# cpu_run_controller

Fig. 1: cpu_run_controller, routed clock nets over the placement
Scale bar: 20 µm.
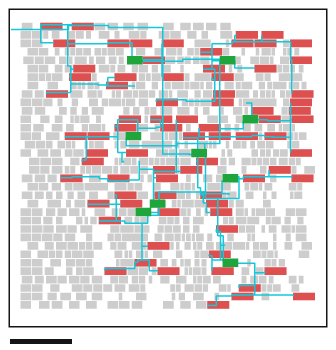
Fig. 2: cpu_run_controller, routed metal, one color a layer
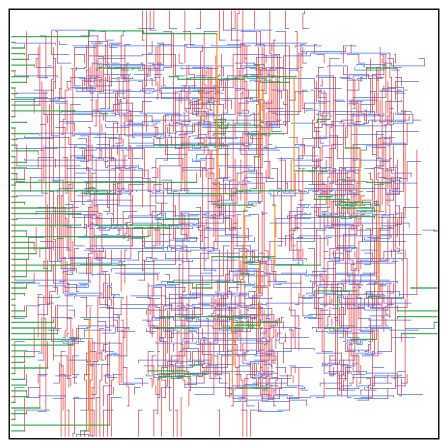
$ cat config.mk
export PLATFORM = sky130hd
export DESIGN_NAME = cpu_run_controller
export DESIGN_NICKNAME = d
export VERILOG_FILES = /design/src/rtl/cpu_ctrl_pkg.sv /design/src/rtl/tick_prescaler.sv /design/src/rtl/cpu_run_controller.sv
export SDC_FILE = /design/constraint.sdc
export NUM_CORES = 1
export LEC_CHECK = 0
export CAP_MARGIN = 30
export CORE_MARGIN = 3
export CORE_UTILIZATION = 55
export DETAILED_ROUTE_END_ITERATION = 6
export PLACE_DENSITY_LB_ADDON = 0.12
export REMOVE_ABC_BUFFERS = 1
export SETUP_SLACK_MARGIN = 0.15
export SLEW_MARGIN = 0
export SYNTH_ARGS = -nofsm -noshare
export SYNTH_HDL_FRONTEND = slang
export SYNTH_HIERARCHICAL = 1
export SYNTH_SLANG_ARGS = --single-unit
$ cat constraint.sdc
create_clock -name clk -period 6.2 [get_ports clk]
set_input_delay 0.62 -clock clk [delete_from_list [all_inputs] [get_ports clk]]
set_output_delay 0.62 -clock clk [all_outputs]
set_load 0.05 [all_outputs]
$ cat src/rtl/cpu_ctrl_pkg.sv
// cpu_ctrl_pkg: run-mode encodings and controller state enum
package cpu_ctrl_pkg;
  localparam logic [1:0] MODE_HALT  = 2'b00;
  localparam logic [1:0] MODE_RUN   = 2'b01;
  localparam logic [1:0] MODE_STEP  = 2'b10;
  localparam logic [1:0] MODE_BURST = 2'b11;
  typedef enum logic [2:0] {
    ST_IDLE,
    ST_RUN,
    ST_BURST,
    ST_DONE,
    ST_BREAK
  } state_e;
endpackage

$ cat src/rtl/tick_prescaler.sv
// tick_prescaler: free-running counter that fires once every 2^(SHIFT+divide) enabled cycles
module tick_prescaler #(
  parameter int SHIFT = 16
) (
  input  logic       clk,
  input  logic       rst,
  input  logic       clear,
  input  logic       enable,
  input  logic [3:0] divide,
  output logic       rateTick
);
  localparam int PW = SHIFT + 15;
  logic [PW-1:0] count_q, count_d, mask;
  always_comb begin
    mask = ~({PW{1'b1}} << (SHIFT + 32'(divide)));
    count_d = clear ? '0 : enable ? count_q + PW'(1) : count_q;
    rateTick = enable && ((count_q & mask) == mask);
  end
  always_ff @(posedge clk) begin
    if (rst) count_q <= '0;
    else count_q <= count_d;
  end
endmodule

$ cat src/rtl/cpu_run_controller.sv
// cpu_run_controller: generates CPU clock-enable pulses for run, single-step and burst modes with a PC breakpoint
module cpu_run_controller
  import cpu_ctrl_pkg::*;
#(
  parameter int SHIFT = 16,
  parameter int CNT_W = 32
) (
  input  logic             clk,
  input  logic             rst,
  input  logic [1:0]       mode,
  input  logic [3:0]       divide,
  input  logic             stepBtn,
  input  logic [7:0]       burstCount,
  input  logic             bpEnable,
  input  logic [31:0]      bpAddr,
  input  logic [31:0]      pc,
  output logic             cpuTick,
  output logic             running,
  output logic             halted,
  output logic [CNT_W-1:0] cycleCount
);
  state_e state_q, state_d;
  logic [7:0] remaining_q, remaining_d;
  logic step_prev_q, cpu_tick_q, running_q, halted_q;
  logic [CNT_W-1:0] cycle_count_q, cycle_count_d;
  logic tick_d, rate_tick, active, bp_hit, step_edge;
  assign active = (state_q == ST_RUN) || (state_q == ST_BURST);
  assign bp_hit = rate_tick && bpEnable && (pc == bpAddr);
  assign step_edge = stepBtn && !step_prev_q;
  // Holding clear outside RUN/BURST guarantees a zeroed count on every entry.
  tick_prescaler #(.SHIFT(SHIFT)) u_prescaler (
    .clk      (clk),
    .rst      (rst),
    .clear    (!active),
    .enable   (active),
    .divide   (divide),
    .rateTick (rate_tick)
  );
  always_comb begin
    state_d = state_q;
    remaining_d = remaining_q;
    tick_d = 1'b0;
    case (state_q)
      ST_IDLE: begin
        if (mode == MODE_RUN) state_d = ST_RUN;
        else if (mode == MODE_BURST) begin
          state_d = (burstCount != 8'd0) ? ST_BURST : ST_DONE;
          remaining_d = burstCount;
        end else if (mode == MODE_STEP) tick_d = step_edge;
      end
      ST_RUN: begin
        if (bp_hit) state_d = ST_BREAK;
        else if (mode != MODE_RUN) state_d = ST_IDLE;
        else tick_d = rate_tick;
      end
      ST_BURST: begin
        if (bp_hit) state_d = ST_BREAK;
        else if (mode != MODE_BURST) state_d = ST_IDLE;
        else if (rate_tick) begin
          tick_d = 1'b1;
          remaining_d = remaining_q - 8'd1;
          state_d = (remaining_q == 8'd1) ? ST_DONE : ST_BURST;
        end
      end
      ST_DONE: state_d = (mode != MODE_BURST) ? ST_IDLE : ST_DONE;
      ST_BREAK: state_d = (mode == MODE_HALT) ? ST_IDLE : ST_BREAK;
      default: state_d = ST_IDLE;
    endcase
    cycle_count_d = tick_d ? cycle_count_q + CNT_W'(1) : cycle_count_q;
  end
  always_ff @(posedge clk) begin
    if (rst) begin
      state_q <= ST_IDLE;
      remaining_q <= 8'd0;
      step_prev_q <= 1'b0;
      cpu_tick_q <= 1'b0;
      running_q <= 1'b0;
      halted_q <= 1'b0;
      cycle_count_q <= '0;
    end else begin
      state_q <= state_d;
      remaining_q <= remaining_d;
      step_prev_q <= stepBtn;
      cpu_tick_q <= tick_d;
      running_q <= (state_d == ST_RUN) || (state_d == ST_BURST);
      halted_q <= state_d == ST_BREAK;
      cycle_count_q <= cycle_count_d;
    end
  end
  assign cpuTick = cpu_tick_q;
  assign running = running_q;
  assign halted = halted_q;
  assign cycleCount = cycle_count_q;
endmodule

==> impl_report.txt <==
RUN METRICS
----------------------------------------------------
[Critical path]
  Logic depth of the worst path, buffers included ........................ 12
  CP required ........................ 6.45 ns
  Crit Path Category ........................ register to register
  Cell family with most CP delay ........................ AND-OR/OR-AND gates

[Floorplanning]
  Ports placed on the boundary ........................ 117
  Standard cell core area ........................ 8810 µm²
  Core Util at FP ........................ 57.4%

[Synth]
  Aoi share ........................ 20.9%
  Main flop type ........................ sky130_fd_sc_hd__dfxtp_1
  Synthesized instance count ........................ 602
  Post-synthesis chip area from yosys ........................ 5050 µm²
  Synthesis-stage register bit count ........................ 78
  Post-synth top cells ........................ sky130_fd_sc_hd__dfxtp_1 (78), sky130_fd_sc_hd__a21oi_1 (44), sky130_fd_sc_hd__xor2_1 (37)

[Cells and area]
  Fraction of layout instances using a drive strength above 1 ........................ 8.09%
  Post-layout instance count excluding filler cells ........................ 813

[Power]
  Total power ........................ 1.05 mW
  Seq pwr ........................ 0.511 mW
  Switching share of power ........................ 26.5%
  Int Pwr ........................ 0.773 mW

[Place]
  Input/output buffers ........................ 116

[Route]
  Total routed wire length on the met1 layer ........................ 5.78 mm

[GRT]
  First-pass GRT wire length ........................ 23.5 mm
  Vias in the first global route ........................ 5,124

[Clock tree]
  Insertion delay of the later-clocked pin in the worst-skew pair ........................ 0.36 ns
  Number of clock buffers inserted by TritonCTS ........................ 9
  CTS tree ........................ done
  Number of setup buffers added after CTS ........................ 0
  Number of clock sinks ........................ 78

[Outcome]
  Outcome ........................ completed

[Run]
  Maxcap violations ........................ 0

----------------------------------------------------
About Fig. 1:
legend:
  cyan:
    item: clock wires
    length: 995 µm
  green:
    item: cells driving clock nets
    count: 9
  red:
    item: flip-flops
    count: 78
routed clock nets: 10
flops lie: spread over the die

About Fig. 2:
legend:
  green:
    layer: met3
    wire_length: 989 µm
  red:
    layer: met2
    wire_length: 7,070 µm
  orange:
    layer: met4
    wire_length: 232 µm
  blue:
    layer: met1
    wire_length: 5,780 µm
total routing usage reported by global routing: 27.9%
post-detailed-routing wire length: 14.1 mm
vias: 5,166
wire length per cell after detailed routing: 17.3 µm

[logic make-up after synthesis]
group | Yosys count
xor gates and xnor gates | 43
buffers and inverters | 44
DFF | 78
and+or+nand+nor | 269
AOI/OAI and AO/OA | 149
muxes | 15
adders and majority gates | 4
[area by class of cell]
class / count / area share, %
clock inverters: 6 / 1.11
inverters: 12 / 0.703
flip-flops and latches: 78 / 24.4
multi-input cells: 480 / 51.0
repair buffers: 119 / 18.7
clock buffers: 10 / 1.99
well taps: 108 / 2.11

# nes_line_doubler

Fig. 3: nes_line_doubler, routed metal, one color a layer
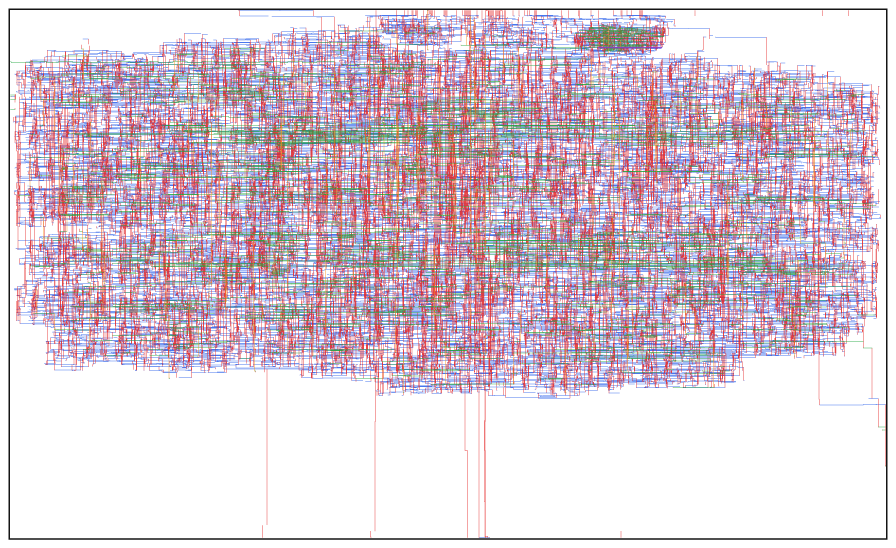
Fig. 4: nes_line_doubler, cell placement
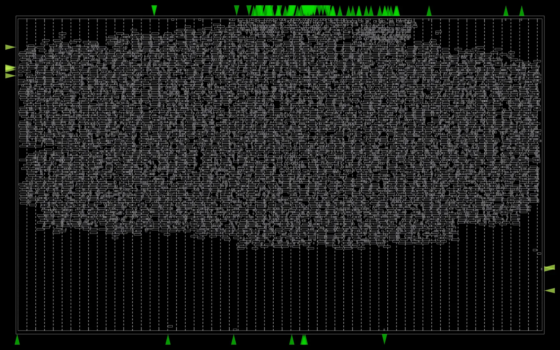
**src/rtl/nes_video_pkg.sv**
```systemverilog
// Shared NES video types and the 64-entry NES master palette (24-bit RGB).
package nes_video_pkg;

  localparam int unsigned NES_W = 256;
  localparam int unsigned NES_H = 240;

  typedef logic [5:0] palette_idx_t;

  typedef struct packed {
    logic [7:0] r;
    logic [7:0] g;
    logic [7:0] b;
  } rgb_t;

  localparam logic [23:0] NES_PALETTE [64] = '{
    24'h747474, 24'h24188C, 24'h0000A8, 24'h44009C, 24'h8C0074, 24'hA80010, 24'hA40000, 24'h7C0800,
    24'h402C00, 24'h004400, 24'h005000, 24'h003C14, 24'h183C5C, 24'h000000, 24'h000000, 24'h000000,
    24'hBCBCBC, 24'h0070EC, 24'h2038EC, 24'h8000F0, 24'hBC00BC, 24'hE40058, 24'hD82800, 24'hC84C0C,
    24'h887000, 24'h009400, 24'h00A800, 24'h009038, 24'h008088, 24'h000000, 24'h000000, 24'h000000,
    24'hFCFCFC, 24'h3CBCFC, 24'h5C94FC, 24'hCC88FC, 24'hF478FC, 24'hFC74B4, 24'hFC7460, 24'hFC9838,
    24'hF0BC3C, 24'h80D010, 24'h4CDC48, 24'h58F898, 24'h00E8D8, 24'h787878, 24'h000000, 24'h000000,
    24'hFCFCFC, 24'hA8E4FC, 24'hC4D4FC, 24'hD4C8FC, 24'hFCC4FC, 24'hFCC4D8, 24'hFCBCB0, 24'hFCD8A8,
    24'hFCE4A0, 24'hE0FCA0, 24'hA8F0BC, 24'hB0FCCC, 24'h9CFCF0, 24'hC4C4C4, 24'h000000, 24'h000000
  };

  function automatic rgb_t palette_lookup(input palette_idx_t idx);
    return rgb_t'(NES_PALETTE[idx]);
  endfunction

endpackage

```
**src/rtl/nes_palette_rom.sv**
```systemverilog
// Registered 64x24 NES palette lookup, one dclk of latency.
module nes_palette_rom
  import nes_video_pkg::*;
(
  input  logic         dclk,
  input  logic         Reset,
  input  palette_idx_t idx,
  output rgb_t         rgb
);

  always_ff @(posedge dclk) begin
    if (Reset) begin
      rgb <= '0;
    end else begin
      rgb <= palette_lookup(idx);
    end
  end

endmodule

```
**src/rtl/nes_line_doubler.sv**
```systemverilog
// Ping-pong NES scanline buffer replayed twice per NES line onto VGA timing.
// Optional macro SCANLINE_EN halves RGB intensity on odd VGA lines.
module nes_line_doubler
  import nes_video_pkg::*;
#(
  parameter int unsigned H_ACTIVE = 256,
  parameter int unsigned V_ACTIVE = 480
) (
  input  logic        dclk,
  input  logic        Reset,
  input  logic        pix_valid,
  input  logic [7:0]  pix_x,
  input  logic [7:0]  pix_y,
  input  logic [5:0]  pix_index,
  input  logic [10:0] DrawX,
  input  logic [10:0] DrawY,
  input  logic        hs_in,
  input  logic        vs_in,
  input  logic        blank_in,
  output logic [7:0]  vga_r,
  output logic [7:0]  vga_g,
  output logic [7:0]  vga_b,
  output logic        vga_hs,
  output logic        vga_vs,
  output logic        vga_blank,
  output logic        underrun,
  output logic [15:0] underrun_count
);

  localparam int unsigned PIPE_LAT = 2;
  localparam logic [10:0] H_LIMIT  = 11'(H_ACTIVE);
  localparam logic [10:0] V_LIMIT  = 11'(V_ACTIVE);

  logic [5:0]   line_mem [2*NES_W];
  logic [7:0]   tag [2];
  logic [1:0]   tag_valid;
  logic         wr_en;

  logic         rb;
  logic [7:0]   nl;
  logic         line_start;
  logic         line_hit;
  logic         line_ok;
  logic         line_ok_cur;

  palette_idx_t ram_q;
  logic         ok_d1, ok_d2;
  logic         xact_d1, xact_d2;
  logic [2:0]   sync_dly [PIPE_LAT];
  rgb_t         pal_rgb;
  logic         show;

  assign wr_en = pix_valid && (pix_y < 8'(NES_H));

  // Buffer RAM is deliberately left out of reset.
  always_ff @(posedge dclk) begin
    if (wr_en) begin
      line_mem[{pix_y[0], pix_x}] <= pix_index;
    end
  end

  always_ff @(posedge dclk) begin
    if (Reset) begin
      tag_valid <= '0;
      tag[0]    <= '0;
      tag[1]    <= '0;
    end else if (wr_en && (pix_x == 8'hFF)) begin
      tag[pix_y[0]]       <= pix_y;
      tag_valid[pix_y[0]] <= 1'b1;
    end
  end

  // The check result is forwarded at DrawX==0 so pixel 0 already sees it.
  always_comb begin
    rb          = DrawY[1];
    nl          = DrawY[8:1];
    line_start  = (DrawX == '0) && (DrawY < V_LIMIT);
    line_hit    = tag_valid[rb] && (tag[rb] == nl);
    line_ok_cur = line_start ? line_hit : line_ok;
  end

  // Separate block from the RAM write so a colliding read returns old data.
  always_ff @(posedge dclk) begin
    if (Reset) begin
      ram_q <= '0;
    end else begin
      ram_q <= line_mem[{rb, DrawX[7:0]}];
    end
  end

  always_ff @(posedge dclk) begin
    if (Reset) begin
      line_ok        <= 1'b0;
      ok_d1          <= 1'b0;
      ok_d2          <= 1'b0;
      xact_d1        <= 1'b0;
      xact_d2        <= 1'b0;
      underrun       <= 1'b0;
      underrun_count <= '0;
      for (int unsigned i = 0; i < PIPE_LAT; i++) begin
        sync_dly[i] <= '0;
      end
    end else begin
      if (line_start) begin
        line_ok <= line_hit;
      end
      ok_d1       <= line_ok_cur;
      ok_d2       <= ok_d1;
      xact_d1     <= (DrawX < H_LIMIT);
      xact_d2     <= xact_d1;
      sync_dly[0] <= {blank_in, vs_in, hs_in};
      for (int unsigned i = 1; i < PIPE_LAT; i++) begin
        sync_dly[i] <= sync_dly[i-1];
      end
      underrun <= line_start && !line_hit;
      if (line_start && !line_hit && (underrun_count != '1)) begin
        underrun_count <= underrun_count + 16'd1;
      end
    end
  end

  nes_palette_rom u_palette_rom (
    .dclk  (dclk),
    .Reset (Reset),
    .idx   (ram_q),
    .rgb   (pal_rgb)
  );

  assign show = sync_dly[PIPE_LAT-1][2] && ok_d2 && xact_d2;

`ifdef SCANLINE_EN
  logic odd_d1, odd_d2;

  always_ff @(posedge dclk) begin
    if (Reset) begin
      odd_d1 <= 1'b0;
      odd_d2 <= 1'b0;
    end else begin
      odd_d1 <= DrawY[0];
      odd_d2 <= odd_d1;
    end
  end

  always_comb begin
    vga_r = '0;
    vga_g = '0;
    vga_b = '0;
    if (show) begin
      vga_r = odd_d2 ? {1'b0, pal_rgb.r[7:1]} : pal_rgb.r;
      vga_g = odd_d2 ? {1'b0, pal_rgb.g[7:1]} : pal_rgb.g;
      vga_b = odd_d2 ? {1'b0, pal_rgb.b[7:1]} : pal_rgb.b;
    end
  end
`else
  always_comb begin
    vga_r = '0;
    vga_g = '0;
    vga_b = '0;
    if (show) begin
      vga_r = pal_rgb.r;
      vga_g = pal_rgb.g;
      vga_b = pal_rgb.b;
    end
  end
`endif

  assign vga_hs    = sync_dly[PIPE_LAT-1][0];
  assign vga_vs    = sync_dly[PIPE_LAT-1][1];
  assign vga_blank = sync_dly[PIPE_LAT-1][2];

endmodule

```
**config.mk**
```make
export PLATFORM = sky130hd
export DESIGN_NAME = nes_line_doubler
export DESIGN_NICKNAME = d
export VERILOG_FILES = /design/src/rtl/nes_video_pkg.sv /design/src/rtl/nes_palette_rom.sv /design/src/rtl/nes_line_doubler.sv
export SDC_FILE = /design/constraint.sdc
export NUM_CORES = 2
export LEC_CHECK = 0
export ABC_AREA = 1
export CORE_ASPECT_RATIO = 0.6
export CORE_MARGIN = 3
export CORE_UTILIZATION = 32
export DETAILED_ROUTE_END_ITERATION = 10
export PLACE_DENSITY = 0.54
export SYNTH_ARGS = -nofsm -noshare
export SYNTH_HDL_FRONTEND = slang
export SYNTH_SLANG_ARGS = --single-unit
```
**constraint.sdc**
```tcl
create_clock -name dclk -period 3.5 [get_ports dclk]
set_clock_uncertainty 0.2 [all_clocks]
set_input_delay 0.875 -clock dclk [delete_from_list [all_inputs] [get_ports dclk]]
set_output_delay 0.875 -clock dclk [all_outputs]
set_load 0.005 [all_outputs]
```
==> impl_report.txt <==
RUN METRICS
----------------------------------------------------
[Critical path]
  Crit-path max FO ........................ 18

[Power]
  LEAKAGE ........................ 55.9 nW

[Synth]
  Synthesis-stage register bit count ........................ 3,141
  Synth Seq Share ........................ 72.2%
  Aoi share ........................ 1.46%
  Total of warnings raised by yosys ........................ 0

[Outcome]
  Outcome ........................ completed

[Timing]
  Final hold violations ........................ 0
  Final-layout setup total negative slack ........................ 0 ns
  Worst slew pin tran ........................ 1.04 ns

[GRT]
  Met2 track utilization from global routing ........................ 25.6%
  First-pass GRT wire length ........................ 597 mm

[Clock tree]
  Clock transition at the registers of the reported paths ........................ 0.06 ns

[Place]
  Area after detailed placement ........................ 146,000 µm²
  Dpl ws ........................ -0.272 ns

[Route]
  Count of unresolved DRC violations after routing ........................ 0
  Met2 Routed Length ........................ 162 mm

[Cells and area]
  Area occupied by registers ........................ 93,800 µm²
  Antenna fix cells ........................ 2
  Logic cell area ........................ 31,800 µm²

[Floorplanning]
  Standard cell core area ........................ 402,000 µm²

----------------------------------------------------
Notes on Fig. 3 above:
legend:
  red:
    layer: met2
    wire_length: 162 mm
  green:
    layer: met3
    wire_length: 45.1 mm
  orange:
    layer: met4
    wire_length: 7,710 µm
  purple:
    layer: met5
    wire_length: 58.9 µm
  blue:
    layer: met1
    wire_length: 196 mm

Notes on Fig. 4 above:
Finished Core Util: 38.6%
fraction of area in registers: 60.3%
Seq cells: 3,141

==> path summary, 6_finish.rpt <==
path,end,depth (start not counted),slack [ns]
worst min-delay path,sync_dly[0][2]$_SDFF_PP0_,2,0.15
worst max-delay path,vga_b[3],3,0.25
worst min register to register,sync_dly[0][4]$_SDFF_PP0_,2,0.18
worst max register to register,u_palette_rom.rgb[13]$_SDFF_PP0_,6,0.63
==> what timing repair did <==
action,CTS,global route
endpoints found under the setup margin,18,18
resized,1,1
setup buffers,0,0

# gb_bus_responder

Fig. 5: gb_bus_responder, the metal 3 layer
Scale bar: 20 µm.
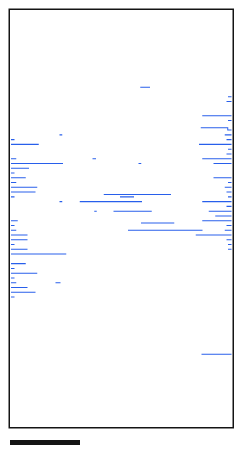
Fig. 6: gb_bus_responder, routed clock nets over the placement
Scale bar: 20 µm.
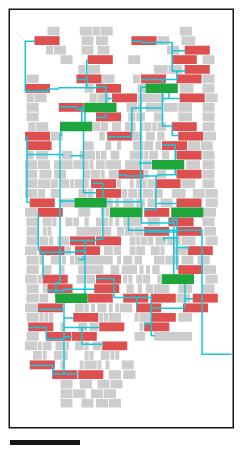
==> src/rtl/gb_bus_responder.sv <==
// gb_bus_responder: memory-side T-state sequencer for the CPU bus-opcode protocol with wait states.
module gb_bus_responder #(
  parameter int ADDR_W     = 16,
  parameter int WAIT_LIMIT = 15
) (
  input  logic              clk,
  input  logic              rst_n,
  input  logic [2:0]        cpu_bus_op,
  input  logic [ADDR_W-1:0] cpu_addr,
  input  logic [7:0]        cpu_wdata,
  output logic              mcycle_start,
  output logic              mcycle_end,
  output logic [7:0]        cpu_rdata,
  output logic              rdata_valid,
  output logic [7:0]        ir_data,
  output logic              ir_valid,
  output logic              ir_is_cb,
  output logic              bus_fault,
  output logic [ADDR_W-1:0] mem_addr,
  output logic [7:0]        mem_wdata,
  output logic              mem_rd,
  output logic              mem_wr,
  input  logic [7:0]        mem_rdata,
  input  logic              mem_ready
);
  typedef enum logic [1:0] {T1, T2, T3, T4} tstate_t;
  localparam logic [2:0] OP_IDLE = 3'd0, OP_IF = 3'd1, OP_WRITE = 3'd2, OP_READ = 3'd3, OP_IF_CB = 3'd4;
  tstate_t    tstate;
  logic       run;
  logic [2:0] op_q;
  logic [7:0] wait_cnt;
  logic       op_ok, in_rd, stall, timeout;
  logic [7:0] cap;
  assign op_ok   = cpu_bus_op <= OP_IF_CB;
  assign in_rd   = cpu_bus_op == OP_IF || cpu_bus_op == OP_READ || cpu_bus_op == OP_IF_CB;
  assign stall   = tstate == T3 && op_q != OP_IDLE && !mem_ready;
  assign timeout = stall && wait_cnt >= 8'(WAIT_LIMIT);
  assign cap     = timeout ? 8'hFF : mem_rdata;
  // run delays the first T1 by one cycle so mcycle_start is never missed after reset
  always_ff @(posedge clk) begin
    if (!rst_n) begin
      tstate <= T1;
      run <= 1'b0;
      op_q <= OP_IDLE;
      wait_cnt <= '0;
      mcycle_start <= 1'b0;
      mcycle_end <= 1'b0;
      cpu_rdata <= '0;
      rdata_valid <= 1'b0;
      ir_data <= '0;
      ir_valid <= 1'b0;
      ir_is_cb <= 1'b0;
      bus_fault <= 1'b0;
      mem_addr <= '0;
      mem_wdata <= '0;
      mem_rd <= 1'b0;
      mem_wr <= 1'b0;
    end else begin
      rdata_valid <= 1'b0;
      ir_valid <= 1'b0;
      mcycle_start <= 1'b0;
      mcycle_end <= 1'b0;
      if (!run) begin
        run <= 1'b1;
        tstate <= T1;
        mcycle_start <= 1'b1;
      end else begin
        case (tstate)
          T1: begin
            tstate <= T2;
            op_q <= op_ok ? cpu_bus_op : OP_IDLE;
            if (!op_ok) bus_fault <= 1'b1;
            if (op_ok && cpu_bus_op != OP_IDLE) mem_addr <= cpu_addr;
            if (cpu_bus_op == OP_WRITE) mem_wdata <= cpu_wdata;
            mem_wr <= cpu_bus_op == OP_WRITE;
            mem_rd <= in_rd;
          end
          T2: tstate <= T3;
          T3: begin
            if (stall && !timeout) begin
              wait_cnt <= wait_cnt + 8'd1;
            end else begin
              tstate <= T4;
              mcycle_end <= 1'b1;
              wait_cnt <= '0;
              mem_rd <= 1'b0;
              mem_wr <= 1'b0;
              if (timeout) bus_fault <= 1'b1;
              if (op_q == OP_READ) begin
                cpu_rdata <= cap;
                rdata_valid <= 1'b1;
              end
              if (op_q == OP_IF || op_q == OP_IF_CB) begin
                ir_data <= cap;
                ir_valid <= 1'b1;
                ir_is_cb <= op_q == OP_IF_CB;
              end
            end
          end
          T4: begin
            tstate <= T1;
            mcycle_start <= 1'b1;
          end
        endcase
      end
    end
  end
endmodule

==> config.mk <==
export PLATFORM = sky130hd
export DESIGN_NAME = gb_bus_responder
export DESIGN_NICKNAME = d
export VERILOG_FILES = /design/src/rtl/gb_bus_responder.sv
export SDC_FILE = /design/constraint.sdc
export NUM_CORES = 1
export LEC_CHECK = 0
export CORE_ASPECT_RATIO = 2
export CORE_MARGIN = 4
export CORE_UTILIZATION = 41
export DETAILED_ROUTE_END_ITERATION = 7
export GPL_ROUTABILITY_DRIVEN = 0
export PLACE_DENSITY = 0.85
export SLEW_MARGIN = 20
export SYNTH_ARGS = -nofsm -noshare
export SYNTH_HDL_FRONTEND = slang
export SYNTH_SLANG_ARGS = --single-unit
==> constraint.sdc <==
create_clock -name clk -period 2.05 [get_ports clk]
set_clock_uncertainty 0.15 [all_clocks]
set_input_delay 0.41 -clock clk [delete_from_list [all_inputs] [get_ports clk]]
set_output_delay 0.41 -clock clk [all_outputs]
set_load 0.02 [all_outputs]
==> impl_report.txt <==
RUN METRICS
----------------------------------------------------
[Route]
  Total routed wire length on the met1 layer ........................ 2.38 mm
  Count of unresolved DRC violations after routing ........................ 0
  Vias ........................ 2,259
  Number of detailed-route iterations in the first pass ........................ 4
  Wire length per cell after detailed routing ........................ 15.1 µm
  Antenna-violating nets left ........................ 0

[Floorplanning]
  Horizontal die dimension ........................ 63.5 µm
  Core Util at FP ........................ 42.0%
  Standard cell core area ........................ 6010 µm²
  Standard-cell rows ........................ 40

[Synth]
  Async set-or-reset flop fraction in the synthesized netlist ........................ 0%
  Post-synth top area share ........................ 49.2%

[Timing]
  Final Max Tran Viols ........................ 0
  Highest clock rate ........................ 520 MHz
  Worst Hold Margin ........................ 0.205 ns
  # setup viols final ........................ 0

[GRT]
  Total routing usage reported by global routing ........................ 17.8%
  Total overflow reported by the global router ........................ 0
  Top Usage Layer GRT ........................ met2
  Vias in the first global route ........................ 2,320

[Clock tree]
  CTS H-tree depth ........................ 3

[Cells and area]
  Logic cell area ........................ 1180 µm²
  Post-layout instance count excluding filler cells ........................ 428
  Number of flip-flops under the largest register name ........................ 16

[Run]
  Maxcap violations ........................ 0

[Outcome]
  Outcome ........................ completed

[Power]
  Fraction of power consumed by the clock network ........................ 51.0%
  Power of the clock network ........................ 1.65 mW

[Place]
  Area after detailed placement ........................ 3540 µm²

[Critical path]
  Launch instance of the worst register-to-register path ........................ tstate[0]$_SDFFE_PN0P_
  R2r setup slk ........................ 0.13 ns
  Nature of the critical path startpoint ........................ input port

----------------------------------------------------
Notes on Fig. 5 above:
wire length on this layer: 299 µm
share of all routed wire: 4.7%
nets with wire on the layer: 61
main direction: horizontal

Notes on Fig. 6 above:
legend:
  red:
    item: flip-flops
    count: 62
  cyan:
    item: clock wires
    length: 802 µm
  green:
    item: cells driving clock nets
    count: 9
routed clock nets: 10

[critical path: stages]
cell	delay (ns)
sky130_fd_sc_hd__clkdlybuf4s50_1	0.42
sky130_fd_sc_hd__or2_2	0.31
sky130_fd_sc_hd__ha_1	0.29
sky130_fd_sc_hd__and3_1	0.20
sky130_fd_sc_hd__buf_12	0.15
sky130_fd_sc_hd__nand2_1	0.06
sky130_fd_sc_hd__a21boi_0	0.16
[cell families after synthesis]
group,count (synthesis),synth area share [%]
compound gates,51,17.1
xor+xnor,4,1.39
fa+ha+maj,7,3.47
buf+inv,24,4.71
flops,62,49.2
mux,10,3.97
simple gates,101,20.1

# inst_fetch_flat

Fig. 7: inst_fetch_flat, cell placement
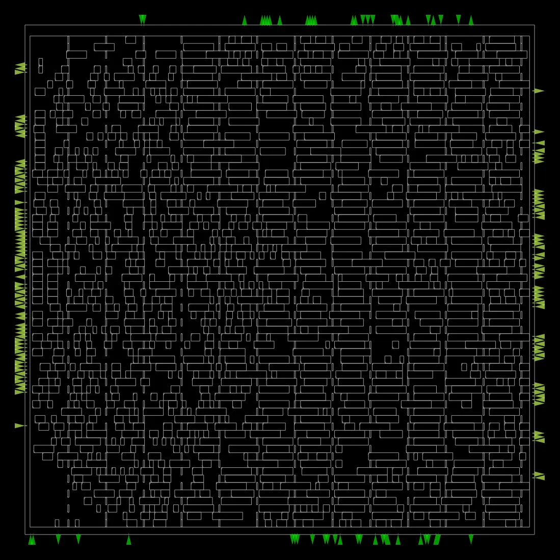
Fig. 8: inst_fetch_flat, routed clock nets over the placement
Scale bar: 50 µm.
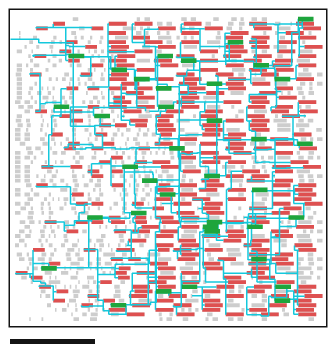
<file path="src/rtl/inst_fetch_pkg.sv">
// Shared types and constants for the instruction fetch stage.
package inst_fetch_pkg;

    localparam int BIN_DIG = 32;
    localparam logic [BIN_DIG-1:0] INST_NOP = 32'h0000_0013;

    typedef struct packed {
        logic [BIN_DIG-1:0] pc;
        logic [BIN_DIG-1:0] inst;
    } fetch_entry_t;

endpackage

</file>
<file path="src/rtl/inst_fetch_if.sv">
// Fetch-stage bus: instruction-memory request/response plus the decode handoff.
interface inst_fetch_if;
    import inst_fetch_pkg::*;

    logic               imem_req_valid;
    logic               imem_req_ready;
    logic [BIN_DIG-1:0] imem_req_addr;
    logic               imem_rsp_valid;
    logic [BIN_DIG-1:0] imem_rsp_data;
    logic               inst_valid;
    logic               inst_ready;
    logic [BIN_DIG-1:0] inst_pc;
    logic [BIN_DIG-1:0] inst_data;

    // master: the fetch stage itself
    modport master (
        output imem_req_valid, imem_req_addr,
        input  imem_req_ready,
        input  imem_rsp_valid, imem_rsp_data,
        output inst_valid, inst_pc, inst_data,
        input  inst_ready
    );

    // slave: instruction memory and decode as seen from the environment
    modport slave (
        input  imem_req_valid, imem_req_addr,
        output imem_req_ready,
        output imem_rsp_valid, imem_rsp_data,
        input  inst_valid, inst_pc, inst_data,
        output inst_ready
    );

endinterface

</file>
<file path="src/rtl/inst_fetch_queue.sv">
// Small in-order FIFO of {pc, inst} entries; flush empties it in one cycle.
module fetch_queue
    import inst_fetch_pkg::*;
#(
    parameter  int DEPTH = 4,
    localparam int AW    = $clog2(DEPTH),
    localparam int CW    = AW + 1
) (
    input  logic         CLK,
    input  logic         RST,
    input  logic         push,
    input  fetch_entry_t push_data,
    input  logic         pop,
    input  logic         flush,
    output fetch_entry_t head,
    output logic [CW-1:0] count,
    output logic         full,
    output logic         empty
);

    fetch_entry_t  mem_reg [DEPTH];
    logic [AW-1:0] wr_ptr_reg, wr_ptr_next;
    logic [AW-1:0] rd_ptr_reg, rd_ptr_next;
    logic [CW-1:0] count_reg, count_next;

    always_ff @(posedge CLK) begin
        if (push) begin
            mem_reg[wr_ptr_reg] <= push_data;
        end
    end

    always_comb begin
        wr_ptr_next = wr_ptr_reg;
        rd_ptr_next = rd_ptr_reg;
        count_next  = count_reg;
        if (flush) begin
            wr_ptr_next = '0;
            rd_ptr_next = '0;
            count_next  = '0;
        end else begin
            if (push) wr_ptr_next = wr_ptr_reg + AW'(1);
            if (pop)  rd_ptr_next = rd_ptr_reg + AW'(1);
            count_next = count_reg + CW'(push) - CW'(pop);
        end
    end

    always_ff @(posedge CLK) begin
        if (!RST) begin
            wr_ptr_reg <= '0;
            rd_ptr_reg <= '0;
            count_reg  <= '0;
        end else begin
            wr_ptr_reg <= wr_ptr_next;
            rd_ptr_reg <= rd_ptr_next;
            count_reg  <= count_next;
        end
    end

    assign count = count_reg;
    assign empty = (count_reg == '0);
    assign full  = (count_reg == CW'(DEPTH));
    // Head reads as zero whenever nothing is buffered, including straight out of reset.
    assign head  = empty ? '0 : mem_reg[rd_ptr_reg];

endmodule

</file>
<file path="src/rtl/inst_fetch.sv">
// Fetch stage: PC, credit-based request issue, stale-response dropping after redirect.
module inst_fetch
    import inst_fetch_pkg::*;
#(
    parameter logic [BIN_DIG-1:0] RESET_PC    = 32'h0000_0000,
    parameter int                 QUEUE_DEPTH = 4
) (
    input  logic               CLK,
    input  logic               RST,
    input  logic               redirect_valid,
    input  logic [BIN_DIG-1:0] redirect_pc,
    inst_fetch_if.master       bus
);

    localparam int CW = $clog2(QUEUE_DEPTH) + 1;
    localparam int UW = CW + 1;

    logic [BIN_DIG-1:0] pc_reg, pc_next;
    logic [BIN_DIG-1:0] rsp_pc_reg, rsp_pc_next;
    logic [CW-1:0]      outstanding_reg, outstanding_next;
    logic [CW-1:0]      drop_cnt_reg, drop_cnt_next;

    logic [BIN_DIG-1:0] redirect_target;
    logic               redirect_lsb_unused;
    logic               pop, req_valid, req_fire, rsp_keep, push;
    logic [UW-1:0]      in_use;
    logic [CW-1:0]      q_count;
    logic               q_full, q_empty;
    fetch_entry_t       q_head, q_push_data;

    assign redirect_target     = {redirect_pc[BIN_DIG-1:2], 2'b00};
    assign redirect_lsb_unused = ^redirect_pc[1:0];

    // Every issued request must have a guaranteed FIFO slot for its response.
    assign pop       = bus.inst_valid & bus.inst_ready;
    assign in_use    = {1'b0, outstanding_reg} + {1'b0, q_count} - UW'(pop);
    assign req_valid = RST & ~redirect_valid & (in_use < UW'(QUEUE_DEPTH));
    assign req_fire  = req_valid & bus.imem_req_ready;

    assign rsp_keep    = bus.imem_rsp_valid & (drop_cnt_reg == '0) & ~redirect_valid;
    assign push        = rsp_keep & ~q_full;
    assign q_push_data = '{pc: rsp_pc_reg, inst: bus.imem_rsp_data};

    always_comb begin
        pc_next          = pc_reg;
        rsp_pc_next      = rsp_pc_reg;
        outstanding_next = outstanding_reg + CW'(req_fire) - CW'(bus.imem_rsp_valid);
        drop_cnt_next    = drop_cnt_reg;
        if (redirect_valid) begin
            pc_next       = redirect_target;
            rsp_pc_next   = redirect_target;
            // Everything still in flight, minus the response arriving now, is stale.
            drop_cnt_next = outstanding_reg - CW'(bus.imem_rsp_valid);
        end else begin
            if (req_fire) pc_next = pc_reg + BIN_DIG'(4);
            if (bus.imem_rsp_valid) begin
                if (drop_cnt_reg != '0) drop_cnt_next = drop_cnt_reg - CW'(1);
                else                    rsp_pc_next   = rsp_pc_reg + BIN_DIG'(4);
            end
        end
    end

    always_ff @(posedge CLK) begin
        if (!RST) begin
            pc_reg          <= RESET_PC;
            rsp_pc_reg      <= RESET_PC;
            outstanding_reg <= '0;
            drop_cnt_reg    <= '0;
        end else begin
            pc_reg          <= pc_next;
            rsp_pc_reg      <= rsp_pc_next;
            outstanding_reg <= outstanding_next;
            drop_cnt_reg    <= drop_cnt_next;
        end
    end

    fetch_queue #(.DEPTH(QUEUE_DEPTH)) u_queue (
        .CLK       (CLK),
        .RST       (RST),
        .push      (push),
        .push_data (q_push_data),
        .pop       (pop),
        .flush     (redirect_valid),
        .head      (q_head),
        .count     (q_count),
        .full      (q_full),
        .empty     (q_empty)
    );

    assign bus.imem_req_valid = req_valid;
    assign bus.imem_req_addr  = pc_reg;
    assign bus.inst_valid     = ~q_empty;
    assign bus.inst_pc        = q_head.pc;
    assign bus.inst_data      = q_head.inst;

endmodule

</file>
<file path="src/flat_wrapper.sv">
// flat-port wrapper written by rule: the top's interface ports become plain ports
module inst_fetch_flat import inst_fetch_pkg::*;
#(
    parameter logic [BIN_DIG-1:0] RESET_PC    = 32'h0000_0000,
    parameter int                 QUEUE_DEPTH = 4
)
  (CLK, RST, redirect_valid, redirect_pc, bus_imem_req_valid, bus_imem_req_addr, bus_imem_req_ready, bus_imem_rsp_valid, bus_imem_rsp_data, bus_inst_valid, bus_inst_pc, bus_inst_data, bus_inst_ready);
  inst_fetch_if bus_i ();
  input  logic CLK;
  input  logic RST;
  input  logic redirect_valid;
  input  logic [BIN_DIG-1:0] redirect_pc;
  output wire logic [$bits(bus_i.imem_req_valid)-1:0] bus_imem_req_valid;
  output wire logic [$bits(bus_i.imem_req_addr)-1:0] bus_imem_req_addr;
  input wire logic [$bits(bus_i.imem_req_ready)-1:0] bus_imem_req_ready;
  input wire logic [$bits(bus_i.imem_rsp_valid)-1:0] bus_imem_rsp_valid;
  input wire logic [$bits(bus_i.imem_rsp_data)-1:0] bus_imem_rsp_data;
  output wire logic [$bits(bus_i.inst_valid)-1:0] bus_inst_valid;
  output wire logic [$bits(bus_i.inst_pc)-1:0] bus_inst_pc;
  output wire logic [$bits(bus_i.inst_data)-1:0] bus_inst_data;
  input wire logic [$bits(bus_i.inst_ready)-1:0] bus_inst_ready;
  assign bus_imem_req_valid = bus_i.imem_req_valid;
  assign bus_imem_req_addr = bus_i.imem_req_addr;
  assign bus_i.imem_req_ready = bus_imem_req_ready;
  assign bus_i.imem_rsp_valid = bus_imem_rsp_valid;
  assign bus_i.imem_rsp_data = bus_imem_rsp_data;
  assign bus_inst_valid = bus_i.inst_valid;
  assign bus_inst_pc = bus_i.inst_pc;
  assign bus_inst_data = bus_i.inst_data;
  assign bus_i.inst_ready = bus_inst_ready;
  inst_fetch #(.RESET_PC(RESET_PC), .QUEUE_DEPTH(QUEUE_DEPTH)) u_core (.CLK(CLK), .RST(RST), .redirect_valid(redirect_valid), .redirect_pc(redirect_pc), .bus(bus_i));
endmodule
</file>
<file path="config.mk">
export PLATFORM = sky130hd
export DESIGN_NAME = inst_fetch_flat
export DESIGN_NICKNAME = d
export VERILOG_FILES = /design/src/rtl/inst_fetch_pkg.sv /design/src/rtl/inst_fetch_if.sv /design/src/rtl/inst_fetch_queue.sv /design/src/rtl/inst_fetch.sv /design/src/flat_wrapper.sv
export SDC_FILE = /design/constraint.sdc
export NUM_CORES = 1
export LEC_CHECK = 0
export CAP_MARGIN = 20
export CELL_PAD_IN_SITES_DETAIL_PLACEMENT = 2
export CELL_PAD_IN_SITES_GLOBAL_PLACEMENT = 2
export CORE_MARGIN = 1.5
export CORE_UTILIZATION = 40
export DETAILED_ROUTE_END_ITERATION = 7
export PLACE_DENSITY_LB_ADDON = 0.1
export SLEW_MARGIN = 10
export SYNTH_ARGS = -nofsm -noshare
export SYNTH_HDL_FRONTEND = slang
export SYNTH_SLANG_ARGS = --single-unit
</file>
<file path="constraint.sdc">
create_clock -name CLK -period 4.89 [get_ports CLK]
set_clock_uncertainty 0.1 [all_clocks]
set_input_delay 1.2225 -clock CLK [delete_from_list [all_inputs] [get_ports CLK]]
set_output_delay 1.2225 -clock CLK [all_outputs]
set_load 0.03 [all_outputs]
</file>
==> impl_report.txt <==
RUN METRICS
----------------------------------------------------
[Power]
  Seq pwr ........................ 3.16 mW
  Power density of the placed cells ........................ 394 nW/µm²
  LEAKAGE ........................ 5.36 nW
  Total power ........................ 6.60 mW
  Largest power group ........................ sequential cells
  Int Pwr ........................ 4.93 mW

[Floorplanning]
  Horizontal die dimension ........................ 186 µm
  Overall die height ........................ 186 µm

[GRT]
  Top Usage Layer GRT ........................ met2
  Vias in the first global route ........................ 9,062

[Clock tree]
  Post-CTS sizing ........................ 0
  Root Buffer Master ........................ sky130_fd_sc_hd__clkbuf_16

[Critical path]
  Buffer-and-inverter tally for the worst setup path ........................ 2
  CP required ........................ 3.57 ns
  Crit-path max FO ........................ 5
  Crit Path Category ........................ input port to output pin
  Logic depth of the worst path, buffers included ........................ 7
  Cell count of the worst reg-to-reg path ........................ 15
  Crit. End Element ........................ output pin
  Endpoint of the most critical setup path ........................ bus_imem_req_valid

[Synth]
  Cell taking the most area after synthesis ........................ sky130_fd_sc_hd__edfxtp_1
  Async set-or-reset flop fraction in the synthesized netlist ........................ 0%
  Synthesis-stage register bit count ........................ 323
  Post-synth top cells ........................ sky130_fd_sc_hd__edfxtp_1 (248), sky130_fd_sc_hd__dfxtp_1 (75), sky130_fd_sc_hd__and2_1 (72)
  Flip-flops with a built-in enable ........................ 248
  Post-synth top area share ........................ 55.4%
  Main flop type ........................ sky130_fd_sc_hd__edfxtp_1

[Route]
  Post-detailed-routing wire length ........................ 36.2 mm
  Met3 layer wire length in the routed design ........................ 1.84 mm
  Number of detailed-route iterations in the first pass ........................ 4
  Vias ........................ 8,227

[Outcome]
  Outcome ........................ completed

[Timing]
  Setup repair after global routing missed its margin ........................ false
  Worst Hold Margin ........................ 0.396 ns

[Cells and area]
  Most common logic cells in the final layout ........................ sky130_fd_sc_hd__edfxtp_1 (248), sky130_fd_sc_hd__clkdlybuf4s50_1 (160), sky130_fd_sc_hd__dfxtp_1 (73)
  Dominant logic cell type in the layout ........................ sky130_fd_sc_hd__edfxtp_1
  Antenna fix cells ........................ 0
  Design Area, Final ........................ 16,800 µm²

[Hold path]
  Hold Crit Depth ........................ 1
  Startpoint of the lowest-slack hold path ........................ u_core.bus.imem_req_addr[31]$_SDFFE_PN0P_

[Place]
  HPWL after DPL ........................ 23.7 mm

----------------------------------------------------
Notes on Fig. 7 above:
standard cell core area: 32,800 µm²
fraction of area in registers: 53.4%
post-layout instance count excluding filler cells: 1,528
standard-cell rows: 66
Seq cells: 323

Notes on Fig. 8 above:
legend:
  green:
    item: cells driving clock nets
    count: 37
  red:
    item: flip-flops
    count: 323
  cyan:
    item: clock wires
    length: 4,270 µm
routed clock nets: 38
insertion delay of the later-clocked pin in the worst-skew pair: 0.52 ns
power of the clock network: 2.58 mW
fraction of power consumed by the clock network: 39.1%

-- final cells by class --
cell class,instances,share of cell area [%]
clock inverters,14,0.582
repair buffers,183,11.0
flip-flops and latches,323,53.4
multi-input cells,487,25.0
inverters,26,0.582
well taps,442,3.30
clock buffers,53,6.06
-- logic make-up after synthesis --
kind of cell	count (synthesis)	share of synthesized area [%]
AOI/OAI and AO/OA	132	6.04
xor gates and xnor gates	53	3.46
adders and majority gates	19	1.88
buffers and inverters	73	2.29
DFF	323	66.6
muxes	66	10.7
other	1	0.0279
and+or+nand+nor	213	9.00

# weight_sram_ctrl

**src/rtl/weight_sram_pkg.sv**
```systemverilog
// ---------------------------------------------------------------------------
// weight_sram_pkg
//   Shared constants and types for the weight SRAM controller.
//   ADDR_W / DATA_W / DEPTH describe the 32x30 weight SRAM macro.
//   state_e is the controller sequencing state.
// ---------------------------------------------------------------------------
package weight_sram_pkg;

    localparam int ADDR_W = 5;
    localparam int DATA_W = 30;
    localparam int DEPTH  = 2 ** ADDR_W;

    typedef enum logic [1:0] {
        IDLE   = 2'd0,
        STREAM = 2'd1,
        DRAIN  = 2'd2
    } state_e;

endpackage

```
**src/rtl/weight_sram_ctrl.sv**
```systemverilog
// ---------------------------------------------------------------------------
// weight_sram_ctrl
//   Arbiter/sequencer for the single-port weight SRAM (1-cycle registered read).
//   The host loader writes single words while the controller is IDLE. The
//   compute engine requests read bursts of rd_len words starting at rd_base,
//   with addresses wrapping mod DEPTH. Returned words are tagged with
//   rd_valid/rd_last so the engine never deals with SRAM timing.
//
// Ports
//   clk, rst_n                      clock, async active-low reset
//   wr_valid/wr_ready/wr_addr/wr_data   loader write handshake
//   rd_start/rd_base/rd_len         burst request (sampled in IDLE only)
//   busy                            burst in progress (STREAM or DRAIN)
//   rd_valid/rd_data/rd_last        burst return stream, no backpressure
//   done                            1-cycle pulse after the rd_last beat
//   sram_ceb/web/a/d                registered SRAM command (active-low enables)
//   sram_q                          SRAM read data, 1 clk after a read command
// ---------------------------------------------------------------------------
module weight_sram_ctrl
    import weight_sram_pkg::*;
(
    input  logic              clk,
    input  logic              rst_n,
    input  logic              wr_valid,
    output logic              wr_ready,
    input  logic [ADDR_W-1:0] wr_addr,
    input  logic [DATA_W-1:0] wr_data,
    input  logic              rd_start,
    input  logic [ADDR_W-1:0] rd_base,
    input  logic [ADDR_W:0]   rd_len,
    output logic              busy,
    output logic              rd_valid,
    output logic [DATA_W-1:0] rd_data,
    output logic              rd_last,
    output logic              done,
    output logic              sram_ceb,
    output logic              sram_web,
    output logic [ADDR_W-1:0] sram_a,
    output logic [DATA_W-1:0] sram_d,
    input  logic [DATA_W-1:0] sram_q
);

    localparam logic [ADDR_W:0] LEN_MAX = (ADDR_W+1)'(DEPTH);
    localparam logic [ADDR_W:0] LEN_ONE = (ADDR_W+1)'(1);

    state_e              state_q, state_d;
    logic [ADDR_W:0]     cnt_q, cnt_d;
    logic [ADDR_W-1:0]   addr_q, addr_d;
    logic                ceb_q, ceb_d;
    logic                web_q, web_d;
    logic [ADDR_W-1:0]   a_q, a_d;
    logic [DATA_W-1:0]   d_q, d_d;
    // iss_* marks a read command sitting on the SRAM pins this cycle; the
    // word it fetches shows up one cycle later, so rd_valid/rd_last are
    // simply these flags delayed by one register.
    logic                iss_q, iss_d;
    logic                iss_last_q, iss_last_d;
    logic                rd_valid_q;
    logic                rd_last_q;
    logic                done_q, done_d;

    always_comb begin
        state_d    = state_q;
        cnt_d      = cnt_q;
        addr_d     = addr_q;
        ceb_d      = 1'b1;
        web_d      = 1'b1;
        a_d        = a_q;
        d_d        = d_q;
        iss_d      = 1'b0;
        iss_last_d = 1'b0;
        done_d     = 1'b0;
        wr_ready   = 1'b0;

        unique case (state_q)
            IDLE: begin
                // A burst request always wins the port, even when it is
                // about to be ignored for a zero length.
                wr_ready = ~rd_start;
                if (rd_start && (rd_len != '0)) begin
                    state_d = STREAM;
                    cnt_d   = (rd_len > LEN_MAX) ? LEN_MAX : rd_len;
                    addr_d  = rd_base;
                end else if (wr_valid && !rd_start) begin
                    ceb_d = 1'b0;
                    web_d = 1'b0;
                    a_d   = wr_addr;
                    d_d   = wr_data;
                end
            end
            STREAM: begin
                ceb_d      = 1'b0;
                a_d        = addr_q;
                addr_d     = addr_q + 1'b1;   // natural wrap: DEPTH == 2**ADDR_W
                cnt_d      = cnt_q - 1'b1;
                iss_d      = 1'b1;
                iss_last_d = (cnt_q == LEN_ONE);
                if (cnt_q == LEN_ONE) begin
                    state_d = DRAIN;
                end
            end
            DRAIN: begin
                // Leave once the final word is on rd_data; done follows.
                if (rd_last_q) begin
                    state_d = IDLE;
                    done_d  = 1'b1;
                end
            end
            default: begin
                state_d = IDLE;
            end
        endcase
    end

    always_ff @(posedge clk or negedge rst_n) begin
        if (!rst_n) begin
            state_q    <= IDLE;
            cnt_q      <= '0;
            addr_q     <= '0;
            ceb_q      <= 1'b1;
            web_q      <= 1'b1;
            a_q        <= '0;
            d_q        <= '0;
            iss_q      <= 1'b0;
            iss_last_q <= 1'b0;
            rd_valid_q <= 1'b0;
            rd_last_q  <= 1'b0;
            done_q     <= 1'b0;
        end else begin
            state_q    <= state_d;
            cnt_q      <= cnt_d;
            addr_q     <= addr_d;
            ceb_q      <= ceb_d;
            web_q      <= web_d;
            a_q        <= a_d;
            d_q        <= d_d;
            iss_q      <= iss_d;
            iss_last_q <= iss_last_d;
            rd_valid_q <= iss_q;
            rd_last_q  <= iss_last_q;
            done_q     <= done_d;
        end
    end

    assign busy     = (state_q != IDLE);
    assign rd_valid = rd_valid_q;
    assign rd_last  = rd_last_q;
    assign rd_data  = rd_valid_q ? sram_q : '0;
    assign done     = done_q;
    assign sram_ceb = ceb_q;
    assign sram_web = web_q;
    assign sram_a   = a_q;
    assign sram_d   = d_q;

endmodule
```
**config.mk**
```make
export PLATFORM = sky130hd
export DESIGN_NAME = weight_sram_ctrl
export DESIGN_NICKNAME = d
export VERILOG_FILES = /design/src/rtl/weight_sram_pkg.sv /design/src/rtl/weight_sram_ctrl.sv
export SDC_FILE = /design/constraint.sdc
export NUM_CORES = 1
export LEC_CHECK = 0
export ABC_AREA = 1
export CAP_MARGIN = 20
export CORE_MARGIN = 2
export CORE_UTILIZATION = 39
export CTS_CLUSTER_DIAMETER = 80
export CTS_CLUSTER_SIZE = 30
export DETAILED_ROUTE_END_ITERATION = 12
export PLACE_DENSITY = 0.89
export SYNTH_ARGS = -nofsm -noshare
export SYNTH_HDL_FRONTEND = slang
export SYNTH_SLANG_ARGS = --single-unit
```
**constraint.sdc**
```tcl
create_clock -name clk -period 1.5 [get_ports clk]
set_input_delay 0.3 -clock clk [delete_from_list [all_inputs] [get_ports clk]]
set_output_delay 0.3 -clock clk [all_outputs]
set_load 0.005 [all_outputs]
```
Fig. 9: weight_sram_ctrl, cell placement
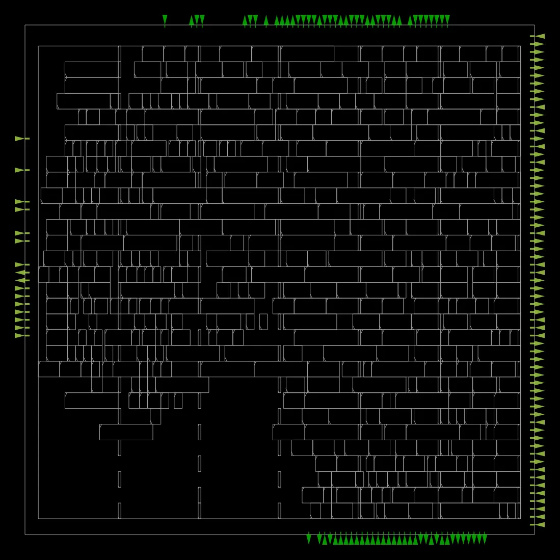
standard-cell rows: 30
post-layout instance count excluding filler cells: 577

Fig. 10: weight_sram_ctrl, routed clock nets over the placement
Scale bar: 20 µm.
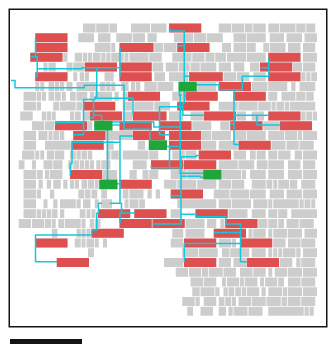
legend:
  green:
    item: cells driving clock nets
    count: 5
  red:
    item: flip-flops
    count: 55
  cyan:
    item: clock wires
    length: 599 µm
routed clock nets: 6
fraction of power consumed by the clock network: 11.4%
setup skew after layout: 0.00950 ns
power of the clock network: 1.04 mW
insertion delay of the later-clocked pin in the worst-skew pair: 0.31 ns

==> impl_report.txt <==
RUN METRICS
----------------------------------------------------
[Outcome]
  Outcome ........................ finished with violations
  Failing checks ........................ setup timing

[GRT]
  Number of antenna violations at the first check in global routing ........................ 0
  Pin count of the biggest net entering global routing ........................ 56

[Timing]
  Final hold violations ........................ 0
  # setup viols final ........................ 18
  Setup ws final ........................ -0.103 ns
  Final Max Tran Viols ........................ 0

[Power]
  Sequential power share ........................ 29.2%

[Hold path]
  Startpoint of the lowest-slack hold path ........................ iss_q$_DFF_PN0_

[Critical path]
  Endpoint of the most critical setup path ........................ rd_data[15]
  Launch instance of the worst register-to-register path ........................ state_q[1]$_DFFE_PN0P_
  Nature of the critical path startpoint ........................ register

[Clock tree]
  Number of clock sinks ........................ 55

[Synth]
  Synth top area cells ........................ sky130_fd_sc_hd__dfrtp_1 (48%), sky130_fd_sc_hd__mux2_4 (16%), sky130_fd_sc_hd__nand2_1 (10%), sky130_fd_sc_hd__inv_1 (5.6%), sky130_fd_sc_hd__nand3_1 (3.5%)
  Arithmetic-cell share of the synthesized area counting full adders, half adders and majority gates ........................ 1.37%

[Cells and area]
  Fraction of layout instances using a drive strength above 1 ........................ 35.3%

[Floorplanning]
  Horizontal die dimension ........................ 88.0 µm

----------------------------------------------------
[repair_timing]
action / CTS / global route
hold buffers: 1 / 0
setup endpoints to repair: 49 / 70
pin swaps: 1 / 2
resized: 183 / 69
endpoints found under the hold margin: 53 / 0
cloned: 3 / 0
setup buffers: 11 / 19
[layer usage]
layer  wire (µm)  global-route usage, %  vias to the layer above
met3         724                   5.28                       28
met5           0                      0                        -
met4         323                   6.29                        0
met1        3900                   23.0                     1395
met2        5630                   42.8                      134
li1            -                      -                     1296
[sequential cells by signal, indices dropped and copies added (netlist names), 2 cells and up]
signal,count
addr_q,5
sram_a,5
cnt_q,6
sram_d,30
state_q,2

# led_display_row_fetch

File: config.mk
export PLATFORM = sky130hd
export DESIGN_NAME = led_display_row_fetch
export DESIGN_NICKNAME = d
export VERILOG_FILES = /design/src/rtl/led_display_row_fetch.sv
export SDC_FILE = /design/constraint.sdc
export NUM_CORES = 1
export LEC_CHECK = 0
export ABC_AREA = 1
export CELL_PAD_IN_SITES_DETAIL_PLACEMENT = 1
export CELL_PAD_IN_SITES_GLOBAL_PLACEMENT = 2
export CORE_MARGIN = 3
export CORE_UTILIZATION = 36
export CTS_CLUSTER_DIAMETER = 100
export CTS_CLUSTER_SIZE = 14
export DETAILED_ROUTE_END_ITERATION = 6
export DONT_BUFFER_PORTS = 1
export PLACE_DENSITY = 0.87
export SLEW_MARGIN = 15
export SYNTH_ARGS = -nofsm -noshare
export SYNTH_HDL_FRONTEND = slang
export SYNTH_SLANG_ARGS = --single-unit
File: constraint.sdc
create_clock -name clk_in -period 2.4 [get_ports clk_in]
set_input_delay 0.48 -clock clk_in [delete_from_list [all_inputs] [get_ports clk_in]]
set_output_delay 0.48 -clock clk_in [all_outputs]
set_load 0.05 [all_outputs]
File: src/rtl/led_display_row_fetch.sv
// ---------------------------------------------------------------------------
// led_display_row_fetch
//
// Walks the pixel RAM of a HUB75-style LED panel and feeds the PHY one pixel
// pair per column. The upper and lower panel halves are scanned together:
// each pair holds pixel (row, col) and pixel (row + NUM_ROW_PIXELS/2, col).
// Each pair takes two RAM reads, one capture cycle and one output cycle, so
// the fastest rate is one pair every four cycles.
//
// Ports
//   clk_in          system clock
//   reset_in        synchronous active-high reset
//   frame_start_in  one-cycle request to fetch a full frame (ignored if busy)
//   ram_rd_en_out   pixel RAM read strobe
//   ram_addr_out    pixel RAM address, row*NUM_COL_PIXELS + col
//   ram_data_in     {R,G,B} read data, valid one cycle after the strobe
//   pix_valid_out   pixel pair available to the PHY
//   pix_ready_in    PHY accepts the pair (transfer on valid & ready)
//   pix_top_out     {R,G,B} of the upper-half pixel
//   pix_bot_out     {R,G,B} of the lower-half pixel
//   row_sel_out     current row-pair index
//   line_last_out   high with the pair at the last column
//   busy_out        high from frame accept until the final transfer
//   frame_done_out  one-cycle pulse after the last pair is accepted
// ---------------------------------------------------------------------------
module led_display_row_fetch #(
    parameter int NUM_ROW_PIXELS = 32,
    parameter int NUM_COL_PIXELS = 64,
    localparam int ADDR_W = $clog2(NUM_ROW_PIXELS * NUM_COL_PIXELS),
    localparam int ROW_W  = $clog2(NUM_ROW_PIXELS / 2),
    localparam int COL_W  = $clog2(NUM_COL_PIXELS)
) (
    input  logic              clk_in,
    input  logic              reset_in,
    input  logic              frame_start_in,
    output logic              ram_rd_en_out,
    output logic [ADDR_W-1:0] ram_addr_out,
    input  logic [2:0]        ram_data_in,
    output logic              pix_valid_out,
    input  logic              pix_ready_in,
    output logic [2:0]        pix_top_out,
    output logic [2:0]        pix_bot_out,
    output logic [ROW_W-1:0]  row_sel_out,
    output logic              line_last_out,
    output logic              busy_out,
    output logic              frame_done_out
);

    typedef enum logic [2:0] {
        IDLE   = 3'd0,
        RD_TOP = 3'd1,
        RD_BOT = 3'd2,
        CAPT   = 3'd3,
        OUT    = 3'd4
    } state_t;

    localparam logic [COL_W-1:0] COL_LAST = COL_W'(NUM_COL_PIXELS - 1);
    localparam logic [ROW_W-1:0] ROW_LAST = ROW_W'(NUM_ROW_PIXELS / 2 - 1);

    state_t              state_q;
    logic [ROW_W-1:0]    row_q;
    logic [COL_W-1:0]    col_q;
    logic                rd_en_q;
    logic [ADDR_W-1:0]   addr_q;
    logic [2:0]          top_q;
    logic [2:0]          bot_q;
    logic                valid_q;
    logic                last_q;
    logic                busy_q;
    logic                done_q;

    logic                last_col;
    logic                last_row;
    logic [ROW_W-1:0]    row_d;
    logic [COL_W-1:0]    col_d;

    assign last_col = (col_q == COL_LAST);
    assign last_row = (row_q == ROW_LAST);

    // Position of the next pair; only used when the frame is not finished,
    // so the row never steps past ROW_LAST and the column wraps to 0.
    always_comb begin
        col_d = last_col ? '0 : col_q + COL_W'(1);
        row_d = last_col ? row_q + ROW_W'(1) : row_q;
    end

    // Addresses are formed by concatenation: the lower-half row is the
    // upper-half row with the extra MSB set, i.e. row + NUM_ROW_PIXELS/2.
    always_ff @(posedge clk_in) begin
        if (reset_in) begin
            state_q <= IDLE;
            row_q   <= '0;
            col_q   <= '0;
            rd_en_q <= 1'b0;
            addr_q  <= '0;
            top_q   <= '0;
            bot_q   <= '0;
            valid_q <= 1'b0;
            last_q  <= 1'b0;
            busy_q  <= 1'b0;
            done_q  <= 1'b0;
        end else begin
            done_q <= 1'b0;
            case (state_q)
                IDLE: begin
                    if (frame_start_in) begin
                        row_q   <= '0;
                        col_q   <= '0;
                        rd_en_q <= 1'b1;
                        addr_q  <= '0;
                        busy_q  <= 1'b1;
                        state_q <= RD_TOP;
                    end
                end
                RD_TOP: begin
                    addr_q  <= {1'b1, row_q, col_q};
                    state_q <= RD_BOT;
                end
                RD_BOT: begin
                    // Data for the upper-half read arrives this cycle.
                    top_q   <= ram_data_in;
                    rd_en_q <= 1'b0;
                    state_q <= CAPT;
                end
                CAPT: begin
                    bot_q   <= ram_data_in;
                    valid_q <= 1'b1;
                    last_q  <= last_col;
                    state_q <= OUT;
                end
                OUT: begin
                    if (pix_ready_in) begin
                        valid_q <= 1'b0;
                        last_q  <= 1'b0;
                        if (last_col && last_row) begin
                            busy_q  <= 1'b0;
                            done_q  <= 1'b1;
                            state_q <= IDLE;
                        end else begin
                            row_q   <= row_d;
                            col_q   <= col_d;
                            rd_en_q <= 1'b1;
                            addr_q  <= {1'b0, row_d, col_d};
                            state_q <= RD_TOP;
                        end
                    end
                end
                default: begin
                    state_q <= IDLE;
                    rd_en_q <= 1'b0;
                    valid_q <= 1'b0;
                    busy_q  <= 1'b0;
                end
            endcase
        end
    end

    assign ram_rd_en_out  = rd_en_q;
    assign ram_addr_out   = addr_q;
    assign pix_valid_out  = valid_q;
    assign pix_top_out    = top_q;
    assign pix_bot_out    = bot_q;
    assign row_sel_out    = row_q;
    assign line_last_out  = last_q;
    assign busy_out       = busy_q;
    assign frame_done_out = done_q;

endmodule

Fig. 11: led_display_row_fetch, the metal 3 layer
Scale bar: 20 µm.
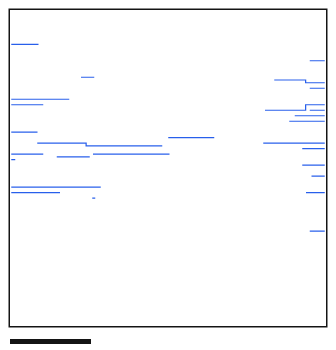
longest straight run: 21.8 µm
share of all routed wire: 5.1%
nets with wire on the layer: 23
main direction: horizontal
wire length on this layer: 239 µm
post-detailed-routing wire length: 4.69 mm
vias: 1,668
met3 track demand over resource: 4.82%

==> impl_report.txt <==
RUN METRICS
----------------------------------------------------
[Critical path]
  Arr. time, crit path ........................ 1.99 ns
  Cell count of the worst reg-to-reg path ........................ 8
  R2r setup slk ........................ 0.59 ns

[Timing]
  Final-layout setup total negative slack ........................ 0 ns
  # setup viols final ........................ 0
  Final hold violations ........................ 0
  Max-slew headroom ........................ 63.3%

[Synth]
  Synthesized cell area ........................ 1880 µm²
  Synthesis-stage register bit count ........................ 35
  Post-synth top cells ........................ sky130_fd_sc_hd__nand2_1 (83), sky130_fd_sc_hd__nor2_1 (50), sky130_fd_sc_hd__inv_1 (36)
  Synth Area per Inst ........................ 6.65 µm²

[Clock tree]
  Number of clock buffers inserted by TritonCTS ........................ 5
  Post-CTS sizing ........................ 0
  Number of setup buffers added after CTS ........................ 0
  Insertion delay of the later-clocked pin in the worst-skew pair ........................ 0.29 ns

[Floorplanning]
  Overall die height ........................ 78.2 µm
  Ports placed on the boundary ........................ 33

[Place]
  Instance count after placement with tap cells included ........................ 348

[Route]
  Count of unresolved DRC violations after routing ........................ 0
  Average via count per standard cell ........................ 4.69
  Number of detailed-route iterations in the first pass ........................ 4

[Power]
  Maximum vdd drop ........................ 0.367 mV
  Power density of the placed cells ........................ 917 nW/µm²

[Cells and area]
  Number of flip-flops under the largest register name ........................ 11
  Non-clock buffer area fraction after layout ........................ 1.85%

[Outcome]
  Outcome ........................ completed

[Run]
  Maxcap violations ........................ 0

[GRT]
  Total overflow reported by the global router ........................ 0

----------------------------------------------------
==> worst max-delay path, cell delays in order, from the launching register on <==
cell and delay, ns:
sky130_fd_sc_hd__dfxtp_1 0.40, sky130_fd_sc_hd__ha_1 0.23, sky130_fd_sc_hd__nand3_2 0.16, sky130_fd_sc_hd__nor2_8 0.20
sky130_fd_sc_hd__nand3_4 0.12, sky130_fd_sc_hd__nand3_2 0.35, sky130_fd_sc_hd__nand2_1 0.10, sky130_fd_sc_hd__nand2_1 0.07
sky130_fd_sc_hd__nor2_1 0.05

# window_level_counter

### src/rtl/window_level_counter_pkg.sv
// window_level_counter_pkg: shared constants and width helper for the windowed level counter.
//   MODE_LEVEL / MODE_EDGE select level or edge counting; pos_w() sizes the window position counter.
package window_level_counter_pkg;
    localparam int MODE_LEVEL = 0;
    localparam int MODE_EDGE  = 1;
    function automatic int pos_w(input int win);
        return (win <= 2) ? 1 : $clog2(win);
    endfunction
endpackage

### src/rtl/window_level_chan.sv
// window_level_chan: one channel of hit detection, saturating accumulator, count and peak.
//   clk, rst     : clock, synchronous active-high reset
//   en, clr      : sample strobe, soft clear of accumulator/peak/edge history
//   close        : this en cycle ends the window (shared from the top)
//   rx           : channel input bit
//   count, peak  : last completed window count and running maximum
module window_level_chan
    import window_level_counter_pkg::*;
#(
    parameter int   W         = 4,
    parameter logic BIT_VALUE = 1'b0,
    parameter int   MODE      = MODE_LEVEL
) (
    input  logic         clk,
    input  logic         rst,
    input  logic         en,
    input  logic         clr,
    input  logic         close,
    input  logic         rx,
    output logic [W-1:0] count,
    output logic [W-1:0] peak
);
    logic [W-1:0] acc_q, acc_d, count_q, peak_q;
    logic         prev_q, hit;
    assign hit   = en && (rx == BIT_VALUE) && (MODE == MODE_LEVEL || prev_q != BIT_VALUE);
    // Holds at all-ones so a busy window reports the maximum instead of wrapping.
    assign acc_d = (&acc_q) ? acc_q : acc_q + W'(hit);
    always_ff @(posedge clk) begin
        if (rst) begin
            acc_q   <= '0;
            count_q <= '0;
            peak_q  <= '0;
            prev_q  <= BIT_VALUE;
        end else if (clr) begin
            acc_q  <= '0;
            peak_q <= '0;
            prev_q <= BIT_VALUE;
        end else if (en) begin
            prev_q <= rx;
            if (close) begin
                count_q <= acc_d;
                peak_q  <= (acc_d > peak_q) ? acc_d : peak_q;
                acc_q   <= '0;
            end else begin
                acc_q <= acc_d;
            end
        end
    end
    assign count = count_q;
    assign peak  = peak_q;
endmodule

### src/rtl/window_level_counter.sv
// window_level_counter: per-channel windowed count of BIT_VALUE samples (or edges) with running peak.
//   clk, rst : clock, synchronous active-high reset
//   en       : sample strobe, advances the window
//   clr      : soft clear of window and peaks (count held)
//   rx       : CH input bits
//   count    : last window counts, channel i at [i*W +: W]
//   peak     : maximum window count since rst/clr, same packing
//   valid    : one-cycle pulse when count/peak have just updated
module window_level_counter
    import window_level_counter_pkg::*;
#(
    parameter int   CH        = 2,
    parameter int   W         = 4,
    parameter int   WIN       = 8,
    parameter logic BIT_VALUE = 1'b0,
    parameter int   MODE      = MODE_LEVEL
) (
    input  logic            clk,
    input  logic            rst,
    input  logic            en,
    input  logic            clr,
    input  logic [CH-1:0]   rx,
    output logic [CH*W-1:0] count,
    output logic [CH*W-1:0] peak,
    output logic            valid
);
    localparam int PW = pos_w(WIN);
    logic [PW-1:0] pos_q, pos_d;
    logic          valid_q, close;
    assign close = en && (pos_q == PW'(WIN - 1));
    assign pos_d = close ? '0 : pos_q + 1'b1;
    always_ff @(posedge clk) begin
        if (rst || clr) begin
            pos_q   <= '0;
            valid_q <= 1'b0;
        end else begin
            valid_q <= close;
            if (en) pos_q <= pos_d;
        end
    end
    assign valid = valid_q;
    for (genvar i = 0; i < CH; i++) begin : g_ch
        window_level_chan #(.W(W), .BIT_VALUE(BIT_VALUE), .MODE(MODE)) u_chan (
            .clk  (clk),
            .rst  (rst),
            .en   (en),
            .clr  (clr),
            .close(close),
            .rx   (rx[i]),
            .count(count[i*W +: W]),
            .peak (peak[i*W +: W])
        );
    end
endmodule
### config.mk
export PLATFORM = sky130hd
export DESIGN_NAME = window_level_counter
export DESIGN_NICKNAME = d
export VERILOG_FILES = /design/src/rtl/window_level_counter_pkg.sv /design/src/rtl/window_level_chan.sv /design/src/rtl/window_level_counter.sv
export SDC_FILE = /design/constraint.sdc
export NUM_CORES = 1
export LEC_CHECK = 0
export ABC_AREA = 1
export CORE_UTILIZATION = 55
export CTS_BUF_LIST = sky130_fd_sc_hd__clkbuf_8 sky130_fd_sc_hd__clkbuf_16
export DETAILED_ROUTE_END_ITERATION = 12
export GPL_TIMING_DRIVEN = 1
export PLACE_DENSITY_LB_ADDON = 0.12
export SLEW_MARGIN = 20
export SYNTH_ARGS = -nofsm -noshare
export SYNTH_HDL_FRONTEND = slang
export SYNTH_HIERARCHICAL = 1
export SYNTH_SLANG_ARGS = --single-unit
export TNS_END_PERCENT = 50
### constraint.sdc
create_clock -name clk -period 3.5 [get_ports clk]
set_input_delay 0.35 -clock clk [delete_from_list [all_inputs] [get_ports clk]]
set_output_delay 0.35 -clock clk [all_outputs]
set_load 0.01 [all_outputs]
Fig. 12: window_level_counter, sequential cells colored by netlist name
Other sequential cells in the stronger gray, the rest of the logic in the fainter gray.
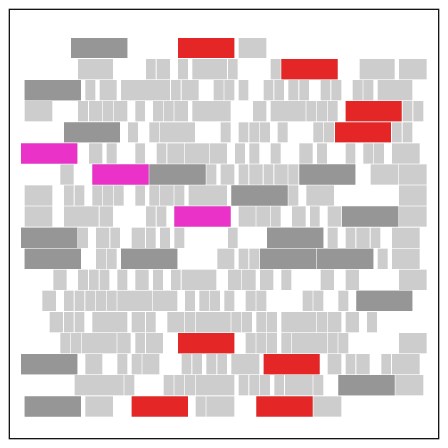
legend:
  red:
    signal: `g_ch.u_chan/peak`
    sequential_cells: 8
  magenta:
    signal: `pos_q`
    sequential_cells: 3
area occupied by registers: 561 µm²
Finished Core Util: 71.4%
seq pwr: 0.321 mW
fraction of area in registers: 30.6%

Fig. 13: window_level_counter, cell placement
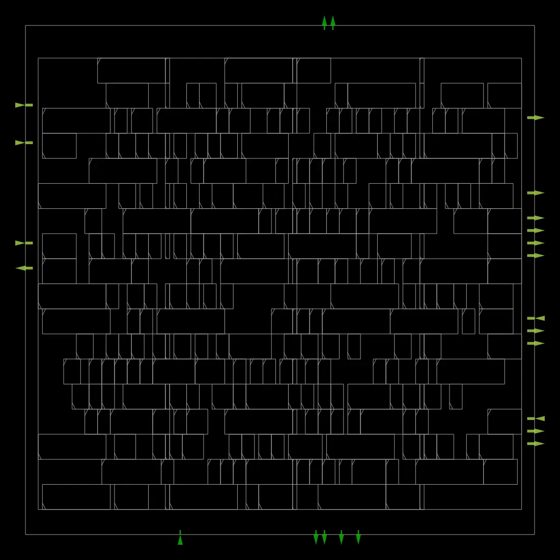
final-layout fill cell count: 217
post-layout instance count excluding filler cells: 282
standard-cell rows: 18
tap cells: 30
standard cell core area: 2570 µm²

==> impl_report.txt <==
RUN METRICS
----------------------------------------------------
[Outcome]
  Outcome ........................ completed

[GRT]
  Met1 global-route usage ........................ 28.7%

[Floorplanning]
  Ports placed on the boundary ........................ 23

[Clock tree]
  Number of hold buffers added after cts ........................ 0

[Synth]
  Synth Area per Inst ........................ 6.80 µm²
  Area share of xor/xnor cells in the synthesized design ........................ 1.12%

[Run]
  Maxcap violations ........................ 0

[Power]
  Power of the clock network ........................ 0.176 mW
  Power density of the placed cells ........................ 288 nW/µm²
  Int Pwr ........................ 0.408 mW

[Cells and area]
  Non-CTS inverters ........................ 48
  Dominant logic cell type in the layout ........................ sky130_fd_sc_hd__nand2_1

[Critical path]
  Crit-path max FO ........................ 10
  CP required ........................ 3.68 ns

[Timing]
  Setup repair after global routing missed its margin ........................ false

[Hold path]
  Min-Delay Path Class ........................ register to register

----------------------------------------------------
==> synth_stat cells (all sizes together) <==
master,n
nand2,68
a21oi,21
buf,2
inv,48
dfxtp,28
nor2,29
o21ai,8
nand3,7
or2,2
ha,14
xnor2,2
==> stage by stage <==
step	util, %	worst slack, ns	instance area (µm²)
final	71.4	0.887	1830
after global routing	71.4	0.625	1830
after CTS	71.4	0.893	1830
after detailed placement	69.8	0.600	1790
after global placement	69.8	0.633	1790
after floorplan	-	1.49	1560
==> critical path: cells and delay by family <==
family	cells	cell delay (ns)
adders and majority gates	3	0.75
buffers and inverters	3	0.88
and+or+nand+nor	10	0.81

# ms_timer_sched

Fig. 14: ms_timer_sched, the metal 3 layer
Scale bar: 20 µm.
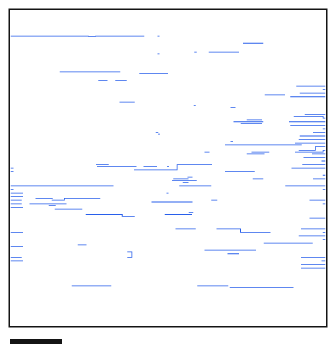
Fig. 15: ms_timer_sched, routed metal, one color a layer
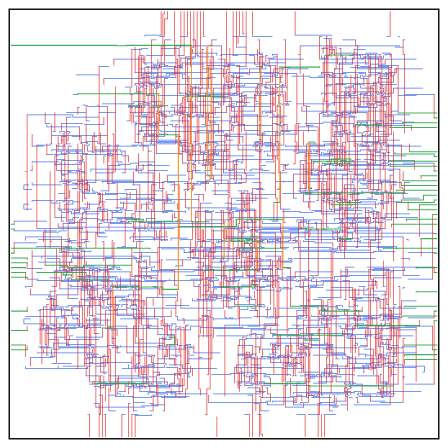
===== src/rtl/ms_timer_sched.sv =====
// Four-channel millisecond one-shot timer scheduler with round-robin load arbitration
// and a shared prescaler that only runs while at least one channel is busy.
module ms_timer_sched #(
    parameter int unsigned T     = 100000,
    parameter int unsigned DUR_W = 16
) (
    input  logic               clk,
    input  logic               rst,
    input  logic [3:0]         req,
    input  logic [4*DUR_W-1:0] dur,
    input  logic [3:0]         cancel,
    output logic [3:0]         gnt,
    output logic [3:0]         busy,
    output logic [3:0]         done,
    output logic               tick
);

    localparam int unsigned    PW      = $clog2(T);
    localparam logic [PW-1:0]  PRE_MAX = PW'(T - 1);

    logic [PW-1:0]    pre_q, pre_d;
    logic [1:0]       ptr_q, ptr_d;
    logic [3:0]       busy_q, busy_d;
    logic [3:0]       gnt_q, gnt_d;
    logic [3:0]       done_q, done_d;
    logic [DUR_W-1:0] rem_q [4];
    logic [DUR_W-1:0] rem_d [4];

    logic [3:0] elig;
    logic [3:0] grant;
    logic [1:0] idx;
    logic       any_busy;

    assign any_busy = |busy_q;
    assign tick     = any_busy && (pre_q == PRE_MAX);
    assign elig     = req & ~busy_q;

    always_comb begin
        grant = '0;
        ptr_d = ptr_q;
        idx   = '0;
        for (int unsigned k = 1; k <= 4; k++) begin
            idx = ptr_q + 2'(k);
            if ((grant == '0) && elig[idx]) begin
                grant[idx] = 1'b1;
                ptr_d      = idx;
            end
        end
    end

    // Cancel is checked before expiry so an aborted channel never reports done;
    // a freshly granted channel is idle this cycle and so skips the tick.
    always_comb begin
        busy_d = busy_q;
        done_d = '0;
        gnt_d  = grant;
        for (int unsigned i = 0; i < 4; i++) begin
            rem_d[i] = rem_q[i];
            if (busy_q[i]) begin
                if (cancel[i]) begin
                    busy_d[i] = 1'b0;
                end else if (tick) begin
                    if (rem_q[i] <= DUR_W'(1)) begin
                        busy_d[i] = 1'b0;
                        done_d[i] = 1'b1;
                    end else begin
                        rem_d[i] = rem_q[i] - DUR_W'(1);
                    end
                end
            end else if (grant[i]) begin
                busy_d[i] = 1'b1;
                if (dur[i*DUR_W +: DUR_W] == '0) begin
                    rem_d[i] = DUR_W'(1);
                end else begin
                    rem_d[i] = dur[i*DUR_W +: DUR_W];
                end
            end
        end
    end

    // Starting from all-idle keeps the prescaler at 0 so the first ms is a full period.
    always_comb begin
        if ((busy_d == '0) || !any_busy) begin
            pre_d = '0;
        end else if (pre_q == PRE_MAX) begin
            pre_d = '0;
        end else begin
            pre_d = pre_q + PW'(1);
        end
    end

    always_ff @(posedge clk or posedge rst) begin
        if (rst) begin
            pre_q  <= '0;
            ptr_q  <= 2'd3;
            busy_q <= '0;
            gnt_q  <= '0;
            done_q <= '0;
            for (int unsigned i = 0; i < 4; i++) begin
                rem_q[i] <= '0;
            end
        end else begin
            pre_q  <= pre_d;
            ptr_q  <= ptr_d;
            busy_q <= busy_d;
            gnt_q  <= gnt_d;
            done_q <= done_d;
            for (int unsigned i = 0; i < 4; i++) begin
                rem_q[i] <= rem_d[i];
            end
        end
    end

    assign gnt  = gnt_q;
    assign busy = busy_q;
    assign done = done_q;

endmodule


===== config.mk =====
export PLATFORM = sky130hd
export DESIGN_NAME = ms_timer_sched
export DESIGN_NICKNAME = d
export VERILOG_FILES = /design/src/rtl/ms_timer_sched.sv
export SDC_FILE = /design/constraint.sdc
export NUM_CORES = 1
export LEC_CHECK = 0
export ABC_AREA = 1
export ABC_CLOCK_PERIOD_IN_PS = 3900
export CORE_MARGIN = 4
export CORE_UTILIZATION = 50
export DETAILED_ROUTE_END_ITERATION = 12
export GPL_TIMING_DRIVEN = 0
export HOLD_SLACK_MARGIN = 0.06
export PLACE_DENSITY = 0.74
export SETUP_SLACK_MARGIN = 0.4
export SYNTH_ARGS = -nofsm -noshare
export SYNTH_HDL_FRONTEND = slang
export SYNTH_SLANG_ARGS = --single-unit
export TNS_END_PERCENT = 50

===== constraint.sdc =====
create_clock -name clk -period 3.9 [get_ports clk]
set_input_delay 0.39 -clock clk [delete_from_list [all_inputs] [get_ports clk]]
set_output_delay 0.39 -clock clk [all_outputs]
set_load 0.005 [all_outputs]

==> impl_report.txt <==
RUN METRICS
----------------------------------------------------
[Timing]
  Final critical-path share of the clock period ........................ 83.1%

[Synth]
  Dominant combinational family ........................ simple AND/OR/NAND/NOR gates
  Cell taking the most area after synthesis ........................ sky130_fd_sc_hd__dfrtp_1
  Synth Seq Share ........................ 37.6%

[Route]
  Vias ........................ 6,013
  Average via count per standard cell ........................ 5.41

[GRT]
  Top Usage Layer GRT ........................ met2
  First-pass GRT wire length ........................ 26.9 mm
  Met3 track demand over resource ........................ 4.91%

[Power]
  Switching share of power ........................ 48.8%
  Combinational cell fraction of total power ........................ 59.3%
  Total power ........................ 6.83 mW
  Sequential power share ........................ 27.1%
  Fraction of power consumed by the clock network ........................ 13.6%
  Power density of the placed cells ........................ 883 nW/µm²
  Largest power group ........................ combinational logic

[Clock tree]
  Number of clock sinks ........................ 95
  Number of hold buffers added after cts ........................ 0
  Root Buffer Master ........................ sky130_fd_sc_hd__clkbuf_16
  Number of clock buffers inserted by TritonCTS ........................ 9

[Floorplanning]
  Tap cells ........................ 168

[Place]
  Area after detailed placement ........................ 7420 µm²
  Input/output buffers ........................ 86

[Critical path]
  Logic depth of the worst path, buffers included ........................ 21
  Slowest stage delay, CP ........................ 0.63 ns

[Run]
  Maxcap violations ........................ 0

[Cells and area]
  Logic cell area ........................ 3420 µm²
  Post-layout instance count excluding filler cells ........................ 1,112
  Area occupied by registers ........................ 2380 µm²
  Fraction of layout instances using a drive strength above 1 ........................ 9.11%

[Outcome]
  Outcome ........................ completed

----------------------------------------------------
## Picture notes: Fig. 14
share of all routed wire: 5.4%
nets with wire on the layer: 88
wire length on this layer: 860 µm

## Picture notes: Fig. 15
legend:
  red:
    layer: met2
    wire_length: 7,350 µm
  green:
    layer: met3
    wire_length: 860 µm
  orange:
    layer: met4
    wire_length: 290 µm
  blue:
    layer: met1
    wire_length: 7,470 µm

synth_stat cells, drive strengths merged:
cell type and number:
nand2 163, nor2 124, inv 103, dfrtp 93, nand3 59, o21ai 57, a31oi 31, o211ai 29
xor2 27, nor3 24, nor4 23, a21oi 16, buf 16, ha 16, nand4 13, clkbuf 11
o221ai 10, xnor2 5, and2 3, nand3b 3, o21a 3, or2 3, dfstp 2, a211oi 1
a32oi 1, o22ai 1, o31a 1, o31ai 1, o32ai 1, or3b 1
state kept, by name, summed over array words and instances (netlist names):
name	cells
busy	4
pre_q	17
rem_q	64
gnt	4
done	4
ptr_q	2

# mem_initiator_flat

**src/rtl/mem_initiator_pkg.sv**
```systemverilog
// Shared types for the SRAM bus initiator: access sizes, FSM states, error causes
// and the misalignment rule used by the lane aligner.
package mem_initiator_pkg;

    typedef enum logic [1:0] {
        MEM_SIZE_B = 2'b00,
        MEM_SIZE_H = 2'b01,
        MEM_SIZE_W = 2'b10
    } mem_size_e;

    typedef enum logic [1:0] {
        MEM_ST_IDLE,
        MEM_ST_BUS,
        MEM_ST_RESP,
        MEM_ST_FAULT
    } mem_state_e;

    typedef enum logic [1:0] {
        MEM_ERR_NONE,
        MEM_ERR_BUS,
        MEM_ERR_MISALIGN,
        MEM_ERR_TIMEOUT
    } mem_err_e;

    typedef struct packed {
        logic        write;
        logic [1:0]  size;
        logic        sign_ext;
        logic [31:0] wdata;
    } mem_req_t;

    // Size code 2'b11 falls into the word rule.
    function automatic logic is_misaligned(input logic [1:0] size, input logic [1:0] addr_lo);
        logic mis;
        mis = 1'b0;
        case (size)
            MEM_SIZE_B: mis = 1'b0;
            MEM_SIZE_H: mis = addr_lo[0];
            default:    mis = (addr_lo != 2'b00);
        endcase
        return mis;
    endfunction

endpackage

```
**src/rtl/mem_initiator_if.sv**
```systemverilog
// Core request/response and SRAM bus signals of mem_initiator.
// master = initiator view, slave = core + responder view.
interface mem_initiator_if #(
    parameter int addr_w = 32
);
    logic              req_valid;
    logic              req_ready;
    logic              req_write;
    logic [1:0]        req_size;
    logic              req_signed;
    logic [addr_w-1:0] req_addr;
    logic [31:0]       req_wdata;

    logic              resp_valid;
    logic [31:0]       resp_rdata;
    logic              resp_error;
    logic              resp_misaligned;

    logic [addr_w-1:0] mem_addr;
    logic [31:0]       mem_wdata;
    logic [3:0]        mem_b_en;
    logic              mem_w_en;
    logic [31:0]       mem_rdata;
    logic              mem_stall;
    logic              mem_error;

    modport master (
        input  req_valid, req_write, req_size, req_signed, req_addr, req_wdata,
        output req_ready,
        output resp_valid, resp_rdata, resp_error, resp_misaligned,
        output mem_addr, mem_wdata, mem_b_en, mem_w_en,
        input  mem_rdata, mem_stall, mem_error
    );

    modport slave (
        output req_valid, req_write, req_size, req_signed, req_addr, req_wdata,
        input  req_ready,
        input  resp_valid, resp_rdata, resp_error, resp_misaligned,
        input  mem_addr, mem_wdata, mem_b_en, mem_w_en,
        output mem_rdata, mem_stall, mem_error
    );

endinterface

```
**src/rtl/mem_initiator_lane_align.sv**
```systemverilog
// Combinational byte-lane logic: byte enables, store replication, load shift/extend,
// plus misalignment check of an incoming request.
module mem_lane_align
    import mem_initiator_pkg::*;
(
    input  logic [1:0]  chk_size,
    input  logic [1:0]  chk_addr_lo,
    output logic        chk_misaligned,
    input  logic [1:0]  size,
    input  logic        sign_ext,
    input  logic [1:0]  addr_lo,
    input  logic [31:0] wdata,
    input  logic [31:0] rdata,
    output logic [3:0]  b_en,
    output logic [31:0] wdata_rep,
    output logic [31:0] rdata_fmt
);

    logic [31:0] shifted;

    assign chk_misaligned = is_misaligned(chk_size, chk_addr_lo);
    assign shifted        = rdata >> {addr_lo, 3'b000};

    always_comb begin
        b_en      = '0;
        wdata_rep = '0;
        rdata_fmt = '0;
        case (size)
            MEM_SIZE_B: begin
                b_en      = 4'b0001 << addr_lo;
                wdata_rep = {4{wdata[7:0]}};
                rdata_fmt = {{24{sign_ext & shifted[7]}}, shifted[7:0]};
            end
            MEM_SIZE_H: begin
                b_en      = 4'b0011 << addr_lo;
                wdata_rep = {2{wdata[15:0]}};
                rdata_fmt = {{16{sign_ext & shifted[15]}}, shifted[15:0]};
            end
            default: begin
                b_en      = 4'b1111;
                wdata_rep = wdata;
                rdata_fmt = shifted;
            end
        endcase
    end

endmodule

```
**src/rtl/mem_initiator.sv**
```systemverilog
// SRAM bus initiator: IDLE -> BUS -> RESP (or IDLE -> FAULT) per core load/store.
// Optional stall timeout enabled by defining RVM_MEM_TIMEOUT_EN.
module mem_initiator
    import mem_initiator_pkg::*;
#(
    parameter int addr_w         = 32,
    parameter int data_w         = 32,
    parameter int TIMEOUT_CYCLES = 16
) (
    input logic             gclk,
    input logic             resetn,
    mem_initiator_if.master bus
);

    if (data_w != 32 || TIMEOUT_CYCLES < 1) begin : g_bad_cfg
        $error("mem_initiator: data_w must be 32 and TIMEOUT_CYCLES at least 1");
    end

    mem_state_e        state, state_next;
    mem_err_e          err_q, err_next;
    mem_req_t          req_q;
    logic [addr_w-1:0] addr_q;
    logic              accept;
    logic              chk_misaligned;
    logic              to_hit;
    logic [3:0]        b_en;
    logic [31:0]       wdata_rep;
    logic [31:0]       rdata_fmt;

    mem_lane_align u_align (
        .chk_size       (bus.req_size),
        .chk_addr_lo    (bus.req_addr[1:0]),
        .chk_misaligned (chk_misaligned),
        .size           (req_q.size),
        .sign_ext       (req_q.sign_ext),
        .addr_lo        (addr_q[1:0]),
        .wdata          (req_q.wdata),
        .rdata          (bus.mem_rdata),
        .b_en           (b_en),
        .wdata_rep      (wdata_rep),
        .rdata_fmt      (rdata_fmt)
    );

`ifdef RVM_MEM_TIMEOUT_EN
    localparam int unsigned TO_W = $clog2(TIMEOUT_CYCLES + 1);
    logic [TO_W-1:0] to_cnt;

    // Fires on the stalled edge that would complete TIMEOUT_CYCLES stalled cycles.
    assign to_hit = bus.mem_stall && (to_cnt == TO_W'(TIMEOUT_CYCLES - 1));

    always_ff @(posedge gclk or negedge resetn) begin
        if (!resetn)
            to_cnt <= '0;
        else if (accept)
            to_cnt <= '0;
        else if (state == MEM_ST_BUS && bus.mem_stall)
            to_cnt <= to_cnt + 1'b1;
    end
`else
    assign to_hit = 1'b0;
`endif

    always_comb begin
        state_next    = state;
        err_next      = err_q;
        accept        = 1'b0;
        bus.req_ready = 1'b0;
        case (state)
            MEM_ST_IDLE: begin
                bus.req_ready = 1'b1;
                if (bus.req_valid) begin
                    accept     = 1'b1;
                    state_next = chk_misaligned ? MEM_ST_FAULT : MEM_ST_BUS;
                end
            end
            MEM_ST_BUS: begin
                if (!bus.mem_stall) begin
                    state_next = MEM_ST_RESP;
                    err_next   = bus.mem_error ? MEM_ERR_BUS : MEM_ERR_NONE;
                end else if (to_hit) begin
                    state_next = MEM_ST_RESP;
                    err_next   = MEM_ERR_TIMEOUT;
                end
            end
            default: state_next = MEM_ST_IDLE;
        endcase
    end

    assign bus.mem_addr  = {addr_q[addr_w-1:2], 2'b00};
    assign bus.mem_wdata = wdata_rep;
    assign bus.mem_b_en  = (state == MEM_ST_BUS) ? b_en : '0;
    assign bus.mem_w_en  = (state == MEM_ST_BUS) && req_q.write;

    always_ff @(posedge gclk or negedge resetn) begin
        if (!resetn) begin
            state               <= MEM_ST_IDLE;
            err_q               <= MEM_ERR_NONE;
            req_q               <= '0;
            addr_q              <= '0;
            bus.resp_valid      <= 1'b0;
            bus.resp_rdata      <= '0;
            bus.resp_error      <= 1'b0;
            bus.resp_misaligned <= 1'b0;
        end else begin
            state <= state_next;
            err_q <= err_next;
            if (accept) begin
                req_q.write    <= bus.req_write;
                req_q.size     <= bus.req_size;
                req_q.sign_ext <= bus.req_signed;
                req_q.wdata    <= bus.req_wdata;
                addr_q         <= bus.req_addr;
            end
            bus.resp_valid      <= 1'b0;
            bus.resp_rdata      <= '0;
            bus.resp_error      <= 1'b0;
            bus.resp_misaligned <= 1'b0;
            case (state)
                MEM_ST_RESP: begin
                    bus.resp_valid <= 1'b1;
                    bus.resp_error <= (err_q != MEM_ERR_NONE);
                    if (err_q == MEM_ERR_NONE && !req_q.write)
                        bus.resp_rdata <= rdata_fmt;
                end
                MEM_ST_FAULT: begin
                    bus.resp_valid      <= 1'b1;
                    bus.resp_error      <= 1'b1;
                    bus.resp_misaligned <= 1'b1;
                end
                default: ;
            endcase
        end
    end

endmodule

```
**src/flat_wrapper.sv**
```systemverilog
// flat-port wrapper written by rule: the top's interface ports become plain ports
module mem_initiator_flat import mem_initiator_pkg::*;
#(
    parameter int addr_w         = 32,
    parameter int data_w         = 32,
    parameter int TIMEOUT_CYCLES = 16
)
  (gclk, resetn, bus_req_valid, bus_req_write, bus_req_size, bus_req_signed, bus_req_addr, bus_req_wdata, bus_req_ready, bus_resp_valid, bus_resp_rdata, bus_resp_error, bus_resp_misaligned, bus_mem_addr, bus_mem_wdata, bus_mem_b_en, bus_mem_w_en, bus_mem_rdata, bus_mem_stall, bus_mem_error);
  mem_initiator_if #(.addr_w(addr_w)) bus_i ();
  input logic gclk;
  input logic resetn;
  input wire logic [$bits(bus_i.req_valid)-1:0] bus_req_valid;
  input wire logic [$bits(bus_i.req_write)-1:0] bus_req_write;
  input wire logic [$bits(bus_i.req_size)-1:0] bus_req_size;
  input wire logic [$bits(bus_i.req_signed)-1:0] bus_req_signed;
  input wire logic [$bits(bus_i.req_addr)-1:0] bus_req_addr;
  input wire logic [$bits(bus_i.req_wdata)-1:0] bus_req_wdata;
  output wire logic [$bits(bus_i.req_ready)-1:0] bus_req_ready;
  output wire logic [$bits(bus_i.resp_valid)-1:0] bus_resp_valid;
  output wire logic [$bits(bus_i.resp_rdata)-1:0] bus_resp_rdata;
  output wire logic [$bits(bus_i.resp_error)-1:0] bus_resp_error;
  output wire logic [$bits(bus_i.resp_misaligned)-1:0] bus_resp_misaligned;
  output wire logic [$bits(bus_i.mem_addr)-1:0] bus_mem_addr;
  output wire logic [$bits(bus_i.mem_wdata)-1:0] bus_mem_wdata;
  output wire logic [$bits(bus_i.mem_b_en)-1:0] bus_mem_b_en;
  output wire logic [$bits(bus_i.mem_w_en)-1:0] bus_mem_w_en;
  input wire logic [$bits(bus_i.mem_rdata)-1:0] bus_mem_rdata;
  input wire logic [$bits(bus_i.mem_stall)-1:0] bus_mem_stall;
  input wire logic [$bits(bus_i.mem_error)-1:0] bus_mem_error;
  assign bus_i.req_valid = bus_req_valid;
  assign bus_i.req_write = bus_req_write;
  assign bus_i.req_size = bus_req_size;
  assign bus_i.req_signed = bus_req_signed;
  assign bus_i.req_addr = bus_req_addr;
  assign bus_i.req_wdata = bus_req_wdata;
  assign bus_req_ready = bus_i.req_ready;
  assign bus_resp_valid = bus_i.resp_valid;
  assign bus_resp_rdata = bus_i.resp_rdata;
  assign bus_resp_error = bus_i.resp_error;
  assign bus_resp_misaligned = bus_i.resp_misaligned;
  assign bus_mem_addr = bus_i.mem_addr;
  assign bus_mem_wdata = bus_i.mem_wdata;
  assign bus_mem_b_en = bus_i.mem_b_en;
  assign bus_mem_w_en = bus_i.mem_w_en;
  assign bus_i.mem_rdata = bus_mem_rdata;
  assign bus_i.mem_stall = bus_mem_stall;
  assign bus_i.mem_error = bus_mem_error;
  mem_initiator #(.addr_w(addr_w), .data_w(data_w), .TIMEOUT_CYCLES(TIMEOUT_CYCLES)) u_core (.gclk(gclk), .resetn(resetn), .bus(bus_i));
endmodule
```
**config.mk**
```make
export PLATFORM = sky130hd
export DESIGN_NAME = mem_initiator_flat
export DESIGN_NICKNAME = d
export VERILOG_FILES = /design/src/rtl/mem_initiator_pkg.sv /design/src/rtl/mem_initiator_if.sv /design/src/rtl/mem_initiator_lane_align.sv /design/src/rtl/mem_initiator.sv /design/src/flat_wrapper.sv
export SDC_FILE = /design/constraint.sdc
export NUM_CORES = 1
export LEC_CHECK = 0
export CORE_ASPECT_RATIO = 1.75
export CORE_MARGIN = 1.5
export CORE_UTILIZATION = 40
export CTS_CLUSTER_SIZE = 25
export DETAILED_ROUTE_END_ITERATION = 6
export HOLD_SLACK_MARGIN = 0.02
export PLACE_DENSITY = 0.75
export SKIP_CTS_REPAIR_TIMING = 1
export SKIP_LAST_GASP = 1
export SLEW_MARGIN = 20
export SYNTH_ARGS = -nofsm -noshare
export SYNTH_HDL_FRONTEND = slang
export SYNTH_SLANG_ARGS = --single-unit
```
**constraint.sdc**
```tcl
create_clock -name gclk -period 1.95 [get_ports gclk]
set_input_delay 0.39 -clock gclk [delete_from_list [all_inputs] [get_ports gclk]]
set_output_delay 0.39 -clock gclk [all_outputs]
set_load 0.005 [all_outputs]
```
Fig. 16: mem_initiator_flat, the metal 3 layer
Scale bar: 20 µm.
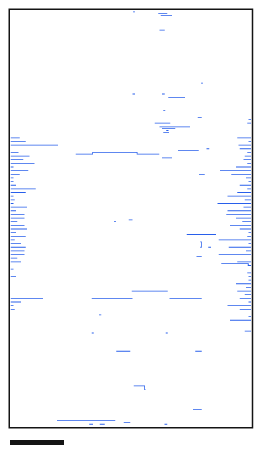
share of all routed wire: 4.0%
main direction: horizontal
wire length on this layer: 561 µm
longest straight run: 21.4 µm

Fig. 17: mem_initiator_flat, routed metal, one color a layer
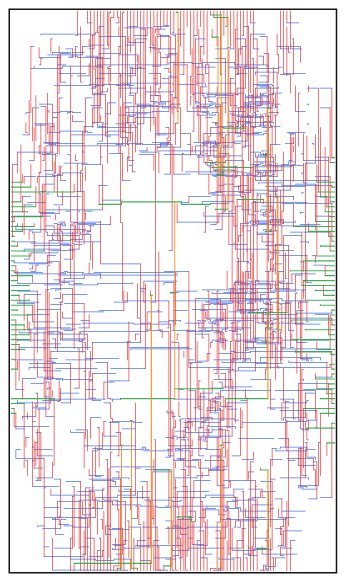
legend:
  green:
    layer: met3
    wire_length: 561 µm
  red:
    layer: met2
    wire_length: 8,040 µm
  orange:
    layer: met4
    wire_length: 537 µm
  blue:
    layer: met1
    wire_length: 4,800 µm
post-detailed-routing wire length: 13.9 mm
wire length per cell after detailed routing: 17.9 µm
total routing usage reported by global routing: 20.1%

==> impl_report.txt <==
RUN METRICS
----------------------------------------------------
[Clock tree]
  CTS H-tree depth ........................ 3
  Number of clock sinks ........................ 106
  Insertion delay of the later-clocked pin in the worst-skew pair ........................ 0.34 ns
  Number of clock buffers inserted by TritonCTS ........................ 9

[Run]
  Log Warnings ........................ 27

[Cells and area]
  Non-CTS inverters ........................ 3
  Most common logic cells in the final layout ........................ sky130_fd_sc_hd__clkdlybuf4s50_1 (184), sky130_fd_sc_hd__dfrtp_1 (102), sky130_fd_sc_hd__mux2_2 (80)
  Non-clock buffer area fraction after layout ........................ 31.8%
  Final-layout fill cell count ........................ 1,114
  Fraction of area in clock buffers and inverters ........................ 3.71%
  Area growth syn-to-layout ........................ 47.5%
  Nets ........................ 709
  Number of clock buffer instances in the layout ........................ 9

[Outcome]
  Outcome ........................ finished with violations
  Failing checks ........................ setup timing

[Synth]
  Synth Seq Share ........................ 50.0%
  Synth Area per Inst ........................ 12.7 µm²
  Post-synth top area share ........................ 50.0%
  Total of warnings raised by yosys ........................ 0
  # Cells Yosys ........................ 417

[GRT]
  Met2 track utilization from global routing ........................ 39.2%
  Vias in the first global route ........................ 4,236
  Top Usage Layer GRT ........................ met2

[Place]
  HPWL after DPL ........................ 10.8 mm

[Floorplanning]
  Tap cells ........................ 171
  Total die size ........................ 14,000 µm²
  Overall die height ........................ 155 µm

[Critical path]
  Logic depth of the worst path, buffers included ........................ 6
  Crit-path slowest cell ........................ sky130_fd_sc_hd__dfrtp_2
  R2r setup slk ........................ 0.17 ns
  Ordered list of cells on the worst path ........................ nor2_4 > buf_4 > buf_6 > buf_4 > mux2_2 > dlymetal6s2s_1
  Launch instance of the worst register-to-register path ........................ u_core.addr_q[1]$_DFFE_PN0P_

[Timing]
  Setup ws final ........................ -0.206 ns
  Highest clock rate ........................ 464 MHz
  # setup viols final ........................ 13

[Power]
  Sequential power share ........................ 33.8%
  Int Pwr ........................ 6.73 mW
  Maximum vdd drop ........................ 0.718 mV
  Combinational cell fraction of total power ........................ 47.7%

[Route]
  Total routed wire length on the met1 layer ........................ 4.80 mm
  Number of detailed-route iterations in the first pass ........................ 4
  Antenna-violating nets left ........................ 0

[Hold path]
  Hold endpoint ........................ u_core.req_q[23]$_DFFE_PN0P_
  Hold Crit Depth ........................ 1

----------------------------------------------------
cell families after synthesis:
kind of cell,count (synthesis),share of synthesized area (%)
multiplexers,118,26.1
flip-flops,106,50.0
buffers and inverters,72,9.73
AND/OR/NAND/NOR,70,6.91
AND-OR/OR-AND,49,7.02
XOR/XNOR,1,0.165
other,1,0.0706
flip-flops by register name, summed over array words and instances (netlist names):
signal / count
u_core.addr_q: 32
u_core.bus.resp_error: 1
u_core.bus.resp_misaligned: 1
u_core.bus.resp_rdata: 32
u_core.bus.resp_valid: 1
u_core.err_q: 1
u_core.req_q: 36
u_core.state: 2

# adder_accumulator

Fig. 18: adder_accumulator, the metal 3 layer
Scale bar: 20 µm.
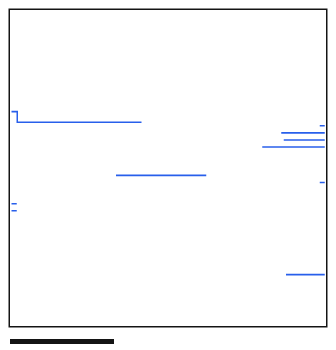
File: src/rtl/adder_acc_pkg.sv
// ============================================================================
// Module   : adder_acc_pkg
// Purpose  : Shared constants for the adder_accumulator slice: datapath width,
//            FSM state encodings and saturation values.
// Revision : 1.0 - initial release
// ============================================================================
`default_nettype none

package adder_acc_pkg;

    localparam int WIDTH_DEF = 4;

    localparam logic [1:0] ST_IDLE = 2'b00;
    localparam logic [1:0] ST_ACC  = 2'b01;
    localparam logic [1:0] ST_DONE = 2'b10;

    localparam logic [3:0] SAT_POS = 4'b0111;
    localparam logic [3:0] SAT_NEG = 4'b1000;

    // Saturation target on overflow: only two negatives can overflow negative.
    function automatic logic [3:0] sat_value(input logic a_msb, input logic b_msb);
        return (a_msb & b_msb) ? SAT_NEG : SAT_POS;
    endfunction

endpackage

`default_nettype wire

File: src/rtl/adder_accumulator_fa4.sv
// ============================================================================
// Module   : FullAdder4bit
// Purpose  : 4-bit ripple-carry adder with carry-out and signed overflow.
// Revision : 1.0 - initial release
// ============================================================================
`default_nettype none

module FullAdder4bit
    import adder_acc_pkg::*;
(
    output logic [3:0] sum,
    output logic       carryout,
    output logic       overflow,
    input  logic [3:0] a,
    input  logic [3:0] b
);

    logic       w_carry;
    logic       w_carry_msb;

    // Ripple chain kept in one block; carry into the MSB feeds the overflow test.
    always_comb begin
        w_carry     = 1'b0;
        w_carry_msb = 1'b0;
        sum         = 4'b0000;
        for (int i = 0; i < 4; i++) begin
            if (i == 3) begin
                w_carry_msb = w_carry;
            end
            sum[i]  = a[i] ^ b[i] ^ w_carry;
            w_carry = (a[i] & b[i]) | (w_carry & (a[i] ^ b[i]));
        end
    end

    assign carryout = w_carry;
    assign overflow = w_carry ^ w_carry_msb;

endmodule

`default_nettype wire

File: src/rtl/adder_accumulator.sv
// ============================================================================
// Module   : adder_accumulator
// Purpose  : Folds a counted stream of 4-bit operands into a running sum via
//            FullAdder4bit; optional saturation under ADDER_ACC_SAT_EN.
// Revision : 1.0 - initial release
// ============================================================================
`default_nettype none

module adder_accumulator
    import adder_acc_pkg::*;
#(
    parameter int WIDTH   = WIDTH_DEF,
    parameter int MAX_OPS = 8,
    parameter int CNT_W   = 4
) (
    input  logic             clk,
    input  logic             rst_n,
    input  logic             start,
    input  logic [CNT_W-1:0] op_count,
    input  logic             in_valid,
    output logic             in_ready,
    input  logic [WIDTH-1:0] in_data,
    output logic             res_valid,
    input  logic             res_ready,
    output logic [WIDTH-1:0] res_sum,
    output logic             res_carry,
    output logic             res_ovf,
    output logic             busy
);

    localparam logic [CNT_W-1:0] C_MAX_OPS = CNT_W'(MAX_OPS);
    localparam logic [CNT_W-1:0] C_ONE     = CNT_W'(1);

    logic [1:0]       state_q, state_d;
    logic [CNT_W-1:0] cnt_q, cnt_d;
    logic [WIDTH-1:0] acc_q, acc_d;
    logic             carry_q, carry_d;
    logic             ovf_q, ovf_d;

    logic [WIDTH-1:0] add_sum;
    logic             add_co;
    logic             add_ovf;
    logic [WIDTH-1:0] acc_next;
    logic [CNT_W-1:0] cnt_start;

    FullAdder4bit u_adder (
        .sum      (add_sum),
        .carryout (add_co),
        .overflow (add_ovf),
        .a        (acc_q),
        .b        (in_data)
    );

`ifdef ADDER_ACC_SAT_EN
    assign acc_next = add_ovf ? sat_value(acc_q[WIDTH-1], in_data[WIDTH-1]) : add_sum;
`else
    assign acc_next = add_sum;
`endif

    assign cnt_start = (op_count > C_MAX_OPS) ? C_MAX_OPS : op_count;

    always_comb begin
        state_d = state_q;
        cnt_d   = cnt_q;
        acc_d   = acc_q;
        carry_d = carry_q;
        ovf_d   = ovf_q;
        case (state_q)
            ST_IDLE: begin
                if (start) begin
                    cnt_d   = cnt_start;
                    acc_d   = '0;
                    carry_d = 1'b0;
                    ovf_d   = 1'b0;
                    state_d = (cnt_start == '0) ? ST_DONE : ST_ACC;
                end
            end
            ST_ACC: begin
                if (in_valid) begin
                    acc_d   = acc_next;
                    carry_d = carry_q | add_co;
                    ovf_d   = ovf_q | add_ovf;
                    cnt_d   = cnt_q - C_ONE;
                    if (cnt_q == C_ONE) begin
                        state_d = ST_DONE;
                    end
                end
            end
            ST_DONE: begin
                if (res_ready) begin
                    state_d = ST_IDLE;
                end
            end
            default: state_d = ST_IDLE;
        endcase
    end

    always_ff @(posedge clk or negedge rst_n) begin
        if (!rst_n) begin
            state_q <= ST_IDLE;
            cnt_q   <= '0;
            acc_q   <= '0;
            carry_q <= 1'b0;
            ovf_q   <= 1'b0;
        end else begin
            state_q <= state_d;
            cnt_q   <= cnt_d;
            acc_q   <= acc_d;
            carry_q <= carry_d;
            ovf_q   <= ovf_d;
        end
    end

    // Result fields are gated so nothing but a finished run is ever visible.
    assign in_ready  = (state_q == ST_ACC);
    assign res_valid = (state_q == ST_DONE);
    assign busy      = (state_q != ST_IDLE);
    assign res_sum   = res_valid ? acc_q : '0;
    assign res_carry = res_valid & carry_q;
    assign res_ovf   = res_valid & ovf_q;

endmodule

`default_nettype wire

File: config.mk
export PLATFORM = sky130hd
export DESIGN_NAME = adder_accumulator
export DESIGN_NICKNAME = d
export VERILOG_FILES = /design/src/rtl/adder_acc_pkg.sv /design/src/rtl/adder_accumulator_fa4.sv /design/src/rtl/adder_accumulator.sv
export SDC_FILE = /design/constraint.sdc
export NUM_CORES = 1
export LEC_CHECK = 0
export ABC_AREA = 1
export CORE_UTILIZATION = 25
export DETAILED_ROUTE_END_ITERATION = 8
export PLACE_DENSITY_LB_ADDON = 0.3
export SLEW_MARGIN = 20
export SYNTH_ARGS = -nofsm -noshare
export SYNTH_HDL_FRONTEND = slang
export SYNTH_SLANG_ARGS = --single-unit
File: constraint.sdc
create_clock -name clk -period 2.5 [get_ports clk]
set_clock_uncertainty 0.15 [all_clocks]
set_input_delay 0.5 -clock clk [delete_from_list [all_inputs] [get_ports clk]]
set_output_delay 0.5 -clock clk [all_outputs]
set_load 0.02 [all_outputs]
==> impl_report.txt <==
RUN METRICS
----------------------------------------------------
[Route]
  Met3 layer wire length in the routed design ........................ 80 µm
  Number of detailed-route iterations in the first pass ........................ 3

[GRT]
  Met1 global-route usage ........................ 16.4%
  Top Usage Layer GRT ........................ met2

[Cells and area]
  Non-CTS buffers ........................ 22
  Area growth syn-to-layout ........................ 34.2%
  Most common logic cells in the final layout ........................ sky130_fd_sc_hd__clkdlybuf4s50_1 (21), sky130_fd_sc_hd__nand2_1 (20), sky130_fd_sc_hd__inv_1 (18)
  Multi-Input Combinational ........................ 72

[Power]
  Fraction of power consumed by the clock network ........................ 13.1%
  Power Combinational ........................ 0.696 mW
  Int Pwr ........................ 0.654 mW

[Synth]
  Post-synth top area share ........................ 34.9%
  Yosys cell types ........................ 22
  Cell taking the most area after synthesis ........................ sky130_fd_sc_hd__dfrtp_1

[Critical path]
  Nature of the critical path startpoint ........................ input port
  Crit-path max FO ........................ 2
  Crit-path slowest cell ........................ sky130_fd_sc_hd__clkdlybuf4s50_1

[Hold path]
  Startpoint of the lowest-slack hold path ........................ carry_q$_DFFE_PN0P_
  Hold Crit Depth ........................ 1

[Place]
  Dpl ws ........................ -0.323 ns

[Outcome]
  Outcome ........................ completed

[Clock tree]
  Maximum clock path buffer count ........................ 2

----------------------------------------------------
About Fig. 18:
main direction: horizontal
longest straight run: 23.7 µm
nets with wire on the layer: 10
share of all routed wire: 4.5%
wire length on this layer: 80.9 µm

worst max path at each step:
stage / to / slack (ns) / cells after the start
after floorplan: acc_q[3]$_DFFE_PN0P_ / 0.17 / 6
after detailed placement: ovf_q$_DFFE_PN0P_ / -0.32 / 9
after global routing: res_carry / 0.03 / 4
after CTS: acc_q[3]$_DFFE_PN0P_ / 0.02 / 7
final: acc_q[3]$_DFFE_PN0P_ / 0.07 / 7
after global placement: acc_q[3]$_DFFE_PN0P_ / -0.27 / 7
flip-flops by register name, summed over array words and instances (netlist names):
signal,count
cnt_q,4
state_q,2
carry_q,1
ovf_q,1
acc_q,4

# mem_stage

$ cat config.mk
export PLATFORM = sky130hd
export DESIGN_NAME = mem_stage
export DESIGN_NICKNAME = d
export VERILOG_FILES = /design/src/rtl/mem_stage.sv
export SDC_FILE = /design/constraint.sdc
export NUM_CORES = 1
export LEC_CHECK = 0
export ABC_AREA = 1
export CORE_MARGIN = 3
export CORE_UTILIZATION = 30
export CTS_BUF_LIST = sky130_fd_sc_hd__clkbuf_8
export DETAILED_ROUTE_END_ITERATION = 10
export GPL_TIMING_DRIVEN = 1
export PLACE_DENSITY = 0.72
export REMOVE_ABC_BUFFERS = 1
export SETUP_SLACK_MARGIN = 0.05
export SYNTH_ARGS = -nofsm -noshare
export SYNTH_HDL_FRONTEND = slang
export SYNTH_SLANG_ARGS = --single-unit
$ cat constraint.sdc
create_clock -name clk -period 2.5 [get_ports clk]
set_input_delay 0.375 -clock clk [delete_from_list [all_inputs] [get_ports clk]]
set_output_delay 0.375 -clock clk [all_outputs]
set_load 0.02 [all_outputs]
$ cat src/rtl/mem_stage.sv
// rtl/mem_stage.sv - RV32 pipeline memory-access stage with req/ready data port and MEM/WB register
//
// Purpose:
//   Takes the EX/MEM pipeline register and drives a data-memory port. Stores
//   get lane-replicated data and byte enables. Loads are shifted, extended and
//   registered into MEM/WB. The stage stalls upstream while memory is busy and
//   abandons an access after TIMEOUT_CYCLES wait cycles (0 disables this).
//
// Ports:
//   clk, rst_n                     clock, asynchronous active-low reset
//   MEM_*_i                        EX/MEM pipeline register contents
//   dmem_req_o/we_o/addr_o/
//   wdata_o/be_o                   data-memory request (combinational)
//   dmem_ready_i/rdata_i           memory completion and read word
//   MEM_stall_o                    freezes IF/ID/EX and EX/MEM registers
//   WB_*_o                         registered MEM/WB pipeline register
//   WB_misalign_o, WB_bus_err_o    one-cycle fault flags

module mem_stage #(
    parameter int DATA_WIDTH     = 32,
    parameter int TIMEOUT_CYCLES = 16
) (
    input  logic                  clk,
    input  logic                  rst_n,
    input  logic [31:0]           MEM_pc_i,
    input  logic [DATA_WIDTH-1:0] MEM_alu_result_i,
    input  logic [DATA_WIDTH-1:0] MEM_rs2_data_i,
    input  logic [4:0]            MEM_rd_add_i,
    input  logic [1:0]            MEM_sel_to_reg_i,
    input  logic                  MEM_regwrite_i,
    input  logic                  MEM_RD_mem_i,
    input  logic                  MEM_WR_mem_i,
    input  logic [2:0]            MEM_mem_op_i,
    output logic                  dmem_req_o,
    output logic                  dmem_we_o,
    output logic [31:0]           dmem_addr_o,
    output logic [DATA_WIDTH-1:0] dmem_wdata_o,
    output logic [3:0]            dmem_be_o,
    input  logic                  dmem_ready_i,
    input  logic [DATA_WIDTH-1:0] dmem_rdata_i,
    output logic                  MEM_stall_o,
    output logic [31:0]           WB_pc_o,
    output logic [4:0]            WB_rd_add_o,
    output logic [1:0]            WB_sel_to_reg_o,
    output logic                  WB_regwrite_o,
    output logic [DATA_WIDTH-1:0] WB_alu_result_o,
    output logic [DATA_WIDTH-1:0] WB_mem_data_o,
    output logic                  WB_misalign_o,
    output logic                  WB_bus_err_o
);

    // Counter holds the number of cycles the current request has already waited.
    localparam int CW = $clog2(TIMEOUT_CYCLES + 2);

    typedef enum logic {
        S_IDLE = 1'b0,
        S_WAIT = 1'b1
    } state_t;

    state_t          state_q, state_d;
    logic [CW-1:0]   cnt_q, cnt_d;

    logic [31:0]           wb_pc_q, wb_pc_d;
    logic [4:0]            wb_rd_q, wb_rd_d;
    logic [1:0]            wb_sel_q, wb_sel_d;
    logic                  wb_regwrite_q, wb_regwrite_d;
    logic [DATA_WIDTH-1:0] wb_alu_q, wb_alu_d;
    logic [DATA_WIDTH-1:0] wb_mem_data_q, wb_mem_data_d;
    logic                  wb_misalign_q, wb_misalign_d;
    logic                  wb_bus_err_q, wb_bus_err_d;

    logic                  access;
    logic                  misalign;
    logic                  req;
    logic                  timeout;
    logic                  stall;
    logic                  complete;
    logic [1:0]            lane;
    logic [DATA_WIDTH-1:0] shifted;
    logic [DATA_WIDTH-1:0] load_data;
    logic [DATA_WIDTH-1:0] wdata;
    logic [3:0]            be;

    always_comb begin
        access   = MEM_RD_mem_i | MEM_WR_mem_i;
        lane     = MEM_alu_result_i[1:0];
        misalign = ((MEM_mem_op_i[1:0] == 2'b01) && lane[0]) ||
                   ((MEM_mem_op_i[1:0] == 2'b10) && (lane != 2'b00));

        // Gated by rst_n so an access in flight disappears the moment reset asserts.
        req = rst_n && (((state_q == S_IDLE) && access && !misalign) ||
                        (state_q == S_WAIT));

        timeout  = (TIMEOUT_CYCLES != 0) && req && !dmem_ready_i &&
                   (cnt_q == CW'(TIMEOUT_CYCLES - 1));
        stall    = req && !dmem_ready_i && !timeout;
        complete = req && dmem_ready_i;
    end

    // Store lane alignment; loads always read the full word.
    always_comb begin
        wdata = MEM_rs2_data_i;
        be    = 4'b1111;
        if (MEM_WR_mem_i) begin
            case (MEM_mem_op_i[1:0])
                2'b00: begin
                    wdata = {4{MEM_rs2_data_i[7:0]}};
                    be    = 4'b0001 << lane;
                end
                2'b01: begin
                    wdata = {2{MEM_rs2_data_i[15:0]}};
                    be    = 4'b0011 << lane;
                end
                default: begin
                    wdata = MEM_rs2_data_i;
                    be    = 4'b1111;
                end
            endcase
        end
    end

    // Load extraction: bring the addressed byte/half down to bit 0, then extend.
    always_comb begin
        shifted = dmem_rdata_i >> {lane, 3'b000};
        case (MEM_mem_op_i)
            3'b000:  load_data = {{24{shifted[7]}}, shifted[7:0]};
            3'b100:  load_data = {24'h000000, shifted[7:0]};
            3'b001:  load_data = {{16{shifted[15]}}, shifted[15:0]};
            3'b101:  load_data = {16'h0000, shifted[15:0]};
            default: load_data = shifted;
        endcase
    end

    // FSM next state and wait counter.
    always_comb begin
        state_d = state_q;
        cnt_d   = cnt_q;
        case (state_q)
            S_IDLE: begin
                cnt_d = '0;
                if (req && !dmem_ready_i && !timeout) begin
                    state_d = S_WAIT;
                    cnt_d   = CW'(1);
                end
            end
            S_WAIT: begin
                if (dmem_ready_i || timeout) begin
                    state_d = S_IDLE;
                    cnt_d   = '0;
                end else begin
                    cnt_d = cnt_q + CW'(1);
                end
            end
            default: begin
                state_d = S_IDLE;
                cnt_d   = '0;
            end
        endcase
    end

    // MEM/WB next value.
    always_comb begin
        wb_pc_d       = wb_pc_q;
        wb_rd_d       = wb_rd_q;
        wb_sel_d      = wb_sel_q;
        wb_regwrite_d = wb_regwrite_q;
        wb_alu_d      = wb_alu_q;
        wb_mem_data_d = wb_mem_data_q;
        wb_misalign_d = 1'b0;
        wb_bus_err_d  = 1'b0;
        if (stall) begin
            // Bubble: nothing writes back, data fields keep their last value.
            wb_regwrite_d = 1'b0;
            wb_rd_d       = 5'd0;
        end else begin
            wb_pc_d       = MEM_pc_i;
            wb_rd_d       = MEM_rd_add_i;
            wb_sel_d      = MEM_sel_to_reg_i;
            wb_regwrite_d = MEM_regwrite_i;
            wb_alu_d      = MEM_alu_result_i;
            wb_mem_data_d = '0;
            if (access) begin
                if (misalign) begin
                    wb_regwrite_d = 1'b0;
                    wb_misalign_d = 1'b1;
                end else if (complete) begin
                    if (!MEM_WR_mem_i) begin
                        wb_mem_data_d = load_data;
                    end
                end else begin
                    // Only remaining unstalled case for an aligned access is a timeout.
                    wb_regwrite_d = 1'b0;
                    wb_bus_err_d  = 1'b1;
                end
            end
        end
    end

    always_ff @(posedge clk or negedge rst_n) begin
        if (!rst_n) begin
            state_q       <= S_IDLE;
            cnt_q         <= '0;
            wb_pc_q       <= '0;
            wb_rd_q       <= '0;
            wb_sel_q      <= '0;
            wb_regwrite_q <= 1'b0;
            wb_alu_q      <= '0;
            wb_mem_data_q <= '0;
            wb_misalign_q <= 1'b0;
            wb_bus_err_q  <= 1'b0;
        end else begin
            state_q       <= state_d;
            cnt_q         <= cnt_d;
            wb_pc_q       <= wb_pc_d;
            wb_rd_q       <= wb_rd_d;
            wb_sel_q      <= wb_sel_d;
            wb_regwrite_q <= wb_regwrite_d;
            wb_alu_q      <= wb_alu_d;
            wb_mem_data_q <= wb_mem_data_d;
            wb_misalign_q <= wb_misalign_d;
            wb_bus_err_q  <= wb_bus_err_d;
        end
    end

    assign dmem_req_o      = req;
    assign dmem_we_o       = req && MEM_WR_mem_i;
    assign dmem_addr_o     = {MEM_alu_result_i[31:2], 2'b00};
    assign dmem_wdata_o    = wdata;
    assign dmem_be_o       = be;
    assign MEM_stall_o     = stall;
    assign WB_pc_o         = wb_pc_q;
    assign WB_rd_add_o     = wb_rd_q;
    assign WB_sel_to_reg_o = wb_sel_q;
    assign WB_regwrite_o   = wb_regwrite_q;
    assign WB_alu_result_o = wb_alu_q;
    assign WB_mem_data_o   = wb_mem_data_q;
    assign WB_misalign_o   = wb_misalign_q;
    assign WB_bus_err_o    = wb_bus_err_q;

endmodule
==> impl_report.txt <==
RUN METRICS
----------------------------------------------------
[Cells and area]
  Most common logic cells in the final layout ........................ sky130_fd_sc_hd__nand2_1 (339), sky130_fd_sc_hd__clkdlybuf4s50_1 (288), sky130_fd_sc_hd__dfrtp_1 (112)
  Non-CTS buffers ........................ 350
  Fraction of area in registers ........................ 30.0%
  Non-CTS inverters ........................ 46
  Design Area, Final ........................ 9340 µm²
  Multi-Input Combinational ........................ 538
  Leading cell kind ........................ non-clock buffers
  Fraction of layout instances using a drive strength above 1 ........................ 6.31%
  Share of the final layout cell area in multi-input gates ........................ 25.6%

[Power]
  Power of the clock network ........................ 1.10 mW
  Power Combinational ........................ 1.41 mW
  Maximum vdd drop ........................ 0.257 mV
  Power density of the placed cells ........................ 483 nW/µm²
  Combinational cell fraction of total power ........................ 31.3%

[Synth]
  Synthesis-stage register bit count ........................ 112
  Arithmetic-cell share of the synthesized area counting full adders, half adders and majority gates ........................ 0.424%
  Synthesized cell area ........................ 5900 µm²
  Async set-or-reset flop fraction in the synthesized netlist ........................ 100%
  Post-synth top cells ........................ sky130_fd_sc_hd__nand2_1 (339), sky130_fd_sc_hd__dfrtp_1 (112), sky130_fd_sc_hd__o21ai_0 (53)
  Synth Seq Share ........................ 47.5%
  Dominant combinational family ........................ simple AND/OR/NAND/NOR gates

[Critical path]
  Crit Path Category ........................ input port to output pin
  Crit. Startpoint ........................ MEM_alu_result_i[1]
  Arr. time, crit path ........................ 1.99 ns

[Timing]
  Fin crit period ........................ 2.36 ns
  Final-layout setup total negative slack ........................ 0 ns
  Final hold violations ........................ 0
  Worst Hold Margin ........................ 0.122 ns

[Clock tree]
  Root Buffer Master ........................ sky130_fd_sc_hd__clkbuf_8
  CTS tree ........................ done
  Number of clock buffers inserted by TritonCTS ........................ 9
  Number of clock sinks ........................ 112

[Route]
  Average via count per standard cell ........................ 4.68
  Met2 Routed Length ........................ 10.7 mm
  Count of unresolved DRC violations after routing ........................ 0

[Floorplanning]
  Overall die height ........................ 146 µm

[Place]
  Instance count after placement with tap cells included ........................ 1,305
  HPWL after DPL ........................ 16.4 mm

[Hold path]
  Min-Delay Path Class ........................ input port to async pin

[GRT]
  Vias in the first global route ........................ 6,160
  Met1 global-route usage ........................ 23.6%
  Total overflow reported by the global router ........................ 0

[Outcome]
  Outcome ........................ completed

----------------------------------------------------
## worst max-delay path: stages
cell	delay [ns]
sky130_fd_sc_hd__clkdlybuf4s50_1	0.53
sky130_fd_sc_hd__buf_4	0.27
sky130_fd_sc_hd__o21ai_0	0.13
sky130_fd_sc_hd__nand2_1	0.07
sky130_fd_sc_hd__clkdlybuf4s50_1	0.61
## cells by family after synthesis
group           count (synthesis)
simple gates                  419
buf+inv                       132
compound gates                114
flops                         112
fa+ha+maj                       2
xor+xnor                        1
other cells                     1
Fig. 19: mem_stage, routed clock nets over the placement
Scale bar: 50 µm.
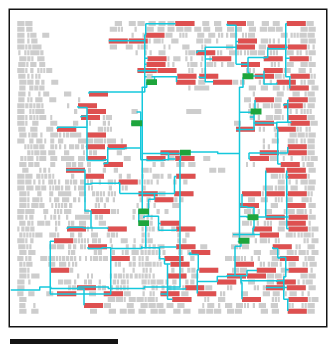
legend:
  green:
    item: cells driving clock nets
    count: 9
  red:
    item: flip-flops
    count: 112
  cyan:
    item: clock wires
    length: 1,470 µm
flops lie: spread over the die

Fig. 20: mem_stage, routed metal, one color a layer
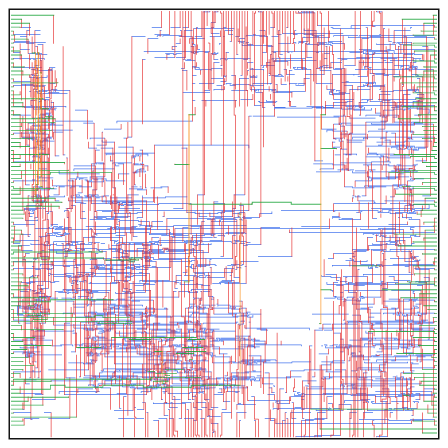
legend:
  red:
    layer: met2
    wire_length: 10,700 µm
  green:
    layer: met3
    wire_length: 1,860 µm
  orange:
    layer: met4
    wire_length: 331 µm
  blue:
    layer: met1
    wire_length: 8,560 µm

Fig. 21: mem_stage, cell placement
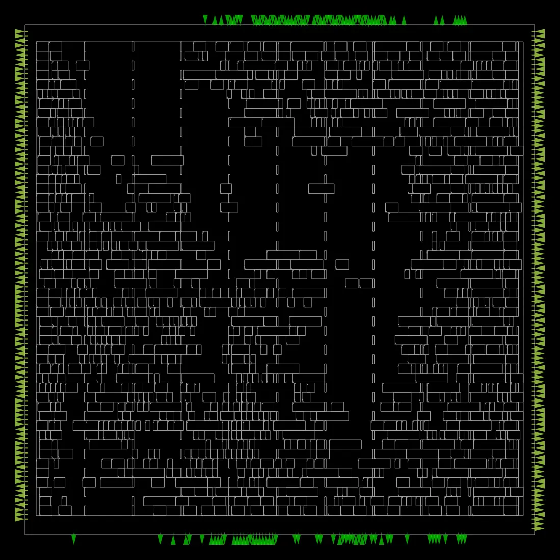
post-layout instance count excluding filler cells: 1,322
standard-cell rows: 50


# io_write_arbiter_flat

Fig. 22: io_write_arbiter_flat, close-up of the layout
Region (18, 3) to (58, 43) µm. Cells in gray, sequential cells in the stronger gray; small squares are vias.
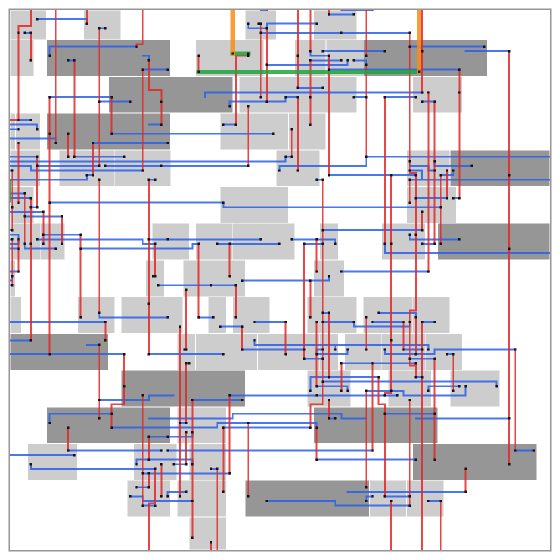
**src/rtl/io_write_arbiter_if.sv**
```systemverilog
// io_write_arbiter_if: request/grant bundle between the IO write-path
// requesters and the arbiter that owns the mux select lines.
interface io_write_arbiter_if;
    logic       Arb_Enable;
    logic [3:0] Req;
    logic [3:0] Done;
    logic       Beat_Valid;
    logic [3:0] Grant;
    logic       Write_Files;
    logic       File_Type;
    logic       Write_Layer;
    logic       Busy;
    logic       Abort;

    modport master (
        output Arb_Enable,
        output Req,
        output Done,
        output Beat_Valid,
        input  Grant,
        input  Write_Files,
        input  File_Type,
        input  Write_Layer,
        input  Busy,
        input  Abort
    );

    modport slave (
        input  Arb_Enable,
        input  Req,
        input  Done,
        input  Beat_Valid,
        output Grant,
        output Write_Files,
        output File_Type,
        output Write_Layer,
        output Busy,
        output Abort
    );
endinterface

```
**src/rtl/io_write_arbiter.sv**
```systemverilog
// io_write_arbiter: round-robin IO write-path arbiter with burst lock
// and a one-cycle turnaround gap between grants.
module io_write_arbiter #(
    parameter int MAX_BURST = 16,
    parameter int CNT_W     = 8
) (
    input  logic clk,
    input  logic rst_n,
    io_write_arbiter_if.slave bus
);

    typedef enum logic [1:0] {
        S_IDLE  = 2'd0,
        S_GRANT = 2'd1,
        S_GAP   = 2'd2
    } state_t;

    localparam logic [CNT_W-1:0] LAST = CNT_W'(MAX_BURST - 1);
    localparam logic [CNT_W-1:0] SAT  = CNT_W'(MAX_BURST);

    state_t           state_q, state_d;
    logic [3:0]       grant_q, grant_d;
    logic [2:0]       sel_q, sel_d;
    logic [1:0]       ptr_q, ptr_d;
    logic [1:0]       gidx_q, gidx_d;
    logic [CNT_W-1:0] cnt_q, cnt_d;
    logic             abort_q, abort_d;

    logic             win_vld;
    logic [1:0]       win_idx;
    logic             end_burst;

    // Mux select code for each requester; 000 is reserved for idle.
    function automatic logic [2:0] sel_code(input logic [1:0] idx);
        logic [2:0] code;
        unique case (idx)
            2'd0:    code = 3'b100;
            2'd1:    code = 3'b110;
            2'd2:    code = 3'b011;
            default: code = 3'b001;
        endcase
        return code;
    endfunction

    // Round-robin search: first set request at or above the pointer, mod 4.
    always_comb begin
        win_vld = 1'b0;
        win_idx = 2'd0;
        for (int i = 3; i >= 0; i--) begin
            if (bus.Req[ptr_q + 2'(i)]) begin
                win_vld = 1'b1;
                win_idx = ptr_q + 2'(i);
            end
        end
    end

    // Next-state logic; grant and select are computed here so they
    // leave the register on the same edge.
    always_comb begin
        state_d   = state_q;
        grant_d   = grant_q;
        sel_d     = sel_q;
        ptr_d     = ptr_q;
        gidx_d    = gidx_q;
        cnt_d     = cnt_q;
        abort_d   = 1'b0;
        end_burst = 1'b0;
        unique case (state_q)
            S_IDLE: begin
                if (bus.Arb_Enable && win_vld) begin
                    state_d = S_GRANT;
                    gidx_d  = win_idx;
                    grant_d = 4'b0001 << win_idx;
                    sel_d   = sel_code(win_idx);
                    cnt_d   = '0;
                end
            end
            S_GRANT: begin
                if (!bus.Req[gidx_q]) begin
                    end_burst = 1'b1;
                    abort_d   = 1'b1;
                end else if (bus.Done[gidx_q]) begin
                    end_burst = 1'b1;
                end else if (bus.Beat_Valid && cnt_q == LAST) begin
                    end_burst = 1'b1;
                end
                if (bus.Beat_Valid && cnt_q != SAT) begin
                    cnt_d = cnt_q + 1'b1;
                end
                if (end_burst) begin
                    state_d = S_GAP;
                    grant_d = 4'b0000;
                    sel_d   = 3'b000;
                    ptr_d   = gidx_q + 2'd1;
                end
            end
            S_GAP: begin
                state_d = S_IDLE;
            end
            default: begin
                state_d = S_IDLE;
                grant_d = 4'b0000;
                sel_d   = 3'b000;
            end
        endcase
    end

    // State and output registers; reset drops the path immediately.
    always_ff @(posedge clk or negedge rst_n) begin
        if (!rst_n) begin
            state_q <= S_IDLE;
            grant_q <= 4'b0000;
            sel_q   <= 3'b000;
            ptr_q   <= 2'd0;
            gidx_q  <= 2'd0;
            cnt_q   <= '0;
            abort_q <= 1'b0;
        end else begin
            state_q <= state_d;
            grant_q <= grant_d;
            sel_q   <= sel_d;
            ptr_q   <= ptr_d;
            gidx_q  <= gidx_d;
            cnt_q   <= cnt_d;
            abort_q <= abort_d;
        end
    end

    assign bus.Grant       = grant_q;
    assign bus.Write_Files = sel_q[2];
    assign bus.File_Type   = sel_q[1];
    assign bus.Write_Layer = sel_q[0];
    assign bus.Busy        = (state_q == S_GRANT);
    assign bus.Abort       = abort_q;

endmodule
```
**src/flat_wrapper.sv**
```systemverilog
// flat-port wrapper written by rule: the top's interface ports become plain ports
module io_write_arbiter_flat 
#(
    parameter int MAX_BURST = 16,
    parameter int CNT_W     = 8
)
  (clk, rst_n, bus_Arb_Enable, bus_Req, bus_Done, bus_Beat_Valid, bus_Grant, bus_Write_Files, bus_File_Type, bus_Write_Layer, bus_Busy, bus_Abort);
  io_write_arbiter_if bus_i ();
  input  logic clk;
  input  logic rst_n;
  input wire logic [$bits(bus_i.Arb_Enable)-1:0] bus_Arb_Enable;
  input wire logic [$bits(bus_i.Req)-1:0] bus_Req;
  input wire logic [$bits(bus_i.Done)-1:0] bus_Done;
  input wire logic [$bits(bus_i.Beat_Valid)-1:0] bus_Beat_Valid;
  output wire logic [$bits(bus_i.Grant)-1:0] bus_Grant;
  output wire logic [$bits(bus_i.Write_Files)-1:0] bus_Write_Files;
  output wire logic [$bits(bus_i.File_Type)-1:0] bus_File_Type;
  output wire logic [$bits(bus_i.Write_Layer)-1:0] bus_Write_Layer;
  output wire logic [$bits(bus_i.Busy)-1:0] bus_Busy;
  output wire logic [$bits(bus_i.Abort)-1:0] bus_Abort;
  assign bus_i.Arb_Enable = bus_Arb_Enable;
  assign bus_i.Req = bus_Req;
  assign bus_i.Done = bus_Done;
  assign bus_i.Beat_Valid = bus_Beat_Valid;
  assign bus_Grant = bus_i.Grant;
  assign bus_Write_Files = bus_i.Write_Files;
  assign bus_File_Type = bus_i.File_Type;
  assign bus_Write_Layer = bus_i.Write_Layer;
  assign bus_Busy = bus_i.Busy;
  assign bus_Abort = bus_i.Abort;
  io_write_arbiter #(.MAX_BURST(MAX_BURST), .CNT_W(CNT_W)) u_core (.clk(clk), .rst_n(rst_n), .bus(bus_i));
endmodule
```
**config.mk**
```make
export PLATFORM = sky130hd
export DESIGN_NAME = io_write_arbiter_flat
export DESIGN_NICKNAME = d
export VERILOG_FILES = /design/src/rtl/io_write_arbiter_if.sv /design/src/rtl/io_write_arbiter.sv /design/src/flat_wrapper.sv
export SDC_FILE = /design/constraint.sdc
export NUM_CORES = 1
export LEC_CHECK = 0
export CAP_MARGIN = 40
export CORE_MARGIN = 2
export CORE_UTILIZATION = 25
export DETAILED_ROUTE_END_ITERATION = 8
export PLACE_DENSITY = 0.51
export SLEW_MARGIN = 20
export SYNTH_ARGS = -nofsm -noshare
export SYNTH_HDL_FRONTEND = slang
export SYNTH_SLANG_ARGS = --single-unit
```
**constraint.sdc**
```tcl
create_clock -name clk -period 2.3 [get_ports clk]
set_input_delay 0.345 -clock clk [delete_from_list [all_inputs] [get_ports clk]]
set_output_delay 0.345 -clock clk [all_outputs]
set_load 0.1 [all_outputs]
```
==> impl_report.txt <==
RUN METRICS
----------------------------------------------------
[Floorplanning]
  Standard-cell rows ........................ 26

[Critical path]
  R2r setup slk ........................ 0.38 ns
  Crit. Startpoint ........................ bus_Req[2]

[Synth]
  Yosys cell types ........................ 39
  Synthesis-stage register bit count ........................ 22
  Synth Area per Inst ........................ 11.2 µm²

[Clock tree]
  Number of clock buffers inserted by TritonCTS ........................ 3

[Place]
  Input/output buffers ........................ 20

[Timing]
  Setup skew after layout ........................ 0.00245 ns
  Highest clock rate ........................ 479 MHz

[Outcome]
  Outcome ........................ completed

[Cells and area]
  Share of the final layout cell area in multi-input gates ........................ 40.8%
  Non-CTS inverters ........................ 9

[Power]
  Total power ........................ 2.23 mW

[GRT]
  Top Usage Layer GRT ........................ met2

----------------------------------------------------
## Picture notes: Fig. 22
legend:
  orange:
    layer: met4
  red:
    layer: met2
  green:
    layer: met3
  blue:
    layer: met1
sequential cells in the window: 12
most frequent: buf_4 (13), dfrtp_1 (12), mux2i_1 (8)
cells with their middle in the window: 69
netlist names of flops here include: `u_core.bus.Grant` (4), `u_core.sel_q` (3), `u_core.gidx_q` (2)

==> stage by stage <==
stage	worst slack, ns	hold WS [ns]	area (µm²)	std cells	utilization, %
5_1_grt	0.0180	0.439	1720	221	33.8
2_1_floorplan	0.353	0.0494	1310	117	-
3_3_place_gp	-0.0125	0.496	1660	217	32.7
6_report	0.210	0.429	1720	221	33.8
4_1_cts	0.202	0.437	1720	221	33.8
3_5_place_dp	-0.0851	0.509	1660	217	32.7

# imem_writer

$ cat src/rtl/imem_writer.sv
// Serialises 64-bit program words into little-endian byte writes on the instruction memory write port.
// Optional XOR checksum of written bytes when IMEM_WR_CHECKSUM_EN is defined.
//   state  | meaning
//   IDLE   | waiting for start, no stream handshake
//   ACCEPT | wr_ready high, waiting for the next word
//   WRITE  | one byte per cycle, eight cycles per word
//   DONE   | one-cycle done pulse after a wr_last word
module imem_writer #(
   parameter int MEM_SIZE = 1024,
   parameter int ADDR_W   = 10
) (
   input  logic              clk,
   input  logic              reset,
   input  logic              start,
   input  logic [63:0]       base_addr,
   input  logic              wr_valid,
   input  logic [63:0]       wr_data,
   input  logic              wr_last,
   output logic              wr_ready,
   output logic              mem_we,
   output logic [ADDR_W-1:0] mem_addr,
   output logic [7:0]        mem_wdata,
   output logic              busy,
   output logic              done,
   output logic              imem_error,
   output logic [15:0]       words_written
`ifdef IMEM_WR_CHECKSUM_EN
   ,
   output logic [7:0]        checksum
`endif
);

   typedef enum logic [1:0] {
      IDLE   = 2'd0,
      ACCEPT = 2'd1,
      WRITE  = 2'd2,
      DONE   = 2'd3
   } state_t;

   state_t              state_q, state_d;
   logic [63:0]         ptr_q;
   logic [63:0]         word_q;
   logic                last_q;
   logic [2:0]          idx_q;
   logic                err_q;
   logic [15:0]         cnt_q;
   logic [ADDR_W-1:0]   addr_hold_q;
   logic [7:0]          data_hold_q;
   logic [7:0]          cur_byte;
   logic                in_range;
`ifdef IMEM_WR_CHECKSUM_EN
   logic [7:0]          csum_q;
`endif

   // Full-width compare so a huge pointer can never alias into low memory.
   assign in_range = (ptr_q <= 64'(MEM_SIZE - 1));
   assign cur_byte = word_q[{idx_q, 3'b000} +: 8];

   always_comb begin
      state_d  = state_q;
      wr_ready = 1'b0;
      mem_we   = 1'b0;
      done     = 1'b0;
      case (state_q)
         IDLE: begin
            if (start) state_d = ACCEPT;
         end
         ACCEPT: begin
            wr_ready = 1'b1;
            if (wr_valid) state_d = WRITE;
         end
         WRITE: begin
            if (in_range) begin
               mem_we = 1'b1;
               if (idx_q == 3'd7) state_d = last_q ? DONE : ACCEPT;
            end else begin
               state_d = IDLE;
            end
         end
         DONE: begin
            done    = 1'b1;
            state_d = IDLE;
         end
         default: state_d = IDLE;
      endcase
   end

   assign mem_addr      = mem_we ? ptr_q[ADDR_W-1:0] : addr_hold_q;
   assign mem_wdata     = mem_we ? cur_byte : data_hold_q;
   assign busy          = (state_q != IDLE);
   assign imem_error    = err_q;
   assign words_written = cnt_q;
`ifdef IMEM_WR_CHECKSUM_EN
   assign checksum      = csum_q;
`endif

   always_ff @(posedge clk) begin
      if (reset) begin
         state_q     <= IDLE;
         ptr_q       <= 64'd0;
         word_q      <= 64'd0;
         last_q      <= 1'b0;
         idx_q       <= 3'd0;
         err_q       <= 1'b0;
         cnt_q       <= 16'd0;
         addr_hold_q <= '0;
         data_hold_q <= 8'd0;
`ifdef IMEM_WR_CHECKSUM_EN
         csum_q      <= 8'd0;
`endif
      end else begin
         state_q <= state_d;
         case (state_q)
            IDLE: begin
               if (start) begin
                  ptr_q <= base_addr;
                  err_q <= 1'b0;
                  cnt_q <= 16'd0;
`ifdef IMEM_WR_CHECKSUM_EN
                  csum_q <= 8'd0;
`endif
               end
            end
            ACCEPT: begin
               if (wr_valid) begin
                  word_q <= wr_data;
                  last_q <= wr_last;
                  idx_q  <= 3'd0;
               end
            end
            WRITE: begin
               if (in_range) begin
                  ptr_q       <= ptr_q + 64'd1;
                  idx_q       <= idx_q + 3'd1;
                  addr_hold_q <= ptr_q[ADDR_W-1:0];
                  data_hold_q <= cur_byte;
`ifdef IMEM_WR_CHECKSUM_EN
                  csum_q      <= csum_q ^ cur_byte;
`endif
                  if (idx_q == 3'd7 && cnt_q != 16'hFFFF) cnt_q <= cnt_q + 16'd1;
               end else begin
                  err_q <= 1'b1;
               end
            end
            default: ;
         endcase
      end
   end

endmodule

$ cat config.mk
export PLATFORM = sky130hd
export DESIGN_NAME = imem_writer
export DESIGN_NICKNAME = d
export VERILOG_FILES = /design/src/rtl/imem_writer.sv
export SDC_FILE = /design/constraint.sdc
export NUM_CORES = 1
export LEC_CHECK = 0
export CAP_MARGIN = 25
export CORE_ASPECT_RATIO = 1.25
export CORE_MARGIN = 2
export CORE_UTILIZATION = 35
export CTS_CLUSTER_SIZE = 24
export DETAILED_ROUTE_END_ITERATION = 12
export GPL_ROUTABILITY_DRIVEN = 1
export PLACE_DENSITY_LB_ADDON = 0.15
export SLEW_MARGIN = 10
export SYNTH_ARGS = -nofsm -noshare
export SYNTH_HDL_FRONTEND = slang
export SYNTH_SLANG_ARGS = --single-unit
$ cat constraint.sdc
create_clock -name clk -period 8.3 [get_ports clk]
set_clock_uncertainty 0.1 [all_clocks]
set_input_delay 2.49 -clock clk [delete_from_list [all_inputs] [get_ports clk]]
set_output_delay 2.49 -clock clk [all_outputs]
set_load 0.02 [all_outputs]
Fig. 23: imem_writer, routed clock nets over the placement
Scale bar: 50 µm.
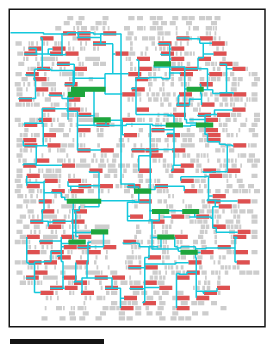
legend:
  cyan:
    item: clock wires
    length: 2,240 µm
  red:
    item: flip-flops
    count: 169
  green:
    item: cells driving clock nets
    count: 17
flops lie: spread over the die

==> impl_report.txt <==
RUN METRICS
----------------------------------------------------
[Cells and area]
  Non-CTS buffers ........................ 184
  Nets ........................ 1,192
  Area occupied by registers ........................ 3380 µm²
  Dominant logic cell type in the layout ........................ sky130_fd_sc_hd__nand2_1
  Non-clock buffer area fraction after layout ........................ 18.0%
  Multi-Input Combinational ........................ 680
  Fraction of area in registers ........................ 33.5%
  Fraction of layout instances using a drive strength above 1 ........................ 7.40%
  Number of clock buffer instances in the layout ........................ 19

[Route]
  Count of unresolved DRC violations after routing ........................ 0
  Antenna-violating nets left ........................ 0

[Critical path]
  Most frequent cell on the critical path ........................ sky130_fd_sc_hd__or4_1
  Crit. End Element ........................ output pin
  Slowest stage delay, CP ........................ 0.75 ns

[Outcome]
  Outcome ........................ completed

[Timing]
  Fin crit period ........................ 6.13 ns
  # setup viols final ........................ 0
  Setup repair after global routing missed its margin ........................ false
  Final critical-path share of the clock period ........................ 73.9%

[Synth]
  Area share of xor/xnor cells in the synthesized design ........................ 0.690%
  Post-synth top cells ........................ sky130_fd_sc_hd__nand2_1 (214), sky130_fd_sc_hd__dfxtp_1 (169), sky130_fd_sc_hd__a21oi_1 (119)
  # Cells Yosys ........................ 919
  Aoi share ........................ 18.1%
  Yosys cell types ........................ 48
  Number of nets at floorplan ........................ 1,056

[Floorplanning]
  Tap cells ........................ 279
  Standard cell core area ........................ 21,500 µm²

[Place]
  Area after detailed placement ........................ 9510 µm²
  Global placement routability congestion ........................ 0.771

[Clock tree]
  Number of clock sinks ........................ 169
  Insertion delay of the later-clocked pin in the worst-skew pair ........................ 0.43 ns
  Post-CTS sizing ........................ 0

[Power]
  Sequential power share ........................ 47.3%

[GRT]
  First-pass GRT wire length ........................ 34.9 mm
  Met1 global-route usage ........................ 23.6%

----------------------------------------------------
Fig. 24: imem_writer, the metal 3 layer
Scale bar: 50 µm.
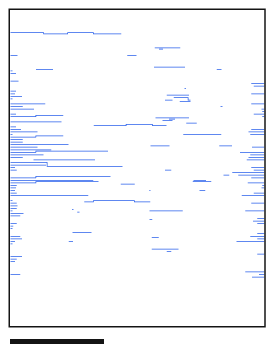
nets with wire on the layer: 115
longest straight run: 43.9 µm
wire length on this layer: 1,310 µm
main direction: horizontal

-- path summary, 6_finish.rpt --
| check | from | to | depth (start not counted) |
|---|---|---|---|
| worst max-delay path | ptr_q[17]$_SDFFE_PP0P_ | mem_addr[8] | 5 |
| worst min register to register | word_q[28]$_SDFFE_PP0P_ | word_q[28]$_SDFFE_PP0P_ | 2 |
| worst max register to register | ptr_q[17]$_SDFFE_PP0P_ | ptr_q[54]$_SDFFE_PP0P_ | 7 |
| worst min-delay path | word_q[28]$_SDFFE_PP0P_ | word_q[28]$_SDFFE_PP0P_ | 2 |

# lsu

==> src/rtl/lsu.sv <==
`default_nettype none
// ============================================================================
// Module   : lsu
// Purpose  : Execute-stage load/store unit. Handles byte/half/word accesses
//            with sign/zero extension, store lane steering and alignment
//            checking, and runs one access at a time over a registered
//            valid/ready data-memory bus.
// Revision : 1.0  initial release
// ----------------------------------------------------------------------------
// Parameters
//   ADDR_W      request/bus address width (data width fixed at 32)
// Ports
//   clk, rst    clock, synchronous active-high reset
//   req_*       execute-stage request (held stable until req_ready)
//   req_ready   one-cycle completion pulse; rdata/fault valid with it
//   rdata       extended load result (0 for stores and faults)
//   fault       illegal funct3 or unsupported misalignment
//   busy        unit not idle (execute holds its pipeline)
//   mem_*       word-aligned data-memory bus, one access in flight
// Configuration
//   LSU_MISALIGN_SPLIT_EN  when defined, misaligned accesses are served
//                          (split into two beats when they cross a word);
//                          when undefined, every misaligned access faults.
// ============================================================================
module lsu #(
  parameter int ADDR_W = 32
) (
  input  logic              clk,
  input  logic              rst,
  input  logic              req_valid,
  input  logic              req_store,
  input  logic [2:0]        req_funct3,
  input  logic [ADDR_W-1:0] req_addr,
  input  logic [31:0]       req_wdata,
  output logic              req_ready,
  output logic [31:0]       rdata,
  output logic              fault,
  output logic              busy,
  output logic              mem_valid,
  input  logic              mem_ready,
  output logic [ADDR_W-1:0] mem_addr,
  input  logic [31:0]       mem_rdata,
  output logic [31:0]       mem_wdata,
  output logic [3:0]        mem_wstrb
);

  typedef enum logic [1:0] {
    IDLE  = 2'd0,
    BEAT0 = 2'd1,
    BEAT1 = 2'd2,
    RESP  = 2'd3
  } state_t;

  state_t              state_q, state_d;
  logic                store_q, store_d;
  logic [2:0]          funct3_q, funct3_d;
  logic [ADDR_W-1:0]   addr_q, addr_d;
  logic [31:0]         wdata_q, wdata_d;
  logic [31:0]         beat0_q, beat0_d;
  logic                req_ready_q, req_ready_d;
  logic                fault_q, fault_d;
  logic [31:0]         rdata_q, rdata_d;
  logic                mem_valid_q, mem_valid_d;
  logic [ADDR_W-1:0]   mem_addr_q, mem_addr_d;
  logic [31:0]         mem_wdata_q, mem_wdata_d;
  logic [3:0]          mem_wstrb_q, mem_wstrb_d;

  // In IDLE the request is decoded straight from the inputs so the first
  // beat can be registered at the accept edge; afterwards the latched copy.
  logic                w_store;
  logic [2:0]          w_funct3;
  logic [ADDR_W-1:0]   w_addr;
  logic [31:0]         w_wdata;
  logic [1:0]          w_off;
  logic [1:0]          w_size;
  logic                w_legal;
  logic                w_split;
  logic                w_bad;
  logic [31:0]         w_rep;
  logic [31:0]         w_rot;
  logic [3:0]          w_strb_base;
  logic [7:0]          w_strb64;
  logic [5:0]          w_shamt;
  logic [ADDR_W-1:0]   w_word0;
  logic [ADDR_W-1:0]   w_word1;

  // Select the addressed byte/half (possibly straddling into the next word)
  // and extend it according to funct3.
  function automatic logic [31:0] extract(input logic [63:0] pair,
                                          input logic [1:0]  off,
                                          input logic [2:0]  f3);
    logic [31:0] sh;
    sh = 32'(pair >> {off, 3'b000});
    case (f3)
      3'd0:    extract = {{24{sh[7]}}, sh[7:0]};
      3'd1:    extract = {{16{sh[15]}}, sh[15:0]};
      3'd4:    extract = {24'h0, sh[7:0]};
      3'd5:    extract = {16'h0, sh[15:0]};
      default: extract = sh;
    endcase
  endfunction

  always_comb begin
    w_store  = (state_q == IDLE) ? req_store  : store_q;
    w_funct3 = (state_q == IDLE) ? req_funct3 : funct3_q;
    w_addr   = (state_q == IDLE) ? req_addr   : addr_q;
    w_wdata  = (state_q == IDLE) ? req_wdata  : wdata_q;
    w_off    = w_addr[1:0];
    w_size   = w_funct3[1:0];

    case (w_funct3)
      3'd0, 3'd1, 3'd2: w_legal = 1'b1;
      3'd4, 3'd5:       w_legal = !w_store;
      default:          w_legal = 1'b0;
    endcase

`ifdef LSU_MISALIGN_SPLIT_EN
    // off + size beyond 4 bytes crosses into the next word.
    case (w_size)
      2'd0:    w_split = 1'b0;
      2'd1:    w_split = (w_off == 2'd3);
      default: w_split = (w_off != 2'd0);
    endcase
    w_bad = !w_legal;
`else
    w_split = 1'b0;
    w_bad   = !w_legal ||
              ((w_size == 2'd1) && w_off[0]) ||
              ((w_size == 2'd2) && (w_off != 2'd0));
`endif

    case (w_size)
      2'd0:    begin w_rep = {4{w_wdata[7:0]}};  w_strb_base = 4'b0001; end
      2'd1:    begin w_rep = {2{w_wdata[15:0]}}; w_strb_base = 4'b0011; end
      default: begin w_rep = w_wdata;            w_strb_base = 4'b1111; end
    endcase

    // Rotating the replicated data places every byte on its lane for both
    // beats of a split access and leaves aligned patterns unchanged.
    w_shamt  = {1'b0, w_off, 3'b000};
    w_rot    = (w_rep << w_shamt) | (w_rep >> (6'd32 - w_shamt));
    w_strb64 = {4'b0000, w_strb_base} << w_off;
    w_word0  = {w_addr[ADDR_W-1:2], 2'b00};
    w_word1  = w_word0 + ADDR_W'(4);
  end

  always_comb begin
    state_d     = state_q;
    store_d     = store_q;
    funct3_d    = funct3_q;
    addr_d      = addr_q;
    wdata_d     = wdata_q;
    beat0_d     = beat0_q;
    req_ready_d = 1'b0;
    fault_d     = 1'b0;
    rdata_d     = '0;
    mem_valid_d = mem_valid_q;
    mem_addr_d  = mem_addr_q;
    mem_wdata_d = mem_wdata_q;
    mem_wstrb_d = mem_wstrb_q;

    case (state_q)
      IDLE: begin
        if (req_valid) begin
          store_d  = req_store;
          funct3_d = req_funct3;
          addr_d   = req_addr;
          wdata_d  = req_wdata;
          if (w_bad) begin
            state_d     = RESP;
            req_ready_d = 1'b1;
            fault_d     = 1'b1;
          end else begin
            state_d     = BEAT0;
            mem_valid_d = 1'b1;
            mem_addr_d  = w_word0;
            mem_wdata_d = w_store ? w_rot : 32'h0;
            mem_wstrb_d = w_store ? w_strb64[3:0] : 4'b0000;
          end
        end
      end
      BEAT0: begin
        if (mem_ready) begin
          beat0_d = mem_rdata;
          if (w_split) begin
            state_d     = BEAT1;
            mem_addr_d  = w_word1;
            mem_wstrb_d = w_store ? w_strb64[7:4] : 4'b0000;
          end else begin
            state_d     = RESP;
            req_ready_d = 1'b1;
            rdata_d     = w_store ? 32'h0 : extract({32'h0, mem_rdata}, w_off, w_funct3);
            mem_valid_d = 1'b0;
            mem_addr_d  = '0;
            mem_wdata_d = '0;
            mem_wstrb_d = '0;
          end
        end
      end
      BEAT1: begin
        if (mem_ready) begin
          state_d     = RESP;
          req_ready_d = 1'b1;
          rdata_d     = w_store ? 32'h0 : extract({mem_rdata, beat0_q}, w_off, w_funct3);
          mem_valid_d = 1'b0;
          mem_addr_d  = '0;
          mem_wdata_d = '0;
          mem_wstrb_d = '0;
        end
      end
      RESP: begin
        state_d = IDLE;
      end
      default: begin
        state_d = IDLE;
      end
    endcase
  end

  always_ff @(posedge clk) begin
    if (rst) begin
      state_q     <= IDLE;
      store_q     <= 1'b0;
      funct3_q    <= '0;
      addr_q      <= '0;
      wdata_q     <= '0;
      beat0_q     <= '0;
      req_ready_q <= 1'b0;
      fault_q     <= 1'b0;
      rdata_q     <= '0;
      mem_valid_q <= 1'b0;
      mem_addr_q  <= '0;
      mem_wdata_q <= '0;
      mem_wstrb_q <= '0;
    end else begin
      state_q     <= state_d;
      store_q     <= store_d;
      funct3_q    <= funct3_d;
      addr_q      <= addr_d;
      wdata_q     <= wdata_d;
      beat0_q     <= beat0_d;
      req_ready_q <= req_ready_d;
      fault_q     <= fault_d;
      rdata_q     <= rdata_d;
      mem_valid_q <= mem_valid_d;
      mem_addr_q  <= mem_addr_d;
      mem_wdata_q <= mem_wdata_d;
      mem_wstrb_q <= mem_wstrb_d;
    end
  end

  assign req_ready = req_ready_q;
  assign rdata     = rdata_q;
  assign fault     = fault_q;
  assign busy      = (state_q != IDLE);
  assign mem_valid = mem_valid_q;
  assign mem_addr  = mem_addr_q;
  assign mem_wdata = mem_wdata_q;
  assign mem_wstrb = mem_wstrb_q;

endmodule
`default_nettype wire
==> config.mk <==
export PLATFORM = sky130hd
export DESIGN_NAME = lsu
export DESIGN_NICKNAME = d
export VERILOG_FILES = /design/src/rtl/lsu.sv
export SDC_FILE = /design/constraint.sdc
export NUM_CORES = 1
export LEC_CHECK = 0
export CORE_MARGIN = 1
export CORE_UTILIZATION = 32
export DETAILED_ROUTE_END_ITERATION = 10
export HOLD_SLACK_MARGIN = 0.02
export SYNTH_ARGS = -nofsm -noshare
export SYNTH_HDL_FRONTEND = slang
export SYNTH_SLANG_ARGS = --single-unit
==> constraint.sdc <==
create_clock -name clk -period 6.58 [get_ports clk]
set_clock_uncertainty 0.05 [all_clocks]
set_input_delay 0.987 -clock clk [delete_from_list [all_inputs] [get_ports clk]]
set_output_delay 0.987 -clock clk [all_outputs]
set_load 0.01 [all_outputs]
Fig. 25: lsu, close-up of the layout
Region (65, 31) to (105, 71) µm. Cells in gray, sequential cells in the stronger gray; small squares are vias.
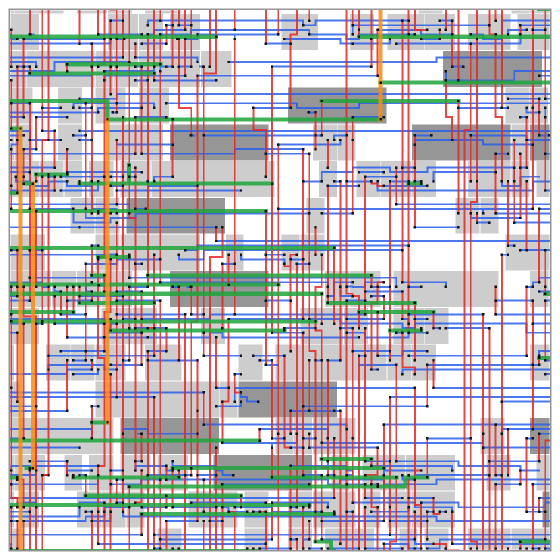
legend:
  green:
    layer: met3
  blue:
    layer: met1
  red:
    layer: met2
  orange:
    layer: met4
most frequent: a21oi_1 (23), nand2_1 (19), o22ai_1 (14)
netlist names of flops here include: `rdata` (5), `beat0_q` (4)
cells with their middle in the window: 121
sequential cells in the window: 9

Fig. 26: lsu, routed metal, one color a layer
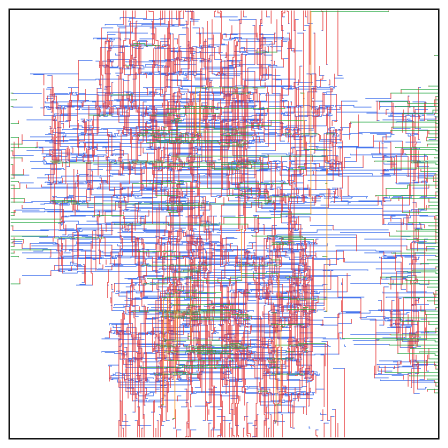
legend:
  orange:
    layer: met4
    wire_length: 476 µm
  red:
    layer: met2
    wire_length: 13,900 µm
  green:
    layer: met3
    wire_length: 2,890 µm
  blue:
    layer: met1
    wire_length: 14,500 µm
post-detailed-routing wire length: 31.7 mm
wire length per cell after detailed routing: 19.4 µm
vias: 9,028
total routing usage reported by global routing: 21.4%

==> impl_report.txt <==
RUN METRICS
----------------------------------------------------
[Hold path]
  Startpoint of the lowest-slack hold path ........................ wdata_q[12]$_SDFFE_PP0P_
  Min-Delay Path Class ........................ register to register

[Outcome]
  Outcome ........................ completed

[GRT]
  Total overflow reported by the global router ........................ 0

[Timing]
  Highest clock rate ........................ 233 MHz
  Final Max Tran Viols ........................ 0
  Final-layout setup total negative slack ........................ 0 ns

[Clock tree]
  Number of clock sinks ........................ 173

[Critical path]
  R2r setup slk ........................ 2.30 ns

[Route]
  Count of unresolved DRC violations after routing ........................ 0
  Met3 layer wire length in the routed design ........................ 2.89 mm

[Cells and area]
  Leading cell kind ........................ logic gates
  Fraction of area in registers ........................ 29.1%
  Post-layout instance count excluding filler cells ........................ 1,637
  Nets ........................ 1,356
  Antenna fix cells ........................ 0

[Synth]
  Post-synth top cells ........................ sky130_fd_sc_hd__nand2_1 (245), sky130_fd_sc_hd__dfxtp_1 (173), sky130_fd_sc_hd__a21oi_1 (132)
  Synth top area cells ........................ sky130_fd_sc_hd__dfxtp_1 (38%), sky130_fd_sc_hd__nand2_1 (10%), sky130_fd_sc_hd__a21oi_1 (7.2%), sky130_fd_sc_hd__mux2i_1 (5.9%), sky130_fd_sc_hd__a22o_1 (3.0%)
  Synth Seq Share ........................ 38.0%

[Power]
  Power density of the placed cells ........................ 392 nW/µm²
  Int Pwr ........................ 2.64 mW
  Power Combinational ........................ 2.35 mW
  Maximum vdd drop ........................ 0.252 mV

[Place]
  Area after detailed placement ........................ 11,300 µm²

[Floorplanning]
  Ports placed on the boundary ........................ 208

----------------------------------------------------
## worst max-delay path: stages, from the launching register on
cell	delay [ns]
sky130_fd_sc_hd__dfxtp_1	0.36
sky130_fd_sc_hd__inv_1	0.13
sky130_fd_sc_hd__ha_2	0.85
sky130_fd_sc_hd__mux2_2	0.52
sky130_fd_sc_hd__buf_4	0.64
sky130_fd_sc_hd__a2111oi_2	0.16
sky130_fd_sc_hd__buf_4	0.23
sky130_fd_sc_hd__o31ai_2	0.96
sky130_fd_sc_hd__o22ai_1	0.21

# trap_ctrl

`src/rtl/trap_ctrl_pkg.sv`:
```
// trap_ctrl_pkg: shared constants, cause codes and FSM encoding for the trap controller.
// Latency: n/a (declarations only).
// Backpressure: n/a.
package trap_ctrl_pkg;

  localparam int ADDR_W   = 48;
  localparam int SR_IDX_W = 4;

  // Special-register index of the link register.
  localparam logic [SR_IDX_W-1:0] SR_IDX_LR = 4'd1;

  localparam logic [ADDR_W-1:0] VEC_BASE   = 48'h0000_0000_0100;
  localparam logic [ADDR_W-1:0] VEC_STRIDE = 48'd16;

  localparam logic [1:0] TRAP_IRQ     = 2'd0;
  localparam logic [1:0] TRAP_SYSCALL = 2'd1;
  localparam logic [1:0] TRAP_ILLEGAL = 2'd2;
  localparam logic [1:0] TRAP_DOUBLE  = 2'd3;

  typedef enum logic [2:0] {
    ST_IDLE   = 3'd0,
    ST_FLUSH  = 3'd1,
    ST_SAVE   = 3'd2,
    ST_BRANCH = 3'd3,
    ST_HALT   = 3'd4
  } trap_state_t;

  // Vector address for a cause; the product and sum wrap at 48 bits.
  function automatic logic [ADDR_W-1:0] vec_addr(input logic [1:0] cause);
    return VEC_BASE + (ADDR_W'(cause) * VEC_STRIDE);
  endfunction

endpackage

```
`src/rtl/trap_prio.sv`:
```
// trap_prio: priority encoder ILLEGAL > SYSCALL > IRQ; flags double faults taken in kernel mode.
// Latency: combinational.
// Backpressure: none; inputs must already be qualified by a valid EX instruction.
// Ports: illegal_i/syscall_i/irq_i qualified requests, kernel_i current mode;
//        accept_o request taken, cause_o trap cause, double_o SYSCALL/ILLEGAL in kernel mode.
module trap_prio
  import trap_ctrl_pkg::*;
(
  input  logic       illegal_i,
  input  logic       syscall_i,
  input  logic       irq_i,
  input  logic       kernel_i,
  output logic       accept_o,
  output logic [1:0] cause_o,
  output logic       double_o
);

  always_comb begin
    double_o = kernel_i & (illegal_i | syscall_i);
    // IRQ is masked in kernel mode; synchronous traps are never masked.
    accept_o = illegal_i | syscall_i | (irq_i & ~kernel_i);
    if (double_o) begin
      cause_o = TRAP_DOUBLE;
    end else if (illegal_i) begin
      cause_o = TRAP_ILLEGAL;
    end else if (syscall_i) begin
      cause_o = TRAP_SYSCALL;
    end else begin
      cause_o = TRAP_IRQ;
    end
  end

endmodule

```
`src/rtl/trap_ctrl.sv`:
```
// trap_ctrl: kernel-entry controller; flush, save return address to LR, redirect to cause vector.
// Latency: request to redirect pulse 3 cycles (2 for a double fault); all outputs registered.
// Backpressure: requests are ignored while a sequence is in flight; HALT holds fetch until reset.
// Ports: iw_clk/iw_rst clock and sync active-high reset; iw_ex_valid/iw_pc/iw_syscall/iw_illegal/
//        iw_irq/iw_sret from EX; ow_flush/ow_stall/ow_branch_* into redirect logic;
//        ow_sr_* LR write port; ow_cause/ow_kernel/ow_halt status.
module trap_ctrl
  import trap_ctrl_pkg::*;
(
  input  logic                iw_clk,
  input  logic                iw_rst,
  input  logic                iw_ex_valid,
  input  logic [ADDR_W-1:0]   iw_pc,
  input  logic                iw_syscall,
  input  logic                iw_illegal,
  input  logic                iw_irq,
  input  logic                iw_sret,
  output logic                ow_flush,
  output logic                ow_stall,
  output logic                ow_sr_we,
  output logic [SR_IDX_W-1:0] ow_sr_idx,
  output logic [ADDR_W-1:0]   ow_sr_data,
  output logic                ow_branch_taken,
  output logic [ADDR_W-1:0]   ow_branch_pc,
  output logic [1:0]          ow_cause,
  output logic                ow_kernel,
  output logic                ow_halt
);

  trap_state_t       state_q, state_d;
  logic [1:0]        cause_q, cause_d;
  logic              dbl_q, dbl_d;
  logic [ADDR_W-1:0] ret_q, ret_d;
  logic [ADDR_W-1:0] bpc_q, bpc_d;
  logic              kernel_q, kernel_d;
  logic              flush_q, flush_d;
  logic              stall_q, stall_d;
  logic              sr_we_q, sr_we_d;
  logic              br_q, br_d;
  logic              halt_q, halt_d;

  logic              p_accept;
  logic [1:0]        p_cause;
  logic              p_double;

  trap_prio u_prio (
    .illegal_i (iw_ex_valid & iw_illegal),
    .syscall_i (iw_ex_valid & iw_syscall),
    .irq_i     (iw_ex_valid & iw_irq),
    .kernel_i  (kernel_q),
    .accept_o  (p_accept),
    .cause_o   (p_cause),
    .double_o  (p_double)
  );

  always_comb begin
    state_d  = state_q;
    cause_d  = cause_q;
    dbl_d    = dbl_q;
    ret_d    = ret_q;
    bpc_d    = bpc_q;
    kernel_d = kernel_q;
    unique case (state_q)
      ST_IDLE: begin
        if (p_accept) begin
          state_d = ST_FLUSH;
          cause_d = p_cause;
          dbl_d   = p_double;
          // SYSCALL resumes after itself; IRQ/ILLEGAL re-execute the EX instruction.
          ret_d   = (p_cause == TRAP_SYSCALL) ? iw_pc + 48'd1 : iw_pc;
          bpc_d   = vec_addr(p_cause);
        end else if (iw_sret) begin
          kernel_d = 1'b0;
        end
      end
      ST_FLUSH:  state_d = dbl_q ? ST_BRANCH : ST_SAVE;
      ST_SAVE:   state_d = ST_BRANCH;
      ST_BRANCH: begin
        if (dbl_q) begin
          state_d = ST_HALT;
        end else begin
          state_d  = ST_IDLE;
          kernel_d = 1'b1;
        end
      end
      ST_HALT:   state_d = ST_HALT;
      default:   state_d = ST_IDLE;
    endcase

    // Outputs are decoded from the next state so they leave a register.
    flush_d = (state_d == ST_FLUSH);
    stall_d = (state_d == ST_FLUSH) || (state_d == ST_SAVE) || (state_d == ST_HALT);
    sr_we_d = (state_d == ST_SAVE);
    br_d    = (state_d == ST_BRANCH);
    halt_d  = (state_d == ST_HALT);
  end

  always_ff @(posedge iw_clk) begin
    if (iw_rst) begin
      state_q  <= ST_IDLE;
      cause_q  <= TRAP_IRQ;
      dbl_q    <= 1'b0;
      ret_q    <= '0;
      bpc_q    <= '0;
      kernel_q <= 1'b0;
      flush_q  <= 1'b0;
      stall_q  <= 1'b0;
      sr_we_q  <= 1'b0;
      br_q     <= 1'b0;
      halt_q   <= 1'b0;
    end else begin
      state_q  <= state_d;
      cause_q  <= cause_d;
      dbl_q    <= dbl_d;
      ret_q    <= ret_d;
      bpc_q    <= bpc_d;
      kernel_q <= kernel_d;
      flush_q  <= flush_d;
      stall_q  <= stall_d;
      sr_we_q  <= sr_we_d;
      br_q     <= br_d;
      halt_q   <= halt_d;
    end
  end

  assign ow_flush        = flush_q;
  assign ow_stall        = stall_q;
  assign ow_sr_we        = sr_we_q;
  assign ow_sr_idx       = SR_IDX_LR;
  assign ow_sr_data      = ret_q;
  assign ow_branch_taken = br_q;
  assign ow_branch_pc    = bpc_q;
  assign ow_cause        = cause_q;
  assign ow_kernel       = kernel_q;
  assign ow_halt         = halt_q;

endmodule

```
`config.mk`:
```
export PLATFORM = sky130hd
export DESIGN_NAME = trap_ctrl
export DESIGN_NICKNAME = d
export VERILOG_FILES = /design/src/rtl/trap_ctrl_pkg.sv /design/src/rtl/trap_prio.sv /design/src/rtl/trap_ctrl.sv
export SDC_FILE = /design/constraint.sdc
export NUM_CORES = 1
export LEC_CHECK = 0
export CELL_PAD_IN_SITES_DETAIL_PLACEMENT = 0
export CELL_PAD_IN_SITES_GLOBAL_PLACEMENT = 2
export CORE_ASPECT_RATIO = 1.5
export CORE_MARGIN = 3
export CORE_UTILIZATION = 23
export DETAILED_ROUTE_END_ITERATION = 8
export GPL_ROUTABILITY_DRIVEN = 1
export PLACE_DENSITY = 0.92
export SLEW_MARGIN = 15
export SYNTH_ARGS = -nofsm -noshare
export SYNTH_HDL_FRONTEND = slang
export SYNTH_SLANG_ARGS = --single-unit
```
`constraint.sdc`:
```
create_clock -name iw_clk -period 2.7 [get_ports iw_clk]
set_input_delay 0.54 -clock iw_clk [delete_from_list [all_inputs] [get_ports iw_clk]]
set_output_delay 0.54 -clock iw_clk [all_outputs]
set_load 0.02 [all_outputs]
```
Fig. 27: trap_ctrl, routed metal, one color a layer
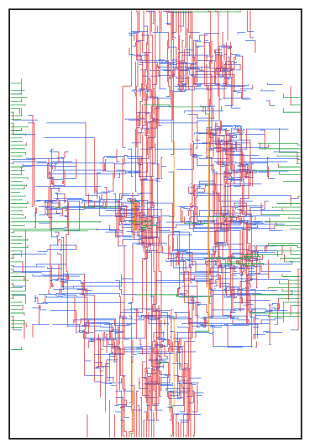
legend:
  blue:
    layer: met1
    wire_length: 4,620 µm
  green:
    layer: met3
    wire_length: 898 µm
  orange:
    layer: met4
    wire_length: 227 µm
  red:
    layer: met2
    wire_length: 6,170 µm

==> impl_report.txt <==
RUN METRICS
----------------------------------------------------
[Critical path]
  Cell family with most CP delay ........................ simple AND/OR/NAND/NOR gates
  Crit-path max FO ........................ 10
  Most frequent cell on the critical path ........................ sky130_fd_sc_hd__or4_1
  Cell count of the worst reg-to-reg path ........................ 6
  Logic depth of the worst path, buffers included ........................ 7
  Buffer-and-inverter tally for the worst setup path ........................ 2
  Crit Path Category ........................ input port to register

[GRT]
  Met3 track demand over resource ........................ 3.00%

[Power]
  Seq pwr ........................ 1.14 mW
  Sequential power share ........................ 32.1%
  Maximum vdd drop ........................ 0.255 mV
  Power Combinational ........................ 1.17 mW

[Floorplanning]
  Ports placed on the boundary ........................ 163
  Tap cells ........................ 199
  Overall die height ........................ 159 µm
  Core Util at FP ........................ 23.8%

[Cells and area]
  Area occupied by registers ........................ 1220 µm²
  Final-layout fill cell count ........................ 1,560

[Route]
  Highest metal used ........................ met4
  Wire length per cell after detailed routing ........................ 14.7 µm
  Count of unresolved DRC violations after routing ........................ 0
  Vias ........................ 3,751
  Average via count per standard cell ........................ 4.63

[Timing]
  Final critical-path share of the clock period ........................ 94.9%
  Final-layout setup total negative slack ........................ 0 ns
  Highest clock rate ........................ 390 MHz
  Setup repair after global routing missed its margin ........................ false

[Synth]
  Yosys cell types ........................ 44
  Synthesized cell area ........................ 3610 µm²
  Synth top area cells ........................ sky130_fd_sc_hd__dfxtp_1 (34%), sky130_fd_sc_hd__buf_4 (11%), sky130_fd_sc_hd__a211oi_1 (6.4%), sky130_fd_sc_hd__nor2_1 (6.1%), sky130_fd_sc_hd__xnor2_1 (4.6%)
  Synthesized instance count ........................ 449

[Hold path]
  Hold endpoint ........................ ow_cause[0]$_SDFFE_PP0P_

[Outcome]
  Outcome ........................ completed

[Clock tree]
  Number of hold buffers added after cts ........................ 0
  Number of clock buffers inserted by TritonCTS ........................ 9
  Insertion delay of the later-clocked pin in the worst-skew pair ........................ 0.33 ns
  CTS H-tree depth ........................ 3

----------------------------------------------------
flip-flops by register name, indices dropped and copies added, names as in the netlist:
name and cells:
ow_halt 1, ow_cause 1, ow_sr_data 48, dbl_q 1, ow_sr_we 1, ow_stall 1
ow_kernel 1, ow_flush 1, ow_branch_pc 2, ow_branch_taken 1, state_q 3
cells by family after synthesis:
logic type | synth area share, %
AOI/OAI and AO/OA | 13.9
xor gates and xnor gates | 6.79
adders and majority gates | 0.346
buffers and inverters | 14.5
DFF | 33.8
muxes | 0.831
other | 0.208
and+or+nand+nor | 29.7


==> screenshots <==
Cell placement.
image #1
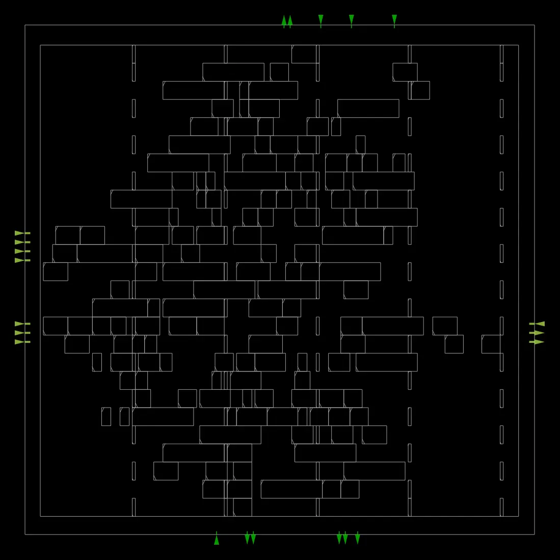
image #2
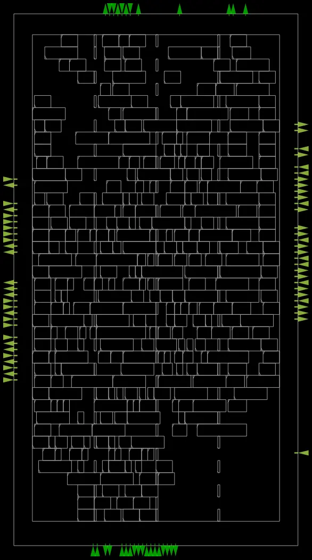
image #3
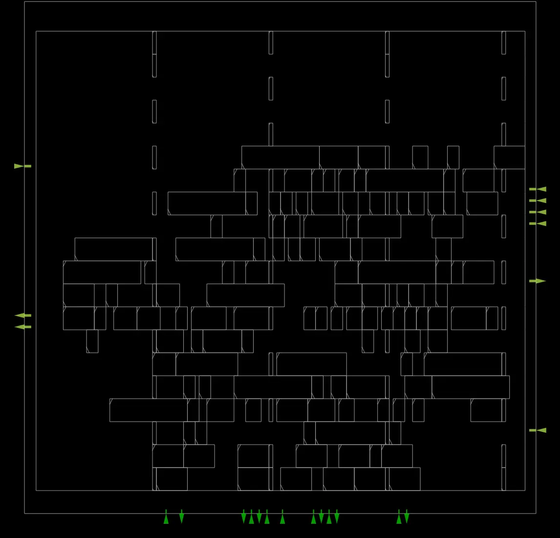
image #4
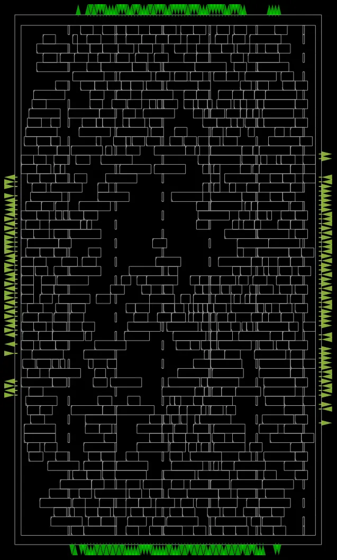
image #5
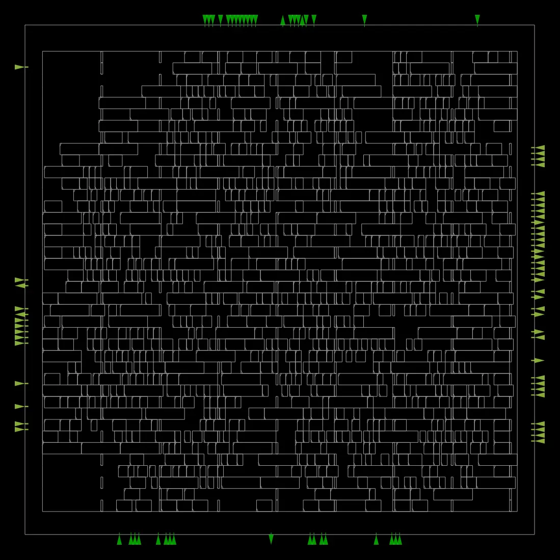
image #6
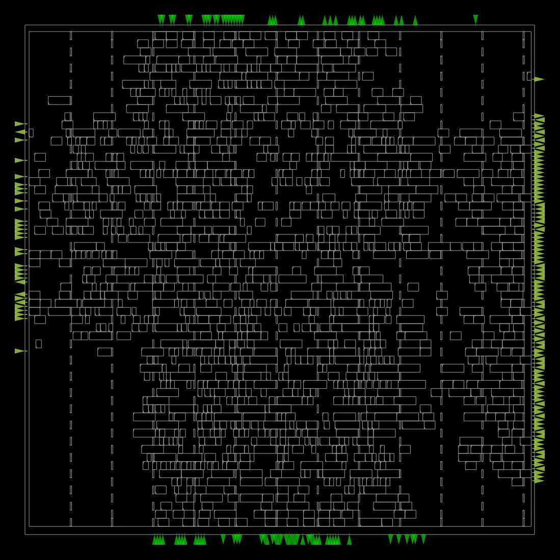
- most cells: image #6
- fewest sequential cells: image #3
mem_initiator_flat is image #4.
gb_bus_responder is image #2.
lsu is image #6.
io_write_arbiter_flat is image #1.
adder_accumulator is image #3.
ms_timer_sched is image #5.


## Gallery

Close-up of the layout.
panel A
Region (12, 16) to (52, 56) µm. Cells in gray, sequential cells in the stronger gray; small squares are vias.
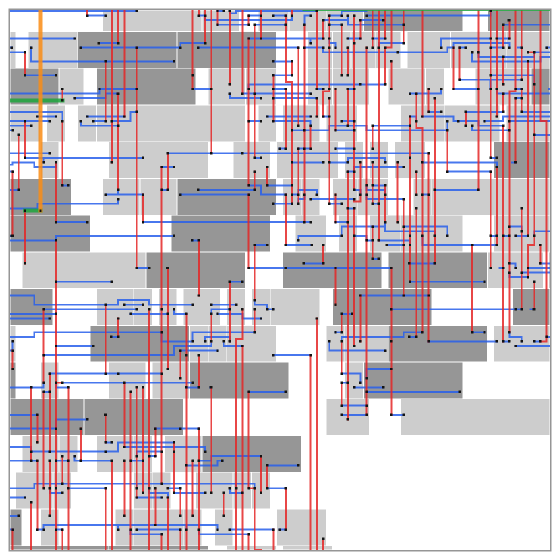
panel B
Region (48, 31) to (88, 71) µm. Cells in gray, sequential cells in the stronger gray; small squares are vias.
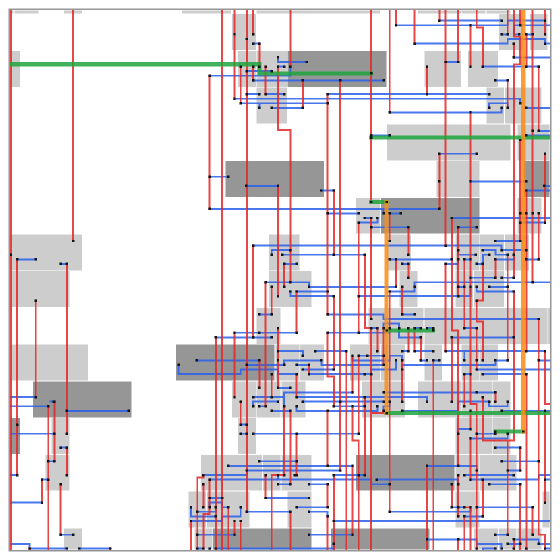
panel C
Region (19, 3) to (59, 43) µm. Cells in gray, sequential cells in the stronger gray; small squares are vias.
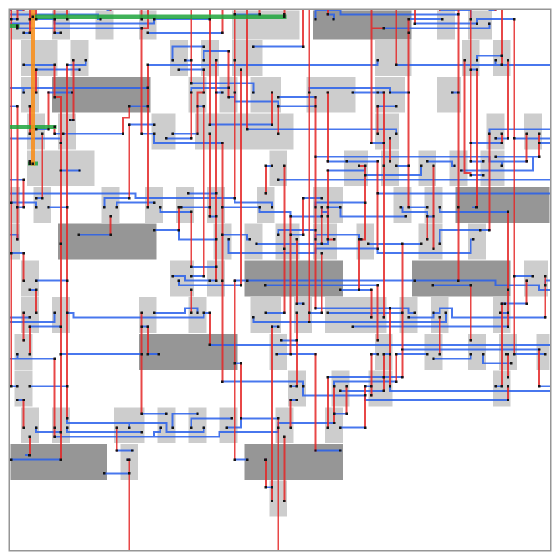
panel D
Region (73, 36) to (113, 76) µm. Cells in gray, sequential cells in the stronger gray; small squares are vias.
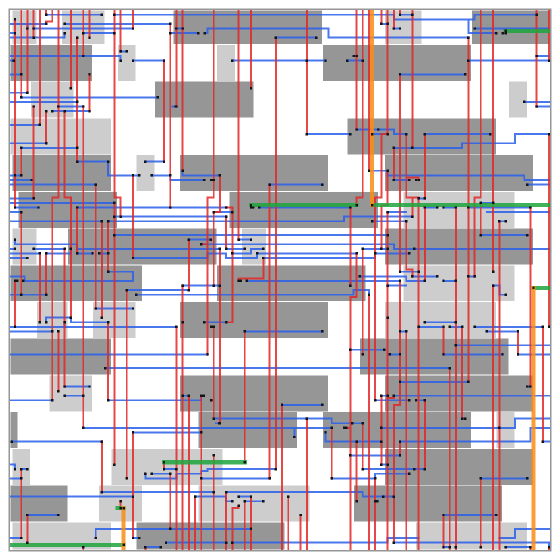
panel E
Region (10, 0) to (50, 40) µm. Cells in gray, sequential cells in the stronger gray; small squares are vias.
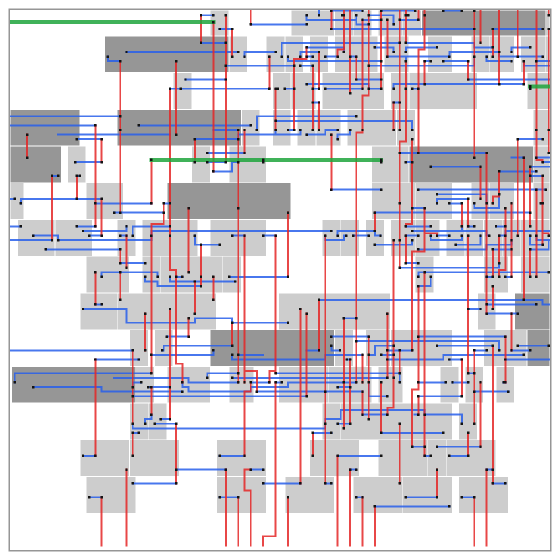
panel F
Region (31, 11) to (71, 51) µm. Cells in gray, sequential cells in the stronger gray; small squares are vias.
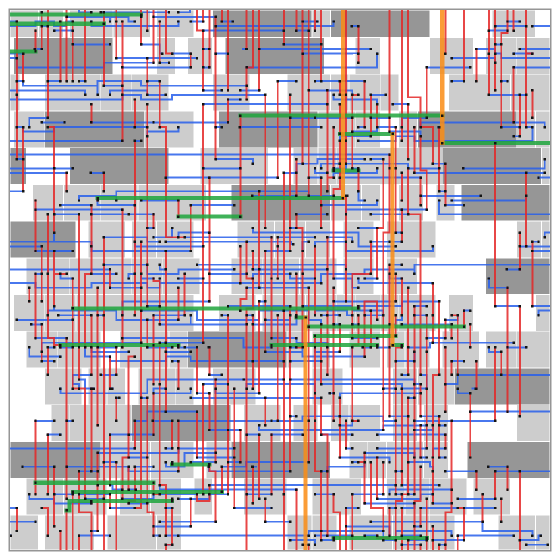
panel C: led_display_row_fetch
panel A: gb_bus_responder
panel D: inst_fetch_flat
panel E: adder_accumulator
panel F: cpu_run_controller
panel B: imem_writer

Key to panel E:
legend:
  red:
    layer: met2
  blue:
    layer: met1
  green:
    layer: met3
netlist names of flops here include: `acc_q` (3), `cnt_q` (3)
most frequent: nand2_1 (20), inv_1 (15), clkdlybuf4s50_1 (13)
sequential cells in the window: 8
cells with their middle in the window: 108

No activity file was given, so power comes from the tool's default toggle rates.
